=== tc_spi_scheduler_flat ===
### Gate families picked out, tc_spi_scheduler_flat

(1.5 px per µm)
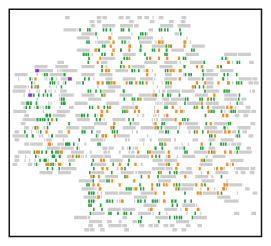
### Clock network drawn from the DEF, tc_spi_scheduler_flat

(3 px per µm)
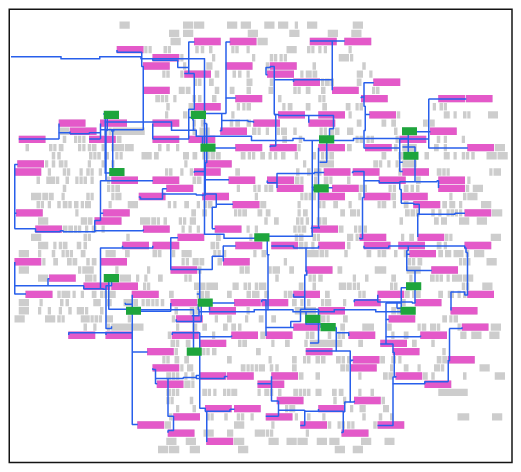
<file path="src/rtl/tc_spi_if.sv">
// tc_spi_if: SPI master handshake seen by the thermocouple scheduler.
interface tc_spi_if #(
    parameter int NCH = 4
) ();
    localparam int CW = $clog2(NCH);
    logic          spi_ena;
    logic [CW-1:0] spi_cs_sel;
    logic          spi_not_busy;
    logic [31:0]   spi_rx_data;
    modport master (output spi_ena, spi_cs_sel, input spi_not_busy, spi_rx_data);
    modport slave  (input spi_ena, spi_cs_sel, output spi_not_busy, spi_rx_data);
endinterface

</file>
<file path="src/rtl/tc_spi_scheduler.sv">
// tc_spi_scheduler: round-robin MAX31855 poller sharing one SPI master.
// Define TC_SCHED_TIMEOUT_EN to add the REQ/BUSY watchdog and timeout_err.
module tc_spi_scheduler #(
    parameter int NCH = 4,
    parameter int STARTUP = 900,
    parameter int PERIOD = 300,
    parameter int TIMEOUT = 64,
    localparam int CW = $clog2(NCH)
) (
    input  logic            clk,
    input  logic            rst,
    tc_spi_if.master        spi,
    input  logic [NCH-1:0]  ch_enable,
    input  logic [CW-1:0]   rd_ch,
    output logic [13:0]     rd_tc_temp,
    output logic [11:0]     rd_junction_temp,
    output logic [3:0]      rd_fault,
    output logic [NCH-1:0]  data_valid,
    output logic            sample_strobe,
    output logic [CW-1:0]   sample_ch,
    output logic            timeout_err
);
    localparam int MX1 = STARTUP > PERIOD ? STARTUP : PERIOD;
    localparam int MX = MX1 > TIMEOUT ? MX1 : TIMEOUT;
    localparam int CNTW = $clog2(MX + 1);
    typedef enum logic [2:0] {S_STARTUP, S_IDLE, S_SELECT, S_REQ, S_BUSY, S_CAPTURE, S_WAIT} state_t;
    state_t          state;
    logic [CNTW-1:0] cnt;
    logic [NCH-1:0]  mask, rest;
    logic [CW-1:0]   nxt;
    logic            abort;
    logic [13:0]     tc [2**CW];
    logic [11:0]     jt [2**CW];
    logic [3:0]      ft [2**CW];
    function automatic logic [CW-1:0] lowest(input logic [NCH-1:0] m);
        logic [CW-1:0] r;
        r = '0;
        for (int i = NCH - 1; i >= 0; i--) if (m[i]) r = CW'(i);
        return r;
    endfunction
    // Channels are served in ascending order, so the lowest remaining bit is the next higher one.
    assign rest = mask & ~(NCH'(1) << spi.spi_cs_sel);
    assign nxt = lowest(rest);
    // Unused entries above NCH-1 are never written, so out-of-range reads return 0.
    assign rd_tc_temp = tc[rd_ch];
    assign rd_junction_temp = jt[rd_ch];
    assign rd_fault = ft[rd_ch];
`ifdef TC_SCHED_TIMEOUT_EN
    assign abort = (state == S_REQ || state == S_BUSY) && cnt == CNTW'(TIMEOUT - 1);
`else
    assign abort = 1'b0;
`endif
    always_ff @(posedge clk or posedge rst) begin
        if (rst) begin
            state <= S_STARTUP;
            cnt <= '0;
            mask <= '0;
            spi.spi_ena <= 1'b0;
            spi.spi_cs_sel <= '0;
            data_valid <= '0;
            sample_strobe <= 1'b0;
            sample_ch <= '0;
            timeout_err <= 1'b0;
            for (int i = 0; i < 2**CW; i++) begin
                tc[i] <= '0;
                jt[i] <= '0;
                ft[i] <= '0;
            end
        end else begin
            sample_strobe <= 1'b0;
            if (abort) begin
                spi.spi_ena <= 1'b0;
                timeout_err <= 1'b1;
                mask <= rest;
                spi.spi_cs_sel <= nxt;
                cnt <= '0;
                state <= |rest ? S_SELECT : S_WAIT;
            end else begin
                case (state)
                    S_STARTUP: begin
                        cnt <= cnt == CNTW'(STARTUP - 1) ? '0 : cnt + 1'b1;
                        state <= cnt == CNTW'(STARTUP - 1) ? S_IDLE : S_STARTUP;
                    end
                    S_IDLE: begin
                        mask <= ch_enable;
                        spi.spi_cs_sel <= lowest(ch_enable);
                        cnt <= '0;
                        state <= |ch_enable ? S_SELECT : S_WAIT;
                    end
                    S_SELECT: begin
                        spi.spi_ena <= 1'b1;
                        cnt <= '0;
                        state <= S_REQ;
                    end
                    S_REQ: begin
                        cnt <= cnt + 1'b1;
                        spi.spi_ena <= spi.spi_not_busy;
                        state <= spi.spi_not_busy ? S_REQ : S_BUSY;
                    end
                    S_BUSY: begin
                        cnt <= cnt + 1'b1;
                        state <= spi.spi_not_busy ? S_CAPTURE : S_BUSY;
                    end
                    S_CAPTURE: begin
                        tc[spi.spi_cs_sel] <= spi.spi_rx_data[31:18];
                        jt[spi.spi_cs_sel] <= spi.spi_rx_data[15:4];
                        ft[spi.spi_cs_sel] <= {spi.spi_rx_data[16], spi.spi_rx_data[2:0]};
                        data_valid[spi.spi_cs_sel] <= 1'b1;
                        sample_strobe <= 1'b1;
                        sample_ch <= spi.spi_cs_sel;
                        mask <= rest;
                        spi.spi_cs_sel <= nxt;
                        cnt <= '0;
                        state <= |rest ? S_SELECT : S_WAIT;
                    end
                    default: begin
                        cnt <= cnt == CNTW'(PERIOD - 1) ? '0 : cnt + 1'b1;
                        state <= cnt == CNTW'(PERIOD - 1) ? S_IDLE : S_WAIT;
                    end
                endcase
            end
        end
    end
endmodule

</file>
<file path="src/flat_wrapper.sv">
// flat-port wrapper written by rule: the top's interface ports become plain ports
module tc_spi_scheduler_flat 
#(
    parameter int NCH = 4,
    parameter int STARTUP = 900,
    parameter int PERIOD = 300,
    parameter int TIMEOUT = 64,
    localparam int CW = $clog2(NCH)
)
  (clk, rst, ch_enable, rd_ch, rd_tc_temp, rd_junction_temp, rd_fault, data_valid, sample_strobe, sample_ch, timeout_err, spi_spi_ena, spi_spi_cs_sel, spi_spi_not_busy, spi_spi_rx_data);
  tc_spi_if #(.NCH(NCH)) spi_i ();
  input  logic clk;
  input  logic rst;
  input  logic [NCH-1:0] ch_enable;
  input  logic [CW-1:0] rd_ch;
  output logic [13:0] rd_tc_temp;
  output logic [11:0] rd_junction_temp;
  output logic [3:0] rd_fault;
  output logic [NCH-1:0] data_valid;
  output logic sample_strobe;
  output logic [CW-1:0] sample_ch;
  output logic timeout_err;
  output wire logic [$bits(spi_i.spi_ena)-1:0] spi_spi_ena;
  output wire logic [$bits(spi_i.spi_cs_sel)-1:0] spi_spi_cs_sel;
  input wire logic [$bits(spi_i.spi_not_busy)-1:0] spi_spi_not_busy;
  input wire logic [$bits(spi_i.spi_rx_data)-1:0] spi_spi_rx_data;
  assign spi_spi_ena = spi_i.spi_ena;
  assign spi_spi_cs_sel = spi_i.spi_cs_sel;
  assign spi_i.spi_not_busy = spi_spi_not_busy;
  assign spi_i.spi_rx_data = spi_spi_rx_data;
  tc_spi_scheduler #(.NCH(NCH), .STARTUP(STARTUP), .PERIOD(PERIOD), .TIMEOUT(TIMEOUT)) u_core (.clk(clk), .rst(rst), .spi(spi_i), .ch_enable(ch_enable), .rd_ch(rd_ch), .rd_tc_temp(rd_tc_temp), .rd_junction_temp(rd_junction_temp), .rd_fault(rd_fault), .data_valid(data_valid), .sample_strobe(sample_strobe), .sample_ch(sample_ch), .timeout_err(timeout_err));
endmodule
</file>
<file path="config.mk">
export PLATFORM = sky130hd
export DESIGN_NAME = tc_spi_scheduler_flat
export DESIGN_NICKNAME = d
export VERILOG_FILES = /design/src/rtl/tc_spi_if.sv /design/src/rtl/tc_spi_scheduler.sv /design/src/flat_wrapper.sv
export SDC_FILE = /design/constraint.sdc
export NUM_CORES = 1
export LEC_CHECK = 0
export ABC_AREA = 1
export CORE_ASPECT_RATIO = 0.9
export CORE_UTILIZATION = 28
export CTS_BUF_LIST = sky130_fd_sc_hd__clkbuf_8
export DETAILED_ROUTE_END_ITERATION = 8
export GPL_TIMING_DRIVEN = 0
export PLACE_DENSITY = 0.46
export SYNTH_ARGS = -nofsm -noshare
export SYNTH_HDL_FRONTEND = slang
export SYNTH_SLANG_ARGS = --single-unit
</file>
<file path="constraint.sdc">
create_clock -name clk -period 15 [get_ports clk]
set_input_delay 4.5 -clock clk [delete_from_list [all_inputs] [get_ports clk]]
set_output_delay 4.5 -clock clk [all_outputs]
set_load 0.02 [all_outputs]
</file>
==> notes.md <==
Implementation summary

The final count of hold timing violations is 0. The number of fill cells is around 2500. The pin closest to its max-slew limit shows a slew of 0.6622 ns. Relative to the synthesized area, the layout overhead comes to 23.32%. The pre-CTS setup check shows a worst slack of 3.809 ns. The TritonCTS clock tree is yes. After routing, the total negative slack on setup checks comes to 0 ns. Grouping stages by cell kind, the critical path spends the most delay in buffers and inverters. The flow ran to the end, and the final reports show no timing, DRC or antenna violations. Following the worst setup path forward leads to its endpoint at rd_junction_temp[5]. Per the log, the first TritonRoute iteration ended with a DRC count of ~370. Dividing the synthesized area by the synthesized cell count gives 7.903 µm². The most frequently used library cell after synthesis is nand2_1. met2 track demand over resource after global routing is roughly 29%. The registers reported with the highest flop counts are u_core.tc: 56 flops, u_core.jt: 48 flops, u_core.ft: 16 flops. around 82 I/O pins were placed. The wire length of the first global-routing pass is around 35000 µm. The floorplan has about 53 rows.

The nature of the critical path endpoint is an output port. The top-area cell type share of the netlist area is a little over half. The count of cells resized by post-cts repair is 0. Per the synth stats, the flop cell with the highest instance count is dfrtp_1.

The initial antenna violation count is 0. The chip area is around 25000 µm². The cell count after synthesis is between 800 and 900.

The register with the most flip-flops in the layout has ~56 of them. At the floorplan stage, the core utilization is reported as 28.93%. The wire length after detailed routing is roughly 22000 µm.

The tool warning count for the run is 30. The critical path arrival is around 6.7 ns. From the final report, the count of setup violators was given as 0. The worst hold margin is 0.4683 ns. The met1 usage in global routing is 25.43%.

The number of logic stages on the critical path including buffering is 6. Post-CTS timing repair inserted 0 buffers for setup. The post-CTS hold buffer count recorded in the log is 0. The first TritonRoute pass finished after 4 iterations.
## Picture notes: 'Gate families picked out' of tc_spi_scheduler_flat
Key: aoi and oai cells = orange [cells 167, most used o21ai_0]; xor and xnor cells = purple [cells 3, most used xor2_1]; nand cells = green [cells 358, most used nand2_1, where widely spread]
combinational fraction of the cell area: 32.90%
number of standard cells in the final layout excluding fillers: 1279

## Picture notes: 'Clock network drawn from the DEF' of tc_spi_scheduler_flat
Key: clock wires = blue [length 2250 µm]; clock-net drivers = green [count 17]; flip-flops = magenta [count 147]
Position of the flops: widely spread. There are 18 routed clock nets.
Clk. pwr: 339 µW
clock share of power: 42.8%
largest clock skew in the final design: 0.01108 ns
clk ins delay skew pair: 0.46 ns

==> kinds of logic (layout without fill, tap and decap cells) <==
group,Yosys count,after routing,synth area share [%]
AOI/OAI and AO/OA,167,167,12.93
xor gates and xnor gates,3,3,0.3827
adders and majority gates,1,1,0.1822
buffers and inverters,88,196,5.866
DFF,147,147,53.56
other,1,1,0.05460
and+or+nand+nor,462,462,27.02
==> cell type report <==
cell class,instances,share of cell area (%)
sequential,147,43.43
multi-input combinational,634,32.90
timing repair buffer,78,9.425
tap,302,4.462
clock buffer,21,3.413
buffer,54,3.250
inverter,34,1.596
clock inverter,9,1.522
==> power breakdown <==
group | switching, mW | internal [mW] | total, mW
Clock | 0.159 | 0.180 | 0.339
Combinational | 0.0368 | 0.0209 | 0.0577
Sequential | 0 | 0.396 | 0.396
Total | 0.196 | 0.597 | 0.793
==> metal layers <==
metal  vias up  part of all wire [%]  routed length, µm
li1       3007                     -                  -
met1      2914                    50              10790
met2       114                    45               9696
met3        14                   4.8               1033
met4         0                  0.72                155
met5         -                     0                  0

=== interfpga_rx_fifo_flat ===
## config.mk

```make
export PLATFORM = sky130hd
export DESIGN_NAME = interfpga_rx_fifo_flat
export DESIGN_NICKNAME = d
export VERILOG_FILES = /design/src/rtl/interfpga_rx_fifo_pkg.sv /design/src/rtl/interfpga_rx_fifo_if.sv /design/src/rtl/interfpga_sync_fifo.sv /design/src/rtl/interfpga_rx_fifo.sv /design/src/flat_wrapper.sv
export SDC_FILE = /design/constraint.sdc
export NUM_CORES = 1
export LEC_CHECK = 0
export CAP_MARGIN = 20
export CELL_PAD_IN_SITES_DETAIL_PLACEMENT = 1
export CELL_PAD_IN_SITES_GLOBAL_PLACEMENT = 2
export CORE_ASPECT_RATIO = 2
export CORE_UTILIZATION = 42
export CTS_CLUSTER_SIZE = 20
export DETAILED_ROUTE_END_ITERATION = 8
export PLACE_DENSITY = 0.84
export REMOVE_ABC_BUFFERS = 1
export SYNTH_ARGS = -nofsm -noshare
export SYNTH_HDL_FRONTEND = slang
export SYNTH_SLANG_ARGS = --single-unit
```

## constraint.sdc

```tcl
create_clock -name clk -period 2.3 [get_ports clk]
set_input_delay 0.46 -clock clk [delete_from_list [all_inputs] [get_ports clk]]
set_output_delay 0.46 -clock clk [all_outputs]
set_load 0.05 [all_outputs]
```

## src/rtl/interfpga_rx_fifo_pkg.sv

```systemverilog
// Definitions shared by both ends of the 4-bit inter-FPGA nibble link.
package interfpga_pkg;
  localparam int NIBBLE_W  = 4;
  localparam int FRAME_LEN = 4;

  // Frame decoder position: IDLE waits for ctrl, C1..C3 count the remaining hold cycles.
  typedef enum logic [1:0] {IDLE, C1, C2, C3} state_t;
endpackage

```

## src/rtl/interfpga_rx_fifo_if.sv

```systemverilog
// Byte stream from the receive FIFO to local logic.
// valid/ready: a byte transfers on a clock edge where m_valid & m_ready are both high;
// m_data/m_valid change only on clock edges and m_valid never depends on m_ready.
interface interfpga_rx_fifo_if;
    logic [7:0] m_data;
    logic       m_valid;
    logic       m_ready;

    modport master (output m_data, output m_valid, input m_ready);
    modport slave  (input m_data, input m_valid, output m_ready);
endinterface

```

## src/rtl/interfpga_sync_fifo.sv

```systemverilog
// Single-clock show-ahead FIFO; a pop frees a slot for a push in the same cycle.
module interfpga_sync_fifo #(
    parameter int DEPTH = 16,
    parameter int AW    = 4,
    parameter int W     = 8
) (
    input  logic          clk,
    input  logic          reset,
    input  logic          push,
    input  logic [W-1:0]  wdata,
    input  logic          pop,
    output logic [W-1:0]  rdata,
    output logic          full,
    output logic          empty,
    output logic [AW:0]   count,
    output logic [AW:0]   count_next
);
    logic [W-1:0]  mem [DEPTH];
    logic [AW-1:0] wr_ptr;
    logic [AW-1:0] rd_ptr;
    logic          do_push;
    logic          do_pop;

    assign full    = (count == (AW+1)'(DEPTH));
    assign empty   = (count == '0);
    assign do_pop  = pop & ~empty;
    assign do_push = push & (~full | do_pop);
    assign rdata   = mem[rd_ptr];

    always_comb begin
        count_next = count;
        case ({do_push, do_pop})
            2'b10:   count_next = count + 1'b1;
            2'b01:   count_next = count - 1'b1;
            default: count_next = count;
        endcase
    end

    always_ff @(posedge clk) begin
        if (reset) begin
            wr_ptr <= '0;
            rd_ptr <= '0;
            count  <= '0;
        end else begin
            if (do_push) wr_ptr <= wr_ptr + 1'b1;
            if (do_pop)  rd_ptr <= rd_ptr + 1'b1;
            count <= count_next;
        end
    end

    always_ff @(posedge clk) begin
        if (do_push) mem[wr_ptr] <= wdata;
    end
endmodule

```

## src/rtl/interfpga_rx_fifo.sv

```systemverilog
// Receive endpoint of the nibble link: registers the pins, decodes 4-cycle frames
// into bytes, buffers them and raises hold_o before the buffer runs out of room.
module interfpga_rx_fifo
    import interfpga_pkg::*;
#(
    parameter int DEPTH       = 16,
    parameter int AW          = 4,
    parameter int HOLD_MARGIN = 4
) (
    input  logic                clk,
    input  logic                reset,
    input  logic [NIBBLE_W-1:0] data_i,
    input  logic                ctrl_i,
    output logic                hold_o,
    interfpga_rx_fifo_if.master m_if,
    output logic [AW:0]         count,
    output logic                overflow,
    output logic                frame_err,
    input  logic                clear_err,
    output state_t              fsm_state
);
    logic [NIBBLE_W-1:0] data_q;
    logic                ctrl_q;
    logic [NIBBLE_W-1:0] lo;
    state_t              state;
    state_t              state_next;
    logic                lo_load;
    logic                push;
    logic                err_set;
    logic                pop;
    logic                full;
    logic                empty;
    logic [AW:0]         count_next;

    assign fsm_state    = state;
    assign pop          = m_if.m_valid & m_if.m_ready;
    assign m_if.m_valid = ~empty;

    always_ff @(posedge clk) begin
        if (reset) begin
            data_q <= '0;
            ctrl_q <= 1'b0;
            state  <= IDLE;
            lo     <= '0;
        end else begin
            data_q <= data_i;
            ctrl_q <= ctrl_i;
            state  <= state_next;
            if (lo_load) lo <= data_q;
        end
    end

    // Nibbles are taken at C1 and C3, i.e. the second cycle of each 2-cycle hold.
    always_comb begin
        state_next = state;
        lo_load    = 1'b0;
        push       = 1'b0;
        err_set    = 1'b0;
        case (state)
            IDLE: if (ctrl_q) state_next = C1;
            C1: begin
                if (ctrl_q) begin
                    lo_load    = 1'b1;
                    state_next = C2;
                end else begin
                    err_set    = 1'b1;
                    state_next = IDLE;
                end
            end
            C2: begin
                if (ctrl_q) state_next = C3;
                else begin
                    err_set    = 1'b1;
                    state_next = IDLE;
                end
            end
            C3: begin
                if (ctrl_q) push = 1'b1;
                else        err_set = 1'b1;
                state_next = IDLE;
            end
            default: state_next = IDLE;
        endcase
    end

    interfpga_sync_fifo #(.DEPTH(DEPTH), .AW(AW), .W(8)) u_fifo (
        .clk        (clk),
        .reset      (reset),
        .push       (push),
        .wdata      ({data_q, lo}),
        .pop        (pop),
        .rdata      (m_if.m_data),
        .full       (full),
        .empty      (empty),
        .count      (count),
        .count_next (count_next)
    );

    // clear_err wins over a set arriving on the same edge.
    always_ff @(posedge clk) begin
        if (reset) begin
            overflow  <= 1'b0;
            frame_err <= 1'b0;
            hold_o    <= 1'b0;
        end else begin
            if (clear_err) begin
                overflow  <= 1'b0;
                frame_err <= 1'b0;
            end else begin
                if (err_set)               frame_err <= 1'b1;
                if (push & full & ~pop)    overflow  <= 1'b1;
            end
            hold_o <= (count_next >= (AW+1)'(DEPTH - HOLD_MARGIN));
        end
    end
endmodule

```

## src/flat_wrapper.sv

```systemverilog
// flat-port wrapper written by rule: the top's interface ports become plain ports
module interfpga_rx_fifo_flat import interfpga_pkg::*;
#(
    parameter int DEPTH       = 16,
    parameter int AW          = 4,
    parameter int HOLD_MARGIN = 4
)
  (clk, reset, data_i, ctrl_i, hold_o, count, overflow, frame_err, clear_err, fsm_state, m_if_m_data, m_if_m_valid, m_if_m_ready);
  interfpga_rx_fifo_if m_if_i ();
  input  logic clk;
  input  logic reset;
  input  logic [NIBBLE_W-1:0] data_i;
  input  logic ctrl_i;
  output logic hold_o;
  output logic [AW:0] count;
  output logic overflow;
  output logic frame_err;
  input  logic clear_err;
  output state_t fsm_state;
  output wire logic [$bits(m_if_i.m_data)-1:0] m_if_m_data;
  output wire logic [$bits(m_if_i.m_valid)-1:0] m_if_m_valid;
  input wire logic [$bits(m_if_i.m_ready)-1:0] m_if_m_ready;
  assign m_if_m_data = m_if_i.m_data;
  assign m_if_m_valid = m_if_i.m_valid;
  assign m_if_i.m_ready = m_if_m_ready;
  interfpga_rx_fifo #(.DEPTH(DEPTH), .AW(AW), .HOLD_MARGIN(HOLD_MARGIN)) u_core (.clk(clk), .reset(reset), .data_i(data_i), .ctrl_i(ctrl_i), .hold_o(hold_o), .m_if(m_if_i), .count(count), .overflow(overflow), .frame_err(frame_err), .clear_err(clear_err), .fsm_state(fsm_state));
endmodule
```

### Clock network drawn from the DEF, interfpga_rx_fifo_flat

(4 px per µm)
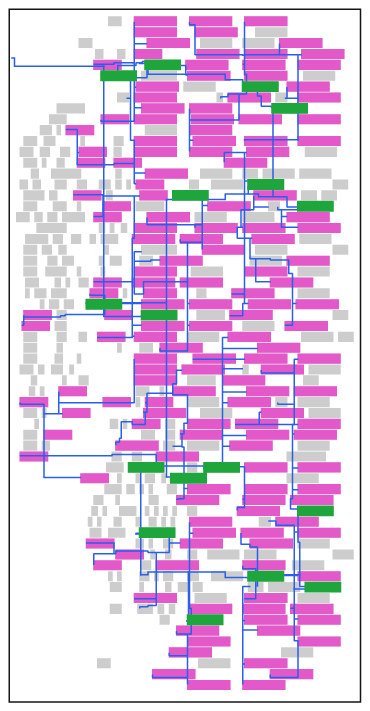
Key: clock wires = blue [length 1730 µm]; clock-net drivers = green [count 17]; flip-flops = magenta [count 159]
There are 18 routed clock nets.

### Signal wires by layer, interfpga_rx_fifo_flat

(2 px per µm)
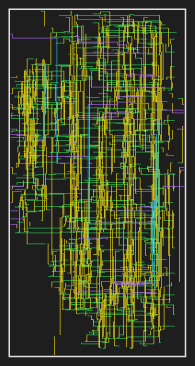
Key: M4 = cyan [wire length 577 µm]; M1 = green [wire length 4570 µm]; M2 = yellow [wire length 7760 µm]; M3 = purple [wire length 549 µm]
routed wirelength normalized by instance count: 22.47 µm
total detailed-routing wirelength: 13460 µm
overall routing resource usage: 19.73%
Via Count: 3136

### The metal 3 layer, interfpga_rx_fifo_flat

(4 px per µm)
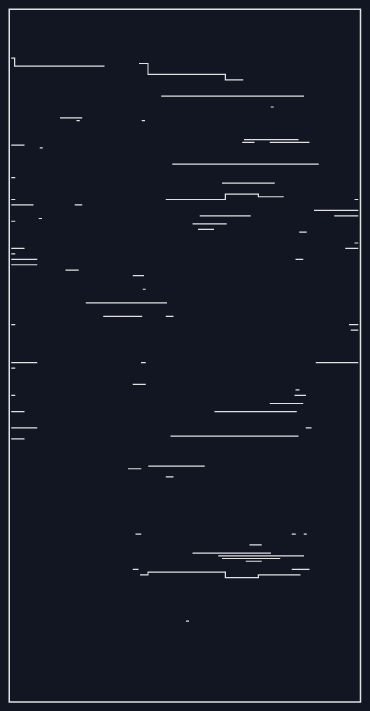
The layer holds 4.1% of the routed length. The longest straight run is 36.3 µm. The wires run mostly horizontal. The layer carries 549 µm of wire. 46 nets have wire on it.
grt met3 use: 4.630%

==> notes.md <==
Implementation summary

The final number of setup-violating endpoints is 8. The worst flop-to-flop path endpoint is u_core.hold_o$_SDFF_PP0_. The biggest slice of the area belongs to flip-flops and latches. The count of flip-flops with a built-in enable after synthesis is ~130.

The run finished, with violations left. The chip area is 15110 µm². The report lists the cells along the critical path as buf_12 -> mux4_2 -> mux4_2 -> buf_6. The initial antenna violation count is 0.

The total non-filler cell area in the finished layout is about 7600 µm². The largest net degree at the start of global routing is 33. The via density per instance is around 5.2.

The non-clock inverter instance count of the final layout is 5. In this design, the largest share of critical-path delay is due to multiplexers. The post-layout worst setup margin is -0.4065 ns. The maximum ir drop on the vdd rail is slightly above 900 µV. The flow reports power dissipated in the clock network as about 2.7 mW. The number of sinks driven by the clock tree is 159. The most common cell in the synthesized netlist is edfxtp_1. The multiplexer share of the synthesized area is 15.76%.

The complex-gate fraction of the synthesized area is 1.817%. The worst setup slack after placement is -0.1406 ns. Buffers placed on the I/O ports in this run total 27.

The final count of hold timing violations is 0. The share of final layout cell area taken by non-clock buffers is 8.064%. Fill cells in the final layout number around 1400. The number of well taps is approximately 190. The number of logic gates is ~150. The synthesized area per cell is 18.74 µm². The final reports fail on setup timing. Counting every instance in the synthesized netlist gives ~330. The via count of the first global-routing pass is around 3400. CTS reports a maximum clock tree buffer depth of 2. The initialized floorplan defines slightly above 60 standard-cell rows. The nature of the critical path endpoint is an output port. The TritonCTS buffer count is 17. TritonCTS built the clock tree. In the synthesis report, Yosys lists the chip area as a little over 6000 µm².
logic make-up after synthesis:
| logic type | Yosys count |
|---|---|
| DFF | 159 |
| and+or+nand+nor | 73 |
| muxes | 46 |
| buffers and inverters | 20 |
| AOI/OAI and AO/OA | 13 |
| xor gates and xnor gates | 10 |
| adders and majority gates | 6 |
layer usage:
metal | wire length (µm) | vias to the layer above | GRT usage (%)
met5 | 0 | - | 0
met4 | 576 | 0 | 11.00
met3 | 548 | 34 | 4.630
met2 | 7764 | 100 | 35.45
met1 | 4572 | 1581 | 20.31
li1 | - | 1421 | -
tightest hold or removal path: stages, from the launching register on:
cell     delay, ns
dfxtp_1       0.33
nand2_1       0.06
a21oi_1       0.07
state kept, by name, indices dropped and copies added (netlist names), named ones only:
signal                flops
u_core.ctrl_q             1
u_core.data_q             4
u_core.frame_err          1
u_core.fsm_state          2
u_core.hold_o             1
u_core.lo                 4
u_core.overflow           1
u_core.u_fifo.count       5
u_core.u_fifo.mem       128
u_core.u_fifo.rd_ptr      4
u_core.u_fifo.wr_ptr      4

=== multicore_sobel_cpu_top_oci_dct_packer ===
### Clock network drawn from the DEF, multicore_sobel_cpu_top_oci_dct_packer

(6 px per µm)
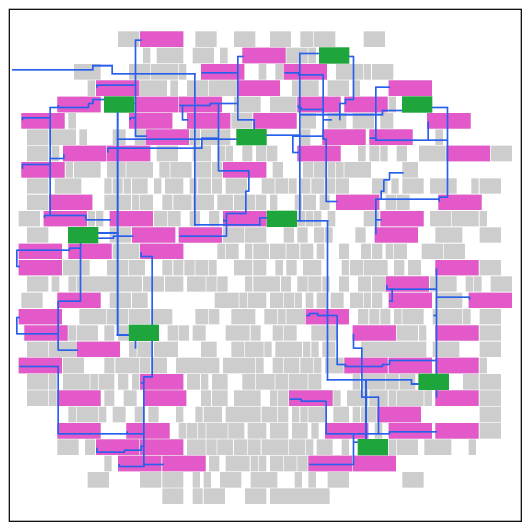
### The metal 3 layer, multicore_sobel_cpu_top_oci_dct_packer

(6 px per µm)
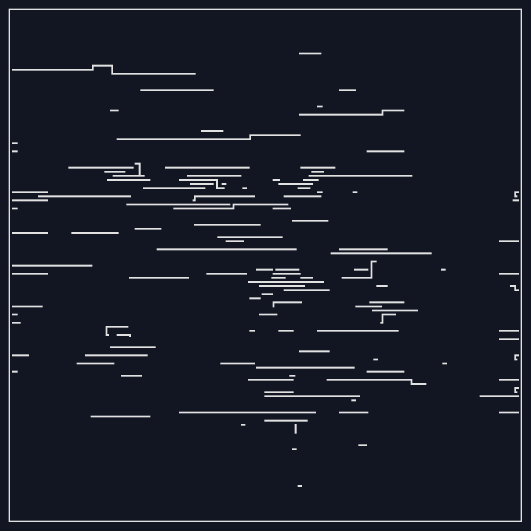
File: config.mk
export PLATFORM = sky130hd
export DESIGN_NAME = multicore_sobel_cpu_top_oci_dct_packer
export DESIGN_NICKNAME = d
export VERILOG_FILES = /design/src/rtl/multicore_sobel_cpu_top_oci_dct_packer.sv
export SDC_FILE = /design/constraint.sdc
export NUM_CORES = 1
export LEC_CHECK = 0
export CAP_MARGIN = 0
export CORE_UTILIZATION = 56
export DETAILED_ROUTE_END_ITERATION = 7
export GPL_ROUTABILITY_DRIVEN = 0
export PLACE_DENSITY = 0.9
export SLEW_MARGIN = 20
export SYNTH_ARGS = -nofsm -noshare
export SYNTH_HDL_FRONTEND = slang
export SYNTH_SLANG_ARGS = --single-unit
export TNS_END_PERCENT = 30
File: constraint.sdc
create_clock -name clk -period 4.3 [get_ports clk]
set_input_delay 0.86 -clock clk [delete_from_list [all_inputs] [get_ports clk]]
set_output_delay 0.86 -clock clk [all_outputs]
set_load 0.01 [all_outputs]
File: src/rtl/multicore_sobel_cpu_top_oci_dct_packer.sv
// Packs 2-bit trace atoms into 30-bit frames with a single output slot and
// an end-of-trace drain sequence that reports test_ending / test_has_ended.
module multicore_sobel_cpu_top_oci_dct_packer #(
    parameter int MAX_ATOMS = 15
) (
    input  logic        clk,
    input  logic        reset,
    input  logic        atom_valid,
    input  logic [1:0]  atom_data,
    output logic        atom_ready,
    input  logic        flush,
    input  logic        end_req,
    output logic [29:0] dct_buffer,
    output logic [3:0]  dct_count,
    output logic        dct_valid,
    input  logic        dct_ready,
    output logic        test_ending,
    output logic        test_has_ended
);

    typedef enum logic [1:0] {FILL, HOLD, ENDING, ENDED} state_t;

    state_t      state_q, state_d;
    logic [29:0] acc_q, acc_d;
    logic [3:0]  cnt_q, cnt_d;
    logic        endSeen_q, endSeen_d;
    logic [29:0] buf_q, buf_d;
    logic [3:0]  count_q, count_d;
    logic        valid_q, valid_d;

    logic        accept;
    logic        slotFree;
    logic        closeFrame;
    logic [29:0] accAfter;
    logic [3:0]  cntAfter;

    assign atom_ready     = (state_q == FILL) && !endSeen_q && !reset;
    assign accept         = atom_valid && atom_ready;
    assign slotFree       = !valid_q || dct_ready;
    assign dct_buffer     = buf_q;
    assign dct_count      = count_q;
    assign dct_valid      = valid_q;
    assign test_ending    = (state_q == ENDING) && !reset;
    assign test_has_ended = (state_q == ENDED) && !reset;

    // Accumulator contents as they would be after this cycle's accept; bits
    // above the fill point stay zero because acc is cleared on every transfer.
    always_comb begin
        accAfter = acc_q;
        if (accept) begin
            accAfter[{cnt_q, 1'b0} +: 2] = atom_data;
        end
        cntAfter = cnt_q + {3'b000, accept};
    end

    always_comb begin
        state_d    = state_q;
        acc_d      = acc_q;
        cnt_d      = cnt_q;
        endSeen_d  = endSeen_q | end_req;
        buf_d      = buf_q;
        count_d    = count_q;
        valid_d    = valid_q && !dct_ready;
        closeFrame = 1'b0;

        case (state_q)
            FILL: begin
                // A pending end request behaves like a flush of whatever is buffered.
                closeFrame = (accept && (cntAfter == 4'(MAX_ATOMS)))
                          || ((flush || endSeen_d) && (cntAfter != 4'd0));
                acc_d = accAfter;
                cnt_d = cntAfter;
                if (closeFrame) begin
                    if (slotFree) begin
                        buf_d   = accAfter;
                        count_d = cntAfter;
                        valid_d = 1'b1;
                        acc_d   = '0;
                        cnt_d   = '0;
                    end else begin
                        state_d = HOLD;
                    end
                end else if (endSeen_q && (cnt_q == 4'd0) && !valid_q) begin
                    state_d = ENDING;
                end
            end
            HOLD: begin
                if (slotFree) begin
                    buf_d   = acc_q;
                    count_d = cnt_q;
                    valid_d = 1'b1;
                    acc_d   = '0;
                    cnt_d   = '0;
                    state_d = FILL;
                end
            end
            ENDING: state_d = ENDED;
            ENDED:  state_d = ENDED;
            default: state_d = FILL;
        endcase
    end

    always_ff @(posedge clk) begin
        if (reset) begin
            state_q   <= FILL;
            acc_q     <= '0;
            cnt_q     <= '0;
            endSeen_q <= 1'b0;
            buf_q     <= '0;
            count_q   <= '0;
            valid_q   <= 1'b0;
        end else begin
            state_q   <= state_d;
            acc_q     <= acc_d;
            cnt_q     <= cnt_d;
            endSeen_q <= endSeen_d;
            buf_q     <= buf_d;
            count_q   <= count_d;
            valid_q   <= valid_d;
        end
    end

endmodule

==> notes.md <==
Implementation summary

Once the clock tree was built, the resizer swapped 0 gates to a different size. The share of power burned in registers is 40.8%. The number of well taps is 77. The most used standard cell by instance count after synthesis is dfxtp_1. The TritonCTS buffer count is 9. The xor/xnor cell area share of the yosys netlist is between 1 and 1.5%.

The nature of the critical path endpoint is a flip-flop. The cell type that accounts for the most area after synthesis is dfxtp_1. The highest achievable clock rate is between 200 and 300 MHz. Looking at the clock tree report, the H-tree level count equals 3. Net switching is about 31% of the power. The synthesized area per cell is between 8 and 9 µm². Ranking logic cells in the layout by count gives the top entries dfxtp_1 (72), nor2_1 (60), clkdlybuf4s50_1 (44), nand2_1 (31), nand3_1 (30). The clock drives between 70 and 80 sinks. The cell count after synthesis is roughly 440.

The via count of the first global-routing pass is between 3000 and 4000. The share of cell area taken by flip-flops and latches is between 30% and 40%. The worst hold margin is 0.4770 ns. In the final layout, the clock buffer count is 12.

The run finished with clean final reports. Counting both buffers and inverters, the worst setup path holds a total of 1. For reference, the top cells by area after synthesis are dfxtp_1 (37%), a211oi_2 (9.4%), mux2i_1 (6.2%), nor2_1 (5.8%), nand3_1 (3.9%).

Among cell families on the critical path, the largest total delay comes from simple AND/OR/NAND/NOR gates. The proportion of register bits with asynchronous set or reset after synthesis is 0%. The area share of and/or/nand/nor cells after synthesis is between 20% and 30%. The synthesized netlist was found by Yosys to have 442 cells. The clock network consumes a total of between 600 and 700 µW. For the completed layout, the total cell area is recorded as about 4500 µm². ~320 cells are multi-input combinational gates. Once layout is complete, the cells apart from fillers number roughly 550.

The register bit count reported by yosys is between 70 and 80. The multiplexer share of the synthesized area is under 10%. After layout, the inverter instance count without clock inverters stands at 10.

Relative to the synthesized area, the layout overhead comes to 16.05%. The horizontal extent of the die is about 85 µm.
About 'Clock network drawn from the DEF' of multicore_sobel_cpu_top_oci_dct_packer:
Key: clock wires = blue [length 881 µm]; clock-net drivers = green [count 9]; flip-flops = magenta [count 72]
Position of the flops: widely spread. There are 10 routed clock nets.
clk ins delay skew pair: 0.36 ns
largest clock skew in the final design: 0.009287 ns

About 'The metal 3 layer' of multicore_sobel_cpu_top_oci_dct_packer:
81 nets have wire on it. The layer carries 738 µm of wire. The wires run mostly horizontal.
total detailed-routing wirelength: 9534 µm
Via Count: 3513
grt met3 use: 5.837%

how the worst max path moves through the flow:
stage,start,endpoint,slack (ns),depth (start not counted)
after global placement,atom_valid,dct_buffer[9]$_SDFFE_PP0P_,0.43,12
final,state_q[0]$_SDFFE_PP0P_,dct_buffer[20]$_SDFFE_PP0P_,0.57,11
after detailed placement,atom_valid,dct_buffer[19]$_SDFFE_PP0P_,0.30,12
after floorplan,reset,acc_q[13]$_SDFFE_PP0P_,0.75,12
after global routing,state_q[0]$_SDFFE_PP0P_,dct_buffer[9]$_SDFFE_PP0P_,0.30,11
after CTS,state_q[0]$_SDFFE_PP0P_,dct_buffer[17]$_SDFFE_PP0P_,0.59,11
state kept, by name, indices dropped and copies added (netlist names):
register    flops
dct_buffer     30
cnt_q           4
dct_count       4
state_q         2
dct_valid       1
endSeen_q       1
acc_q          30
metal layers:
| layer | vias up | global-route usage (%) | wire length [µm] |
|---|---|---|---|
| met5 | - | 0 | 0 |
| li1 | 1644 | - | - |
| met2 | 196 | 45.16 | 4451 |
| met3 | 41 | 5.837 | 737 |
| met4 | 0 | 14.64 | 336 |
| met1 | 1632 | 34.84 | 4008 |

=== la_wb_master ===
### The metal 3 layer, la_wb_master

(4 px per µm)
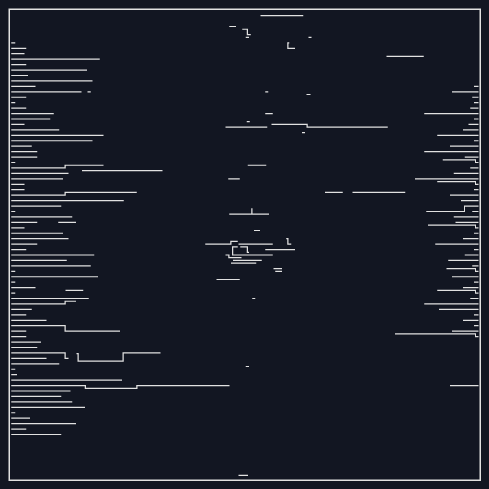
### Gate families picked out, la_wb_master

(2 px per µm)
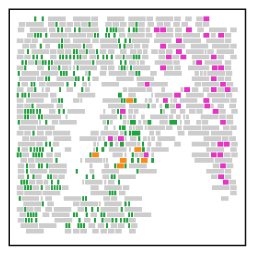
==> src/rtl/la_wb_master.sv <==
// Wishbone classic single-transfer initiator driven by a logic-analyzer
// command/response handshake. One transfer outstanding, with a per-transfer
// ack timeout and abort on loss of the project-select enable.
module la_wb_master #(
  parameter int unsigned TIMEOUT = 255
) (
  input  logic        wb_clk_i,
  input  logic        wb_rst_ni,
  input  logic        active,
  input  logic        cmd_valid,
  output logic        cmd_ready,
  input  logic        cmd_we,
  input  logic [3:0]  cmd_sel,
  input  logic [31:0] cmd_adr,
  input  logic [31:0] cmd_dat,
  output logic        rsp_valid,
  input  logic        rsp_ready,
  output logic [31:0] rsp_dat,
  output logic        rsp_err,
  output logic        wbm_cyc_o,
  output logic        wbm_stb_o,
  output logic        wbm_we_o,
  output logic [3:0]  wbm_sel_o,
  output logic [31:0] wbm_adr_o,
  output logic [31:0] wbm_dat_o,
  input  logic        wbm_ack_i,
  input  logic [31:0] wbm_dat_i
);

  localparam int unsigned CNT_W = 16;
  localparam int unsigned SEL_W = 4;
  localparam int unsigned DAT_W = 32;

  localparam logic [CNT_W-1:0] TO_LAST = CNT_W'(TIMEOUT - 1);

  localparam logic [1:0] S_IDLE = 2'd0;
  localparam logic [1:0] S_BUS  = 2'd1;
  localparam logic [1:0] S_RESP = 2'd2;

  logic [1:0]       r_state;
  logic [CNT_W-1:0] r_cnt;
  logic             r_cmd_ready;
  logic             r_rsp_valid;
  logic [DAT_W-1:0] r_rsp_dat;
  logic             r_rsp_err;
  logic             r_cyc;
  logic             r_stb;
  logic             r_we;
  logic [SEL_W-1:0] r_sel;
  logic [DAT_W-1:0] r_adr;
  logic [DAT_W-1:0] r_dat;

  logic [1:0]       w_state_nxt;
  logic [CNT_W-1:0] w_cnt_nxt;
  logic             w_cmd_ready_nxt;
  logic             w_rsp_valid_nxt;
  logic [DAT_W-1:0] w_rsp_dat_nxt;
  logic             w_rsp_err_nxt;
  logic             w_cyc_nxt;
  logic             w_we_nxt;
  logic [SEL_W-1:0] w_sel_nxt;
  logic [DAT_W-1:0] w_adr_nxt;
  logic [DAT_W-1:0] w_dat_nxt;
  logic             w_accept;

  assign w_accept = r_cmd_ready & active & cmd_valid;

  // Next-state and next-output decode; ack takes priority over timeout.
  always_comb begin
    w_state_nxt     = r_state;
    w_cnt_nxt       = r_cnt;
    w_cmd_ready_nxt = 1'b0;
    w_rsp_valid_nxt = r_rsp_valid;
    w_rsp_dat_nxt   = r_rsp_dat;
    w_rsp_err_nxt   = r_rsp_err;
    w_cyc_nxt       = r_cyc;
    w_we_nxt        = r_we;
    w_sel_nxt       = r_sel;
    w_adr_nxt       = r_adr;
    w_dat_nxt       = r_dat;
    case (r_state)
      S_IDLE: begin
        w_cyc_nxt       = 1'b0;
        w_cmd_ready_nxt = active;
        if (w_accept) begin
          w_state_nxt     = S_BUS;
          w_cnt_nxt       = '0;
          w_cyc_nxt       = 1'b1;
          w_we_nxt        = cmd_we;
          w_sel_nxt       = cmd_sel;
          w_adr_nxt       = cmd_adr;
          w_dat_nxt       = cmd_dat;
          w_cmd_ready_nxt = 1'b0;
        end
      end
      S_BUS: begin
        if (!active) begin
          w_state_nxt = S_IDLE;
          w_cyc_nxt   = 1'b0;
        end else if (wbm_ack_i) begin
          w_state_nxt     = S_RESP;
          w_cyc_nxt       = 1'b0;
          w_rsp_valid_nxt = 1'b1;
          w_rsp_dat_nxt   = r_we ? '0 : wbm_dat_i;
          w_rsp_err_nxt   = 1'b0;
        end else if (r_cnt == TO_LAST) begin
          w_state_nxt     = S_RESP;
          w_cyc_nxt       = 1'b0;
          w_rsp_valid_nxt = 1'b1;
          w_rsp_dat_nxt   = '0;
          w_rsp_err_nxt   = 1'b1;
        end else begin
          w_cnt_nxt = r_cnt + CNT_W'(1);
        end
      end
      S_RESP: begin
        if (!active || rsp_ready) begin
          w_state_nxt     = S_IDLE;
          w_rsp_valid_nxt = 1'b0;
          w_rsp_dat_nxt   = '0;
          w_rsp_err_nxt   = 1'b0;
          w_cmd_ready_nxt = active;
        end
      end
      default: begin
        w_state_nxt     = S_IDLE;
        w_cyc_nxt       = 1'b0;
        w_rsp_valid_nxt = 1'b0;
      end
    endcase
  end

  // State and registered outputs; reset drops the bus asynchronously.
  always_ff @(posedge wb_clk_i or negedge wb_rst_ni) begin
    if (!wb_rst_ni) begin
      r_state     <= S_IDLE;
      r_cnt       <= '0;
      r_cmd_ready <= 1'b0;
      r_rsp_valid <= 1'b0;
      r_rsp_dat   <= '0;
      r_rsp_err   <= 1'b0;
      r_cyc       <= 1'b0;
      r_stb       <= 1'b0;
      r_we        <= 1'b0;
      r_sel       <= '0;
      r_adr       <= '0;
      r_dat       <= '0;
    end else begin
      r_state     <= w_state_nxt;
      r_cnt       <= w_cnt_nxt;
      r_cmd_ready <= w_cmd_ready_nxt;
      r_rsp_valid <= w_rsp_valid_nxt;
      r_rsp_dat   <= w_rsp_dat_nxt;
      r_rsp_err   <= w_rsp_err_nxt;
      r_cyc       <= w_cyc_nxt;
      r_stb       <= w_cyc_nxt;
      r_we        <= w_we_nxt;
      r_sel       <= w_sel_nxt;
      r_adr       <= w_adr_nxt;
      r_dat       <= w_dat_nxt;
    end
  end

  assign cmd_ready = r_cmd_ready;
  assign rsp_valid = r_rsp_valid;
  assign rsp_dat   = r_rsp_dat;
  assign rsp_err   = r_rsp_err;
  assign wbm_cyc_o = r_cyc;
  assign wbm_stb_o = r_stb;
  assign wbm_we_o  = r_we;
  assign wbm_sel_o = r_sel;
  assign wbm_adr_o = r_adr;
  assign wbm_dat_o = r_dat;

endmodule

==> config.mk <==
export PLATFORM = sky130hd
export DESIGN_NAME = la_wb_master
export DESIGN_NICKNAME = d
export VERILOG_FILES = /design/src/rtl/la_wb_master.sv
export SDC_FILE = /design/constraint.sdc
export NUM_CORES = 1
export LEC_CHECK = 0
export CORE_MARGIN = 3
export CORE_UTILIZATION = 40
export CTS_BUF_LIST = sky130_fd_sc_hd__clkbuf_4
export DETAILED_ROUTE_END_ITERATION = 6
export GPL_TIMING_DRIVEN = 0
export PLACE_DENSITY = 0.87
export SLEW_MARGIN = 20
export SYNTH_ARGS = -nofsm -noshare
export SYNTH_HDL_FRONTEND = slang
export SYNTH_SLANG_ARGS = --single-unit
export TNS_END_PERCENT = 50
==> constraint.sdc <==
create_clock -name wb_clk_i -period 2.25 [get_ports wb_clk_i]
set_input_delay 0.225 -clock wb_clk_i [delete_from_list [all_inputs] [get_ports wb_clk_i]]
set_output_delay 0.225 -clock wb_clk_i [all_outputs]
set_load 0.005 [all_outputs]
==> notes.md <==
Implementation summary

The number of logic gates is 341. The worst hold path passes through 3 cells. The worst clock skew is 0.01248 ns. The run finished with clean final reports.

Detailed placement finished with a half-perimeter wire length of 10560 µm. In this run the worst setup path begins at r_cnt[0]$_DFFE_PN0P_. Looking at the worst setup and hold paths, the clock pins of their registers show a slew of 0.12 ns. In this run the vertical extent of the chip is between 100 and 150 µm. Yosys attributes the largest share of cell area to dfrtp_1 (62%), nand2_1 (17%), a22o_1 (5.7%), clkbuf_1 (1.4%), a31oi_1 (1.3%). Final hold analysis gives a worst-case slack of approximately 0.21 ns. In the Yosys report, the sequential cells make up between 60 and 70% of the chip area.

For the worst setup path, the data required time is approximately 2.7 ns. In the layout the commonest cells are nand2_1 (226), clkdlybuf4s50_1 (211), dfrtp_1 (123), a22o_1 (32). The met2 usage is roughly 36%. The number of rows created at floorplan is about 40. Across the placement rows, the number of tap cells is 168. Summing all flip-flop and latch instances after layout gives 3078 µm². In this run the top signal layer used is met4.

In this run, distinct cell masters in the synthesized netlist total ~43. Per the hold report, the tightest min-delay path originates at cmd_dat[16]. Counting every instance in the synthesized netlist gives between 400 and 500.

The via density per instance is 4.880. The share of power burned in registers is a little under half. The critical path in the final layout is reported with a setup slack of 0.2583 ns. The reg-to-reg critical path startpoint is r_cnt[0]$_DFFE_PN0P_.

The maximum buffer depth of the clock tree is 2. Per the CTS log, the maximum H-tree level is 4. Counting endpoints that fail hold in the final report gives 0. In the final layout, flip-flops and latches take up 40.39% of the cell area.
About 'The metal 3 layer' of la_wb_master:
The wires run mostly horizontal. The layer carries 1300 µm of wire. 146 nets have wire on it. The layer holds 9.0% of the routed length. The longest straight run is 27.8 µm.
Via Count: 4455
total detailed-routing wirelength: 14440 µm
grt met3 use: 8.679%

About 'Gate families picked out' of la_wb_master:
Key: non-inverting ao/oa cells = magenta [cells 40, most used a22o_1]; mux cells = orange [cells 6, most used mux2i_1]; nand cells = green [cells 241, most used nand2_1]

==> Yosys cell counts (2+ instances only) <==
master     instances
a21oi_1            4
nor2b_1            2
o21ai_0            5
nand2_1          226
o211ai_1           2
buf_4              2
nor2_1             5
dfrtp_1          123
a31oi_1           10
buf_2              7
nand4_1            2
nand2b_1           3
or3_1              2
clkbuf_1          18
o2bb2ai_1          2
inv_1              5
nor4_1             3
mux2i_1            6
and4b_1            2
ha_1               2
nor3_1             3
nand3_1            7
a22o_1            32
and3_1             2
o21a_1             4
and3b_1            2
==> registers in the layout, summed over array words and instances, names as in the netlist <==
name,count
wbm_stb_o,1
wbm_dat_o,32
r_cnt,16
wbm_sel_o,4
wbm_adr_o,32
rsp_valid,1
r_state,2
rsp_err,1
rsp_dat,32
cmd_ready,1
wbm_we_o,1
==> logic make-up (layout without fill, tap and decap cells) <==
logic type,after synthesis,count (layout),synth area share [%]
compound gates,64,64,9.965
fa+ha+maj,2,2,0.5045
buf+inv,34,280,3.052
other cells,0,1,0
mux,6,6,1.211
simple gates,269,269,23.21
flops,123,123,62.06

=== telemetry_decoder ===
### The metal 3 layer, telemetry_decoder

(4 px per µm)
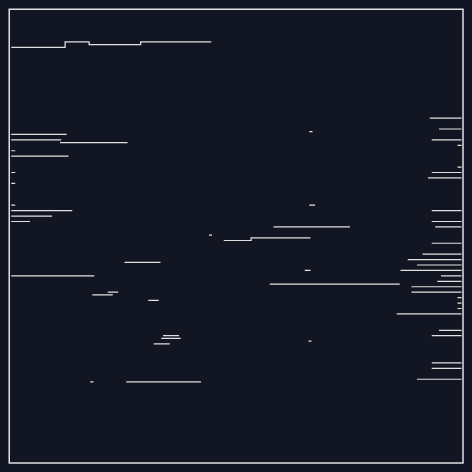
<file path="src/rtl/telemetry_decoder.sv">
// telemetry_decoder: parses AA 55 framed BATT/TORQUE/CURR telemetry bytes from UART_rcv
module telemetry_decoder #(
    parameter logic [7:0] HDR1        = 8'hAA,
    parameter logic [7:0] HDR2        = 8'h55,
    parameter int         TIMEOUT_CYC = 200000,
    parameter int         ERR_W       = 8
) (
    input  logic             clk,
    input  logic             rst,
    input  logic [7:0]       rx_data,
    input  logic             rdy,
    output logic             clr_rdy,
    output logic [11:0]      batt,
    output logic [11:0]      torque,
    output logic [11:0]      curr,
    output logic             pkt_vld,
    output logic             in_frame,
    output logic [ERR_W-1:0] err_cnt
);
    localparam int TW = $clog2(TIMEOUT_CYC + 1);
    typedef enum logic [1:0] {SYNC1, SYNC2, PAYLOAD} state_t;
    state_t state_q, state_d;
    logic [2:0] idx_q, idx_d;
    logic [5:0][7:0] shd_q, shd_d;
    logic [TW-1:0] timer_q, timer_d;
    logic [ERR_W-1:0] err_q, err_d;
    logic [11:0] batt_q, batt_d, torque_q, torque_d, curr_q, curr_d;
    logic vld_q, vld_d, clr_q, clr_d, err_inc;
    always_comb begin
        state_d  = state_q;
        idx_d    = idx_q;
        shd_d    = shd_q;
        timer_d  = timer_q;
        batt_d   = batt_q;
        torque_d = torque_q;
        curr_d   = curr_q;
        vld_d    = 1'b0;
        clr_d    = rdy;
        err_inc  = 1'b0;
        if (rdy) begin
            timer_d = '0;
            case (state_q)
                SYNC1: state_d = (rx_data == HDR1) ? SYNC2 : SYNC1;
                SYNC2: begin
                    state_d = (rx_data == HDR2) ? PAYLOAD : (rx_data == HDR1) ? SYNC2 : SYNC1;
                    idx_d   = '0;
                end
                PAYLOAD: begin
                    if (!idx_q[0] && rx_data[7:4] != 4'h0) begin
                        state_d = SYNC1;
                        err_inc = 1'b1;
                    end else if (idx_q == 3'd5) begin
                        state_d  = SYNC1;
                        batt_d   = {shd_q[0][3:0], shd_q[1]};
                        torque_d = {shd_q[2][3:0], shd_q[3]};
                        curr_d   = {shd_q[4][3:0], rx_data};
                        vld_d    = 1'b1;
                    end else begin
                        shd_d[idx_q] = rx_data;
                        idx_d        = idx_q + 3'd1;
                    end
                end
                default: state_d = SYNC1;
            endcase
        end else if (state_q != SYNC1) begin
            // A byte landing on the expiry cycle takes the rdy branch above instead
            if (timer_q == TW'(TIMEOUT_CYC - 1)) begin
                state_d = SYNC1;
                timer_d = '0;
                err_inc = 1'b1;
            end else begin
                timer_d = timer_q + 1'b1;
            end
        end
        err_d = (err_inc && err_q != '1) ? err_q + 1'b1 : err_q;
    end
    always_ff @(posedge clk or posedge rst) begin
        if (rst) begin
            state_q  <= SYNC1;
            idx_q    <= '0;
            shd_q    <= '0;
            timer_q  <= '0;
            err_q    <= '0;
            batt_q   <= '0;
            torque_q <= '0;
            curr_q   <= '0;
            vld_q    <= 1'b0;
            clr_q    <= 1'b0;
        end else begin
            state_q  <= state_d;
            idx_q    <= idx_d;
            shd_q    <= shd_d;
            timer_q  <= timer_d;
            err_q    <= err_d;
            batt_q   <= batt_d;
            torque_q <= torque_d;
            curr_q   <= curr_d;
            vld_q    <= vld_d;
            clr_q    <= clr_d;
        end
    end
    assign clr_rdy  = clr_q;
    assign batt     = batt_q;
    assign torque   = torque_q;
    assign curr     = curr_q;
    assign pkt_vld  = vld_q;
    assign in_frame = state_q != SYNC1;
    assign err_cnt  = err_q;
endmodule
</file>
<file path="config.mk">
export PLATFORM = sky130hd
export DESIGN_NAME = telemetry_decoder
export DESIGN_NICKNAME = d
export VERILOG_FILES = /design/src/rtl/telemetry_decoder.sv
export SDC_FILE = /design/constraint.sdc
export NUM_CORES = 1
export LEC_CHECK = 0
export ABC_AREA = 1
export CAP_MARGIN = 20
export CORE_MARGIN = 4
export CORE_UTILIZATION = 40
export DETAILED_ROUTE_END_ITERATION = 8
export PLACE_DENSITY = 0.57
export SYNTH_ARGS = -nofsm -noshare
export SYNTH_HDL_FRONTEND = slang
export SYNTH_SLANG_ARGS = --single-unit
</file>
<file path="constraint.sdc">
create_clock -name clk -period 7.3 [get_ports clk]
set_input_delay 0.73 -clock clk [delete_from_list [all_inputs] [get_ports clk]]
set_output_delay 0.73 -clock clk [all_outputs]
set_load 0.02 [all_outputs]
</file>
==> notes.md <==
Implementation summary

The number of hold buffers added after CTS is 0. The power density over cell area is between 150 and 200 nW/µm². The routed design shows a wire length per standard cell of between 10 and 15 µm. The flow ran to the end, and the final reports show no timing, DRC or antenna violations.

The largest non-sequential cell family by area is simple AND/OR/NAND/NOR gates. After legalization and detailed placement, the total HPWL measured roughly 7100 µm. The TritonCTS clock tree is yes.

The initial antenna violation count is 0. For reference, the critical path cell chain is clkdlybuf4s50_1 -> inv_1 -> nand2_1 -> inv_1 -> nor2_1 -> xnor2_1 -> nor2_1. Tracing the worst setup path back leads to its startpoint at rdy. The proportion of layout cells with a drive suffix above 1 is roughly 6.4%. The xor/xnor cell area share of the yosys netlist is under 10%. The detailed router's first-iteration violation count is 177. The capture point of the worst register-to-register path is recorded as batt[7]$_DFFE_PP0P_. The amount of wire on met2 after detailed routing is between 4000 and 5000 µm. In the post-route analysis, the smallest setup slack over all paths is 4.681 ns.

The completed layout was analyzed and its total power is approximately 960 µW. The clock H-tree reported by CTS has 3 levels. The slack of the worst reg-to-reg path is 5.08 ns.

The pin slew with the least headroom to its limit is 0.7251 ns. The number of fill cells is 1109. In this run the layout overhead on the synthesized area is reported as 19.44%. The portion of the clock cycle consumed by the worst path in the final layout is between 30% and 40%. The DRC violation total left in the routed layout is recorded as 0.
## Picture notes: 'The metal 3 layer' of telemetry_decoder
The wires run mostly horizontal. The layer holds 4.8% of the routed length. The layer carries 489 µm of wire.

power breakdown:
group | switching (mW) | internal (mW)
Clock | 0.191 | 0.123
Combinational | 0.0531 | 0.0331
Sequential | 0.0136 | 0.547
flip-flops by register name, indices dropped and copies added (netlist names):
register and flops:
curr 12, timer_q 18, batt 12, clr_rdy 1, torque 12, pkt_vld 1, err_cnt 8, state_q 2
idx_q 3, shd_q 28
layer usage:
metal / vias to the layer above / track usage [%]
li1: 1775 / -
met1: 1672 / 23.34
met2: 70 / 25.32
met3: 9 / 2.995
met4: 0 / 6.170
met5: - / 0
worst max-delay path: cells and delay by family:
family / cells / cell delay, ns
simple gates: 3 / 0.82
buf+inv: 3 / 1.16
xor+xnor: 1 / 0.13
cell type report:
type                       count  area share [%]
timing repair buffer          58           10.96
clock inverter                 7          0.9018
sequential                    97           46.04
inverter                      35           2.515
clock buffer                   9           2.349
multi-input combinational    385           33.91
tap                          140           3.322
logic make-up after synthesis:
| family | Yosys count |
|---|---|
| and+or+nand+nor | 332 |
| DFF | 97 |
| buffers and inverters | 45 |
| AOI/OAI and AO/OA | 33 |
| xor gates and xnor gates | 16 |
| adders and majority gates | 4 |

=== ldpc_layer_sched ===
### src/rtl/ldpc_layer_sched.sv
// Layered LDPC decoding scheduler. Walks the base-matrix ROM layer by layer,
// column by column, and hands one circulant shift per block column to the
// cyclic shifter over a valid/ready handshake. Iterations repeat until the
// syndrome checker reports success or MAX_ITER passes have been issued.
module ldpc_layer_sched #(
  parameter int mtx_w    = 8,
  parameter int ROWS     = 4,
  parameter int COLS     = 8,
  parameter int MAX_ITER = 10,
  parameter int addr_w   = 5,
  localparam int CW      = (COLS > 1) ? $clog2(COLS) : 1,
  localparam int LW      = (ROWS > 1) ? $clog2(ROWS) : 1,
  localparam int IW      = (MAX_ITER > 1) ? $clog2(MAX_ITER) : 1
) (
  input  logic              clk,
  input  logic              rst,
  input  logic              start,
  output logic              rom_en,
  output logic [addr_w-1:0] rom_addr,
  input  logic [mtx_w-1:0]  rom_data,
  output logic [mtx_w-1:0]  shift,
  output logic              shift_vld,
  input  logic              shift_rdy,
  output logic [CW-1:0]     col_idx,
  output logic [LW-1:0]     layer_idx,
  output logic [IW-1:0]     iter_idx,
  output logic              first_col,
  output logic              last_col,
  output logic              null_blk,
  input  logic              syn_vld,
  input  logic              syn_ok,
  output logic              busy,
  output logic              done,
  output logic              converged
);

  typedef enum logic [1:0] {IDLE, RUN, WAIT_SYN, FIN} state_t;

  localparam logic [addr_w:0] TOTAL = (addr_w+1)'(ROWS * COLS);

  state_t            state;
  logic [addr_w:0]   fcnt;       // next linear ROM entry to fetch this iteration
  logic              pending;    // rom_data holds a fetched entry not yet loaded
  logic [CW-1:0]     nxt_col;    // tags of the entry that loads next
  logic [LW-1:0]     nxt_layer;

  logic load, more, acc, last_beat, syn_restart;

  // Prefetch/handshake decode; rom_en is combinational so the fetch lands
  // the cycle after it is issued and the beat register can stream at 1/cycle.
  always_comb begin
    load        = (state == RUN) && pending && (!shift_vld || shift_rdy);
    more        = fcnt < TOTAL;
    acc         = shift_vld && shift_rdy;
    last_beat   = acc && last_col && (layer_idx == LW'(ROWS - 1));
    syn_restart = (state == WAIT_SYN) && syn_vld && !syn_ok &&
                  (iter_idx != IW'(MAX_ITER - 1));
    rom_en      = !rst && (((state == IDLE) && start) || syn_restart ||
                           (load && more));
    rom_addr    = (state == RUN) ? fcnt[addr_w-1:0] : '0;
  end

  // Control FSM, fetch counter and beat register.
  always_ff @(posedge clk) begin
    if (rst) begin
      state     <= IDLE;
      fcnt      <= '0;
      pending   <= 1'b0;
      nxt_col   <= '0;
      nxt_layer <= '0;
      shift     <= '0;
      shift_vld <= 1'b0;
      col_idx   <= '0;
      layer_idx <= '0;
      iter_idx  <= '0;
      first_col <= 1'b0;
      last_col  <= 1'b0;
      null_blk  <= 1'b0;
      busy      <= 1'b0;
      done      <= 1'b0;
      converged <= 1'b0;
    end else begin
      done <= 1'b0;

      if (rom_en) pending <= 1'b1;
      else if (load) pending <= 1'b0;

      // Fetches from IDLE/WAIT_SYN always target address 0.
      if (rom_en) fcnt <= (state == RUN) ? fcnt + 1'b1 : (addr_w+1)'(1);

      if (load) begin
        shift     <= rom_data;
        null_blk  <= &rom_data;
        col_idx   <= nxt_col;
        layer_idx <= nxt_layer;
        first_col <= (nxt_col == '0);
        last_col  <= (nxt_col == CW'(COLS - 1));
        shift_vld <= 1'b1;
        if (nxt_col == CW'(COLS - 1)) begin
          nxt_col   <= '0;
          nxt_layer <= nxt_layer + 1'b1;
        end else begin
          nxt_col <= nxt_col + 1'b1;
        end
      end else if (acc) begin
        shift_vld <= 1'b0;
      end

      case (state)
        IDLE: if (start) begin
          state     <= RUN;
          busy      <= 1'b1;
          iter_idx  <= '0;
          converged <= 1'b0;
          nxt_col   <= '0;
          nxt_layer <= '0;
        end
        RUN: if (last_beat) state <= WAIT_SYN;
        WAIT_SYN: if (syn_vld) begin
          if (syn_ok) begin
            state     <= FIN;
            done      <= 1'b1;
            converged <= 1'b1;
          end else if (iter_idx == IW'(MAX_ITER - 1)) begin
            state     <= FIN;
            done      <= 1'b1;
            converged <= 1'b0;
          end else begin
            state     <= RUN;
            iter_idx  <= iter_idx + 1'b1;
            nxt_col   <= '0;
            nxt_layer <= '0;
          end
        end
        FIN: begin
          state <= IDLE;
          busy  <= 1'b0;
        end
        default: state <= IDLE;
      endcase
    end
  end

endmodule

### config.mk
export PLATFORM = sky130hd
export DESIGN_NAME = ldpc_layer_sched
export DESIGN_NICKNAME = d
export VERILOG_FILES = /design/src/rtl/ldpc_layer_sched.sv
export SDC_FILE = /design/constraint.sdc
export NUM_CORES = 1
export LEC_CHECK = 0
export ABC_AREA = 1
export CORE_ASPECT_RATIO = 1.1
export CORE_UTILIZATION = 51
export CTS_CLUSTER_DIAMETER = 50
export DETAILED_ROUTE_END_ITERATION = 10
export GPL_TIMING_DRIVEN = 1
export PLACE_DENSITY = 0.85
export SYNTH_ARGS = -nofsm -noshare
export SYNTH_HDL_FRONTEND = slang
export SYNTH_SLANG_ARGS = --single-unit
### constraint.sdc
create_clock -name clk -period 2.4 [get_ports clk]
set_input_delay 0.6 -clock clk [delete_from_list [all_inputs] [get_ports clk]]
set_output_delay 0.6 -clock clk [all_outputs]
set_load 0.005 [all_outputs]
### The metal 3 layer, ldpc_layer_sched

(8 px per µm)
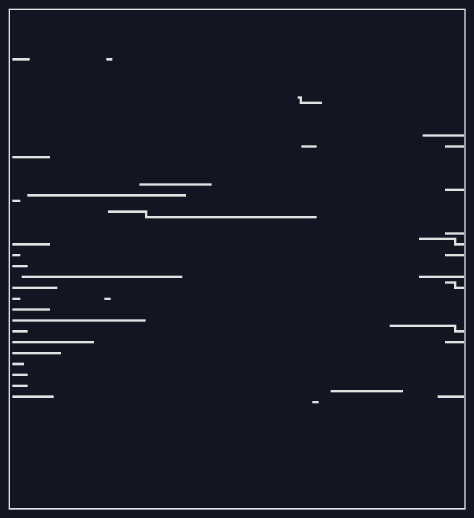
33 nets have wire on it. The longest straight run is 21.2 µm. The wires run mostly horizontal.

==> notes.md <==
Implementation summary

The number of antenna diodes in the final layout is 0. Per the synthesis report, the single largest cell type by area occupies a little under half of cell area. The worst clock skew is just over 0.006 ns. The worst setup path endpoint is rom_en. The number of rows created at floorplan is 21. Hold is met by 0.4676 ns. The detailed router's first-iteration violation count is approximately 60. The final sum of negative setup slack is 0 ns. The flow ran to the end, but the final reports show violations.

The count of tool warnings is 28. The checks that failed: DRC. The met3 demand-to-capacity share in global routing is 5.208%.

The total placed instance area is between 2000 and 2500 µm². The final hold violation count recorded for this run is 0. Sequential elements use a little under half of the synthesized area. The wire length of the first global-routing pass is between 6000 and 7000 µm. The worst setup slack after placement is -0.3001 ns. The DRC violation count after routing is 6. For the worst-skew pair, the clock arrives at the later sink with an insertion delay of 0.35 ns. STA classifies the critical path startpoint as an input pin.

The routed wirelength on the met1 layer is recorded as around 1600 µm. The design draws roughly 1.4 mW. The shortest clock period the worst path allows after layout is between 2 and 2.5 ns. The maximum cell stage delay along the critical path is 0.52 ns. The warning tally printed by Yosys for this design is 0.

The setup check on the worst reg-to-reg path leaves a slack of 0.94 ns. The routed design uses about 200 µm of met3 wire. The utilization after layout is between 70% and 80%. The number of logic stages on the critical path including buffering is 7.

The commonest register cell after synthesis is dfxtp_1. The top fanout value on the critical path is 3. The power density over cell area is between 500 and 600 nW/µm². The most used standard cell by instance count after synthesis is nor2_1.

The fraction of final cell area spent on clock buffers and inverters in this run is between 2 and 3%.
### Signal wires by layer, ldpc_layer_sched

(4 px per µm)
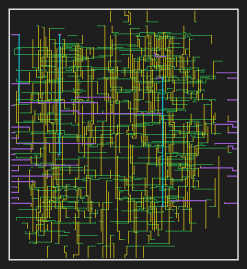
Key: M4 = cyan [wire length 78.9 µm]; M3 = purple [wire length 198 µm]; M2 = yellow [wire length 1870 µm]; M1 = green [wire length 1610 µm]

==> kinds of logic after synthesis <==
family	after synthesis	share of synthesized area [%]
AOI/OAI and AO/OA	41	12.93
xor gates and xnor gates	4	2.081
adders and majority gates	6	4.458
buffers and inverters	32	7.504
DFF	38	45.17
and+or+nand+nor	100	27.86
==> where the power goes <==
part | leakage [nW] | total [mW] | internal [mW] | switching [mW]
registers | 0.309 | 0.707 | 0.674 | 0.0331
logic | 0.561 | 0.305 | 0.150 | 0.155
clock network | 0.0353 | 0.352 | 0.142 | 0.210
==> flip-flops by register name, indices dropped and copies added (netlist names) <==
register and count:
converged 1, last_col 1, fcnt 6, busy 1, layer_idx 2, nxt_col 3, nxt_layer 2, col_idx 3
pending 1, done 1, first_col 1, null_blk 1, shift 8, iter_idx 4, shift_vld 1, state 2
==> worst register-to-register path, delay by kind of cell, from the launching register on <==
kind                   cells  cell delay, ns
AOI/OAI and AO/OA          1            0.21
buffers and inverters      2            0.25
DFF                        1            0.49
and+or+nand+nor            4            0.44
==> timing repair <==
item                       in CTS  in global routing
setup endpoints to repair       2                  6
setup buffers                   1                  0
pin swaps                       3                  1
gates resized                   5                  4

=== multiword_add_seq_flat ===
### Signal wires by layer, multiword_add_seq_flat

(3 px per µm)
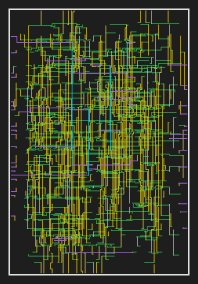
**src/rtl/multiword_add_seq_pkg.sv**
```systemverilog
// Shared types and sizing helpers for the nibble-serial multiword adder.
// Used by multiword_add_seq and its interface.
package multiword_add_seq_pkg;

    localparam int NIBBLE_W = 4;

    typedef enum logic {
        IDLE = 1'b0,
        RUN  = 1'b1
    } state_t;

    function automatic int calc_nibbles(input int width);
        return width / NIBBLE_W;
    endfunction

    // A single-nibble word would give $clog2 of 1, so keep the index at least one bit wide.
    function automatic int calc_idx_width(input int width);
        return (width / NIBBLE_W > 1) ? $clog2(width / NIBBLE_W) : 1;
    endfunction

endpackage

```
**src/rtl/multiword_add_seq_if.sv**
```systemverilog
// Request/result bundle between a requester and multiword_add_seq.
// The op/ovf pair exists only when MULTIWORD_ADD_SEQ_SUB_EN is defined.
interface multiword_add_seq_if #(parameter int WIDTH = 16);

    logic             start;
    logic [WIDTH-1:0] a;
    logic [WIDTH-1:0] b;
    logic             cin;
    logic             busy;
    logic             done;
    logic [WIDTH-1:0] sum;
    logic             cout;
`ifdef MULTIWORD_ADD_SEQ_SUB_EN
    logic             op;
    logic             ovf;

    modport master (output start, a, b, cin, op, input busy, done, sum, cout, ovf);
    modport slave  (input start, a, b, cin, op, output busy, done, sum, cout, ovf);
`else
    modport master (output start, a, b, cin, input busy, done, sum, cout);
    modport slave  (input start, a, b, cin, output busy, done, sum, cout);
`endif

endinterface

```
**src/rtl/multiword_add_seq_adder.sv**
```systemverilog
// Adder_4_Bit: the shared 4-bit ripple-carry slice time-shared by the sequencer.
module Adder_4_Bit (
    input  logic [3:0] a,
    input  logic [3:0] b,
    input  logic       cin,
    output logic [3:0] s,
    output logic       cout
);

    assign {cout, s} = {1'b0, a} + {1'b0, b} + {4'b0000, cin};

endmodule

```
**src/rtl/multiword_add_seq.sv**
```systemverilog
// WIDTH-bit add computed one nibble per clock through a single Adder_4_Bit slice.
// Define MULTIWORD_ADD_SEQ_SUB_EN to add the op (subtract) input and ovf output.
module multiword_add_seq
    import multiword_add_seq_pkg::*;
#(
    parameter int WIDTH = 16
) (
    input  logic                clk,
    input  logic                rst,
    multiword_add_seq_if.slave  bus
);

    localparam int NIBBLES = calc_nibbles(WIDTH);
    localparam int IDX_W   = calc_idx_width(WIDTH);

    state_t              state_q;
    state_t              state_d;
    logic [WIDTH-1:0]    a_q;
    logic [WIDTH-1:0]    b_q;
    logic [WIDTH-1:0]    partial_q;
    logic [WIDTH-1:0]    sum_q;
    logic                carry_q;
    logic                cout_q;
    logic                done_q;
    logic [IDX_W-1:0]    idx_q;
    logic [NIBBLE_W-1:0] a_nib;
    logic [NIBBLE_W-1:0] b_nib;
    logic [NIBBLE_W-1:0] s_nib;
    logic                slice_cout;
    logic                accept;
    logic                last;
`ifdef MULTIWORD_ADD_SEQ_SUB_EN
    logic                ovf_q;
`endif

    assign accept = (state_q == IDLE) && bus.start;
    assign last   = (state_q == RUN) && (idx_q == IDX_W'(NIBBLES - 1));
    assign a_nib  = a_q[NIBBLE_W*int'(idx_q) +: NIBBLE_W];
    assign b_nib  = b_q[NIBBLE_W*int'(idx_q) +: NIBBLE_W];

    Adder_4_Bit u_slice (
        .a    (a_nib),
        .b    (b_nib),
        .cin  (carry_q),
        .s    (s_nib),
        .cout (slice_cout)
    );

    always_ff @(posedge clk) begin
        if (rst) state_q <= IDLE;
        else     state_q <= state_d;
    end

    always_comb begin
        state_d = state_q;
        case (state_q)
            IDLE:    if (bus.start) state_d = RUN;
            RUN:     if (last)      state_d = IDLE;
            default: state_d = IDLE;
        endcase
    end

    always_comb begin
        bus.busy = (state_q == RUN);
        bus.done = done_q;
        bus.sum  = sum_q;
        bus.cout = cout_q;
`ifdef MULTIWORD_ADD_SEQ_SUB_EN
        bus.ovf  = ovf_q;
`endif
    end

    // Subtraction is a + ~b + 1: B is inverted once at accept and the carry seeded with 1.
    always_ff @(posedge clk) begin
        if (rst) begin
            a_q       <= '0;
            b_q       <= '0;
            partial_q <= '0;
            sum_q     <= '0;
            carry_q   <= 1'b0;
            cout_q    <= 1'b0;
            done_q    <= 1'b0;
            idx_q     <= '0;
`ifdef MULTIWORD_ADD_SEQ_SUB_EN
            ovf_q     <= 1'b0;
`endif
        end else begin
            done_q <= 1'b0;
            if (accept) begin
                a_q   <= bus.a;
                idx_q <= '0;
`ifdef MULTIWORD_ADD_SEQ_SUB_EN
                b_q     <= bus.op ? ~bus.b : bus.b;
                carry_q <= bus.op | bus.cin;
`else
                b_q     <= bus.b;
                carry_q <= bus.cin;
`endif
            end else if (state_q == RUN) begin
                partial_q[NIBBLE_W*int'(idx_q) +: NIBBLE_W] <= s_nib;
                carry_q <= slice_cout;
                idx_q   <= idx_q + 1'b1;
                if (last) begin
                    sum_q  <= {s_nib, partial_q[WIDTH-NIBBLE_W-1:0]};
                    cout_q <= slice_cout;
                    done_q <= 1'b1;
`ifdef MULTIWORD_ADD_SEQ_SUB_EN
                    ovf_q  <= (a_q[WIDTH-1] == b_q[WIDTH-1]) &&
                              (s_nib[NIBBLE_W-1] != a_q[WIDTH-1]);
`endif
                end
            end
        end
    end

endmodule

```
**src/flat_wrapper.sv**
```systemverilog
// flat-port wrapper written by rule: the top's interface ports become plain ports
module multiword_add_seq_flat import multiword_add_seq_pkg::*;
#(
    parameter int WIDTH = 16
)
  (clk, rst, bus_start, bus_a, bus_b, bus_cin, bus_busy, bus_done, bus_sum, bus_cout);
  multiword_add_seq_if #(.WIDTH(WIDTH)) bus_i ();
  input  logic clk;
  input  logic rst;
  input wire logic [$bits(bus_i.start)-1:0] bus_start;
  input wire logic [$bits(bus_i.a)-1:0] bus_a;
  input wire logic [$bits(bus_i.b)-1:0] bus_b;
  input wire logic [$bits(bus_i.cin)-1:0] bus_cin;
  output wire logic [$bits(bus_i.busy)-1:0] bus_busy;
  output wire logic [$bits(bus_i.done)-1:0] bus_done;
  output wire logic [$bits(bus_i.sum)-1:0] bus_sum;
  output wire logic [$bits(bus_i.cout)-1:0] bus_cout;
  assign bus_i.start = bus_start;
  assign bus_i.a = bus_a;
  assign bus_i.b = bus_b;
  assign bus_i.cin = bus_cin;
  assign bus_busy = bus_i.busy;
  assign bus_done = bus_i.done;
  assign bus_sum = bus_i.sum;
  assign bus_cout = bus_i.cout;
  multiword_add_seq #(.WIDTH(WIDTH)) u_core (.clk(clk), .rst(rst), .bus(bus_i));
endmodule
```
**config.mk**
```make
export PLATFORM = sky130hd
export DESIGN_NAME = multiword_add_seq_flat
export DESIGN_NICKNAME = d
export VERILOG_FILES = /design/src/rtl/multiword_add_seq_pkg.sv /design/src/rtl/multiword_add_seq_if.sv /design/src/rtl/multiword_add_seq_adder.sv /design/src/rtl/multiword_add_seq.sv /design/src/flat_wrapper.sv
export SDC_FILE = /design/constraint.sdc
export NUM_CORES = 1
export LEC_CHECK = 0
export CAP_MARGIN = 20
export CORE_ASPECT_RATIO = 1.5
export CORE_UTILIZATION = 55
export DETAILED_ROUTE_END_ITERATION = 7
export GPL_TIMING_DRIVEN = 0
export PLACE_DENSITY_LB_ADDON = 0.3
export SETUP_SLACK_MARGIN = 0.4
export SYNTH_ARGS = -nofsm -noshare
export SYNTH_HDL_FRONTEND = slang
export SYNTH_SLANG_ARGS = --single-unit
```
**constraint.sdc**
```tcl
create_clock -name clk -period 8.1 [get_ports clk]
set_clock_uncertainty 0.2 [all_clocks]
set_input_delay 0.81 -clock clk [delete_from_list [all_inputs] [get_ports clk]]
set_output_delay 0.81 -clock clk [all_outputs]
set_load 0.02 [all_outputs]
```
==> notes.md <==
Implementation summary

The total overflow left after global routing is 0. The critical path data required time is approximately 8.2 ns. After synthesis, the largest area contributor takes up approximately 49% of total cell area. In this run the layout overhead on the synthesized area is reported as 30.38%. The share of total power dissipated in combinational logic is roughly an eighth. Warnings reported by Yosys during synthesis add up to 0.

Per the slew report, the remaining headroom to the max-slew limit stands at 63.97%. The chip area from the yosys synthesis statistics is 2714 µm². For this run, asynchronously set or reset flops after synthesis account for 0%.

The clock passes through at most 2 buffers. The timing report shows that the slowest cell on the worst path is mux4_2. By count the netlist is led by nand2_1 (69), dfxtp_1 (66), a21oi_1 (35). The final timing report lists a max-slew violation count of 0. The via count of the first global-routing pass came to roughly 2200. The main area contributors are dfxtp_1 (49%), nand2_1 (9.5%), a21oi_1 (6.5%), mux4_2 (5.8%), a22o_1 (5.2%). Sorting the Yosys area breakdown by cell type puts at the top dfxtp_1. The worst register-to-register path has a depth of 7.

Setup repair after global routing left no endpoint under its margin. The pin slew with the least headroom to its limit is 0.5348 ns. Derived from the worst setup path, the maximum achievable clock frequency is roughly 340 MHz. The tool flagged a number of max-cap violations equal to 0. The post-synth count of flops with an enable pin is 0. The flow ran to the end, and the final reports show no timing, DRC or antenna violations. The most used standard cell by instance count after synthesis is nand2_1. The share of the Yosys chip area taken by registers is roughly half.

The post-detailed-route count of antenna-violating nets is 0. After filler insertion, the fill cell instance count of the layout stands at about 330.
## Picture notes: 'Signal wires by layer' of multiword_add_seq_flat
Key: M4 = cyan [wire length 148 µm]; M3 = purple [wire length 296 µm]; M1 = green [wire length 2310 µm]; M2 = yellow [wire length 3250 µm]

-- through the flow --
step	cells	area, µm²	setup WS (ns)
after floorplan	275	2714	5.477
after global placement	393	3334	5.289
after detailed placement	393	3334	5.222
after CTS	409	3538	5.186
after global routing	409	3538	5.058
final	409	3538	5.163
-- cell families (layout without fill, tap and decap cells) --
kind of cell               Yosys count  after routing  synth area share [%]
AOI/OAI and AO/OA                   70             70                 17.24
muxes                                9              9                 7.146
xor gates and xnor gates             1              1                0.3228
adders and majority gates           10             10                 5.164
buffers and inverters               24             94                 4.979
DFF                                 66             66                 48.69
and+or+nand+nor                     95             95                 16.46
-- metal layers --
metal  wire [µm]  vias up  global-route usage [%]
met5           0        -                       0
met4         148        0                   14.50
met2        3249       78                   48.21
met1        2311     1035                   27.24
li1            -     1085                       -
met3         295       14                   9.010
-- cell type report --
| cell class | instances | share of cell area, % |
|---|---|---|
| plain buffers | 17 | 3.076 |
| clock buffers | 11 | 4.279 |
| clock inverters | 5 | 1.485 |
| inverters | 7 | 0.7426 |
| multi-input cells | 185 | 35.54 |
| flip-flops and latches | 66 | 37.34 |
| well taps | 64 | 2.263 |
| repair buffers | 54 | 15.28 |

=== pwm_multi_channel ===
### Gate families picked out, pwm_multi_channel

(2 px per µm)
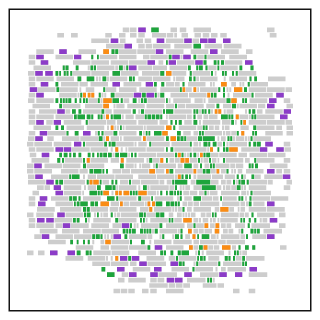
### Clock network drawn from the DEF, pwm_multi_channel

(3 px per µm)
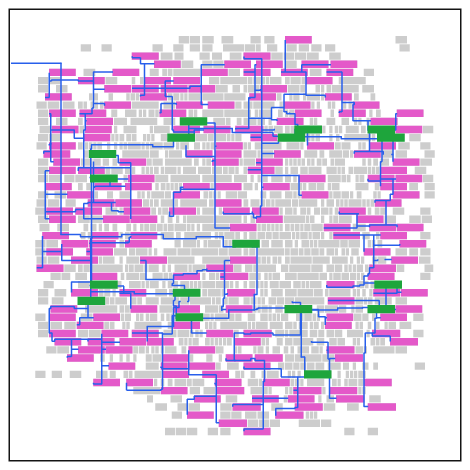
### config.mk
export PLATFORM = sky130hd
export DESIGN_NAME = pwm_multi_channel
export DESIGN_NICKNAME = d
export VERILOG_FILES = /design/src/rtl/pwm_multi_channel.sv
export SDC_FILE = /design/constraint.sdc
export NUM_CORES = 1
export LEC_CHECK = 0
export ABC_AREA = 1
export ABC_CLOCK_PERIOD_IN_PS = 1600
export CORE_MARGIN = 8
export CORE_UTILIZATION = 52
export DETAILED_ROUTE_END_ITERATION = 10
export PLACE_DENSITY = 0.76
export SYNTH_ARGS = -nofsm -noshare
export SYNTH_HDL_FRONTEND = slang
export SYNTH_SLANG_ARGS = --single-unit
### constraint.sdc
create_clock -name clk_in -period 1.6 [get_ports clk_in]
set_input_delay 0.24 -clock clk_in [delete_from_list [all_inputs] [get_ports clk_in]]
set_output_delay 0.24 -clock clk_in [all_outputs]
set_load 0.02 [all_outputs]
### src/rtl/pwm_multi_channel.sv
// ----------------------------------------------------------------------------
// pwm_multi_channel
//   N-channel PWM generator with one shared, prescaled period counter.
//   Configuration (period, per-channel duty and enable) is written into shadow
//   registers through a valid/ready port. The shadow registers are copied into
//   the active registers only at a period boundary, so a period in progress is
//   never cut short or stretched. While stopped (run=0) a pending configuration
//   is applied on the next cycle.
//
// Ports
//   clk_in        system clock
//   rst_in        asynchronous reset, active-low
//   run           1 = counter runs, 0 = counter held at 0 and outputs low
//   cfg_valid     a configuration word is present
//   cfg_ready     a configuration word can be accepted (no commit pending)
//   cfg_period    new period value P (the period lasts P+1 ticks)
//   cfg_duty      new duties, channel i in bits [i*CNT_W +: CNT_W]
//   cfg_en        new per-channel enables
//   pwm_out       registered PWM outputs
//   period_start  one-cycle pulse on the cycle after each period boundary
//
// Build option
//   PWM_CENTER_ALIGN_EN  when defined, the counter runs up 0..P and back down
//                        to 0 (2*P ticks per period) for centre-aligned pulses.
// ----------------------------------------------------------------------------
module pwm_multi_channel #(
  parameter int N_CH           = 4,
  parameter int CNT_W          = 16,
  parameter int PRESCALE       = 1,
  parameter int DEFAULT_PERIOD = 999
) (
  input  logic                  clk_in,
  input  logic                  rst_in,
  input  logic                  run,
  input  logic                  cfg_valid,
  output logic                  cfg_ready,
  input  logic [CNT_W-1:0]      cfg_period,
  input  logic [N_CH*CNT_W-1:0] cfg_duty,
  input  logic [N_CH-1:0]       cfg_en,
  output logic [N_CH-1:0]       pwm_out,
  output logic                  period_start
);

  localparam int               PS_W     = (PRESCALE > 1) ? $clog2(PRESCALE) : 1;
  localparam logic [PS_W-1:0]  PS_LAST  = PS_W'(PRESCALE - 1);
  localparam logic [CNT_W-1:0] CNT_ONE  = CNT_W'(1);
  localparam logic [CNT_W-1:0] PER_INIT = CNT_W'(DEFAULT_PERIOD);

  // Counter state
  logic [PS_W-1:0]       r_presc;
  logic [CNT_W-1:0]      r_cnt;
`ifdef PWM_CENTER_ALIGN_EN
  logic                  r_dir_down;
  logic                  w_dir_next;
`endif

  // Active configuration
  logic [CNT_W-1:0]      r_period_q;
  logic [N_CH*CNT_W-1:0] r_duty_q;
  logic [N_CH-1:0]       r_en_q;

  // Shadow configuration
  logic [CNT_W-1:0]      r_sh_period;
  logic [N_CH*CNT_W-1:0] r_sh_duty;
  logic [N_CH-1:0]       r_sh_en;
  logic                  r_pending;

  // Registered outputs
  logic [N_CH-1:0]       r_pwm;
  logic                  r_period_start;

  logic                  w_tick;
  logic                  w_boundary;
  logic                  w_accept;
  logic                  w_commit;
  logic [PS_W-1:0]       w_presc_next;
  logic [CNT_W-1:0]      w_cnt_next;
  logic [N_CH-1:0]       w_pwm_next;

  assign cfg_ready    = !r_pending;
  assign pwm_out      = r_pwm;
  assign period_start = r_period_start;

  assign w_tick   = run && (r_presc == PS_LAST);
  assign w_accept = cfg_valid && !r_pending;
  // When stopped there is no boundary to wait for, so commit right away.
  assign w_commit = r_pending && (!run || w_boundary);

  always_comb begin
    w_presc_next = r_presc + PS_W'(1);
    if (!run || w_tick) begin
      w_presc_next = '0;
    end
  end

  always_comb begin
    w_cnt_next = r_cnt;
    w_boundary = 1'b0;
`ifdef PWM_CENTER_ALIGN_EN
    w_dir_next = r_dir_down;
    if (!run) begin
      w_cnt_next = '0;
      w_dir_next = 1'b0;
    end else if (w_tick) begin
      if (r_period_q == '0) begin
        w_cnt_next = '0;
        w_boundary = 1'b1;
      end else if (r_dir_down) begin
        w_cnt_next = r_cnt - CNT_ONE;
        if (r_cnt == CNT_ONE) begin
          w_boundary = 1'b1;
          w_dir_next = 1'b0;
        end
      end else if (r_cnt >= r_period_q) begin
        // Turn around at the top. With P=1 the turn-around step is itself
        // the 1->0 step, so it is the boundary and the flag stays "up".
        w_cnt_next = r_cnt - CNT_ONE;
        if (r_cnt == CNT_ONE) begin
          w_boundary = 1'b1;
        end else begin
          w_dir_next = 1'b1;
        end
      end else begin
        w_cnt_next = r_cnt + CNT_ONE;
      end
    end
`else
    if (!run) begin
      w_cnt_next = '0;
    end else if (w_tick) begin
      if (r_cnt == r_period_q) begin
        w_cnt_next = '0;
        w_boundary = 1'b1;
      end else begin
        w_cnt_next = r_cnt + CNT_ONE;
      end
    end
`endif
  end

  // Per-channel compare against the shared counter; all channels are
  // phase-aligned at cnt=0.
  for (genvar gi = 0; gi < N_CH; gi++) begin : g_ch
    assign w_pwm_next[gi] = run && r_en_q[gi] &&
                            (r_cnt < r_duty_q[gi*CNT_W +: CNT_W]);
  end

  always_ff @(posedge clk_in or negedge rst_in) begin
    if (!rst_in) begin
      r_presc        <= '0;
      r_cnt          <= '0;
`ifdef PWM_CENTER_ALIGN_EN
      r_dir_down     <= 1'b0;
`endif
      r_period_q     <= PER_INIT;
      r_duty_q       <= '0;
      r_en_q         <= '0;
      r_sh_period    <= PER_INIT;
      r_sh_duty      <= '0;
      r_sh_en        <= '0;
      r_pending      <= 1'b0;
      r_pwm          <= '0;
      r_period_start <= 1'b0;
    end else begin
      r_presc        <= w_presc_next;
      r_cnt          <= w_cnt_next;
`ifdef PWM_CENTER_ALIGN_EN
      r_dir_down     <= w_dir_next;
`endif
      r_pwm          <= w_pwm_next;
      r_period_start <= w_boundary;
      // Accept needs !pending and commit needs pending, so they never
      // coincide; an accept on a boundary cycle therefore waits for the
      // following boundary.
      if (w_accept) begin
        r_sh_period <= cfg_period;
        r_sh_duty   <= cfg_duty;
        r_sh_en     <= cfg_en;
        r_pending   <= 1'b1;
      end else if (w_commit) begin
        r_period_q  <= r_sh_period;
        r_duty_q    <= r_sh_duty;
        r_en_q      <= r_sh_en;
        r_pending   <= 1'b0;
      end
    end
  end

endmodule
==> notes.md <==
Implementation summary

Global routing consumed, over all layers together, between 20% and 30% of the routing resources. The number of fill cells is roughly 1100. The worst hold margin is 0.2864 ns.

Looking at the power breakdown, combinational cells take roughly 28% of the total. The run finished, with violations left. Of the total power, the clock network draws a little over a quarter. The slack of the worst reg-to-reg path is -0.35 ns. Of the total power, registers draw 44.2%. The wire length of the first global-routing pass is between 30000 and 40000 µm. The most used standard cell by instance count after synthesis is nand2_1.

The total number of nets in the final design is 1323. The cell-mix breakdown from Yosys lists the simple-gate area share as a little under a fifth. The number of hold buffers added after CTS is 1. The number of cells on the worst reg-to-reg path is 12. The worst setup slack after placement is -0.2932 ns. The number of clock buffers added by TritonCTS is 17.

The clock-pin transition on the worst setup and hold timing paths is approximately 0.080 ns. The number of standard cells reported by yosys is between 900 and 1000. Per the synthesis report, the AND-OR/OR-AND share of the synthesized area is between 3 and 4%. In the layout the commonest cells are nand2_1 (219), dfrtp_1 (171), inv_1 (95), nand3_1 (93), clkdlybuf4s50_1 (86). Setup repair after global routing could not meet its margin everywhere. The critical path in the final layout is reported with a setup slack of -0.3538 ns.

The worst hold-check path type is in2async. The routed design has between 20000 and 30000 µm of wire. Per the finish-stage timing summary, setup violations number between 100 and 150. In this run the count of I/O pins placed on the die edge is around 94.

After detailed routing, the number of vias per cell comes to roughly 5.7. Global routing consumed, on the met2 layer, between 30% and 40% of the routing resources. The nature of the critical path startpoint is a flip-flop. The checks that failed: setup timing.
About 'Gate families picked out' of pwm_multi_channel:
Key: mux cells = purple [cells 84, most used mux2_2, where widely spread]; aoi and oai cells = orange [cells 64, most used a21oi_1, where middle]; nand cells = green [cells 395, most used nand2_1]

About 'Clock network drawn from the DEF' of pwm_multi_channel:
Key: flip-flops = magenta [count 191]; clock-net drivers = green [count 17]; clock wires = blue [length 2180 µm]
Position of the flops: widely spread.
Clk. pwr: 4.38 mW
largest clock skew in the final design: 0.01966 ns
clk ins delay skew pair: 0.44 ns

==> layout make-up <==
cell class / instances / area [µm²] / area share (%)
repair buffers: 205 / 2186 / 16.93
multi-input cells: 650 / 4624 / 35.82
well taps: 229 / 286.5 / 2.219
clock buffers: 17 / 425.4 / 3.295
inverters: 109 / 409.1 / 3.169
clock inverters: 15 / 173.9 / 1.347
flip-flops and latches: 191 / 4805 / 37.22
==> per-layer routing <==
| layer | vias up | share of wire, % |
|---|---|---|
| li1 | 3588 | - |
| met1 | 3933 | 38 |
| met2 | 439 | 48 |
| met3 | 156 | 7.8 |
| met4 | 0 | 5.9 |
| met5 | - | 0 |
==> worst min path at each step <==
| stage | cells past startpoint | to | slack (ns) |
|---|---|---|---|
| global route | 2 | r_sh_duty[38]$_DFFE_PN0P_ | 0.33 |
| finish | 2 | r_sh_duty[38]$_DFFE_PN0P_ | 0.29 |
| floorplan | 0 | period_start$_DFF_PN0_ | -0.06 |
| global placement | 1 | r_sh_duty[39]$_DFFE_PN0P_ | 0.20 |
| CTS | 2 | r_sh_duty[45]$_DFFE_PN0P_ | 0.31 |
| detailed placement | 1 | r_sh_duty[44]$_DFFE_PN0P_ | 0.20 |

=== if_block ===
### Clock network drawn from the DEF, if_block

(3 px per µm)
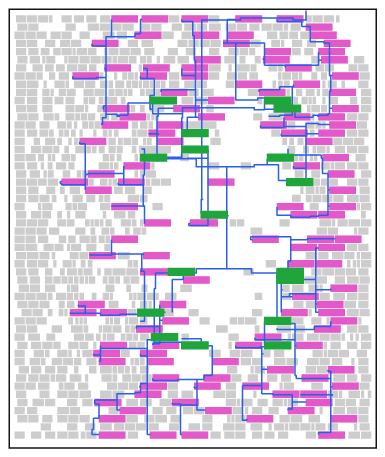
### Clock nets, if_block

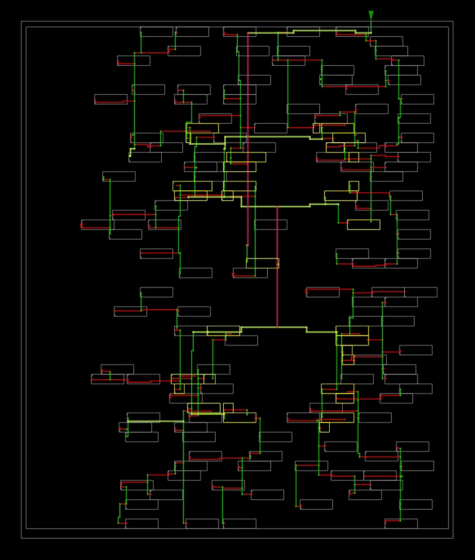
### Signal wires by layer, if_block

(2 px per µm)
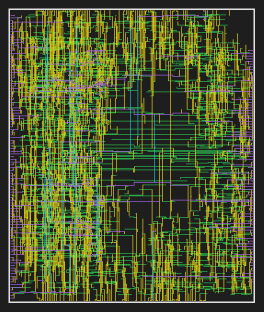
### src/rtl/if_block_pkg.sv
// Shared types and constants for the instruction-fetch stage.
package if_block_pkg;

  // Decode-stage register: PC of the instruction in the decode slot plus its valid flag.
  typedef struct packed {
    logic [31:0] pc;
    logic        valid;
  } de_reg_d;

  // Next-PC select encodings; 6 and 7 fall back to sequential fetch.
  localparam logic [2:0] PC_PLUS4  = 3'd0;
  localparam logic [2:0] PC_JALR   = 3'd1;
  localparam logic [2:0] PC_BRANCH = 3'd2;
  localparam logic [2:0] PC_JAL    = 3'd3;
  localparam logic [2:0] PC_MTVEC  = 3'd4;
  localparam logic [2:0] PC_MEPC   = 3'd5;

  // addi x0,x0,0 -- shown to decode whenever the slot holds no instruction.
  localparam logic [31:0] NOP_INSTR = 32'h0000_0013;

  // Fetch addresses are always word aligned.
  function automatic logic [31:0] align_word(input logic [31:0] addr);
    return {addr[31:2], 2'b00};
  endfunction

endpackage

### src/rtl/if_block_next_pc.sv
// Next-PC target mux: picks the redirect source and forces word alignment.
module if_next_pc
  import if_block_pkg::*;
(
  input  logic [2:0]  pc_source,
  input  logic [31:0] pc,
  input  logic [31:0] jalr,
  input  logic [31:0] branch,
  input  logic [31:0] jal,
  input  logic [31:0] mtvec,
  input  logic [31:0] mepc,
  output logic [31:0] target
);

  logic [31:0] raw_target;

  // Select the raw target; unused encodings behave as sequential fetch (wraps mod 2^32).
  always_comb begin
    raw_target = pc + 32'd4;
    case (pc_source)
      PC_PLUS4:  raw_target = pc + 32'd4;
      PC_JALR:   raw_target = jalr;
      PC_BRANCH: raw_target = branch;
      PC_JAL:    raw_target = jal;
      PC_MTVEC:  raw_target = mtvec;
      PC_MEPC:   raw_target = mepc;
      default:   raw_target = pc + 32'd4;
    endcase
  end

  // Strip the low two bits so a misaligned redirect still fetches a whole word.
  always_comb begin
    target = align_word(raw_target);
  end

endmodule

### src/rtl/if_block.sv
// Instruction-fetch stage: owns the fetch PC, drives the synchronous
// instruction memory, and presents a stable {de_reg, ir} pair to decode.
module if_block
  import if_block_pkg::*;
#(
  parameter logic [31:0] RESET_VECTOR = 32'h0000_0000,
  parameter logic [31:0] NOP_INSTR    = if_block_pkg::NOP_INSTR
) (
  input  logic        clk,
  input  logic        reset,
  input  logic        stall,
  input  logic        flush,
  input  logic [2:0]  pc_source,
  input  logic [31:0] jalr,
  input  logic [31:0] branch,
  input  logic [31:0] jal,
  input  logic [31:0] mtvec,
  input  logic [31:0] mepc,
  output logic [31:0] imem_addr,
  output logic        imem_rden,
  input  logic [31:0] imem_data,
  output de_reg_d     de_reg,
  output logic [31:0] ir,
  output logic [31:0] fetch_count
);

  logic [31:0] pc_f;
  logic [31:0] pc_d;
  logic        valid_d;
  logic [31:0] hold_ir;
  logic        holding;
  logic [31:0] target;

  if_next_pc u_next_pc (
    .pc_source (pc_source),
    .pc        (pc_f),
    .jalr      (jalr),
    .branch    (branch),
    .jal       (jal),
    .mtvec     (mtvec),
    .mepc      (mepc),
    .target    (target)
  );

  // Memory port: the fetch PC is the address; reads stay enabled during stalls so
  // the held PC is re-read every cycle and is ready the moment the stall drops.
  always_comb begin
    imem_addr = pc_f;
    imem_rden = ~reset;
  end

  // Pipeline state: flush beats stall beats advance. During a stall the memory
  // output already belongs to the next fetch, so the decode word is captured once.
  always_ff @(posedge clk or posedge reset) begin
    if (reset) begin
      pc_f        <= RESET_VECTOR;
      pc_d        <= 32'd0;
      valid_d     <= 1'b0;
      hold_ir     <= 32'd0;
      holding     <= 1'b0;
      fetch_count <= 32'd0;
    end else if (flush) begin
      pc_f    <= target;
      valid_d <= 1'b0;
      holding <= 1'b0;
    end else if (stall) begin
      if (!holding) begin
        hold_ir <= imem_data;
        holding <= 1'b1;
      end else begin
        hold_ir <= hold_ir;
        holding <= 1'b1;
      end
    end else begin
      pc_d        <= pc_f;
      valid_d     <= 1'b1;
      pc_f        <= target;
      holding     <= 1'b0;
      fetch_count <= fetch_count + 32'd1;
    end
  end

  // Decode outputs: bubble shows a NOP; a stalled slot shows the captured word.
  always_comb begin
    de_reg.pc    = pc_d;
    de_reg.valid = valid_d;
    if (!valid_d) begin
      ir = NOP_INSTR;
    end else if (holding) begin
      ir = hold_ir;
    end else begin
      ir = imem_data;
    end
  end

endmodule
### config.mk
export PLATFORM = sky130hd
export DESIGN_NAME = if_block
export DESIGN_NICKNAME = d
export VERILOG_FILES = /design/src/rtl/if_block_pkg.sv /design/src/rtl/if_block_next_pc.sv /design/src/rtl/if_block.sv
export SDC_FILE = /design/constraint.sdc
export NUM_CORES = 1
export LEC_CHECK = 0
export CAP_MARGIN = 20
export CORE_ASPECT_RATIO = 1.2
export CORE_MARGIN = 1
export CORE_UTILIZATION = 43
export DETAILED_ROUTE_END_ITERATION = 8
export PLACE_DENSITY = 0.92
export SLEW_MARGIN = 25
export SYNTH_ARGS = -nofsm -noshare
export SYNTH_HDL_FRONTEND = slang
export SYNTH_SLANG_ARGS = --single-unit
### constraint.sdc
create_clock -name clk -period 5.26 [get_ports clk]
set_clock_uncertainty 0.1 [all_clocks]
set_input_delay 0.526 -clock clk [delete_from_list [all_inputs] [get_ports clk]]
set_output_delay 0.526 -clock clk [all_outputs]
set_load 0.02 [all_outputs]
==> notes.md <==
Implementation summary

The met1 layer wirelength in the final routing is ~9600 µm. The pin slew with the least headroom to its limit is approximately 0.97 ns. For this block, the routed nets add up to approximately 25000 µm of wire. The met3 demand-to-capacity share in global routing is ~6%. The analysis reports a worst IR drop on VDD of roughly 230 µV.

The largest cell class by area is multi-input combinational cells. The first global-routing pass estimated approximately 38000 µm of wire. The sequential cell power is ~1.3 mW. The via density per instance is about 5.7. The routed design could run at a clock period as short as between 3 and 4 ns. Yosys mapped a number of flops with a built-in enable equal to 0.

Detailed-route iteration 0 reported a violation count of ~500. Ranked by instance count, the synthesized netlist is headed by dfrtp_1 (126), mux2_2 (73), mux2i_1 (62), nor2_1 (62), o21ai_0 (53). The flow ran to the end, and the final reports show no timing, DRC or antenna violations. The flow measured a signed area growth from synthesis to layout of 51.94%.

The area of the mapped netlist is between 7000 and 8000 µm². For the worst setup path, the data required time is 4.63 ns.
Notes on 'Clock network drawn from the DEF' of if_block above:
Key: clock wires = blue [length 1670 µm]; clock-net drivers = green [count 17]; flip-flops = magenta [count 126]
There are 18 routed clock nets. Position of the flops: widely spread.
Clk. pwr: 1.17 mW
clk ins delay skew pair: 0.41 ns
clock share of power: 33.3%

Notes on 'Clock nets' of if_block above:
Clock buffer cells: 20
Inserted Clock Buffers: 17
total clock sinks: 126

Notes on 'Signal wires by layer' of if_block above:
Key: M3 = purple [wire length 1950 µm]; M1 = green [wire length 9560 µm]; M4 = cyan [wire length 826 µm]; M2 = yellow [wire length 12300 µm]
overall routing resource usage: 27.79%
routed wirelength normalized by instance count: 19.44 µm
Via Count: 7276

## flip-flops by register name, indices dropped and copies added (netlist names)
register     count
fetch_count     32
hold_ir         32
holding          1
imem_addr       30
pc_d            30
valid_d          1
## cell families (layout without fill, tap and decap cells)
group / count (synthesis) / count (layout) / share of synthesized area, %
XOR/XNOR: 31 / 31 / 3.666
AND-OR/OR-AND: 173 / 173 / 16.22
flip-flops: 126 / 126 / 42.57
buffers and inverters: 73 / 370 / 4.172
AND/OR/NAND/NOR: 206 / 206 / 13.51
other: 1 / 7 / 0.05063
multiplexers: 135 / 135 / 19.48
adder cells (fa/ha/maj): 2 / 2 / 0.3378
## final timing paths
kind / end / slack, ns
max: ir[24] / 2.20
min: fetch_count[31]$_DFFE_PP0P_ / 0.37
max reg2reg: imem_addr[26]$_DFFE_PP0N_ / 2.61
min reg2reg: fetch_count[31]$_DFFE_PP0P_ / 0.37
max in group asynchronous: pc_d[30]$_DFFE_PP0P_ / 3.31
min in group asynchronous: fetch_count[15]$_DFFE_PP0P_ / 0.47
## critical path, delay by kind of cell (launching register included)
family,cells,cell delay (ns)
flops,1,0.98
buf+inv,1,0.62
mux,1,0.27
simple gates,1,0.14

=== cache_fill_ctrl_flat ===
### Clock nets, cache_fill_ctrl_flat

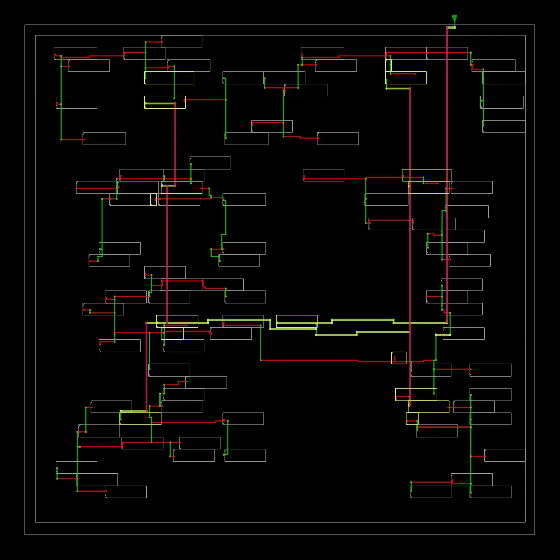
### The metal 3 layer, cache_fill_ctrl_flat

(4 px per µm)
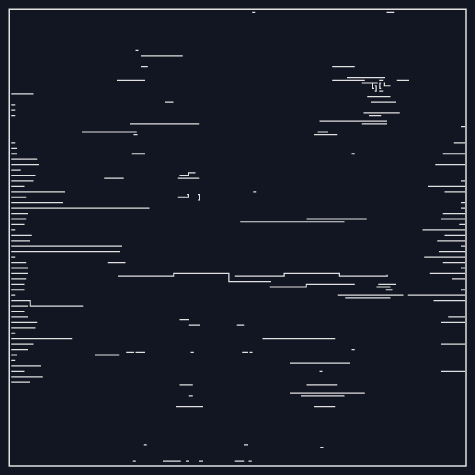
### Clock network drawn from the DEF, cache_fill_ctrl_flat

(4 px per µm)
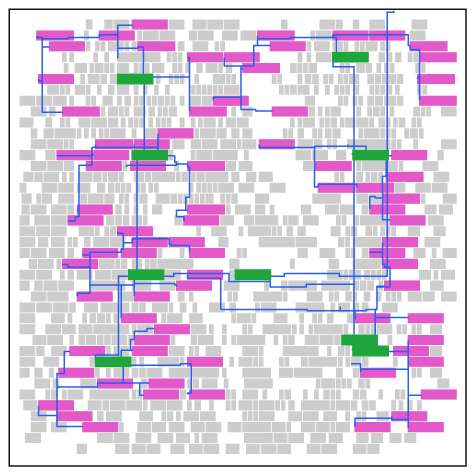
<file path="config.mk">
export PLATFORM = sky130hd
export DESIGN_NAME = cache_fill_ctrl_flat
export DESIGN_NICKNAME = d
export VERILOG_FILES = /design/src/rtl/cache_fill_ctrl_if.sv /design/src/rtl/cache_fill_ctrl.sv /design/src/flat_wrapper.sv
export SDC_FILE = /design/constraint.sdc
export NUM_CORES = 1
export LEC_CHECK = 0
export ABC_AREA = 1
export CORE_MARGIN = 2
export CORE_UTILIZATION = 40
export CTS_CLUSTER_DIAMETER = 150
export DETAILED_ROUTE_END_ITERATION = 7
export GPL_TIMING_DRIVEN = 0
export HOLD_SLACK_MARGIN = 0.15
export PLACE_DENSITY = 0.73
export SETUP_SLACK_MARGIN = 0.5
export SLEW_MARGIN = 10
export SYNTH_ARGS = -nofsm -noshare
export SYNTH_HDL_FRONTEND = slang
export SYNTH_SLANG_ARGS = --single-unit
</file>
<file path="constraint.sdc">
create_clock -name clk -period 2.3 [get_ports clk]
set_input_delay 0.69 -clock clk [delete_from_list [all_inputs] [get_ports clk]]
set_output_delay 0.69 -clock clk [all_outputs]
set_load 0.02 [all_outputs]
</file>
<file path="src/rtl/cache_fill_ctrl_if.sv">
// Bus bundle between the cache fill controller and its environment.
// Carries the request/response handshake, the backing-memory request and
// response channel, and the dual-port cache connections (A = write, B = read).
//   slave  : controller side (cache_fill_ctrl)
//   master : environment side (requester, memory, cache)
interface cache_fill_ctrl_if #(
  parameter int unsigned ADDR_WIDTH = 8,
  parameter int unsigned DATA_WIDTH = 16
);
  // request / response
  logic                  req_valid_i;
  logic                  req_ready_o;
  logic [ADDR_WIDTH-1:0] req_addr_i;
  logic                  req_we_i;
  logic [DATA_WIDTH-1:0] req_wdata_i;
  logic                  resp_valid_o;
  logic                  resp_ready_i;
  logic [DATA_WIDTH-1:0] resp_data_o;
  // backing memory
  logic                  mem_req_valid_o;
  logic                  mem_req_ready_i;
  logic [ADDR_WIDTH-1:0] mem_req_addr_o;
  logic                  mem_req_we_o;
  logic [DATA_WIDTH-1:0] mem_req_wdata_o;
  logic                  mem_rsp_valid_i;
  logic [DATA_WIDTH-1:0] mem_rsp_data_i;
  // cache ports
  logic [ADDR_WIDTH-1:0] cache_addra_o;
  logic [ADDR_WIDTH-1:0] cache_addrb_o;
  logic [DATA_WIDTH-1:0] cache_wdata_o;
  logic                  cache_cea_o;
  logic                  cache_ceb_o;
  logic                  cache_we_o;
  logic [DATA_WIDTH-1:0] cache_rdatab_i;
  logic                  cache_rhitb_i;

  modport slave (
    input  req_valid_i, req_addr_i, req_we_i, req_wdata_i, resp_ready_i,
           mem_req_ready_i, mem_rsp_valid_i, mem_rsp_data_i,
           cache_rdatab_i, cache_rhitb_i,
    output req_ready_o, resp_valid_o, resp_data_o,
           mem_req_valid_o, mem_req_addr_o, mem_req_we_o, mem_req_wdata_o,
           cache_addra_o, cache_addrb_o, cache_wdata_o,
           cache_cea_o, cache_ceb_o, cache_we_o
  );

  modport master (
    output req_valid_i, req_addr_i, req_we_i, req_wdata_i, resp_ready_i,
           mem_req_ready_i, mem_rsp_valid_i, mem_rsp_data_i,
           cache_rdatab_i, cache_rhitb_i,
    input  req_ready_o, resp_valid_o, resp_data_o,
           mem_req_valid_o, mem_req_addr_o, mem_req_we_o, mem_req_wdata_o,
           cache_addra_o, cache_addrb_o, cache_wdata_o,
           cache_cea_o, cache_ceb_o, cache_we_o
  );
endinterface

</file>
<file path="src/rtl/cache_fill_ctrl.sv">
// Request-side controller for a direct-mapped dual-port cache.
// Single-word read/write requests are probed on cache port B; read hits are
// answered from the cache, read misses are fetched from backing memory and
// filled through port A. Writes are write-allocate, write-through.
// Per-line valid bits qualify the cache's tag match, which alone would hit on
// stale reset contents.
// Ports:
//   clk, reset_n     clock, asynchronous active-low reset
//   flush_i          pulse: invalidate all lines (deferred to IDLE if busy)
//   hit_count_o      saturating read-hit count
//   miss_count_o     saturating read-miss count
//   bus              request/response, memory and cache signals (slave side)
module cache_fill_ctrl #(
  parameter int unsigned IDX_BITS   = 2,
  parameter int unsigned ADDR_WIDTH = 8,
  parameter int unsigned DATA_WIDTH = 16,
  parameter int unsigned CNT_WIDTH  = 16
) (
  input  logic                 clk,
  input  logic                 reset_n,
  input  logic                 flush_i,
  output logic [CNT_WIDTH-1:0] hit_count_o,
  output logic [CNT_WIDTH-1:0] miss_count_o,
  cache_fill_ctrl_if.slave     bus
);
  localparam int unsigned LINES = 2 ** IDX_BITS;

  typedef enum logic [2:0] {
    IDLE,
    LOOKUP,
    MEM_REQ,
    MEM_WAIT,
    RESP
  } state_t;

  state_t                state, state_nxt;
  logic [ADDR_WIDTH-1:0] addr_q;
  logic                  we_q;
  logic [DATA_WIDTH-1:0] wdata_q;
  logic [DATA_WIDTH-1:0] data_q;
  logic [LINES-1:0]      valid_q;
  logic                  flush_pend;
  logic [CNT_WIDTH-1:0]  hit_cnt;
  logic [CNT_WIDTH-1:0]  miss_cnt;

  logic [IDX_BITS-1:0]   idx;
  logic                  flush_req;
  logic                  hit;
  logic                  fill;

  assign idx       = addr_q[IDX_BITS-1:0];
  // A flush requested now or earlier blocks acceptance in IDLE.
  assign flush_req = flush_i | flush_pend;
  assign hit       = bus.cache_rhitb_i & valid_q[idx];
  assign fill      = (state == MEM_WAIT) && bus.mem_rsp_valid_i;

  assign hit_count_o     = hit_cnt;
  assign miss_count_o    = miss_cnt;
  assign bus.resp_data_o = data_q;

  always_comb begin
    state_nxt           = state;
    bus.req_ready_o     = 1'b0;
    bus.resp_valid_o    = 1'b0;
    bus.mem_req_valid_o = 1'b0;
    bus.mem_req_addr_o  = '0;
    bus.mem_req_we_o    = 1'b0;
    bus.mem_req_wdata_o = '0;
    bus.cache_addra_o   = '0;
    bus.cache_addrb_o   = '0;
    bus.cache_wdata_o   = '0;
    bus.cache_cea_o     = 1'b0;
    bus.cache_ceb_o     = 1'b0;
    bus.cache_we_o      = 1'b0;
    unique case (state)
      IDLE: begin
        bus.req_ready_o = ~flush_req;
        if (bus.req_valid_i && !flush_req) state_nxt = LOOKUP;
      end
      LOOKUP: begin
        bus.cache_ceb_o   = 1'b1;
        bus.cache_addrb_o = addr_q;
        if (we_q) begin
          bus.cache_cea_o   = 1'b1;
          bus.cache_we_o    = 1'b1;
          bus.cache_addra_o = addr_q;
          bus.cache_wdata_o = wdata_q;
          state_nxt         = MEM_REQ;
        end else if (hit) begin
          state_nxt = RESP;
        end else begin
          state_nxt = MEM_REQ;
        end
      end
      MEM_REQ: begin
        bus.mem_req_valid_o = 1'b1;
        bus.mem_req_addr_o  = addr_q;
        bus.mem_req_we_o    = we_q;
        bus.mem_req_wdata_o = wdata_q;
        if (bus.mem_req_ready_i) state_nxt = we_q ? RESP : MEM_WAIT;
      end
      MEM_WAIT: begin
        if (bus.mem_rsp_valid_i) begin
          bus.cache_cea_o   = 1'b1;
          bus.cache_we_o    = 1'b1;
          bus.cache_addra_o = addr_q;
          bus.cache_wdata_o = bus.mem_rsp_data_i;
          state_nxt         = RESP;
        end
      end
      RESP: begin
        bus.resp_valid_o = 1'b1;
        if (bus.resp_ready_i) state_nxt = IDLE;
      end
      default: state_nxt = IDLE;
    endcase
  end

  always_ff @(posedge clk or negedge reset_n) begin
    if (!reset_n) begin
      state      <= IDLE;
      addr_q     <= '0;
      we_q       <= 1'b0;
      wdata_q    <= '0;
      data_q     <= '0;
      valid_q    <= '0;
      flush_pend <= 1'b0;
      hit_cnt    <= '0;
      miss_cnt   <= '0;
    end else begin
      state <= state_nxt;

      // Flush executes only in IDLE; elsewhere it is remembered so an
      // in-flight fill completes first and is then invalidated.
      if (state == IDLE) begin
        if (flush_req) begin
          valid_q    <= '0;
          flush_pend <= 1'b0;
        end else if (bus.req_valid_i) begin
          addr_q  <= bus.req_addr_i;
          we_q    <= bus.req_we_i;
          wdata_q <= bus.req_wdata_i;
        end
      end else if (flush_i) begin
        flush_pend <= 1'b1;
      end

      if (state == LOOKUP) begin
        if (we_q) begin
          valid_q[idx] <= 1'b1;
          data_q       <= wdata_q;
        end else if (hit) begin
          data_q <= bus.cache_rdatab_i;
          if (hit_cnt != '1) hit_cnt <= hit_cnt + CNT_WIDTH'(1);
        end else begin
          if (miss_cnt != '1) miss_cnt <= miss_cnt + CNT_WIDTH'(1);
        end
      end

      if (fill) begin
        valid_q[idx] <= 1'b1;
        data_q       <= bus.mem_rsp_data_i;
      end
    end
  end
endmodule

</file>
<file path="src/flat_wrapper.sv">
// flat-port wrapper written by rule: the top's interface ports become plain ports
module cache_fill_ctrl_flat 
#(
  parameter int unsigned IDX_BITS   = 2,
  parameter int unsigned ADDR_WIDTH = 8,
  parameter int unsigned DATA_WIDTH = 16,
  parameter int unsigned CNT_WIDTH  = 16
)
  (clk, reset_n, flush_i, hit_count_o, miss_count_o, bus_req_valid_i, bus_req_addr_i, bus_req_we_i, bus_req_wdata_i, bus_resp_ready_i, bus_mem_req_ready_i, bus_mem_rsp_valid_i, bus_mem_rsp_data_i, bus_cache_rdatab_i, bus_cache_rhitb_i, bus_req_ready_o, bus_resp_valid_o, bus_resp_data_o, bus_mem_req_valid_o, bus_mem_req_addr_o, bus_mem_req_we_o, bus_mem_req_wdata_o, bus_cache_addra_o, bus_cache_addrb_o, bus_cache_wdata_o, bus_cache_cea_o, bus_cache_ceb_o, bus_cache_we_o);
  cache_fill_ctrl_if #(.ADDR_WIDTH(ADDR_WIDTH), .DATA_WIDTH(DATA_WIDTH)) bus_i ();
  input  logic clk;
  input  logic reset_n;
  input  logic flush_i;
  output logic [CNT_WIDTH-1:0] hit_count_o;
  output logic [CNT_WIDTH-1:0] miss_count_o;
  input wire logic [$bits(bus_i.req_valid_i)-1:0] bus_req_valid_i;
  input wire logic [$bits(bus_i.req_addr_i)-1:0] bus_req_addr_i;
  input wire logic [$bits(bus_i.req_we_i)-1:0] bus_req_we_i;
  input wire logic [$bits(bus_i.req_wdata_i)-1:0] bus_req_wdata_i;
  input wire logic [$bits(bus_i.resp_ready_i)-1:0] bus_resp_ready_i;
  input wire logic [$bits(bus_i.mem_req_ready_i)-1:0] bus_mem_req_ready_i;
  input wire logic [$bits(bus_i.mem_rsp_valid_i)-1:0] bus_mem_rsp_valid_i;
  input wire logic [$bits(bus_i.mem_rsp_data_i)-1:0] bus_mem_rsp_data_i;
  input wire logic [$bits(bus_i.cache_rdatab_i)-1:0] bus_cache_rdatab_i;
  input wire logic [$bits(bus_i.cache_rhitb_i)-1:0] bus_cache_rhitb_i;
  output wire logic [$bits(bus_i.req_ready_o)-1:0] bus_req_ready_o;
  output wire logic [$bits(bus_i.resp_valid_o)-1:0] bus_resp_valid_o;
  output wire logic [$bits(bus_i.resp_data_o)-1:0] bus_resp_data_o;
  output wire logic [$bits(bus_i.mem_req_valid_o)-1:0] bus_mem_req_valid_o;
  output wire logic [$bits(bus_i.mem_req_addr_o)-1:0] bus_mem_req_addr_o;
  output wire logic [$bits(bus_i.mem_req_we_o)-1:0] bus_mem_req_we_o;
  output wire logic [$bits(bus_i.mem_req_wdata_o)-1:0] bus_mem_req_wdata_o;
  output wire logic [$bits(bus_i.cache_addra_o)-1:0] bus_cache_addra_o;
  output wire logic [$bits(bus_i.cache_addrb_o)-1:0] bus_cache_addrb_o;
  output wire logic [$bits(bus_i.cache_wdata_o)-1:0] bus_cache_wdata_o;
  output wire logic [$bits(bus_i.cache_cea_o)-1:0] bus_cache_cea_o;
  output wire logic [$bits(bus_i.cache_ceb_o)-1:0] bus_cache_ceb_o;
  output wire logic [$bits(bus_i.cache_we_o)-1:0] bus_cache_we_o;
  assign bus_i.req_valid_i = bus_req_valid_i;
  assign bus_i.req_addr_i = bus_req_addr_i;
  assign bus_i.req_we_i = bus_req_we_i;
  assign bus_i.req_wdata_i = bus_req_wdata_i;
  assign bus_i.resp_ready_i = bus_resp_ready_i;
  assign bus_i.mem_req_ready_i = bus_mem_req_ready_i;
  assign bus_i.mem_rsp_valid_i = bus_mem_rsp_valid_i;
  assign bus_i.mem_rsp_data_i = bus_mem_rsp_data_i;
  assign bus_i.cache_rdatab_i = bus_cache_rdatab_i;
  assign bus_i.cache_rhitb_i = bus_cache_rhitb_i;
  assign bus_req_ready_o = bus_i.req_ready_o;
  assign bus_resp_valid_o = bus_i.resp_valid_o;
  assign bus_resp_data_o = bus_i.resp_data_o;
  assign bus_mem_req_valid_o = bus_i.mem_req_valid_o;
  assign bus_mem_req_addr_o = bus_i.mem_req_addr_o;
  assign bus_mem_req_we_o = bus_i.mem_req_we_o;
  assign bus_mem_req_wdata_o = bus_i.mem_req_wdata_o;
  assign bus_cache_addra_o = bus_i.cache_addra_o;
  assign bus_cache_addrb_o = bus_i.cache_addrb_o;
  assign bus_cache_wdata_o = bus_i.cache_wdata_o;
  assign bus_cache_cea_o = bus_i.cache_cea_o;
  assign bus_cache_ceb_o = bus_i.cache_ceb_o;
  assign bus_cache_we_o = bus_i.cache_we_o;
  cache_fill_ctrl #(.IDX_BITS(IDX_BITS), .ADDR_WIDTH(ADDR_WIDTH), .DATA_WIDTH(DATA_WIDTH), .CNT_WIDTH(CNT_WIDTH)) u_core (.clk(clk), .reset_n(reset_n), .flush_i(flush_i), .hit_count_o(hit_count_o), .miss_count_o(miss_count_o), .bus(bus_i));
endmodule
</file>
==> notes.md <==
Implementation summary

The maximum cell stage delay along the critical path is around 0.44 ns. According to the cell report, the number of logic gates is 531. The tightest slew margin relative to the limit is between 60% and 70%.

Per the layout report, the design carries approximately 250 non-clock buffers. The transition time recorded at the tightest slew-check pin is 0.4582 ns. The post-layout worst setup margin is -0.3561 ns.

The worst hold-check path type is in2async. The clock distribution area overhead in the final layout is between 3 and 4%. Per STA, the startpoint of the critical path is u_core.state[2]$_DFFE_PN0P_. The non-clock inverter instance count of the final layout is approximately 65. Summing over the stages, the warning tally comes to 29. The share of final layout cell area taken by non-clock buffers is 31.05%. The checks that failed: setup timing. In this run the static leakage power is between 4 and 5 nW.

The total power draw is a little over 10 mW. For the final routed database, the setup TNS stands at -10.90 ns. Synthesis handed over a netlist of a little over 700 instances. Sequential cells account for a little over a fifth of the total power.

The TritonCTS clock tree is yes. The sequential cell area is between 2000 and 2500 µm². Per the post-run analysis, buffers plus inverters along the critical path come to 4.

The final report lists a non-filler cell total of 1094. Data on the critical path is required at its endpoint by about 1.6 ns. In this run, placement finished with an instance count of about 1000. In the final layout, multi-input gates take up 35.27% of the cell area. Total power normalized to cell area comes to ~1200 nW/µm².

The core utilization at floorplan is 40.48%. The final number of setup-violating endpoints is between 50 and 60. The flow ran to the end, but the final reports show violations. The worst flop-to-flop path endpoint is u_core.miss_count_o[6]$_DFFE_PN0P_.
Notes on 'Clock nets' of cache_fill_ctrl_flat above:
largest clock skew in the final design: 0.006750 ns
Clk. pwr: 1.57 mW
clk ins delay skew pair: 0.35 ns

Notes on 'The metal 3 layer' of cache_fill_ctrl_flat above:
The layer holds 5.3% of the routed length. 132 nets have wire on it. The wires run mostly horizontal. The layer carries 893 µm of wire. The longest straight run is 34.3 µm.
total detailed-routing wirelength: 16810 µm
Via Count: 5514
grt met3 use: 3.985%

Notes on 'Clock network drawn from the DEF' of cache_fill_ctrl_flat above:
Key: flip-flops = magenta [count 81]; clock-net drivers = green [count 9]; clock wires = blue [length 1110 µm]
Position of the flops: widely spread.
clock share of power: 15.5%

## repair_timing
action                                  in CTS  in global routing
gates resized                              505                101
buffers inserted                            26                 22
pin swaps                                    8                 10
gates cloned                                 2                  1
endpoints found under the setup margin     156                117
## power by group through the flow
| stage | combinational (mW) | clock [mW] | sequential, mW |
|---|---|---|---|
| 2_1_floorplan | 3.01 | 0 | 2.34 |
| 3_3_place_gp | 5.03 | 0 | 2.19 |
| 3_5_place_dp | 5.10 | 0 | 2.20 |
| 4_1_cts | 5.76 | 1.59 | 2.19 |
| 5_1_grt | 6.88 | 1.64 | 2.25 |
| 6_report | 6.41 | 1.57 | 2.19 |
## cells by family (layout without fill, tap and decap cells)
family,after synthesis,after routing,synth area share [%]
buffers and inverters,92,335,8.147
DFF,81,81,42.03
AOI/OAI and AO/OA,63,63,7.135
adders and majority gates,2,2,0.5189
xor gates and xnor gates,19,19,3.451
and+or+nand+nor,447,447,38.71
## per-layer routing
metal	vias up	GRT usage, %	routed length [µm]
met5	-	0	0
met4	0	10.81	507
met3	37	3.985	892
met2	200	42.44	8199
met1	2583	33.46	7210
li1	2694	-	-

=== spi_reg_bank_rx ===
### Clock network drawn from the DEF, spi_reg_bank_rx

(4 px per µm)
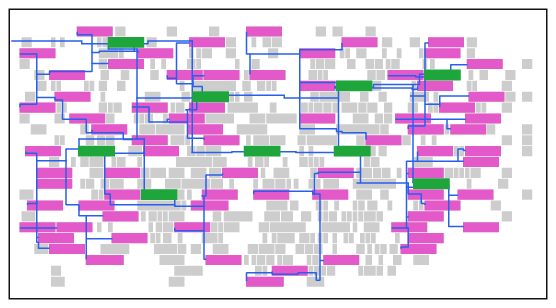
### The metal 3 layer, spi_reg_bank_rx

(4 px per µm)
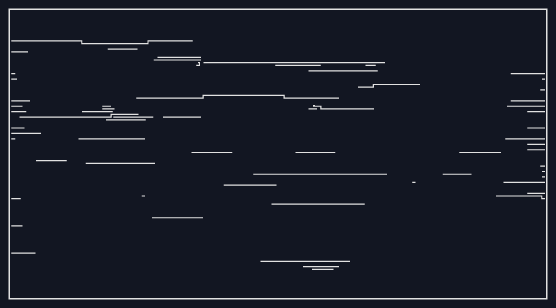
### Gate families picked out, spi_reg_bank_rx

(3 px per µm)
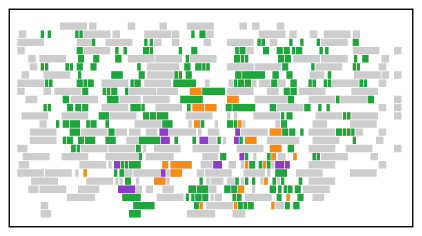
## src/rtl/spi_reg_pkg.sv

```systemverilog
// Shared definitions for the SPI register-bank receiver: register map,
// frame length and the frame FSM state encoding.
package spi_reg_pkg;

  localparam int FRAME_BITS = 16;

  localparam logic [6:0] ADDR_OUT_LO = 7'd0;
  localparam logic [6:0] ADDR_OUT_HI = 7'd1;
  localparam logic [6:0] ADDR_PWM_LO = 7'd2;
  localparam logic [6:0] ADDR_PWM_HI = 7'd3;
  localparam logic [6:0] ADDR_DUTY   = 7'd4;

  typedef enum logic [1:0] {
    IDLE   = 2'd0,
    SHIFT  = 2'd1,
    COMMIT = 2'd2
  } spi_state_t;

endpackage

```

## src/rtl/spi_pin_sync.sv

```systemverilog
// Brings one asynchronous SPI pin into the clk domain: a SYNC_STAGES flop
// chain followed by a history flop, so edges are seen from the last two flops.
// Everything resets to 0 so a pin that is already low after reset never
// produces a falling edge.
module spi_pin_sync #(
  parameter int SYNC_STAGES = 2
) (
  input  logic clk,
  input  logic rst_n,
  input  logic pin,
  output logic level,
  output logic rise,
  output logic fall
);

  logic [SYNC_STAGES-1:0] chain;
  logic                   hist;

  // Synchroniser chain plus one history flop for edge detection
  always_ff @(posedge clk or negedge rst_n) begin
    if (!rst_n) begin
      chain <= '0;
      hist  <= 1'b0;
    end else begin
      chain <= {chain[SYNC_STAGES-2:0], pin};
      hist  <= chain[SYNC_STAGES-1];
    end
  end

  assign level = chain[SYNC_STAGES-1];
  assign rise  = level & ~hist;
  assign fall  = ~level & hist;

endmodule

```

## src/rtl/spi_reg_bank_rx.sv

```systemverilog
// Write-only SPI mode-0 receiver that decodes 16-bit frames
// ({rw, addr[6:0], data[7:0]}) and updates the five PWM control registers.
// All pins are oversampled in the clk domain; SCLK must be at least 8x slower.
module spi_reg_bank_rx
  import spi_reg_pkg::*;
#(
  parameter int SYNC_STAGES = 2,
  parameter int FRAME_BITS  = spi_reg_pkg::FRAME_BITS,
  parameter int MAX_ADDR    = 4
) (
  input  logic       clk,
  input  logic       rst_n,
  input  logic       nCS,
  input  logic       SCLK,
  input  logic       copi,
  output logic [7:0] en_reg_out_7_0,
  output logic [7:0] en_reg_out_15_8,
  output logic [7:0] en_reg_pwm_7_0,
  output logic [7:0] en_reg_pwm_15_8,
  output logic [7:0] pwm_duty_cycle,
  output logic       wr_strobe,
  output logic       frame_err
);

  localparam int               CNT_W   = $clog2(FRAME_BITS + 2);
  localparam logic [CNT_W-1:0] CNT_LEN = CNT_W'(FRAME_BITS);
  localparam logic [CNT_W-1:0] CNT_MAX = CNT_W'(FRAME_BITS + 1);

  logic ncs_lvl, ncs_rise, ncs_fall;
  logic sclk_lvl, sclk_rise, sclk_fall;
  logic copi_lvl, copi_rise, copi_fall;

  spi_pin_sync #(.SYNC_STAGES(SYNC_STAGES)) u_sync_ncs (
    .clk(clk), .rst_n(rst_n), .pin(nCS),
    .level(ncs_lvl), .rise(ncs_rise), .fall(ncs_fall)
  );

  spi_pin_sync #(.SYNC_STAGES(SYNC_STAGES)) u_sync_sclk (
    .clk(clk), .rst_n(rst_n), .pin(SCLK),
    .level(sclk_lvl), .rise(sclk_rise), .fall(sclk_fall)
  );

  spi_pin_sync #(.SYNC_STAGES(SYNC_STAGES)) u_sync_copi (
    .clk(clk), .rst_n(rst_n), .pin(copi),
    .level(copi_lvl), .rise(copi_rise), .fall(copi_fall)
  );

  // Only the levels/edges listed above are needed by the frame logic
  logic unused_sync;
  assign unused_sync = &{1'b0, ncs_lvl, sclk_lvl, sclk_fall, copi_rise, copi_fall};

  spi_state_t            state;
  logic [FRAME_BITS-1:0] shift;
  logic [CNT_W-1:0]      cnt;
  logic                  fall_hold;
  logic [6:0]            addr_f;
  logic                  frame_ok;

  assign addr_f   = shift[FRAME_BITS-2 -: 7];
  assign frame_ok = (cnt == CNT_LEN) && shift[FRAME_BITS-1] &&
                    (addr_f <= 7'(MAX_ADDR));

  // Frame FSM, shift register, bit counter and register file
  always_ff @(posedge clk or negedge rst_n) begin
    if (!rst_n) begin
      state           <= IDLE;
      shift           <= '0;
      cnt             <= '0;
      fall_hold       <= 1'b0;
      wr_strobe       <= 1'b0;
      frame_err       <= 1'b0;
      en_reg_out_7_0  <= 8'h00;
      en_reg_out_15_8 <= 8'h00;
      en_reg_pwm_7_0  <= 8'h00;
      en_reg_pwm_15_8 <= 8'h00;
      pwm_duty_cycle  <= 8'h00;
    end else begin
      wr_strobe <= 1'b0;
      frame_err <= 1'b0;
      case (state)
        IDLE: begin
          // fall_hold covers an nCS fall that arrived while committing
          if (ncs_fall || fall_hold) begin
            state     <= SHIFT;
            shift     <= '0;
            cnt       <= '0;
            fall_hold <= 1'b0;
          end
        end
        SHIFT: begin
          // nCS rise takes priority over a coincident SCLK rise
          if (ncs_rise) begin
            state <= COMMIT;
          end else if (sclk_rise) begin
            shift <= {shift[FRAME_BITS-2:0], copi_lvl};
            if (cnt != CNT_MAX) cnt <= cnt + 1'b1;
          end
        end
        COMMIT: begin
          state <= IDLE;
          if (ncs_fall) fall_hold <= 1'b1;
          if (frame_ok) begin
            wr_strobe <= 1'b1;
            case (addr_f)
              ADDR_OUT_LO: en_reg_out_7_0  <= shift[7:0];
              ADDR_OUT_HI: en_reg_out_15_8 <= shift[7:0];
              ADDR_PWM_LO: en_reg_pwm_7_0  <= shift[7:0];
              ADDR_PWM_HI: en_reg_pwm_15_8 <= shift[7:0];
              ADDR_DUTY:   pwm_duty_cycle  <= shift[7:0];
              default: ;
            endcase
          end else begin
            frame_err <= 1'b1;
          end
        end
        default: state <= IDLE;
      endcase
    end
  end

endmodule

```

## config.mk

```make
export PLATFORM = sky130hd
export DESIGN_NAME = spi_reg_bank_rx
export DESIGN_NICKNAME = d
export VERILOG_FILES = /design/src/rtl/spi_reg_pkg.sv /design/src/rtl/spi_pin_sync.sv /design/src/rtl/spi_reg_bank_rx.sv
export SDC_FILE = /design/constraint.sdc
export NUM_CORES = 1
export LEC_CHECK = 0
export ABC_AREA = 1
export CORE_AREA = 2 2 132 70
export DETAILED_ROUTE_END_ITERATION = 16
export DIE_AREA = 0 0 134 72
export GPL_ROUTABILITY_DRIVEN = 0
export GPL_TIMING_DRIVEN = 0
export MAX_ROUTING_LAYER = met4
export PLACE_DENSITY_LB_ADDON = 0.08
export SETUP_SLACK_MARGIN = 0.05
export SYNTH_ARGS = -nofsm -noshare
export SYNTH_HDL_FRONTEND = slang
export SYNTH_SLANG_ARGS = --single-unit
```

## constraint.sdc

```tcl
create_clock -name clk -period 1.46 [get_ports clk]
set_clock_uncertainty 0.05 [all_clocks]
set_input_delay 0.292 -clock clk [delete_from_list [all_inputs] [get_ports clk]]
set_output_delay 0.292 -clock clk [all_outputs]
set_load 0.1 [all_outputs]
```

==> notes.md <==
Implementation summary

After layout, the clock buffer instance count stands at 12. The synthesis-to-finish area growth is 41.90%. VDD sags by at most 683.1 µV. The shortest clock period the worst path allows after layout is 1.541 ns. The final count of hold timing violations is 0. Internal power comes to around 4.6 mW. After synthesis the cells add up to approximately 3300 µm². Setup repair after global routing could not meet its margin everywhere.

Checking hold timing, the worst path is listed with class reg2reg. Per the OpenROAD floorplan log, the area of the core is between 8000 and 9000 µm². TritonCTS reports the number of clock sinks as roughly 74. Leaving out the clock tree, the finished layout contains an inverter count of 26. The repair_antennas step left the layout with diodes totalling 0. The number of max-capacitance violations reported is 0. After filler insertion, the fill cell instance count of the layout stands at roughly 780.

The maximum buffer depth of the clock tree is 2. The via count of the first global-routing pass is 2522. The share of final layout cell area taken by non-clock buffers is between 10% and 20%. The flow ran to the end, but the final reports show violations. The tightest slew margin relative to the limit is approximately two thirds. Multi-input combinational cells in the finished layout were counted as 247. The overall fraction of global-route tracks in use is ~20%. The topmost layer with routed signal wires is met4. The combined buffer and inverter count along the critical path is 3. The final reports fail on setup timing. The portion of the clock cycle consumed by the worst path in the final layout is 105.6%. The first detailed-routing pass took 5 iterations. The root cell of the clock tree is clkbuf_16.

The timing report gives the worst reg2reg path a setup slack of -0.08 ns. In the final report, the number of endpoints failing setup comes to roughly 43. The number of cells traversed by the worst hold path is 0. The power density over cell area is between 1000 and 1500 nW/µm².

Summed over all nets, wire length on met2 after detailed routing comes to between 3000 and 4000 µm. Across all setup checks in the final design, the least slack found is -0.08146 ns. The critical path goes through inv_2 -> ha_4 -> inv_2 -> nor2_4 -> nand2_2 -> nor2_4 -> buf_12 -> nand4_4 -> nand2_1 -> nand2_1. The first global-routing pass estimated between 10000 and 15000 µm of wire.

Averaged over all synthesized cells, the footprint is 9.267 µm².
About 'Clock network drawn from the DEF' of spi_reg_bank_rx:
Key: clock wires = blue [length 1030 µm]; clock-net drivers = green [count 9]; flip-flops = magenta [count 74]
There are 10 routed clock nets.
clk ins delay skew pair: 0.34 ns
clock share of power: 44.9%
Clk. pwr: 2.83 mW

About 'The metal 3 layer' of spi_reg_bank_rx:
The layer carries 623 µm of wire. The longest straight run is 45.1 µm. The layer holds 7.1% of the routed length. The wires run mostly horizontal.
grt met3 use: 5.241%
Via Count: 2811
total detailed-routing wirelength: 8716 µm

About 'Gate families picked out' of spi_reg_bank_rx:
Key: nand cells = green [cells 207, most used nand2_1, where widely spread]; nor cells = orange [cells 24, most used nor2_1]; aoi and oai cells = purple [cells 12, most used o21ai_2]
most common cell after layout, fill and taps aside: nand2_1
combinational fraction of the cell area: 32.57%
number of standard cells in the final layout excluding fillers: 557

-- metrics by stage --
| step | utilization [%] | cell area (µm²) | hold slack, ns |
|---|---|---|---|
| 5_1_grt | 55.95 | 4721 | 0.3054 |
| 2_1_floorplan | - | 3327 | -0.05359 |
| 4_1_cts | 51.56 | 4350 | 0.3021 |
| 3_5_place_dp | 46.83 | 3951 | 0.2497 |
| 6_report | 55.95 | 4721 | 0.2983 |
| 3_3_place_gp | 46.62 | 3934 | 0.2831 |
-- sequential cells by signal, indices dropped and copies added, names as in the netlist --
signal and flops:
pwm_duty_cycle 8, u_sync_copi.chain 2, cnt 5, en_reg_out_7_0 8, en_reg_pwm_7_0 8, u_sync_ncs.chain 2, u_sync_sclk.hist 1, state 2
shift 16, fall_hold 1, en_reg_out_15_8 8, u_sync_ncs.hist 1, u_sync_sclk.chain 2, wr_strobe 1, en_reg_pwm_15_8 8, frame_err 1
-- kinds of logic after synthesis --
kind of cell	after synthesis	synth area share (%)
AND/OR/NAND/NOR	231	35.16
flip-flops	74	55.66
AND-OR/OR-AND	12	2.407
buffers and inverters	38	5.378
adder cells (fa/ha/maj)	3	1.128
XOR/XNOR	1	0.2633

=== rc4_cipher_buffer ===
**src/rtl/rc4_cipher_buffer.sv**
```systemverilog
// rc4_cipher_buffer: captures one contiguous burst of RC4 ciphertext,
// holds it, and replays it (any number of times) under valid/ready flow
// control. Overflow and writes dropped during replay are reported as
// sticky flags. A flush discards the frame and returns to IDLE.
//
// Handshake: a read word transfers on each rising edge where
// rd_valid=1 and rd_ready=1; while rd_valid=1 and rd_ready=0, rd_valid,
// rd_data and rd_last hold stable. rd_valid never depends on rd_ready.
//
// o_dbg_state exposes the FSM: 0=IDLE, 1=CAPTURE, 2=HOLD, 3=REPLAY.
module rc4_cipher_buffer #(
   parameter  int DATA_W = 8,
   parameter  int DEPTH  = 256,
   localparam int ADDR_W = $clog2(DEPTH)
) (
   input  logic              clk,
   input  logic              rst,
   input  logic              flush,
   input  logic              wr_valid,
   input  logic [DATA_W-1:0] wr_data,
   input  logic              rd_start,
   input  logic              rd_ready,
   output logic              rd_valid,
   output logic [DATA_W-1:0] rd_data,
   output logic              rd_last,
   output logic [ADDR_W:0]   frame_len,
   output logic              busy,
   output logic              overflow,
   output logic              wr_drop,
   output logic [1:0]        o_dbg_state
);

   typedef enum logic [1:0] {
      S_IDLE    = 2'd0,
      S_CAPTURE = 2'd1,
      S_HOLD    = 2'd2,
      S_REPLAY  = 2'd3
   } state_t;

   localparam logic [ADDR_W:0] DEPTH_L = (ADDR_W+1)'(DEPTH);
   localparam logic [ADDR_W:0] ONE_L   = (ADDR_W+1)'(1);

   state_t r_state;
   state_t w_state_nxt;

   // Frame storage; never cleared, only overwritten by a new capture.
   logic [DATA_W-1:0] r_mem [DEPTH];

   logic [ADDR_W:0]   r_count;
   logic [ADDR_W:0]   r_frame_len;
   logic [ADDR_W:0]   r_rd_ptr;
   logic              r_overflow;
   logic              r_wr_drop;

   // Two-stage read pipeline: r_pf is the synchronous memory read
   // (prefetch) register, r_rd_* is the presented output word.
   logic [DATA_W-1:0] r_pf;
   logic              r_pf_valid;
   logic              r_pf_last;
   logic [DATA_W-1:0] r_rd_data;
   logic              r_rd_valid;
   logic              r_rd_last;

   logic              w_wr_en;
   logic [ADDR_W-1:0] w_wr_addr;
   logic              w_cap_start;
   logic              w_cap_end;
   logic              w_ovf_set;
   logic              w_drop_set;
   logic              w_rep_start;
   logic              w_rep_done;
   logic              w_xfer;
   logic              w_out_adv;
   logic              w_pf_take;
   logic              w_rd_en;

   assign w_xfer    = r_rd_valid & rd_ready;
   // Output stage may load when empty or when its word is being taken.
   assign w_out_adv = ~r_rd_valid | rd_ready;
   // Prefetch stage may be overwritten when empty or moving to output.
   assign w_pf_take = ~r_pf_valid | w_out_adv;
   assign w_rd_en   = (r_state == S_REPLAY) & w_pf_take & (r_rd_ptr < r_frame_len);

   // State register with synchronous active-low reset.
   always_ff @(posedge clk) begin
      if (!rst) begin
         r_state <= S_IDLE;
      end else begin
         r_state <= w_state_nxt;
      end
   end

   // Next-state and per-cycle control strobes; reset and flush win over everything.
   always_comb begin
      w_state_nxt = r_state;
      w_wr_en     = 1'b0;
      w_wr_addr   = r_count[ADDR_W-1:0];
      w_cap_start = 1'b0;
      w_cap_end   = 1'b0;
      w_ovf_set   = 1'b0;
      w_drop_set  = 1'b0;
      w_rep_start = 1'b0;
      w_rep_done  = 1'b0;
      if (!rst || flush) begin
         w_state_nxt = S_IDLE;
      end else begin
         case (r_state)
            S_IDLE: begin
               if (wr_valid) begin
                  w_wr_en     = 1'b1;
                  w_wr_addr   = '0;
                  w_cap_start = 1'b1;
                  w_state_nxt = S_CAPTURE;
               end
            end
            S_CAPTURE: begin
               if (wr_valid) begin
                  if (r_count < DEPTH_L) begin
                     w_wr_en = 1'b1;
                  end else begin
                     w_ovf_set = 1'b1;
                  end
               end else begin
                  w_cap_end   = 1'b1;
                  w_state_nxt = S_HOLD;
               end
            end
            S_HOLD: begin
               if (wr_valid) begin
                  w_wr_en     = 1'b1;
                  w_wr_addr   = '0;
                  w_cap_start = 1'b1;
                  w_state_nxt = S_CAPTURE;
               end else if (rd_start) begin
                  w_rep_start = 1'b1;
                  w_state_nxt = S_REPLAY;
               end
            end
            S_REPLAY: begin
               if (wr_valid) begin
                  w_drop_set = 1'b1;
               end
               if (w_xfer && r_rd_last) begin
                  w_rep_done  = 1'b1;
                  w_state_nxt = S_HOLD;
               end
            end
            default: w_state_nxt = S_IDLE;
         endcase
      end
   end

   // Frame memory write port and synchronous prefetch read.
   always_ff @(posedge clk) begin
      if (w_wr_en) begin
         r_mem[w_wr_addr] <= wr_data;
      end
      if (w_rd_en) begin
         r_pf <= r_mem[r_rd_ptr[ADDR_W-1:0]];
      end
   end

   // Counters, sticky flags and the read pipeline control.
   always_ff @(posedge clk) begin
      if (!rst) begin
         r_count     <= '0;
         r_frame_len <= '0;
         r_rd_ptr    <= '0;
         r_overflow  <= 1'b0;
         r_wr_drop   <= 1'b0;
         r_pf_valid  <= 1'b0;
         r_pf_last   <= 1'b0;
         r_rd_valid  <= 1'b0;
         r_rd_last   <= 1'b0;
         r_rd_data   <= '0;
      end else if (flush) begin
         r_count     <= '0;
         r_frame_len <= '0;
         r_rd_ptr    <= '0;
         r_overflow  <= 1'b0;
         r_wr_drop   <= 1'b0;
         r_pf_valid  <= 1'b0;
         r_pf_last   <= 1'b0;
         r_rd_valid  <= 1'b0;
         r_rd_last   <= 1'b0;
      end else begin
         if (w_cap_start) begin
            r_count     <= ONE_L;
            r_frame_len <= '0;
            r_overflow  <= 1'b0;
            r_wr_drop   <= 1'b0;
         end else if (w_wr_en) begin
            r_count <= r_count + ONE_L;
         end
         if (w_ovf_set) begin
            r_overflow <= 1'b1;
         end
         if (w_drop_set) begin
            r_wr_drop <= 1'b1;
         end
         if (w_cap_end) begin
            r_frame_len <= r_count;
         end
         if (w_rep_start) begin
            r_rd_ptr   <= '0;
            r_pf_valid <= 1'b0;
            r_pf_last  <= 1'b0;
            r_rd_valid <= 1'b0;
            r_rd_last  <= 1'b0;
         end else if (r_state == S_REPLAY) begin
            if (w_rep_done) begin
               r_pf_valid <= 1'b0;
               r_rd_valid <= 1'b0;
               r_rd_last  <= 1'b0;
            end else begin
               if (w_out_adv) begin
                  r_rd_valid <= r_pf_valid;
                  r_rd_data  <= r_pf;
                  r_rd_last  <= r_pf_valid & r_pf_last;
               end
               if (w_rd_en) begin
                  r_rd_ptr   <= r_rd_ptr + ONE_L;
                  r_pf_valid <= 1'b1;
                  r_pf_last  <= ((r_rd_ptr + ONE_L) == r_frame_len);
               end else if (w_pf_take) begin
                  r_pf_valid <= 1'b0;
               end
            end
         end
      end
   end

   assign rd_valid    = r_rd_valid;
   assign rd_data     = r_rd_data;
   assign rd_last     = r_rd_last;
   assign frame_len   = r_frame_len;
   assign overflow    = r_overflow;
   assign wr_drop     = r_wr_drop;
   assign busy        = (r_state == S_CAPTURE) || (r_state == S_REPLAY);
   assign o_dbg_state = r_state;

endmodule

```
**config.mk**
```make
export PLATFORM = sky130hd
export DESIGN_NAME = rc4_cipher_buffer
export DESIGN_NICKNAME = d
export VERILOG_FILES = /design/src/rtl/rc4_cipher_buffer.sv
export SDC_FILE = /design/constraint.sdc
export NUM_CORES = 2
export LEC_CHECK = 0
export ABC_AREA = 1
export CAP_MARGIN = 20
export CORE_UTILIZATION = 28
export DETAILED_ROUTE_END_ITERATION = 10
export GPL_TIMING_DRIVEN = 1
export HOLD_SLACK_MARGIN = 0.08
export PLACE_DENSITY = 0.47
export SETUP_SLACK_MARGIN = 0.02
export SLEW_MARGIN = 15
export SYNTH_ARGS = -nofsm -noshare
export SYNTH_HDL_FRONTEND = slang
export SYNTH_SLANG_ARGS = --single-unit
```
**constraint.sdc**
```tcl
create_clock -name clk -period 3.2 [get_ports clk]
set_input_delay 0.64 -clock clk [delete_from_list [all_inputs] [get_ports clk]]
set_output_delay 0.64 -clock clk [all_outputs]
set_load 0.02 [all_outputs]
```
### Clock network drawn from the DEF, rc4_cipher_buffer

(1 px per µm)
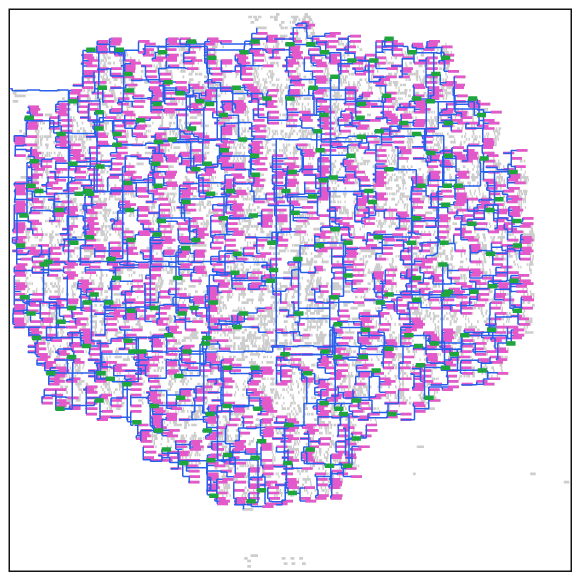
Key: clock-net drivers = green [count 227]; flip-flops = magenta [count 2099]; clock wires = blue [length 26.6 mm]
There are 228 routed clock nets.

==> notes.md <==
Implementation summary

The flow ran to the end, and the final reports show no timing, DRC or antenna violations. Per the synthesis report, the single largest cell type by area occupies 70.69% of cell area. Per the post-CTS timing run, clock transition at the registers of the reported paths is about 0.060 ns.

The synthesis-to-finish area growth is 19.65%. Per report_power, the sequential group accounts for about 52% of the total. The count of tool warnings is 36. According to the timing report, the data required time at the worst endpoint equals approximately 4 ns.

For the final database, setup skew stands at 0.06813 ns. The main area contributors are edfxtp_1 (71%), nand2_1 (11%), nand3_1 (6.0%), nor2_1 (3.0%), inv_1 (1.6%). The DRC violation count after routing is 0. The power report lists cell-internal power as 46.19 mW. Excluding fillers, the count of instances in the completed layout stands at 12580.

Counting flops per register, the top entry is r_mem. Summing internal, switching and leakage power gives ~58 mW. Entering global routing, the biggest net connects ~150 pins. After Yosys synthesis, AND-OR and OR-AND compound gates account for between 3 and 4% of the synthesized area.

OpenSTA, run right after detailed placement, puts the worst setup slack at -0.2284 ns. In this design, the largest share of critical-path delay is due to simple AND/OR/NAND/NOR gates. Summed over the clock group, the power is around 27 mW.

Post-CTS repair changed the size of 0 cells. Per the Yosys statistics, synthesis produced slightly below 8000 cells. The xor/xnor cell area share of the yosys netlist is 0.04011%.

The critical path class is reg2reg. The final critical path takes up between 90% and 100% of the cycle. The utilization after layout is between 30% and 40%. The TritonCTS buffer count is ~230. The clock drives ~2100 sinks.

The global placer's final weighted congestion is between 0.8 and 0.9. The worst path in the final design needs a cycle of around 3.0 ns, including I/O delays and setup. According to the timing report, the arrival time at the worst endpoint equals between 3 and 4 ns.

The top fanout value on the critical path is 63. According to the Yosys statistics, the synthesized design has a chip area of between 80000 and 90000 µm². The area of the mapped netlist is around 87000 µm². At the floorplan stage, the core utilization is reported as between 20% and 30%. The maximum ir drop on the vdd rail is between 400 and 500 µV. Per the OpenROAD power report, switching power amounts to around 12 mW. The chip area is 314200 µm². The proportion of register bits with asynchronous set or reset after synthesis is 0%.
cell type report:
class                           count  area [µm²]
Sequential cell                  2099       62620
Tap cell                         4120        5155
Clock buffer                      265        5844
Antenna cell                        5       12.51
Clock inverter                    145        1700
Multi-Input combinational cell   4919       21180
Inverter                          388        1496
Timing Repair Buffer              639        6496
Fill cell                       30900      205100
routing by layer:
metal / share of wire (%) / track usage [%] / up-vias
met3: 5.9 / 2.577 / 369
met5: 0 / 0 / -
li1: - / - / 27710
met2: 47 / 28.68 / 1912
met1: 45 / 23.94 / 29490
met4: 2.8 / 4.789 / 0
final timing paths:
kind	endpoint	cells after the start	from	slack, ns
max	r_pf[0]$_DFFE_PP_	11	r_rd_ptr[0]$_SDFFE_PP0P_	0.16
min	r_mem[27][7]$_DFFE_PP_	1	wr_data[7]	0.16
max reg2reg	r_pf[0]$_DFFE_PP_	11	r_rd_ptr[0]$_SDFFE_PP0P_	0.16
min reg2reg	r_pf_last$_SDFFE_PP0P_	2	r_pf_last$_SDFFE_PP0P_	0.50

=== ifetch_unit ===
`src/rtl/ifetch_pkg.sv`:
```
// Shared widths, constants and the fetch-buffer entry type for the instruction-fetch front end.
package ifetch_pkg;

    localparam int ADDR_W  = 32;
    localparam int INSTR_W = 32;
    localparam int PC_STEP = 4;

    localparam logic [INSTR_W-1:0] NOP_INSTR = 32'h0000_0013;

    typedef struct packed {
        logic [INSTR_W-1:0] instr;
        logic [ADDR_W-1:0]  pc;
    } fetch_entry_t;

endpackage

```
`src/rtl/ifetch_unit_fifo.sv`:
```
// Registered DEPTH-entry fetch buffer (fetch_fifo); the head is always a stored entry, never fall-through.
module fetch_fifo
    import ifetch_pkg::*;
#(
    parameter int DEPTH = 2,
    localparam int PTR_W = $clog2(DEPTH),
    localparam int CNT_W = $clog2(DEPTH + 1)
) (
    input  logic             clk,
    input  logic             rst_n,
    input  logic             push,
    input  logic             pop,
    input  logic             flush,
    input  fetch_entry_t     din,
    output fetch_entry_t     dout,
    output logic             full,
    output logic             empty,
    output logic [CNT_W-1:0] count
);

    fetch_entry_t     mem [DEPTH];
    logic [PTR_W-1:0] rd_ptr;
    logic [PTR_W-1:0] wr_ptr;
    logic             do_push;
    logic             do_pop;

    assign full    = (count == CNT_W'(DEPTH));
    assign empty   = (count == '0);
    assign do_pop  = pop & ~empty;
    assign do_push = push & (~full | do_pop);
    assign dout    = mem[rd_ptr];

    // Pointers wrap by truncation because DEPTH is a power of two.
    always_ff @(posedge clk or negedge rst_n) begin
        if (!rst_n) begin
            rd_ptr <= '0;
            wr_ptr <= '0;
            count  <= '0;
            for (int i = 0; i < DEPTH; i++) mem[i] <= '0;
        end else if (flush) begin
            rd_ptr <= '0;
            wr_ptr <= '0;
            count  <= '0;
        end else begin
            if (do_push) begin
                mem[wr_ptr] <= din;
                wr_ptr      <= wr_ptr + 1'b1;
            end
            if (do_pop) rd_ptr <= rd_ptr + 1'b1;
            case ({do_push, do_pop})
                2'b10:   count <= count + 1'b1;
                2'b01:   count <= count - 1'b1;
                default: count <= count;
            endcase
        end
    end

endmodule

```
`src/rtl/ifetch_unit.sv`:
```
// Instruction-fetch front end: PC register, fetch/redirect control and a registered fetch buffer.
// Optional perf counters (fetch_cnt, stall_cnt) are built when IFETCH_PERF_EN is defined.
module ifetch_unit
    import ifetch_pkg::*;
#(
    parameter logic [ADDR_W-1:0] RESET_PC = 32'h0000_0000,
    parameter int                DEPTH    = 2,
    localparam int               CNT_W    = $clog2(DEPTH + 1)
) (
    input  logic               clk,
    input  logic               rst_n,
    output logic [ADDR_W-1:0]  Address,
    input  logic [INSTR_W-1:0] instruction,
    input  logic               redirect_valid,
    input  logic [ADDR_W-1:0]  redirect_pc,
    output logic               out_valid,
    input  logic               out_ready,
    output logic [INSTR_W-1:0] out_instr,
    output logic [ADDR_W-1:0]  out_pc,
    output logic [CNT_W-1:0]   buf_count
`ifdef IFETCH_PERF_EN
    ,
    output logic [31:0]        fetch_cnt,
    output logic [31:0]        stall_cnt
`endif
);

    // Handshake: a head entry transfers to decode on any rising edge where out_valid && out_ready;
    // out_valid never depends on out_ready, and the head is held stable until it transfers.
    logic [ADDR_W-1:0] pc;
    logic              pop;
    logic              push;
    logic              buf_full;
    logic              buf_empty;
    fetch_entry_t      head;
    fetch_entry_t      entry_in;

    assign Address   = pc;
    assign out_valid = ~buf_empty;
    assign pop       = out_valid & out_ready;
    // A full buffer still accepts a word when the head leaves in the same cycle.
    assign push      = ~redirect_valid & (~buf_full | pop);
    assign entry_in  = '{instr: instruction, pc: pc};
    assign out_instr = head.instr;
    assign out_pc    = head.pc;

    always_ff @(posedge clk or negedge rst_n) begin
        if (!rst_n) begin
            pc <= RESET_PC;
        end else if (redirect_valid) begin
            pc <= {redirect_pc[ADDR_W-1:2], 2'b00};
        end else if (push) begin
            pc <= pc + ADDR_W'(PC_STEP);
        end
    end

    fetch_fifo #(.DEPTH(DEPTH)) u_fifo (
        .clk   (clk),
        .rst_n (rst_n),
        .push  (push),
        .pop   (pop),
        .flush (redirect_valid),
        .din   (entry_in),
        .dout  (head),
        .full  (buf_full),
        .empty (buf_empty),
        .count (buf_count)
    );

`ifdef IFETCH_PERF_EN
    always_ff @(posedge clk or negedge rst_n) begin
        if (!rst_n) begin
            fetch_cnt <= '0;
            stall_cnt <= '0;
        end else begin
            if (push) fetch_cnt <= fetch_cnt + 1'b1;
            if (!push && !redirect_valid) stall_cnt <= stall_cnt + 1'b1;
        end
    end
`endif

endmodule
```
`config.mk`:
```
export PLATFORM = sky130hd
export DESIGN_NAME = ifetch_unit
export DESIGN_NICKNAME = d
export VERILOG_FILES = /design/src/rtl/ifetch_pkg.sv /design/src/rtl/ifetch_unit_fifo.sv /design/src/rtl/ifetch_unit.sv
export SDC_FILE = /design/constraint.sdc
export NUM_CORES = 1
export LEC_CHECK = 0
export CORE_UTILIZATION = 35
export CTS_BUF_LIST = sky130_fd_sc_hd__clkbuf_8 sky130_fd_sc_hd__clkbuf_16
export CTS_CLUSTER_DIAMETER = 50
export DETAILED_ROUTE_END_ITERATION = 8
export PLACE_DENSITY = 0.62
export SLEW_MARGIN = 30
export SYNTH_ARGS = -nofsm -noshare
export SYNTH_HDL_FRONTEND = slang
export SYNTH_HIERARCHICAL = 1
export SYNTH_SLANG_ARGS = --single-unit
export TNS_END_PERCENT = 20
```
`constraint.sdc`:
```
create_clock -name clk -period 5.1 [get_ports clk]
set_input_delay 1.53 -clock clk [delete_from_list [all_inputs] [get_ports clk]]
set_output_delay 1.53 -clock clk [all_outputs]
set_load 0.005 [all_outputs]
```
### Gate families picked out, ifetch_unit

(2 px per µm)
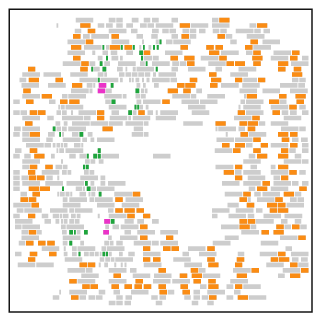
Key: mux cells = orange [cells 194, most used mux2_2, where widely spread]; nand cells = green [cells 43, most used nand2_1]; non-inverting ao/oa cells = magenta [cells 4]

==> notes.md <==
Implementation summary

By area, the class that comes first in the final layout consists of flip-flops and latches. The H-tree was split into 4 levels. The script computed the net switching share of total power as 26.75%. The combinational share of cell area is ~34%. The synthesis-to-finish area growth is 32.37%. The complex-gate fraction of the synthesized area is 5.668%. On the final layout, the worst clock skew is 0.01073 ns. The number of logic gates is ~370. Of all flip-flops after synthesis, the portion carrying an async set or reset was 100.0%.

During placement, the flow inserted port buffers numbering 162. The total power draw is between 4 and 5 mW. The clock insertion delay at the later pin of the skew report is 0.43 ns. STA reports the tightest min-delay check as being of type reg2reg. The post-route non-filler standard cell count is between 1000 and 1500.

The xor/xnor cell area share of the yosys netlist is between 1 and 1.5%. STA classifies the critical path startpoint as an input pin. The overall fraction of global-route tracks in use is roughly 17%.

The clock-pin transition on the worst setup and hold timing paths is about 0.060 ns. The slack of the worst reg-to-reg path is approximately 1.9 ns. The placement stage leaves a total instance area of between 9000 and 10000 µm². Together, buffers and inverters on the worst path number 3. The total number of nets in the final design is ~800. For this block, the routed nets add up to 18450 µm of wire. Detailed routing placed a total of approximately 1000 µm of wire on met3.

After layout the signal buffers, clock cells excluded, come to around 17% of cell area. The initial antenna violation count is 0. The number of different library cells in the post-synthesis netlist is approximately 40. The flow ran to the end, and the final reports show no timing, DRC or antenna violations. In this run the clock root is driven by a clkbuf_16. In this run the worst path has a maximum fanout of 26.

The top register by number of flip-flops is u_fifo/mem. The script extracted a total leakage power of ~4.2 nW. The switching component of the power was reported as 1.159 mW. The total non-filler cell area in the finished layout is ~10000 µm². Ranked by total cell area, the synthesized netlist is headed by dfrtp_1 (52%), mux2_2 (21%), mux2_4 (9.5%), or4_1 (1.7%), o31ai_1 (1.5%). The number of well taps is ~280. Tracing the worst setup path back leads to its startpoint at out_ready. The chip area is 22670 µm².

For the sequential group, total power comes out at 1.87 mW. The synthesis run identifies the leading combinational cell family as multiplexers. After detailed routing, no signal wire sits above met4.
### Clock nets, ifetch_unit

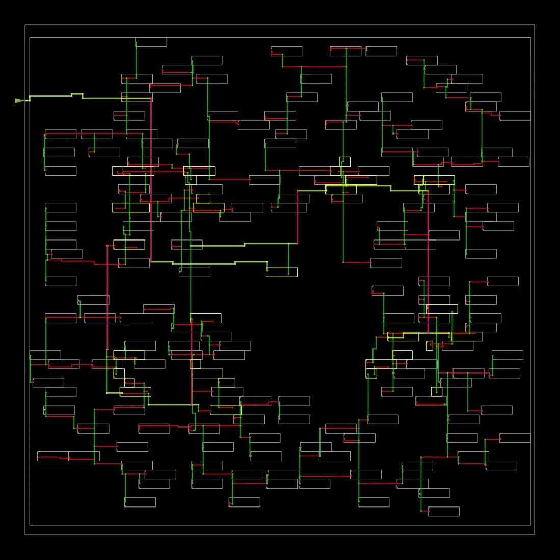
Inserted Clock Buffers: 17
Clk. pwr: 1.27 mW
layout sequential cell count: 162
Clock buffer cells: 18

## cell families after synthesis
group,Yosys count
buffers and inverters,47
DFF,162
other,1
xor gates and xnor gates,10
muxes,194
and+or+nand+nor,95
adders and majority gates,1
AOI/OAI and AO/OA,65
## how the worst min path moves through the flow
| stage | startpoint | slack, ns | to | cells after the start |
|---|---|---|---|---|
| 4_1_cts | u_fifo/mem[84]$_DFFE_PN0P_ | 0.51 | u_fifo/mem[84]$_DFFE_PN0P_ | 1 |
| 3_5_place_dp | u_fifo/mem[117]$_DFFE_PN0P_ | 0.49 | u_fifo/mem[117]$_DFFE_PN0P_ | 1 |
| 5_1_grt | u_fifo/mem[29]$_DFFE_PN0P_ | 0.51 | u_fifo/mem[29]$_DFFE_PN0P_ | 1 |
| 2_1_floorplan | u_fifo/mem[0]$_DFFE_PN0P_ | 0.47 | u_fifo/mem[0]$_DFFE_PN0P_ | 1 |
| 6_report | u_fifo/mem[52]$_DFFE_PN0P_ | 0.50 | u_fifo/mem[52]$_DFFE_PN0P_ | 1 |
| 3_3_place_gp | u_fifo/mem[63]$_DFFE_PN0P_ | 0.48 | u_fifo/mem[63]$_DFFE_PN0P_ | 1 |

=== ram_arbiter_flat ===
### The metal 3 layer, ram_arbiter_flat

(6 px per µm)
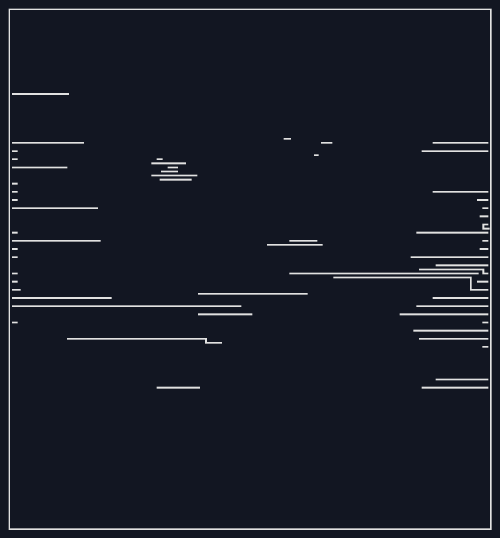
### Clock network drawn from the DEF, ram_arbiter_flat

(6 px per µm)
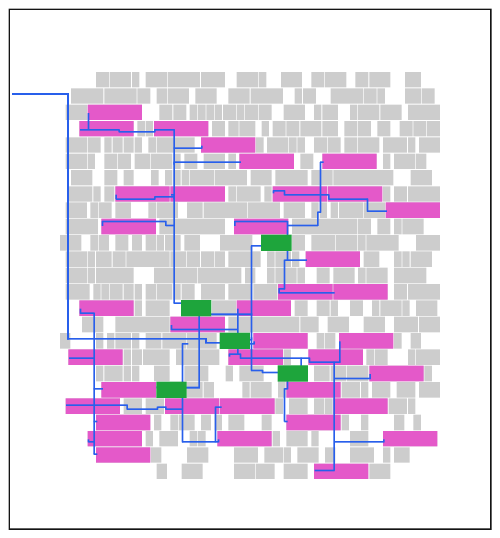
[config.mk]
export PLATFORM = sky130hd
export DESIGN_NAME = ram_arbiter_flat
export DESIGN_NICKNAME = d
export VERILOG_FILES = /design/src/rtl/ram_arbiter_if.sv /design/src/rtl/ram_arbiter.sv /design/src/flat_wrapper.sv
export SDC_FILE = /design/constraint.sdc
export NUM_CORES = 1
export LEC_CHECK = 0
export ABC_AREA = 1
export CORE_ASPECT_RATIO = 1.1
export CORE_MARGIN = 8
export CORE_UTILIZATION = 42
export CTS_CLUSTER_SIZE = 16
export DETAILED_ROUTE_END_ITERATION = 6
export GPL_TIMING_DRIVEN = 0
export HOLD_SLACK_MARGIN = 0.12
export PLACE_DENSITY_LB_ADDON = 0.08
export SETUP_SLACK_MARGIN = 0.1
export SYNTH_ARGS = -nofsm -noshare
export SYNTH_HDL_FRONTEND = slang
export SYNTH_SLANG_ARGS = --single-unit
[constraint.sdc]
create_clock -name clk -period 2.7 [get_ports clk]
set_clock_uncertainty 0.15 [all_clocks]
set_input_delay 0.675 -clock clk [delete_from_list [all_inputs] [get_ports clk]]
set_output_delay 0.675 -clock clk [all_outputs]
set_load 0.05 [all_outputs]
[src/rtl/ram_arbiter_if.sv]
// ram_arbiter_if: CPU port, debug/loader port and data RAM port of the RAM arbiter.
// The dbg_lock signal exists only when RAM_ARB_LOCK_EN is defined.
interface ram_arbiter_if #(
    parameter int ADDR_WIDTH = 8,
    parameter int DATA_WIDTH = 8
);
    logic                  cpu_req;
    logic                  cpu_we;
    logic [ADDR_WIDTH-1:0] cpu_addr;
    logic [DATA_WIDTH-1:0] cpu_wdata;
    logic                  cpu_gnt;
    logic                  cpu_stall;
    logic [DATA_WIDTH-1:0] cpu_rdata;
    logic                  cpu_rvalid;

    logic                  dbg_req;
    logic                  dbg_we;
    logic [ADDR_WIDTH-1:0] dbg_addr;
    logic [DATA_WIDTH-1:0] dbg_wdata;
    logic                  dbg_gnt;
    logic [DATA_WIDTH-1:0] dbg_rdata;
    logic                  dbg_rvalid;
`ifdef RAM_ARB_LOCK_EN
    logic                  dbg_lock;
`endif

    logic [ADDR_WIDTH-1:0] ram_addr;
    logic                  ram_we;
    logic [DATA_WIDTH-1:0] ram_wdata;
    logic [DATA_WIDTH-1:0] ram_rdata;

    // Arbiter side
    modport slave (
        input  cpu_req, cpu_we, cpu_addr, cpu_wdata,
        output cpu_gnt, cpu_stall, cpu_rdata, cpu_rvalid,
        input  dbg_req, dbg_we, dbg_addr, dbg_wdata,
        output dbg_gnt, dbg_rdata, dbg_rvalid,
`ifdef RAM_ARB_LOCK_EN
        input  dbg_lock,
`endif
        output ram_addr, ram_we, ram_wdata,
        input  ram_rdata
    );

    // Requester / RAM side
    modport master (
        output cpu_req, cpu_we, cpu_addr, cpu_wdata,
        input  cpu_gnt, cpu_stall, cpu_rdata, cpu_rvalid,
        output dbg_req, dbg_we, dbg_addr, dbg_wdata,
        input  dbg_gnt, dbg_rdata, dbg_rvalid,
`ifdef RAM_ARB_LOCK_EN
        output dbg_lock,
`endif
        input  ram_addr, ram_we, ram_wdata,
        output ram_rdata
    );
endinterface

[src/rtl/ram_arbiter.sv]
// ram_arbiter: shares a single-port synchronous-read data RAM between the CPU
// port (fixed priority) and a debug/loader port protected by a starvation counter.
// Optional debug lock mode is compiled in with `define RAM_ARB_LOCK_EN.
module ram_arbiter #(
    parameter int ADDR_WIDTH   = 8,
    parameter int DATA_WIDTH   = 8,
    parameter int STARVE_LIMIT = 4
) (
    input  logic           clk,
    input  logic           rst,
    ram_arbiter_if.slave   bus
);
    typedef enum logic [1:0] {ARB_IDLE, ARB_CPU_RD, ARB_DBG_RD} arb_state_t;

    localparam logic [3:0] LIMIT = 4'(STARVE_LIMIT);

    arb_state_t            r_state;
    logic [3:0]            r_starve_cnt;
    logic [3:0]            w_starve_nxt;
    logic                  r_cpu_rvalid;
    logic                  r_dbg_rvalid;
    logic [DATA_WIDTH-1:0] r_cpu_rdata;
    logic [DATA_WIDTH-1:0] r_dbg_rdata;
    logic [ADDR_WIDTH-1:0] r_last_addr;
    logic [DATA_WIDTH-1:0] r_last_wdata;
    logic                  w_locked;
    logic                  w_dbg_win;
    logic                  w_cpu_gnt;
    logic                  w_dbg_gnt;
    logic [ADDR_WIDTH-1:0] w_ram_addr;
    logic                  w_ram_we;
    logic [DATA_WIDTH-1:0] w_ram_wdata;

`ifdef RAM_ARB_LOCK_EN
    logic r_locked;

    // Lock is armed by a debug grant with dbg_lock set; it drops as soon as dbg_lock falls
    always_ff @(posedge clk or posedge rst) begin
        if (rst) r_locked <= 1'b0;
        else     r_locked <= w_dbg_gnt & bus.dbg_lock;
    end

    assign w_locked = r_locked & bus.dbg_lock & bus.dbg_req;
`else
    assign w_locked = 1'b0;
`endif

    // Grants are gated by rst so every grant and the RAM strobe read 0 during reset
    assign w_dbg_win = bus.dbg_req & (~bus.cpu_req | w_locked | (r_starve_cnt == LIMIT));
    assign w_dbg_gnt = ~rst & w_dbg_win;
    assign w_cpu_gnt = ~rst & bus.cpu_req & ~w_dbg_win;

    // Starvation counter: counts CPU wins while debug waits, frozen while locked
    always_comb begin
        w_starve_nxt = '0;
        if (w_locked)
            w_starve_nxt = r_starve_cnt;
        else if (bus.cpu_req && bus.dbg_req && (r_starve_cnt != LIMIT))
            w_starve_nxt = r_starve_cnt + 4'd1;
    end

    // RAM mux: granted port drives the RAM; address/data hold when nobody is granted
    always_comb begin
        w_ram_addr  = r_last_addr;
        w_ram_wdata = r_last_wdata;
        w_ram_we    = 1'b0;
        if (w_cpu_gnt) begin
            w_ram_addr  = bus.cpu_addr;
            w_ram_wdata = bus.cpu_wdata;
            w_ram_we    = bus.cpu_we;
        end else if (w_dbg_gnt) begin
            w_ram_addr  = bus.dbg_addr;
            w_ram_wdata = bus.dbg_wdata;
            w_ram_we    = bus.dbg_we;
        end
    end

    // Arbitration state: read-owner FSM, valid strobes, counter and held RAM fields
    always_ff @(posedge clk or posedge rst) begin
        if (rst) begin
            r_state      <= ARB_IDLE;
            r_cpu_rvalid <= 1'b0;
            r_dbg_rvalid <= 1'b0;
            r_starve_cnt <= '0;
            r_last_addr  <= '0;
            r_last_wdata <= '0;
        end else begin
            r_starve_cnt <= w_starve_nxt;
            r_last_addr  <= w_ram_addr;
            r_last_wdata <= w_ram_wdata;
            r_cpu_rvalid <= 1'b0;
            r_dbg_rvalid <= 1'b0;
            if (w_cpu_gnt && !bus.cpu_we) begin
                r_state      <= ARB_CPU_RD;
                r_cpu_rvalid <= 1'b1;
            end else if (w_dbg_gnt && !bus.dbg_we) begin
                r_state      <= ARB_DBG_RD;
                r_dbg_rvalid <= 1'b1;
            end else begin
                r_state      <= ARB_IDLE;
            end
        end
    end

    // Read data holders keep the last returned value for each port
    always_ff @(posedge clk or posedge rst) begin
        if (rst) begin
            r_cpu_rdata <= '0;
            r_dbg_rdata <= '0;
        end else begin
            if (r_state == ARB_CPU_RD) r_cpu_rdata <= bus.ram_rdata;
            if (r_state == ARB_DBG_RD) r_dbg_rdata <= bus.ram_rdata;
        end
    end

    assign bus.cpu_gnt    = w_cpu_gnt;
    assign bus.dbg_gnt    = w_dbg_gnt;
    assign bus.cpu_stall  = bus.cpu_req & ~w_cpu_gnt;
    assign bus.cpu_rvalid = r_cpu_rvalid;
    assign bus.dbg_rvalid = r_dbg_rvalid;
    assign bus.cpu_rdata  = (r_state == ARB_CPU_RD) ? bus.ram_rdata : r_cpu_rdata;
    assign bus.dbg_rdata  = (r_state == ARB_DBG_RD) ? bus.ram_rdata : r_dbg_rdata;
    assign bus.ram_addr   = w_ram_addr;
    assign bus.ram_we     = w_ram_we;
    assign bus.ram_wdata  = w_ram_wdata;
endmodule
[src/flat_wrapper.sv]
// flat-port wrapper written by rule: the top's interface ports become plain ports
module ram_arbiter_flat 
#(
    parameter int ADDR_WIDTH   = 8,
    parameter int DATA_WIDTH   = 8,
    parameter int STARVE_LIMIT = 4
)
  (clk, rst, bus_cpu_req, bus_cpu_we, bus_cpu_addr, bus_cpu_wdata, bus_cpu_gnt, bus_cpu_stall, bus_cpu_rdata, bus_cpu_rvalid, bus_dbg_req, bus_dbg_we, bus_dbg_addr, bus_dbg_wdata, bus_dbg_gnt, bus_dbg_rdata, bus_dbg_rvalid, bus_ram_addr, bus_ram_we, bus_ram_wdata, bus_ram_rdata);
  ram_arbiter_if #(.ADDR_WIDTH(ADDR_WIDTH), .DATA_WIDTH(DATA_WIDTH)) bus_i ();
  input  logic clk;
  input  logic rst;
  input wire logic [$bits(bus_i.cpu_req)-1:0] bus_cpu_req;
  input wire logic [$bits(bus_i.cpu_we)-1:0] bus_cpu_we;
  input wire logic [$bits(bus_i.cpu_addr)-1:0] bus_cpu_addr;
  input wire logic [$bits(bus_i.cpu_wdata)-1:0] bus_cpu_wdata;
  output wire logic [$bits(bus_i.cpu_gnt)-1:0] bus_cpu_gnt;
  output wire logic [$bits(bus_i.cpu_stall)-1:0] bus_cpu_stall;
  output wire logic [$bits(bus_i.cpu_rdata)-1:0] bus_cpu_rdata;
  output wire logic [$bits(bus_i.cpu_rvalid)-1:0] bus_cpu_rvalid;
  input wire logic [$bits(bus_i.dbg_req)-1:0] bus_dbg_req;
  input wire logic [$bits(bus_i.dbg_we)-1:0] bus_dbg_we;
  input wire logic [$bits(bus_i.dbg_addr)-1:0] bus_dbg_addr;
  input wire logic [$bits(bus_i.dbg_wdata)-1:0] bus_dbg_wdata;
  output wire logic [$bits(bus_i.dbg_gnt)-1:0] bus_dbg_gnt;
  output wire logic [$bits(bus_i.dbg_rdata)-1:0] bus_dbg_rdata;
  output wire logic [$bits(bus_i.dbg_rvalid)-1:0] bus_dbg_rvalid;
  output wire logic [$bits(bus_i.ram_addr)-1:0] bus_ram_addr;
  output wire logic [$bits(bus_i.ram_we)-1:0] bus_ram_we;
  output wire logic [$bits(bus_i.ram_wdata)-1:0] bus_ram_wdata;
  input wire logic [$bits(bus_i.ram_rdata)-1:0] bus_ram_rdata;
  assign bus_i.cpu_req = bus_cpu_req;
  assign bus_i.cpu_we = bus_cpu_we;
  assign bus_i.cpu_addr = bus_cpu_addr;
  assign bus_i.cpu_wdata = bus_cpu_wdata;
  assign bus_cpu_gnt = bus_i.cpu_gnt;
  assign bus_cpu_stall = bus_i.cpu_stall;
  assign bus_cpu_rdata = bus_i.cpu_rdata;
  assign bus_cpu_rvalid = bus_i.cpu_rvalid;
  assign bus_i.dbg_req = bus_dbg_req;
  assign bus_i.dbg_we = bus_dbg_we;
  assign bus_i.dbg_addr = bus_dbg_addr;
  assign bus_i.dbg_wdata = bus_dbg_wdata;
  assign bus_dbg_gnt = bus_i.dbg_gnt;
  assign bus_dbg_rdata = bus_i.dbg_rdata;
  assign bus_dbg_rvalid = bus_i.dbg_rvalid;
  assign bus_ram_addr = bus_i.ram_addr;
  assign bus_ram_we = bus_i.ram_we;
  assign bus_ram_wdata = bus_i.ram_wdata;
  assign bus_i.ram_rdata = bus_ram_rdata;
  ram_arbiter #(.ADDR_WIDTH(ADDR_WIDTH), .DATA_WIDTH(DATA_WIDTH), .STARVE_LIMIT(STARVE_LIMIT)) u_core (.clk(clk), .rst(rst), .bus(bus_i));
endmodule
==> notes.md <==
Implementation summary

The complex-gate fraction of the synthesized area is under 10%. The floorplan report gives the top-level pin count as roughly 84. The most used standard cell by instance count after synthesis is nand2_1. The horizontal extent of the die is 80.01 µm. The worst setup path endpoint is bus_ram_addr[3]. Counting only logic cells after layout, the most numerous master is clkdlybuf4s50_1. The startpoint of the lowest-slack hold path is u_core.r_dbg_rdata[6]$_DFF_PP0_.

Per the detail_route report, the via count comes to 1984. Across the VDD grid, the largest voltage drop is between 400 and 500 µV. Data arrives at the worst endpoint at around 1.9 ns. The number of sinks driven by the clock tree is 38. The area of the mapped netlist is about 1900 µm². The flow ran to the end, and the final reports show no timing, DRC or antenna violations.

The final weighted congestion recorded by global placement is 0.7275. According to the cell report, the number of logic gates is about 140. The worst register-to-register path begins at u_core.r_starve_cnt[1]$_DFF_PP0_. The TritonCTS buffer count is 5. In this run the cell area measured after placement is between 2000 and 3000 µm². The critical path class is reg2out.

By count the netlist is led by nand2_1 (68), inv_1 (47), dfrtp_1 (38). The H-tree depth is 2. According to the timing report, the critical path is launched from u_core.r_starve_cnt[1]$_DFF_PP0_.

At the floorplan stage, the core utilization is reported as roughly 44%. The largest cell class by area is buffers. Per the CTS log, the root buffer master is clkbuf_8. The non-clock inverter instance count of the final layout is approximately 50.

The final hold violation count recorded for this run is 0. Across the placement rows, the number of tap cells is 54. Per the detail_route report, vias per standard cell equal 4.899. The register bit count reported by yosys is 38. In the finished design, the share of the clock period the worst path needs comes to between 90 and 100%.

Across the whole layout, storage elements account for approximately 950 µm². The worst setup path is captured at an output port. The via count of the first global-routing pass is approximately 1900. The number of clock buffer instances in the layout is 6. The top cell types in the final layout, fill and taps aside, are clkdlybuf4s50_1 (44), inv_1 (43), nand2_1 (39), dfrtp_1 (38), nand2_2 (27).

The cell count after synthesis is roughly 230. The number of buffer cells added on primary ports is about 80. In the post-synthesis netlist, the biggest area contributors are dfrtp_1 (50%), nand2_1 (13%), inv_1 (9.3%), nand4_1 (5.3%), nand3_1 (4.8%). The placed cell count is between 300 and 400.

The OpenROAD report gives the critical path a required time of between 1.5 and 2 ns. In the synthesis report, Yosys lists the chip area as ~1900 µm². The residual overflow from global routing is 0. The count of flip-flops with a built-in enable after synthesis is 0.
About 'The metal 3 layer' of ram_arbiter_flat:
The layer holds 6.6% of the routed length. The wires run mostly horizontal. 53 nets have wire on it. The layer carries 441 µm of wire.
total detailed-routing wirelength: 6637 µm
grt met3 use: 6.418%

About 'Clock network drawn from the DEF' of ram_arbiter_flat:
Key: clock-net drivers = green [count 5]; flip-flops = magenta [count 38]; clock wires = blue [length 489 µm]
There are 6 routed clock nets.
clk ins delay skew pair: 0.28 ns
clock share of power: 25.9%
Clk. pwr: 595 µW

## power by group
part	leakage, nW	total, mW	internal, mW	switching [mW]
logic	1.25	1.02	0.383	0.635
registers	0.466	0.687	0.662	0.0259
clock network	0.0714	0.595	0.394	0.201
## per-layer routing
| layer | track usage, % | part of all wire, % | vias to the layer above |
|---|---|---|---|
| met5 | 0 | 0 | - |
| met4 | 5.132 | 1.1 | 0 |
| met3 | 6.418 | 6.6 | 8 |
| met2 | 27.96 | 53 | 67 |
| met1 | 21.15 | 39 | 953 |
| li1 | - | - | 956 |
## worst max-delay path, stage by stage (launching register included)
cell	delay, ns
dfrtp_1	0.39
inv_2	0.07
ha_4	0.14
nand3_4	0.08
nand2_4	0.11
buf_12	0.12
nand3_4	0.10
buf_6	0.17
nand2_2	0.07
nand3_2	0.07
nand2_2	0.10
buf_8	0.15
## stage by stage
| stage | setup WS (ns) | hold slack, ns |
|---|---|---|
| 6_report | 0.01872 | 0.3212 |
| 5_1_grt | -0.08579 | 0.3360 |
| 4_1_cts | -0.003724 | 0.3290 |
| 3_5_place_dp | -1.093 | 0.3110 |
| 3_3_place_gp | -1.064 | 0.3021 |
| 2_1_floorplan | -0.1052 | 0.3032 |

=== alu_issue_ctrl_flat ===
<file path="src/rtl/alu_pkg.sv">
// alu_pkg: shared ALU opcode encoding and datapath width.
//   ALU_W    : ALU operand/result width
//   alu_op_t : 3-bit ALU opcode
package alu_pkg;
    localparam int ALU_W = 32;
    typedef enum logic [2:0] {
        ALU_ADD = 3'b000,
        ALU_SLL = 3'b001,
        ALU_SRA = 3'b010,
        ALU_SUB = 3'b011,
        ALU_XOR = 3'b100,
        ALU_SRL = 3'b101,
        ALU_OR  = 3'b110,
        ALU_AND = 3'b111
    } alu_op_t;
endpackage

</file>
<file path="src/rtl/alu_issue_if.sv">
// alu_issue_if: request/response handshake bundle between the execute front-end and alu_issue_ctrl.
//   req_valid/req_ready/req_op/req_a/req_b/req_tag : tagged op request
//   rsp_valid/rsp_ready/rsp_data/rsp_tag          : tagged result response
//   master : front-end view, slave : controller view
interface alu_issue_if #(parameter int TAG_W = 4);
    import alu_pkg::*;
    logic             req_valid;
    logic             req_ready;
    alu_op_t          req_op;
    logic [ALU_W-1:0] req_a;
    logic [ALU_W-1:0] req_b;
    logic [TAG_W-1:0] req_tag;
    logic             rsp_valid;
    logic             rsp_ready;
    logic [ALU_W-1:0] rsp_data;
    logic [TAG_W-1:0] rsp_tag;
    modport master (
        output req_valid, req_op, req_a, req_b, req_tag, rsp_ready,
        input  req_ready, rsp_valid, rsp_data, rsp_tag
    );
    modport slave (
        input  req_valid, req_op, req_a, req_b, req_tag, rsp_ready,
        output req_ready, rsp_valid, rsp_data, rsp_tag
    );
endinterface

</file>
<file path="src/rtl/alu_resp_fifo.sv">
// alu_resp_fifo: synchronous FIFO holding ALU results until the response port takes them.
//   clk, rst        : clock, async active-high reset
//   i_push, i_din   : write strobe and data
//   i_pop, o_dout   : read strobe and head data (zero when empty)
//   o_full, o_empty : occupancy flags
//   o_count         : number of stored entries
module alu_resp_fifo #(
    parameter int DEPTH = 4,
    parameter int W     = 36
) (
    input  logic                   clk,
    input  logic                   rst,
    input  logic                   i_push,
    input  logic [W-1:0]           i_din,
    input  logic                   i_pop,
    output logic [W-1:0]           o_dout,
    output logic                   o_full,
    output logic                   o_empty,
    output logic [$clog2(DEPTH):0] o_count
);
    localparam int AW = $clog2(DEPTH);
    // Pointers carry one extra MSB so full and empty are distinguishable.
    logic [AW:0]  r_wr;
    logic [AW:0]  r_rd;
    logic [W-1:0] r_mem [DEPTH];
    always_ff @(posedge clk or posedge rst) begin
        if (rst) begin
            r_wr <= '0;
            r_rd <= '0;
        end else begin
            if (i_push) r_wr <= r_wr + (AW+1)'(1);
            if (i_pop)  r_rd <= r_rd + (AW+1)'(1);
        end
    end
    always_ff @(posedge clk) begin
        if (i_push) r_mem[r_wr[AW-1:0]] <= i_din;
    end
    assign o_empty = r_wr == r_rd;
    assign o_full  = (r_wr[AW] != r_rd[AW]) && (r_wr[AW-1:0] == r_rd[AW-1:0]);
    assign o_count = r_wr - r_rd;
    // Storage is not reset, so the head is masked to keep outputs clean while empty.
    assign o_dout  = o_empty ? '0 : r_mem[r_rd[AW-1:0]];
endmodule

</file>
<file path="src/rtl/alu_issue_ctrl.sv">
// alu_issue_ctrl: issues tagged ops to a fixed-latency ALU and returns tagged results in order.
//   clk, rst               : clock, async active-high reset
//   bus (slave)            : request/response handshake bundle
//   o_alu_aluop/a/b        : ALU opcode and operands (zero when no request)
//   i_alu_f                : ALU result, valid ALU_LAT cycles after issue
module alu_issue_ctrl
    import alu_pkg::*;
#(
    parameter int ALU_LAT    = 1,
    parameter int RESP_DEPTH = 4,
    parameter int TAG_W      = 4
) (
    input  logic             clk,
    input  logic             rst,
    alu_issue_if.slave       bus,
    output alu_op_t          o_alu_aluop,
    output logic [ALU_W-1:0] o_alu_a,
    output logic [ALU_W-1:0] o_alu_b,
    input  logic [ALU_W-1:0] i_alu_f
);
    localparam int CW = $clog2(RESP_DEPTH) + 2;
    logic                         w_issue;
    logic                         w_push;
    logic                         w_pop;
    logic                         w_full;
    logic                         w_empty;
    logic [$clog2(RESP_DEPTH):0]  w_count;
    logic [ALU_W+TAG_W-1:0]       w_head;
    logic [CW-1:0]                r_inflight;
    logic [ALU_LAT-1:0]           r_pv;
    logic [TAG_W-1:0]             r_pt [ALU_LAT];
    always_comb begin
        o_alu_aluop = bus.req_valid ? bus.req_op : ALU_ADD;
        o_alu_a     = bus.req_valid ? bus.req_a  : '0;
        o_alu_b     = bus.req_valid ? bus.req_b  : '0;
    end
    // Every issued op owns a FIFO slot from issue until pop; pops only free credit next cycle.
    assign bus.req_ready = !rst && ((CW'(w_count) + r_inflight) < CW'(RESP_DEPTH));
    assign w_issue       = bus.req_valid && bus.req_ready;
    assign w_push        = r_pv[ALU_LAT-1];
    assign w_pop         = bus.rsp_ready && !w_empty;
    assign bus.rsp_valid = !w_empty;
    assign {bus.rsp_tag, bus.rsp_data} = w_head;
    always_ff @(posedge clk or posedge rst) begin
        if (rst) begin
            r_pv       <= '0;
            r_inflight <= '0;
            for (int i = 0; i < ALU_LAT; i++) r_pt[i] <= '0;
        end else begin
            r_pv[0] <= w_issue;
            r_pt[0] <= bus.req_tag;
            for (int i = 1; i < ALU_LAT; i++) begin
                r_pv[i] <= r_pv[i-1];
                r_pt[i] <= r_pt[i-1];
            end
            r_inflight <= r_inflight + CW'(w_issue) - CW'(w_push);
        end
    end
    alu_resp_fifo #(.DEPTH(RESP_DEPTH), .W(ALU_W + TAG_W)) u_fifo (
        .clk     (clk),
        .rst     (rst),
        .i_push  (w_push),
        .i_din   ({r_pt[ALU_LAT-1], i_alu_f}),
        .i_pop   (w_pop),
        .o_dout  (w_head),
        .o_full  (w_full),
        .o_empty (w_empty),
        .o_count (w_count)
    );
    // Credit accounting must make overflow impossible.
    a_no_overflow: assert property (@(posedge clk) disable iff (rst) !(w_push && w_full));
endmodule

</file>
<file path="src/flat_wrapper.sv">
// flat-port wrapper written by rule: the top's interface ports become plain ports
module alu_issue_ctrl_flat import alu_pkg::*;
#(
    parameter int ALU_LAT    = 1,
    parameter int RESP_DEPTH = 4,
    parameter int TAG_W      = 4
)
  (clk, rst, o_alu_aluop, o_alu_a, o_alu_b, i_alu_f, bus_req_valid, bus_req_op, bus_req_a, bus_req_b, bus_req_tag, bus_rsp_ready, bus_req_ready, bus_rsp_valid, bus_rsp_data, bus_rsp_tag);
  alu_issue_if #(.TAG_W(TAG_W)) bus_i ();
  input  logic clk;
  input  logic rst;
  output alu_op_t o_alu_aluop;
  output logic [ALU_W-1:0] o_alu_a;
  output logic [ALU_W-1:0] o_alu_b;
  input  logic [ALU_W-1:0] i_alu_f;
  input wire logic [$bits(bus_i.req_valid)-1:0] bus_req_valid;
  input wire logic [$bits(bus_i.req_op)-1:0] bus_req_op;
  input wire logic [$bits(bus_i.req_a)-1:0] bus_req_a;
  input wire logic [$bits(bus_i.req_b)-1:0] bus_req_b;
  input wire logic [$bits(bus_i.req_tag)-1:0] bus_req_tag;
  input wire logic [$bits(bus_i.rsp_ready)-1:0] bus_rsp_ready;
  output wire logic [$bits(bus_i.req_ready)-1:0] bus_req_ready;
  output wire logic [$bits(bus_i.rsp_valid)-1:0] bus_rsp_valid;
  output wire logic [$bits(bus_i.rsp_data)-1:0] bus_rsp_data;
  output wire logic [$bits(bus_i.rsp_tag)-1:0] bus_rsp_tag;
  assign bus_i.req_valid = bus_req_valid;
  assign bus_i.req_op = bus_req_op;
  assign bus_i.req_a = bus_req_a;
  assign bus_i.req_b = bus_req_b;
  assign bus_i.req_tag = bus_req_tag;
  assign bus_i.rsp_ready = bus_rsp_ready;
  assign bus_req_ready = bus_i.req_ready;
  assign bus_rsp_valid = bus_i.rsp_valid;
  assign bus_rsp_data = bus_i.rsp_data;
  assign bus_rsp_tag = bus_i.rsp_tag;
  alu_issue_ctrl #(.ALU_LAT(ALU_LAT), .RESP_DEPTH(RESP_DEPTH), .TAG_W(TAG_W)) u_core (.clk(clk), .rst(rst), .bus(bus_i), .o_alu_aluop(o_alu_aluop), .o_alu_a(o_alu_a), .o_alu_b(o_alu_b), .i_alu_f(i_alu_f));
endmodule
</file>
<file path="config.mk">
export PLATFORM = sky130hd
export DESIGN_NAME = alu_issue_ctrl_flat
export DESIGN_NICKNAME = d
export VERILOG_FILES = /design/src/rtl/alu_pkg.sv /design/src/rtl/alu_issue_if.sv /design/src/rtl/alu_resp_fifo.sv /design/src/rtl/alu_issue_ctrl.sv /design/src/flat_wrapper.sv
export SDC_FILE = /design/constraint.sdc
export NUM_CORES = 1
export LEC_CHECK = 0
export CORE_MARGIN = 5
export CORE_UTILIZATION = 50
export CTS_BUF_LIST = sky130_fd_sc_hd__clkbuf_8
export DETAILED_ROUTE_END_ITERATION = 8
export DONT_BUFFER_PORTS = 1
export PLACE_DENSITY = 0.67
export SLEW_MARGIN = 20
export SYNTH_ARGS = -nofsm -noshare
export SYNTH_HDL_FRONTEND = slang
export SYNTH_SLANG_ARGS = --single-unit
</file>
<file path="constraint.sdc">
create_clock -name clk -period 4.7 [get_ports clk]
set_clock_uncertainty 0.05 [all_clocks]
set_input_delay 1.41 -clock clk [delete_from_list [all_inputs] [get_ports clk]]
set_output_delay 1.41 -clock clk [all_outputs]
set_load 0.02 [all_outputs]
</file>
### The metal 3 layer, alu_issue_ctrl_flat

(4 px per µm)
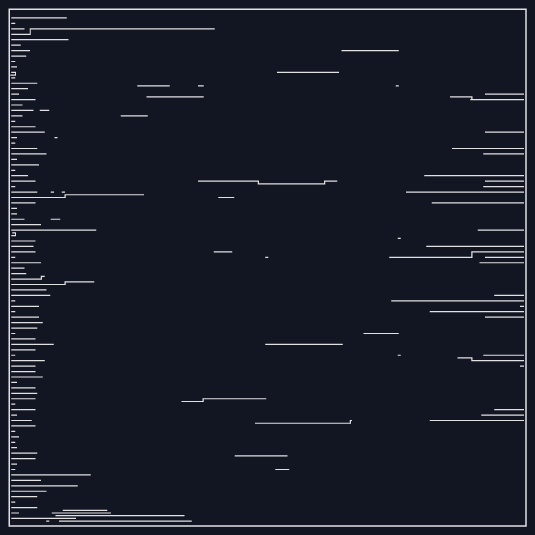
The layer holds 8.5% of the routed length. 130 nets have wire on it. The layer carries 1230 µm of wire. The longest straight run is 46.0 µm.
Via Count: 3215
grt met3 use: 6.974%
total detailed-routing wirelength: 14480 µm

==> notes.md <==
Implementation summary

The number of cells traversed by the worst hold path is 0. The largest cell class by area is flip-flops and latches. The vertical die dimension reported for this design is approximately 130 µm. The clock insertion delay at the later pin of the skew report is around 0.44 ns. The routed length on met3 is around 1200 µm. The critical path class is reg2out.

The cell count after synthesis is about 380. The worst setup path is launched from a flip-flop. The topmost layer with routed signal wires is met4. Timing analysis after detailed placement gives a worst setup slack of 0.8375 ns.

For this configuration, the core starts out at a cell density of between 50% and 60%. Broken down by cell family, the worst path's largest delay share belongs to adder cells. The number of rows created at floorplan is ~43. At floorplan, the net count of the design was reported as around 500. The initial antenna violation count is 0. The total area inside the core boundary comes to around 14000 µm². In the routed layout, each cell is associated on average with a via count of roughly 5.6. Setup repair after global routing left no endpoint under its margin. The area of the mapped netlist is just over 7000 µm². Per the cell usage report, the commonest logic cells after layout are edfxtp_1 (144), and2_1 (67), mux4_2 (29), nor2b_4 (29), clkbuf_8 (17). The met1 usage in global routing is between 10% and 20%. Per STA, the startpoint of the critical path is u_core.u_fifo.r_wr[0]$_DFFE_PP0P_. Counting instances in the post-synthesis netlist gives the leading cell types as edfxtp_1 (144), and2_1 (71), mux4_2 (29), nor2b_4 (29), dfrtp_1 (15). The layout summary lists the proportion of cells stronger than drive strength 1 as 26.38%. The flow ran to the end, and the final reports show no timing, DRC or antenna violations. In this run the tightest slew margin relative to its limit is roughly 30%. The highest achievable clock rate is about 230 MHz. Yosys reports that the leading cell type by area covers around three fifths of the netlist area. At the worst endpoint, the arrival time is around 2.9 ns.

The synthesized area per cell is about 19 µm². Per the GRT congestion report, total overflow comes to 0. Counting buffers and inverters, the worst setup path is 7 cells deep. The highest-utilization routing layer at the global route stage is met2. Buffers placed on the I/O ports in this run total 0.

Entering global routing, the biggest net connects about 70 pins. The detailed router's first-iteration violation count is between 200 and 250.
[cell families (layout without fill, tap and decap cells)]
group	count (synthesis)	after routing	synth area share, %
flops	159	159	66.58
simple gates	118	118	13.38
mux	40	40	12.52
buf+inv	31	51	2.819
fa+ha+maj	15	15	2.872
xor+xnor	9	9	1.223
compound gates	6	6	0.6027
[worst register-to-register path, cell delays in order, from the launching register on]
cell     delay, ns
dfrtp_1       0.43
inv_1         0.13
ha_1          0.17
inv_1         0.05
fa_1          0.45
ha_1          0.28
a31oi_1       0.36
mux2_2        0.40
ha_1          0.27
inv_1         0.05
ha_1          0.16
inv_1         0.05
fa_1          0.37
xnor2_1       0.13
[report_power, final]
| group | internal [mW] | switching (mW) |
|---|---|---|
| clock network | 0.633 | 0.493 |
| registers | 1.54 | 0.00174 |
| logic | 0.0158 | 0.0617 |
[registers in the layout, indices dropped and copies added, names as in the netlist]
| name | flops |
|---|---|
| u_core.u_fifo.r_wr | 3 |
| u_core.u_fifo.r_rd | 3 |
| u_core.r_pt | 4 |
| u_core.r_inflight | 4 |
| u_core.u_fifo.r_mem | 144 |
| u_core.r_pv | 1 |

=== edge_period_meter_flat ===
### Clock nets, edge_period_meter_flat

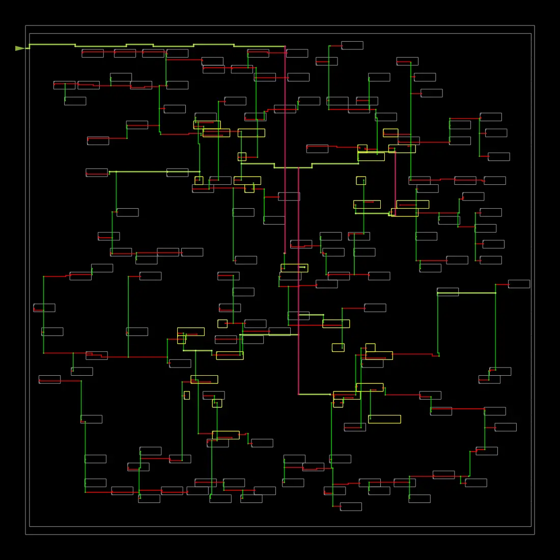
### Gate families picked out, edge_period_meter_flat

(1.5 px per µm)
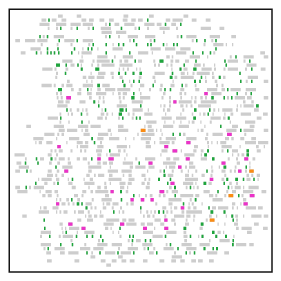
`src/rtl/edge_period_meter_if.sv`:
```
// Bundles the measurement controls and period results of edge_period_meter.
// The master side drives the level and enable; the slave (the meter) returns results.
interface edge_period_meter_if #(
    parameter int CW = 32
);
    logic          en;
    logic          din;
    logic [CW-1:0] period;
    logic          period_valid;
    logic [CW-1:0] period_avg;
    logic          avg_valid;
    logic          stalled;

    modport master (
        output en, din,
        input  period, period_valid, period_avg, avg_valid, stalled
    );

    modport slave (
        input  en, din,
        output period, period_valid, period_avg, avg_valid, stalled
    );
endinterface

```
`src/rtl/edge_period_meter.sv`:
```
// Measures clk cycles between rising edges of a clean comparator level, reports each
// period, a block average over 2^AVG_LOG2 periods, and a stalled flag when edges stop.
module edge_period_meter #(
    parameter int CW       = 32,
    parameter int AVG_LOG2 = 2,
    parameter int TIMEOUT  = 1000000
) (
    input  logic               clk,
    input  logic               rst,
    edge_period_meter_if.slave bus
);
    localparam int            SW   = CW + AVG_LOG2;
    localparam int            NW   = (AVG_LOG2 > 0) ? AVG_LOG2 : 1;
    localparam logic [NW-1:0] LAST = NW'((1 << AVG_LOG2) - 1);
    localparam logic [CW-1:0] TMO  = CW'(TIMEOUT);

    typedef enum logic [1:0] {
        IDLE,
        ARM,
        MEAS
    } state_t;

    state_t        state;
    state_t        state_nx;
    logic          din_d;
    logic          rise;
    logic          timeout;
    logic          last_sample;
    logic [CW-1:0] cnt;
    logic [SW-1:0] sum;
    logic [SW-1:0] sum_nx;
    logic [NW-1:0] nsamp;

    assign rise        = bus.din & ~din_d;
    assign timeout     = (state == MEAS) && (cnt == TMO) && !rise;
    assign sum_nx      = sum + SW'(cnt);
    assign last_sample = (nsamp == LAST);

    always_ff @(posedge clk) begin
        if (rst) state <= IDLE;
        else     state <= state_nx;
    end

    // NOTE: state_nx gets its default before the case so no path can infer a latch.
    always_comb begin
        state_nx = state;
        if (!bus.en) begin
            state_nx = IDLE;
        end else begin
            case (state)
                IDLE:    state_nx = ARM;
                ARM:     if (rise) state_nx = MEAS;
                MEAS:    if (timeout) state_nx = ARM;
                default: state_nx = IDLE;
            endcase
        end
    end

    // NOTE: non-blocking assignments keep every register sampling pre-edge values.
    always_ff @(posedge clk) begin
        if (rst) begin
            din_d            <= 1'b1;
            cnt              <= '0;
            sum              <= '0;
            nsamp            <= '0;
            bus.period       <= '0;
            bus.period_valid <= 1'b0;
            bus.period_avg   <= '0;
            bus.avg_valid    <= 1'b0;
            bus.stalled      <= 1'b0;
        end else begin
            din_d            <= bus.din;
            bus.period_valid <= 1'b0;
            bus.avg_valid    <= 1'b0;
            // Disable beats any coincident edge; partial windows are dropped.
            if (!bus.en || state == IDLE) begin
                cnt   <= '0;
                sum   <= '0;
                nsamp <= '0;
            end else if (state == ARM) begin
                if (rise) cnt <= CW'(1);
            end else if (rise) begin
                cnt              <= CW'(1);
                bus.period       <= cnt;
                bus.period_valid <= 1'b1;
                bus.stalled      <= 1'b0;
                if (last_sample) begin
                    bus.period_avg <= CW'(sum_nx >> AVG_LOG2);
                    bus.avg_valid  <= 1'b1;
                    sum            <= '0;
                    nsamp          <= '0;
                end else begin
                    sum   <= sum_nx;
                    nsamp <= nsamp + 1'b1;
                end
            end else if (timeout) begin
                bus.stalled <= 1'b1;
                cnt         <= '0;
                sum         <= '0;
                nsamp       <= '0;
            end else begin
                cnt <= cnt + 1'b1;
            end
        end
    end
endmodule

```
`src/flat_wrapper.sv`:
```
// flat-port wrapper written by rule: the top's interface ports become plain ports
module edge_period_meter_flat 
#(
    parameter int CW       = 32,
    parameter int AVG_LOG2 = 2,
    parameter int TIMEOUT  = 1000000
)
  (clk, rst, bus_en, bus_din, bus_period, bus_period_valid, bus_period_avg, bus_avg_valid, bus_stalled);
  edge_period_meter_if #(.CW(CW)) bus_i ();
  input  logic clk;
  input  logic rst;
  input wire logic [$bits(bus_i.en)-1:0] bus_en;
  input wire logic [$bits(bus_i.din)-1:0] bus_din;
  output wire logic [$bits(bus_i.period)-1:0] bus_period;
  output wire logic [$bits(bus_i.period_valid)-1:0] bus_period_valid;
  output wire logic [$bits(bus_i.period_avg)-1:0] bus_period_avg;
  output wire logic [$bits(bus_i.avg_valid)-1:0] bus_avg_valid;
  output wire logic [$bits(bus_i.stalled)-1:0] bus_stalled;
  assign bus_i.en = bus_en;
  assign bus_i.din = bus_din;
  assign bus_period = bus_i.period;
  assign bus_period_valid = bus_i.period_valid;
  assign bus_period_avg = bus_i.period_avg;
  assign bus_avg_valid = bus_i.avg_valid;
  assign bus_stalled = bus_i.stalled;
  edge_period_meter #(.CW(CW), .AVG_LOG2(AVG_LOG2), .TIMEOUT(TIMEOUT)) u_core (.clk(clk), .rst(rst), .bus(bus_i));
endmodule
```
`config.mk`:
```
export PLATFORM = sky130hd
export DESIGN_NAME = edge_period_meter_flat
export DESIGN_NICKNAME = d
export VERILOG_FILES = /design/src/rtl/edge_period_meter_if.sv /design/src/rtl/edge_period_meter.sv /design/src/flat_wrapper.sv
export SDC_FILE = /design/constraint.sdc
export NUM_CORES = 1
export LEC_CHECK = 0
export CELL_PAD_IN_SITES_DETAIL_PLACEMENT = 1
export CELL_PAD_IN_SITES_GLOBAL_PLACEMENT = 1
export CORE_MARGIN = 1
export CORE_UTILIZATION = 25
export DETAILED_ROUTE_END_ITERATION = 12
export GPL_TIMING_DRIVEN = 0
export PLACE_DENSITY_LB_ADDON = 0.1
export SLEW_MARGIN = 20
export SYNTH_ARGS = -nofsm -noshare
export SYNTH_HDL_FRONTEND = slang
export SYNTH_SLANG_ARGS = --single-unit
```
`constraint.sdc`:
```
create_clock -name clk -period 7.93 [get_ports clk]
set_clock_uncertainty 0.2 [all_clocks]
set_input_delay 1.586 -clock clk [delete_from_list [all_inputs] [get_ports clk]]
set_output_delay 1.586 -clock clk [all_outputs]
set_load 0.02 [all_outputs]
```
==> notes.md <==
Implementation summary

The run finished with clean final reports. The largest cell class by area is multi-input combinational cells. The register bit count reported by yosys is approximately 140. The final layout contains routed wiring with a total length of between 20000 and 30000 µm.

The TritonCTS clock tree is yes. Per the synthesis report, the number of distinct cell types is a little under 70. The number of well taps is about 380. The post-synthesis sequential area ratio is between 30% and 40%. Counting only logic cells after layout, the most numerous master is nand2_1. Along the worst hold path, the cell count comes to 2. Per the cell usage report, the commonest logic cells after layout are nand2_1 (167), dfxtp_1 (138), a21oi_1 (124), clkdlybuf4s50_1 (70), nor2_1 (66). The sequential cell power is 695 µW. The critical path in this run is classified as in2reg. At the placement stage, the worst setup path has a slack of 2.496 ns. The combinational share of cell area is between 40% and 50%. Per the synthesis report, the XOR/XNOR share of the synthesized area is under 10%. The end-of-flow timing check tallies setup violations at 0.
Notes on 'Clock nets' of edge_period_meter_flat above:
Clk. pwr: 834 µW
Inserted Clock Buffers: 17
total clock sinks: 138

Notes on 'Gate families picked out' of edge_period_meter_flat above:
Key: non-inverting ao/oa cells = magenta [cells 34, most used a22o_1]; nand cells = green [cells 222, most used nand2_1, where widely spread]; mux cells = orange [cells 4, most used mux2i_1]

==> critical path, stage by stage <==
cell	delay (ns)
clkdlybuf4s50_1	0.49
nor2b_1	0.16
clkbuf_1	0.39
and3_1	0.21
clkbuf_1	0.56
and2_1	0.39
clkbuf_1	0.57
clkbuf_1	0.47
nand2_1	0.15
a21oi_1	0.15
==> metrics by stage <==
stage	power, mW	utilization, %	instances
finish	1.575	31.74	1429
global placement	0.7579	29.67	1397
floorplan	0.7363	-	943
global route	1.628	31.74	1429
detailed placement	0.7579	29.67	1397
CTS	1.601	31.74	1429
==> final timing paths <==
check | to | slack [ns]
max | u_core.bus.period_avg[2]$_SDFFE_PP0P_ | 2.93
min | u_core.bus.period[13]$_SDFFE_PP0P_ | 0.26
max reg2reg | u_core.bus.period_avg[24]$_SDFFE_PP0P_ | 4.27
min reg2reg | u_core.bus.period[13]$_SDFFE_PP0P_ | 0.26
==> sequential cells by signal, indices dropped and copies added (netlist names) <==
signal	count
u_core.din_d	1
u_core.nsamp	2
u_core.bus.stalled	1
u_core.bus.period	32
u_core.cnt	32
u_core.bus.avg_valid	1
u_core.bus.period_avg	32
u_core.bus.period_valid	1
u_core.state	2
u_core.sum	34


==> notes/layouts.md <==
Pictures saved along the way, in no particular order.

Signal wires by layer.
shot_01.png
(2 px per µm)
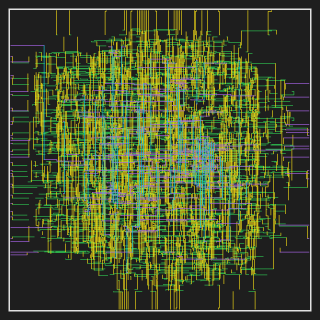
shot_02.png
(2 px per µm)
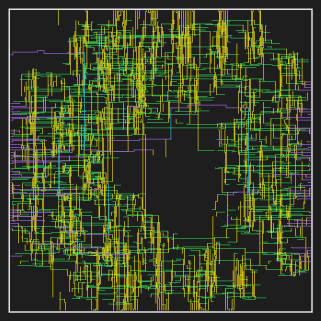
shot_03.png
(2 px per µm)
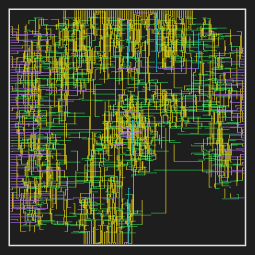
shot_04.png
(3 px per µm)
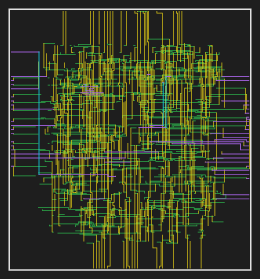
shot_05.png
(3 px per µm)
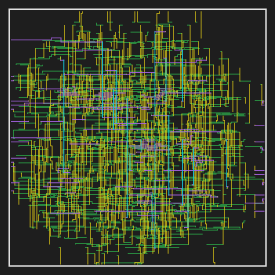
shot_06.png
(2 px per µm)
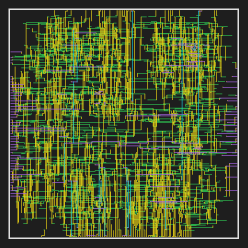
| from | picture |
|---|---|
| cache_fill_ctrl_flat | shot_06.png |
| multicore_sobel_cpu_top_oci_dct_packer | shot_05.png |
| pwm_multi_channel | shot_01.png |
| ram_arbiter_flat | shot_04.png |
| la_wb_master | shot_03.png |
| ifetch_unit | shot_02.png |
Of these, least wire: shot_04.png
Of these, most wire: shot_01.png

Key to shot_06.png:
Key: M1 = green [wire length 7210 µm]; M3 = purple [wire length 893 µm]; M2 = yellow [wire length 8200 µm]; M4 = cyan [wire length 508 µm]


==> notes/layouts.md <==
Pictures saved along the way, in no particular order.

Clock network drawn from the DEF.
(a)
(4 px per µm)
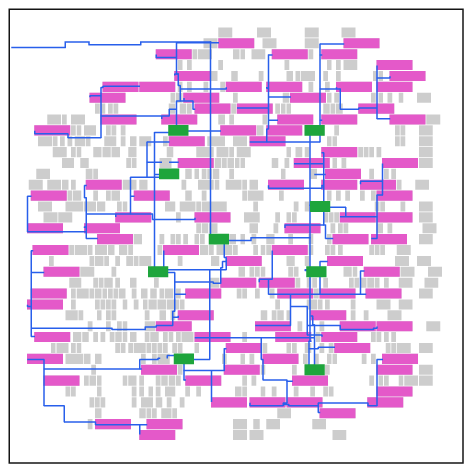
(b)
(3 px per µm)
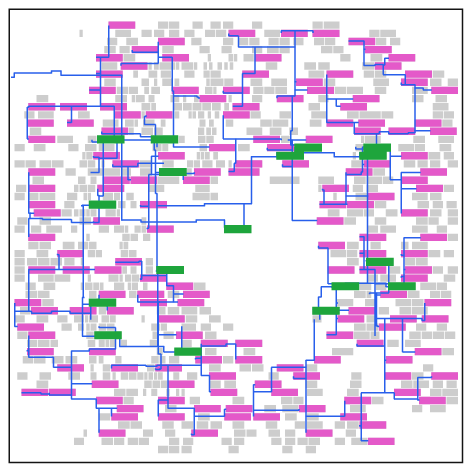
(c)
(4 px per µm)
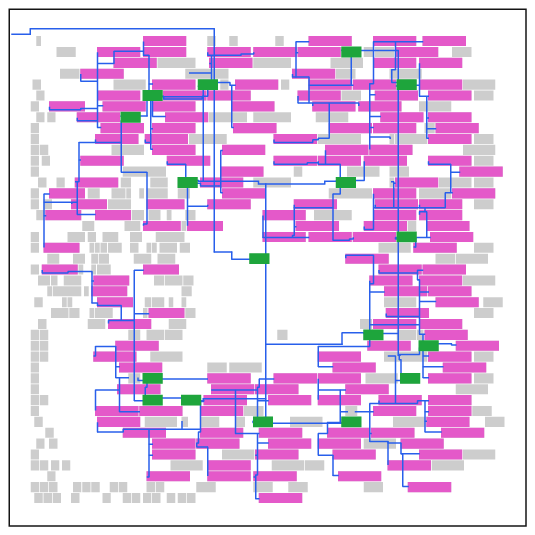
(d)
(6 px per µm)
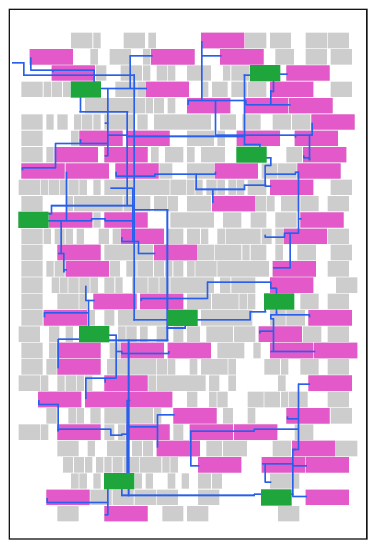
(e)
(3 px per µm)
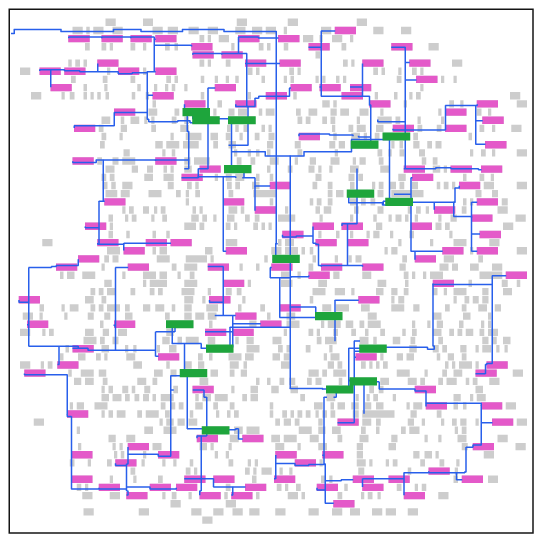
(f)
(4 px per µm)
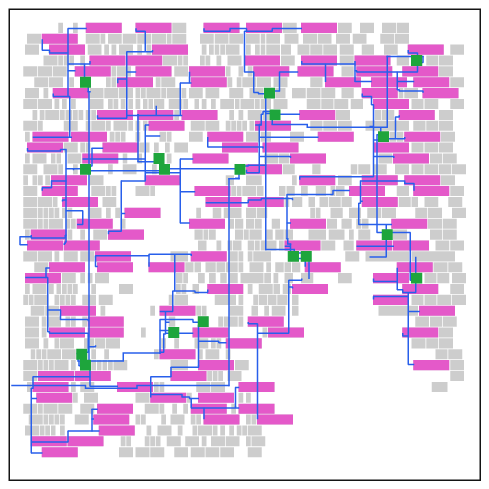
(d) comes from multiword_add_seq_flat.
(c) comes from alu_issue_ctrl_flat.
(f) comes from la_wb_master.
(b) comes from ifetch_unit.
(e) comes from edge_period_meter_flat.
(a) comes from telemetry_decoder.
The one with the largest die is (e).
The one with the smallest die is (d).

No activity file was given, so power comes from the tool's default toggle rates.
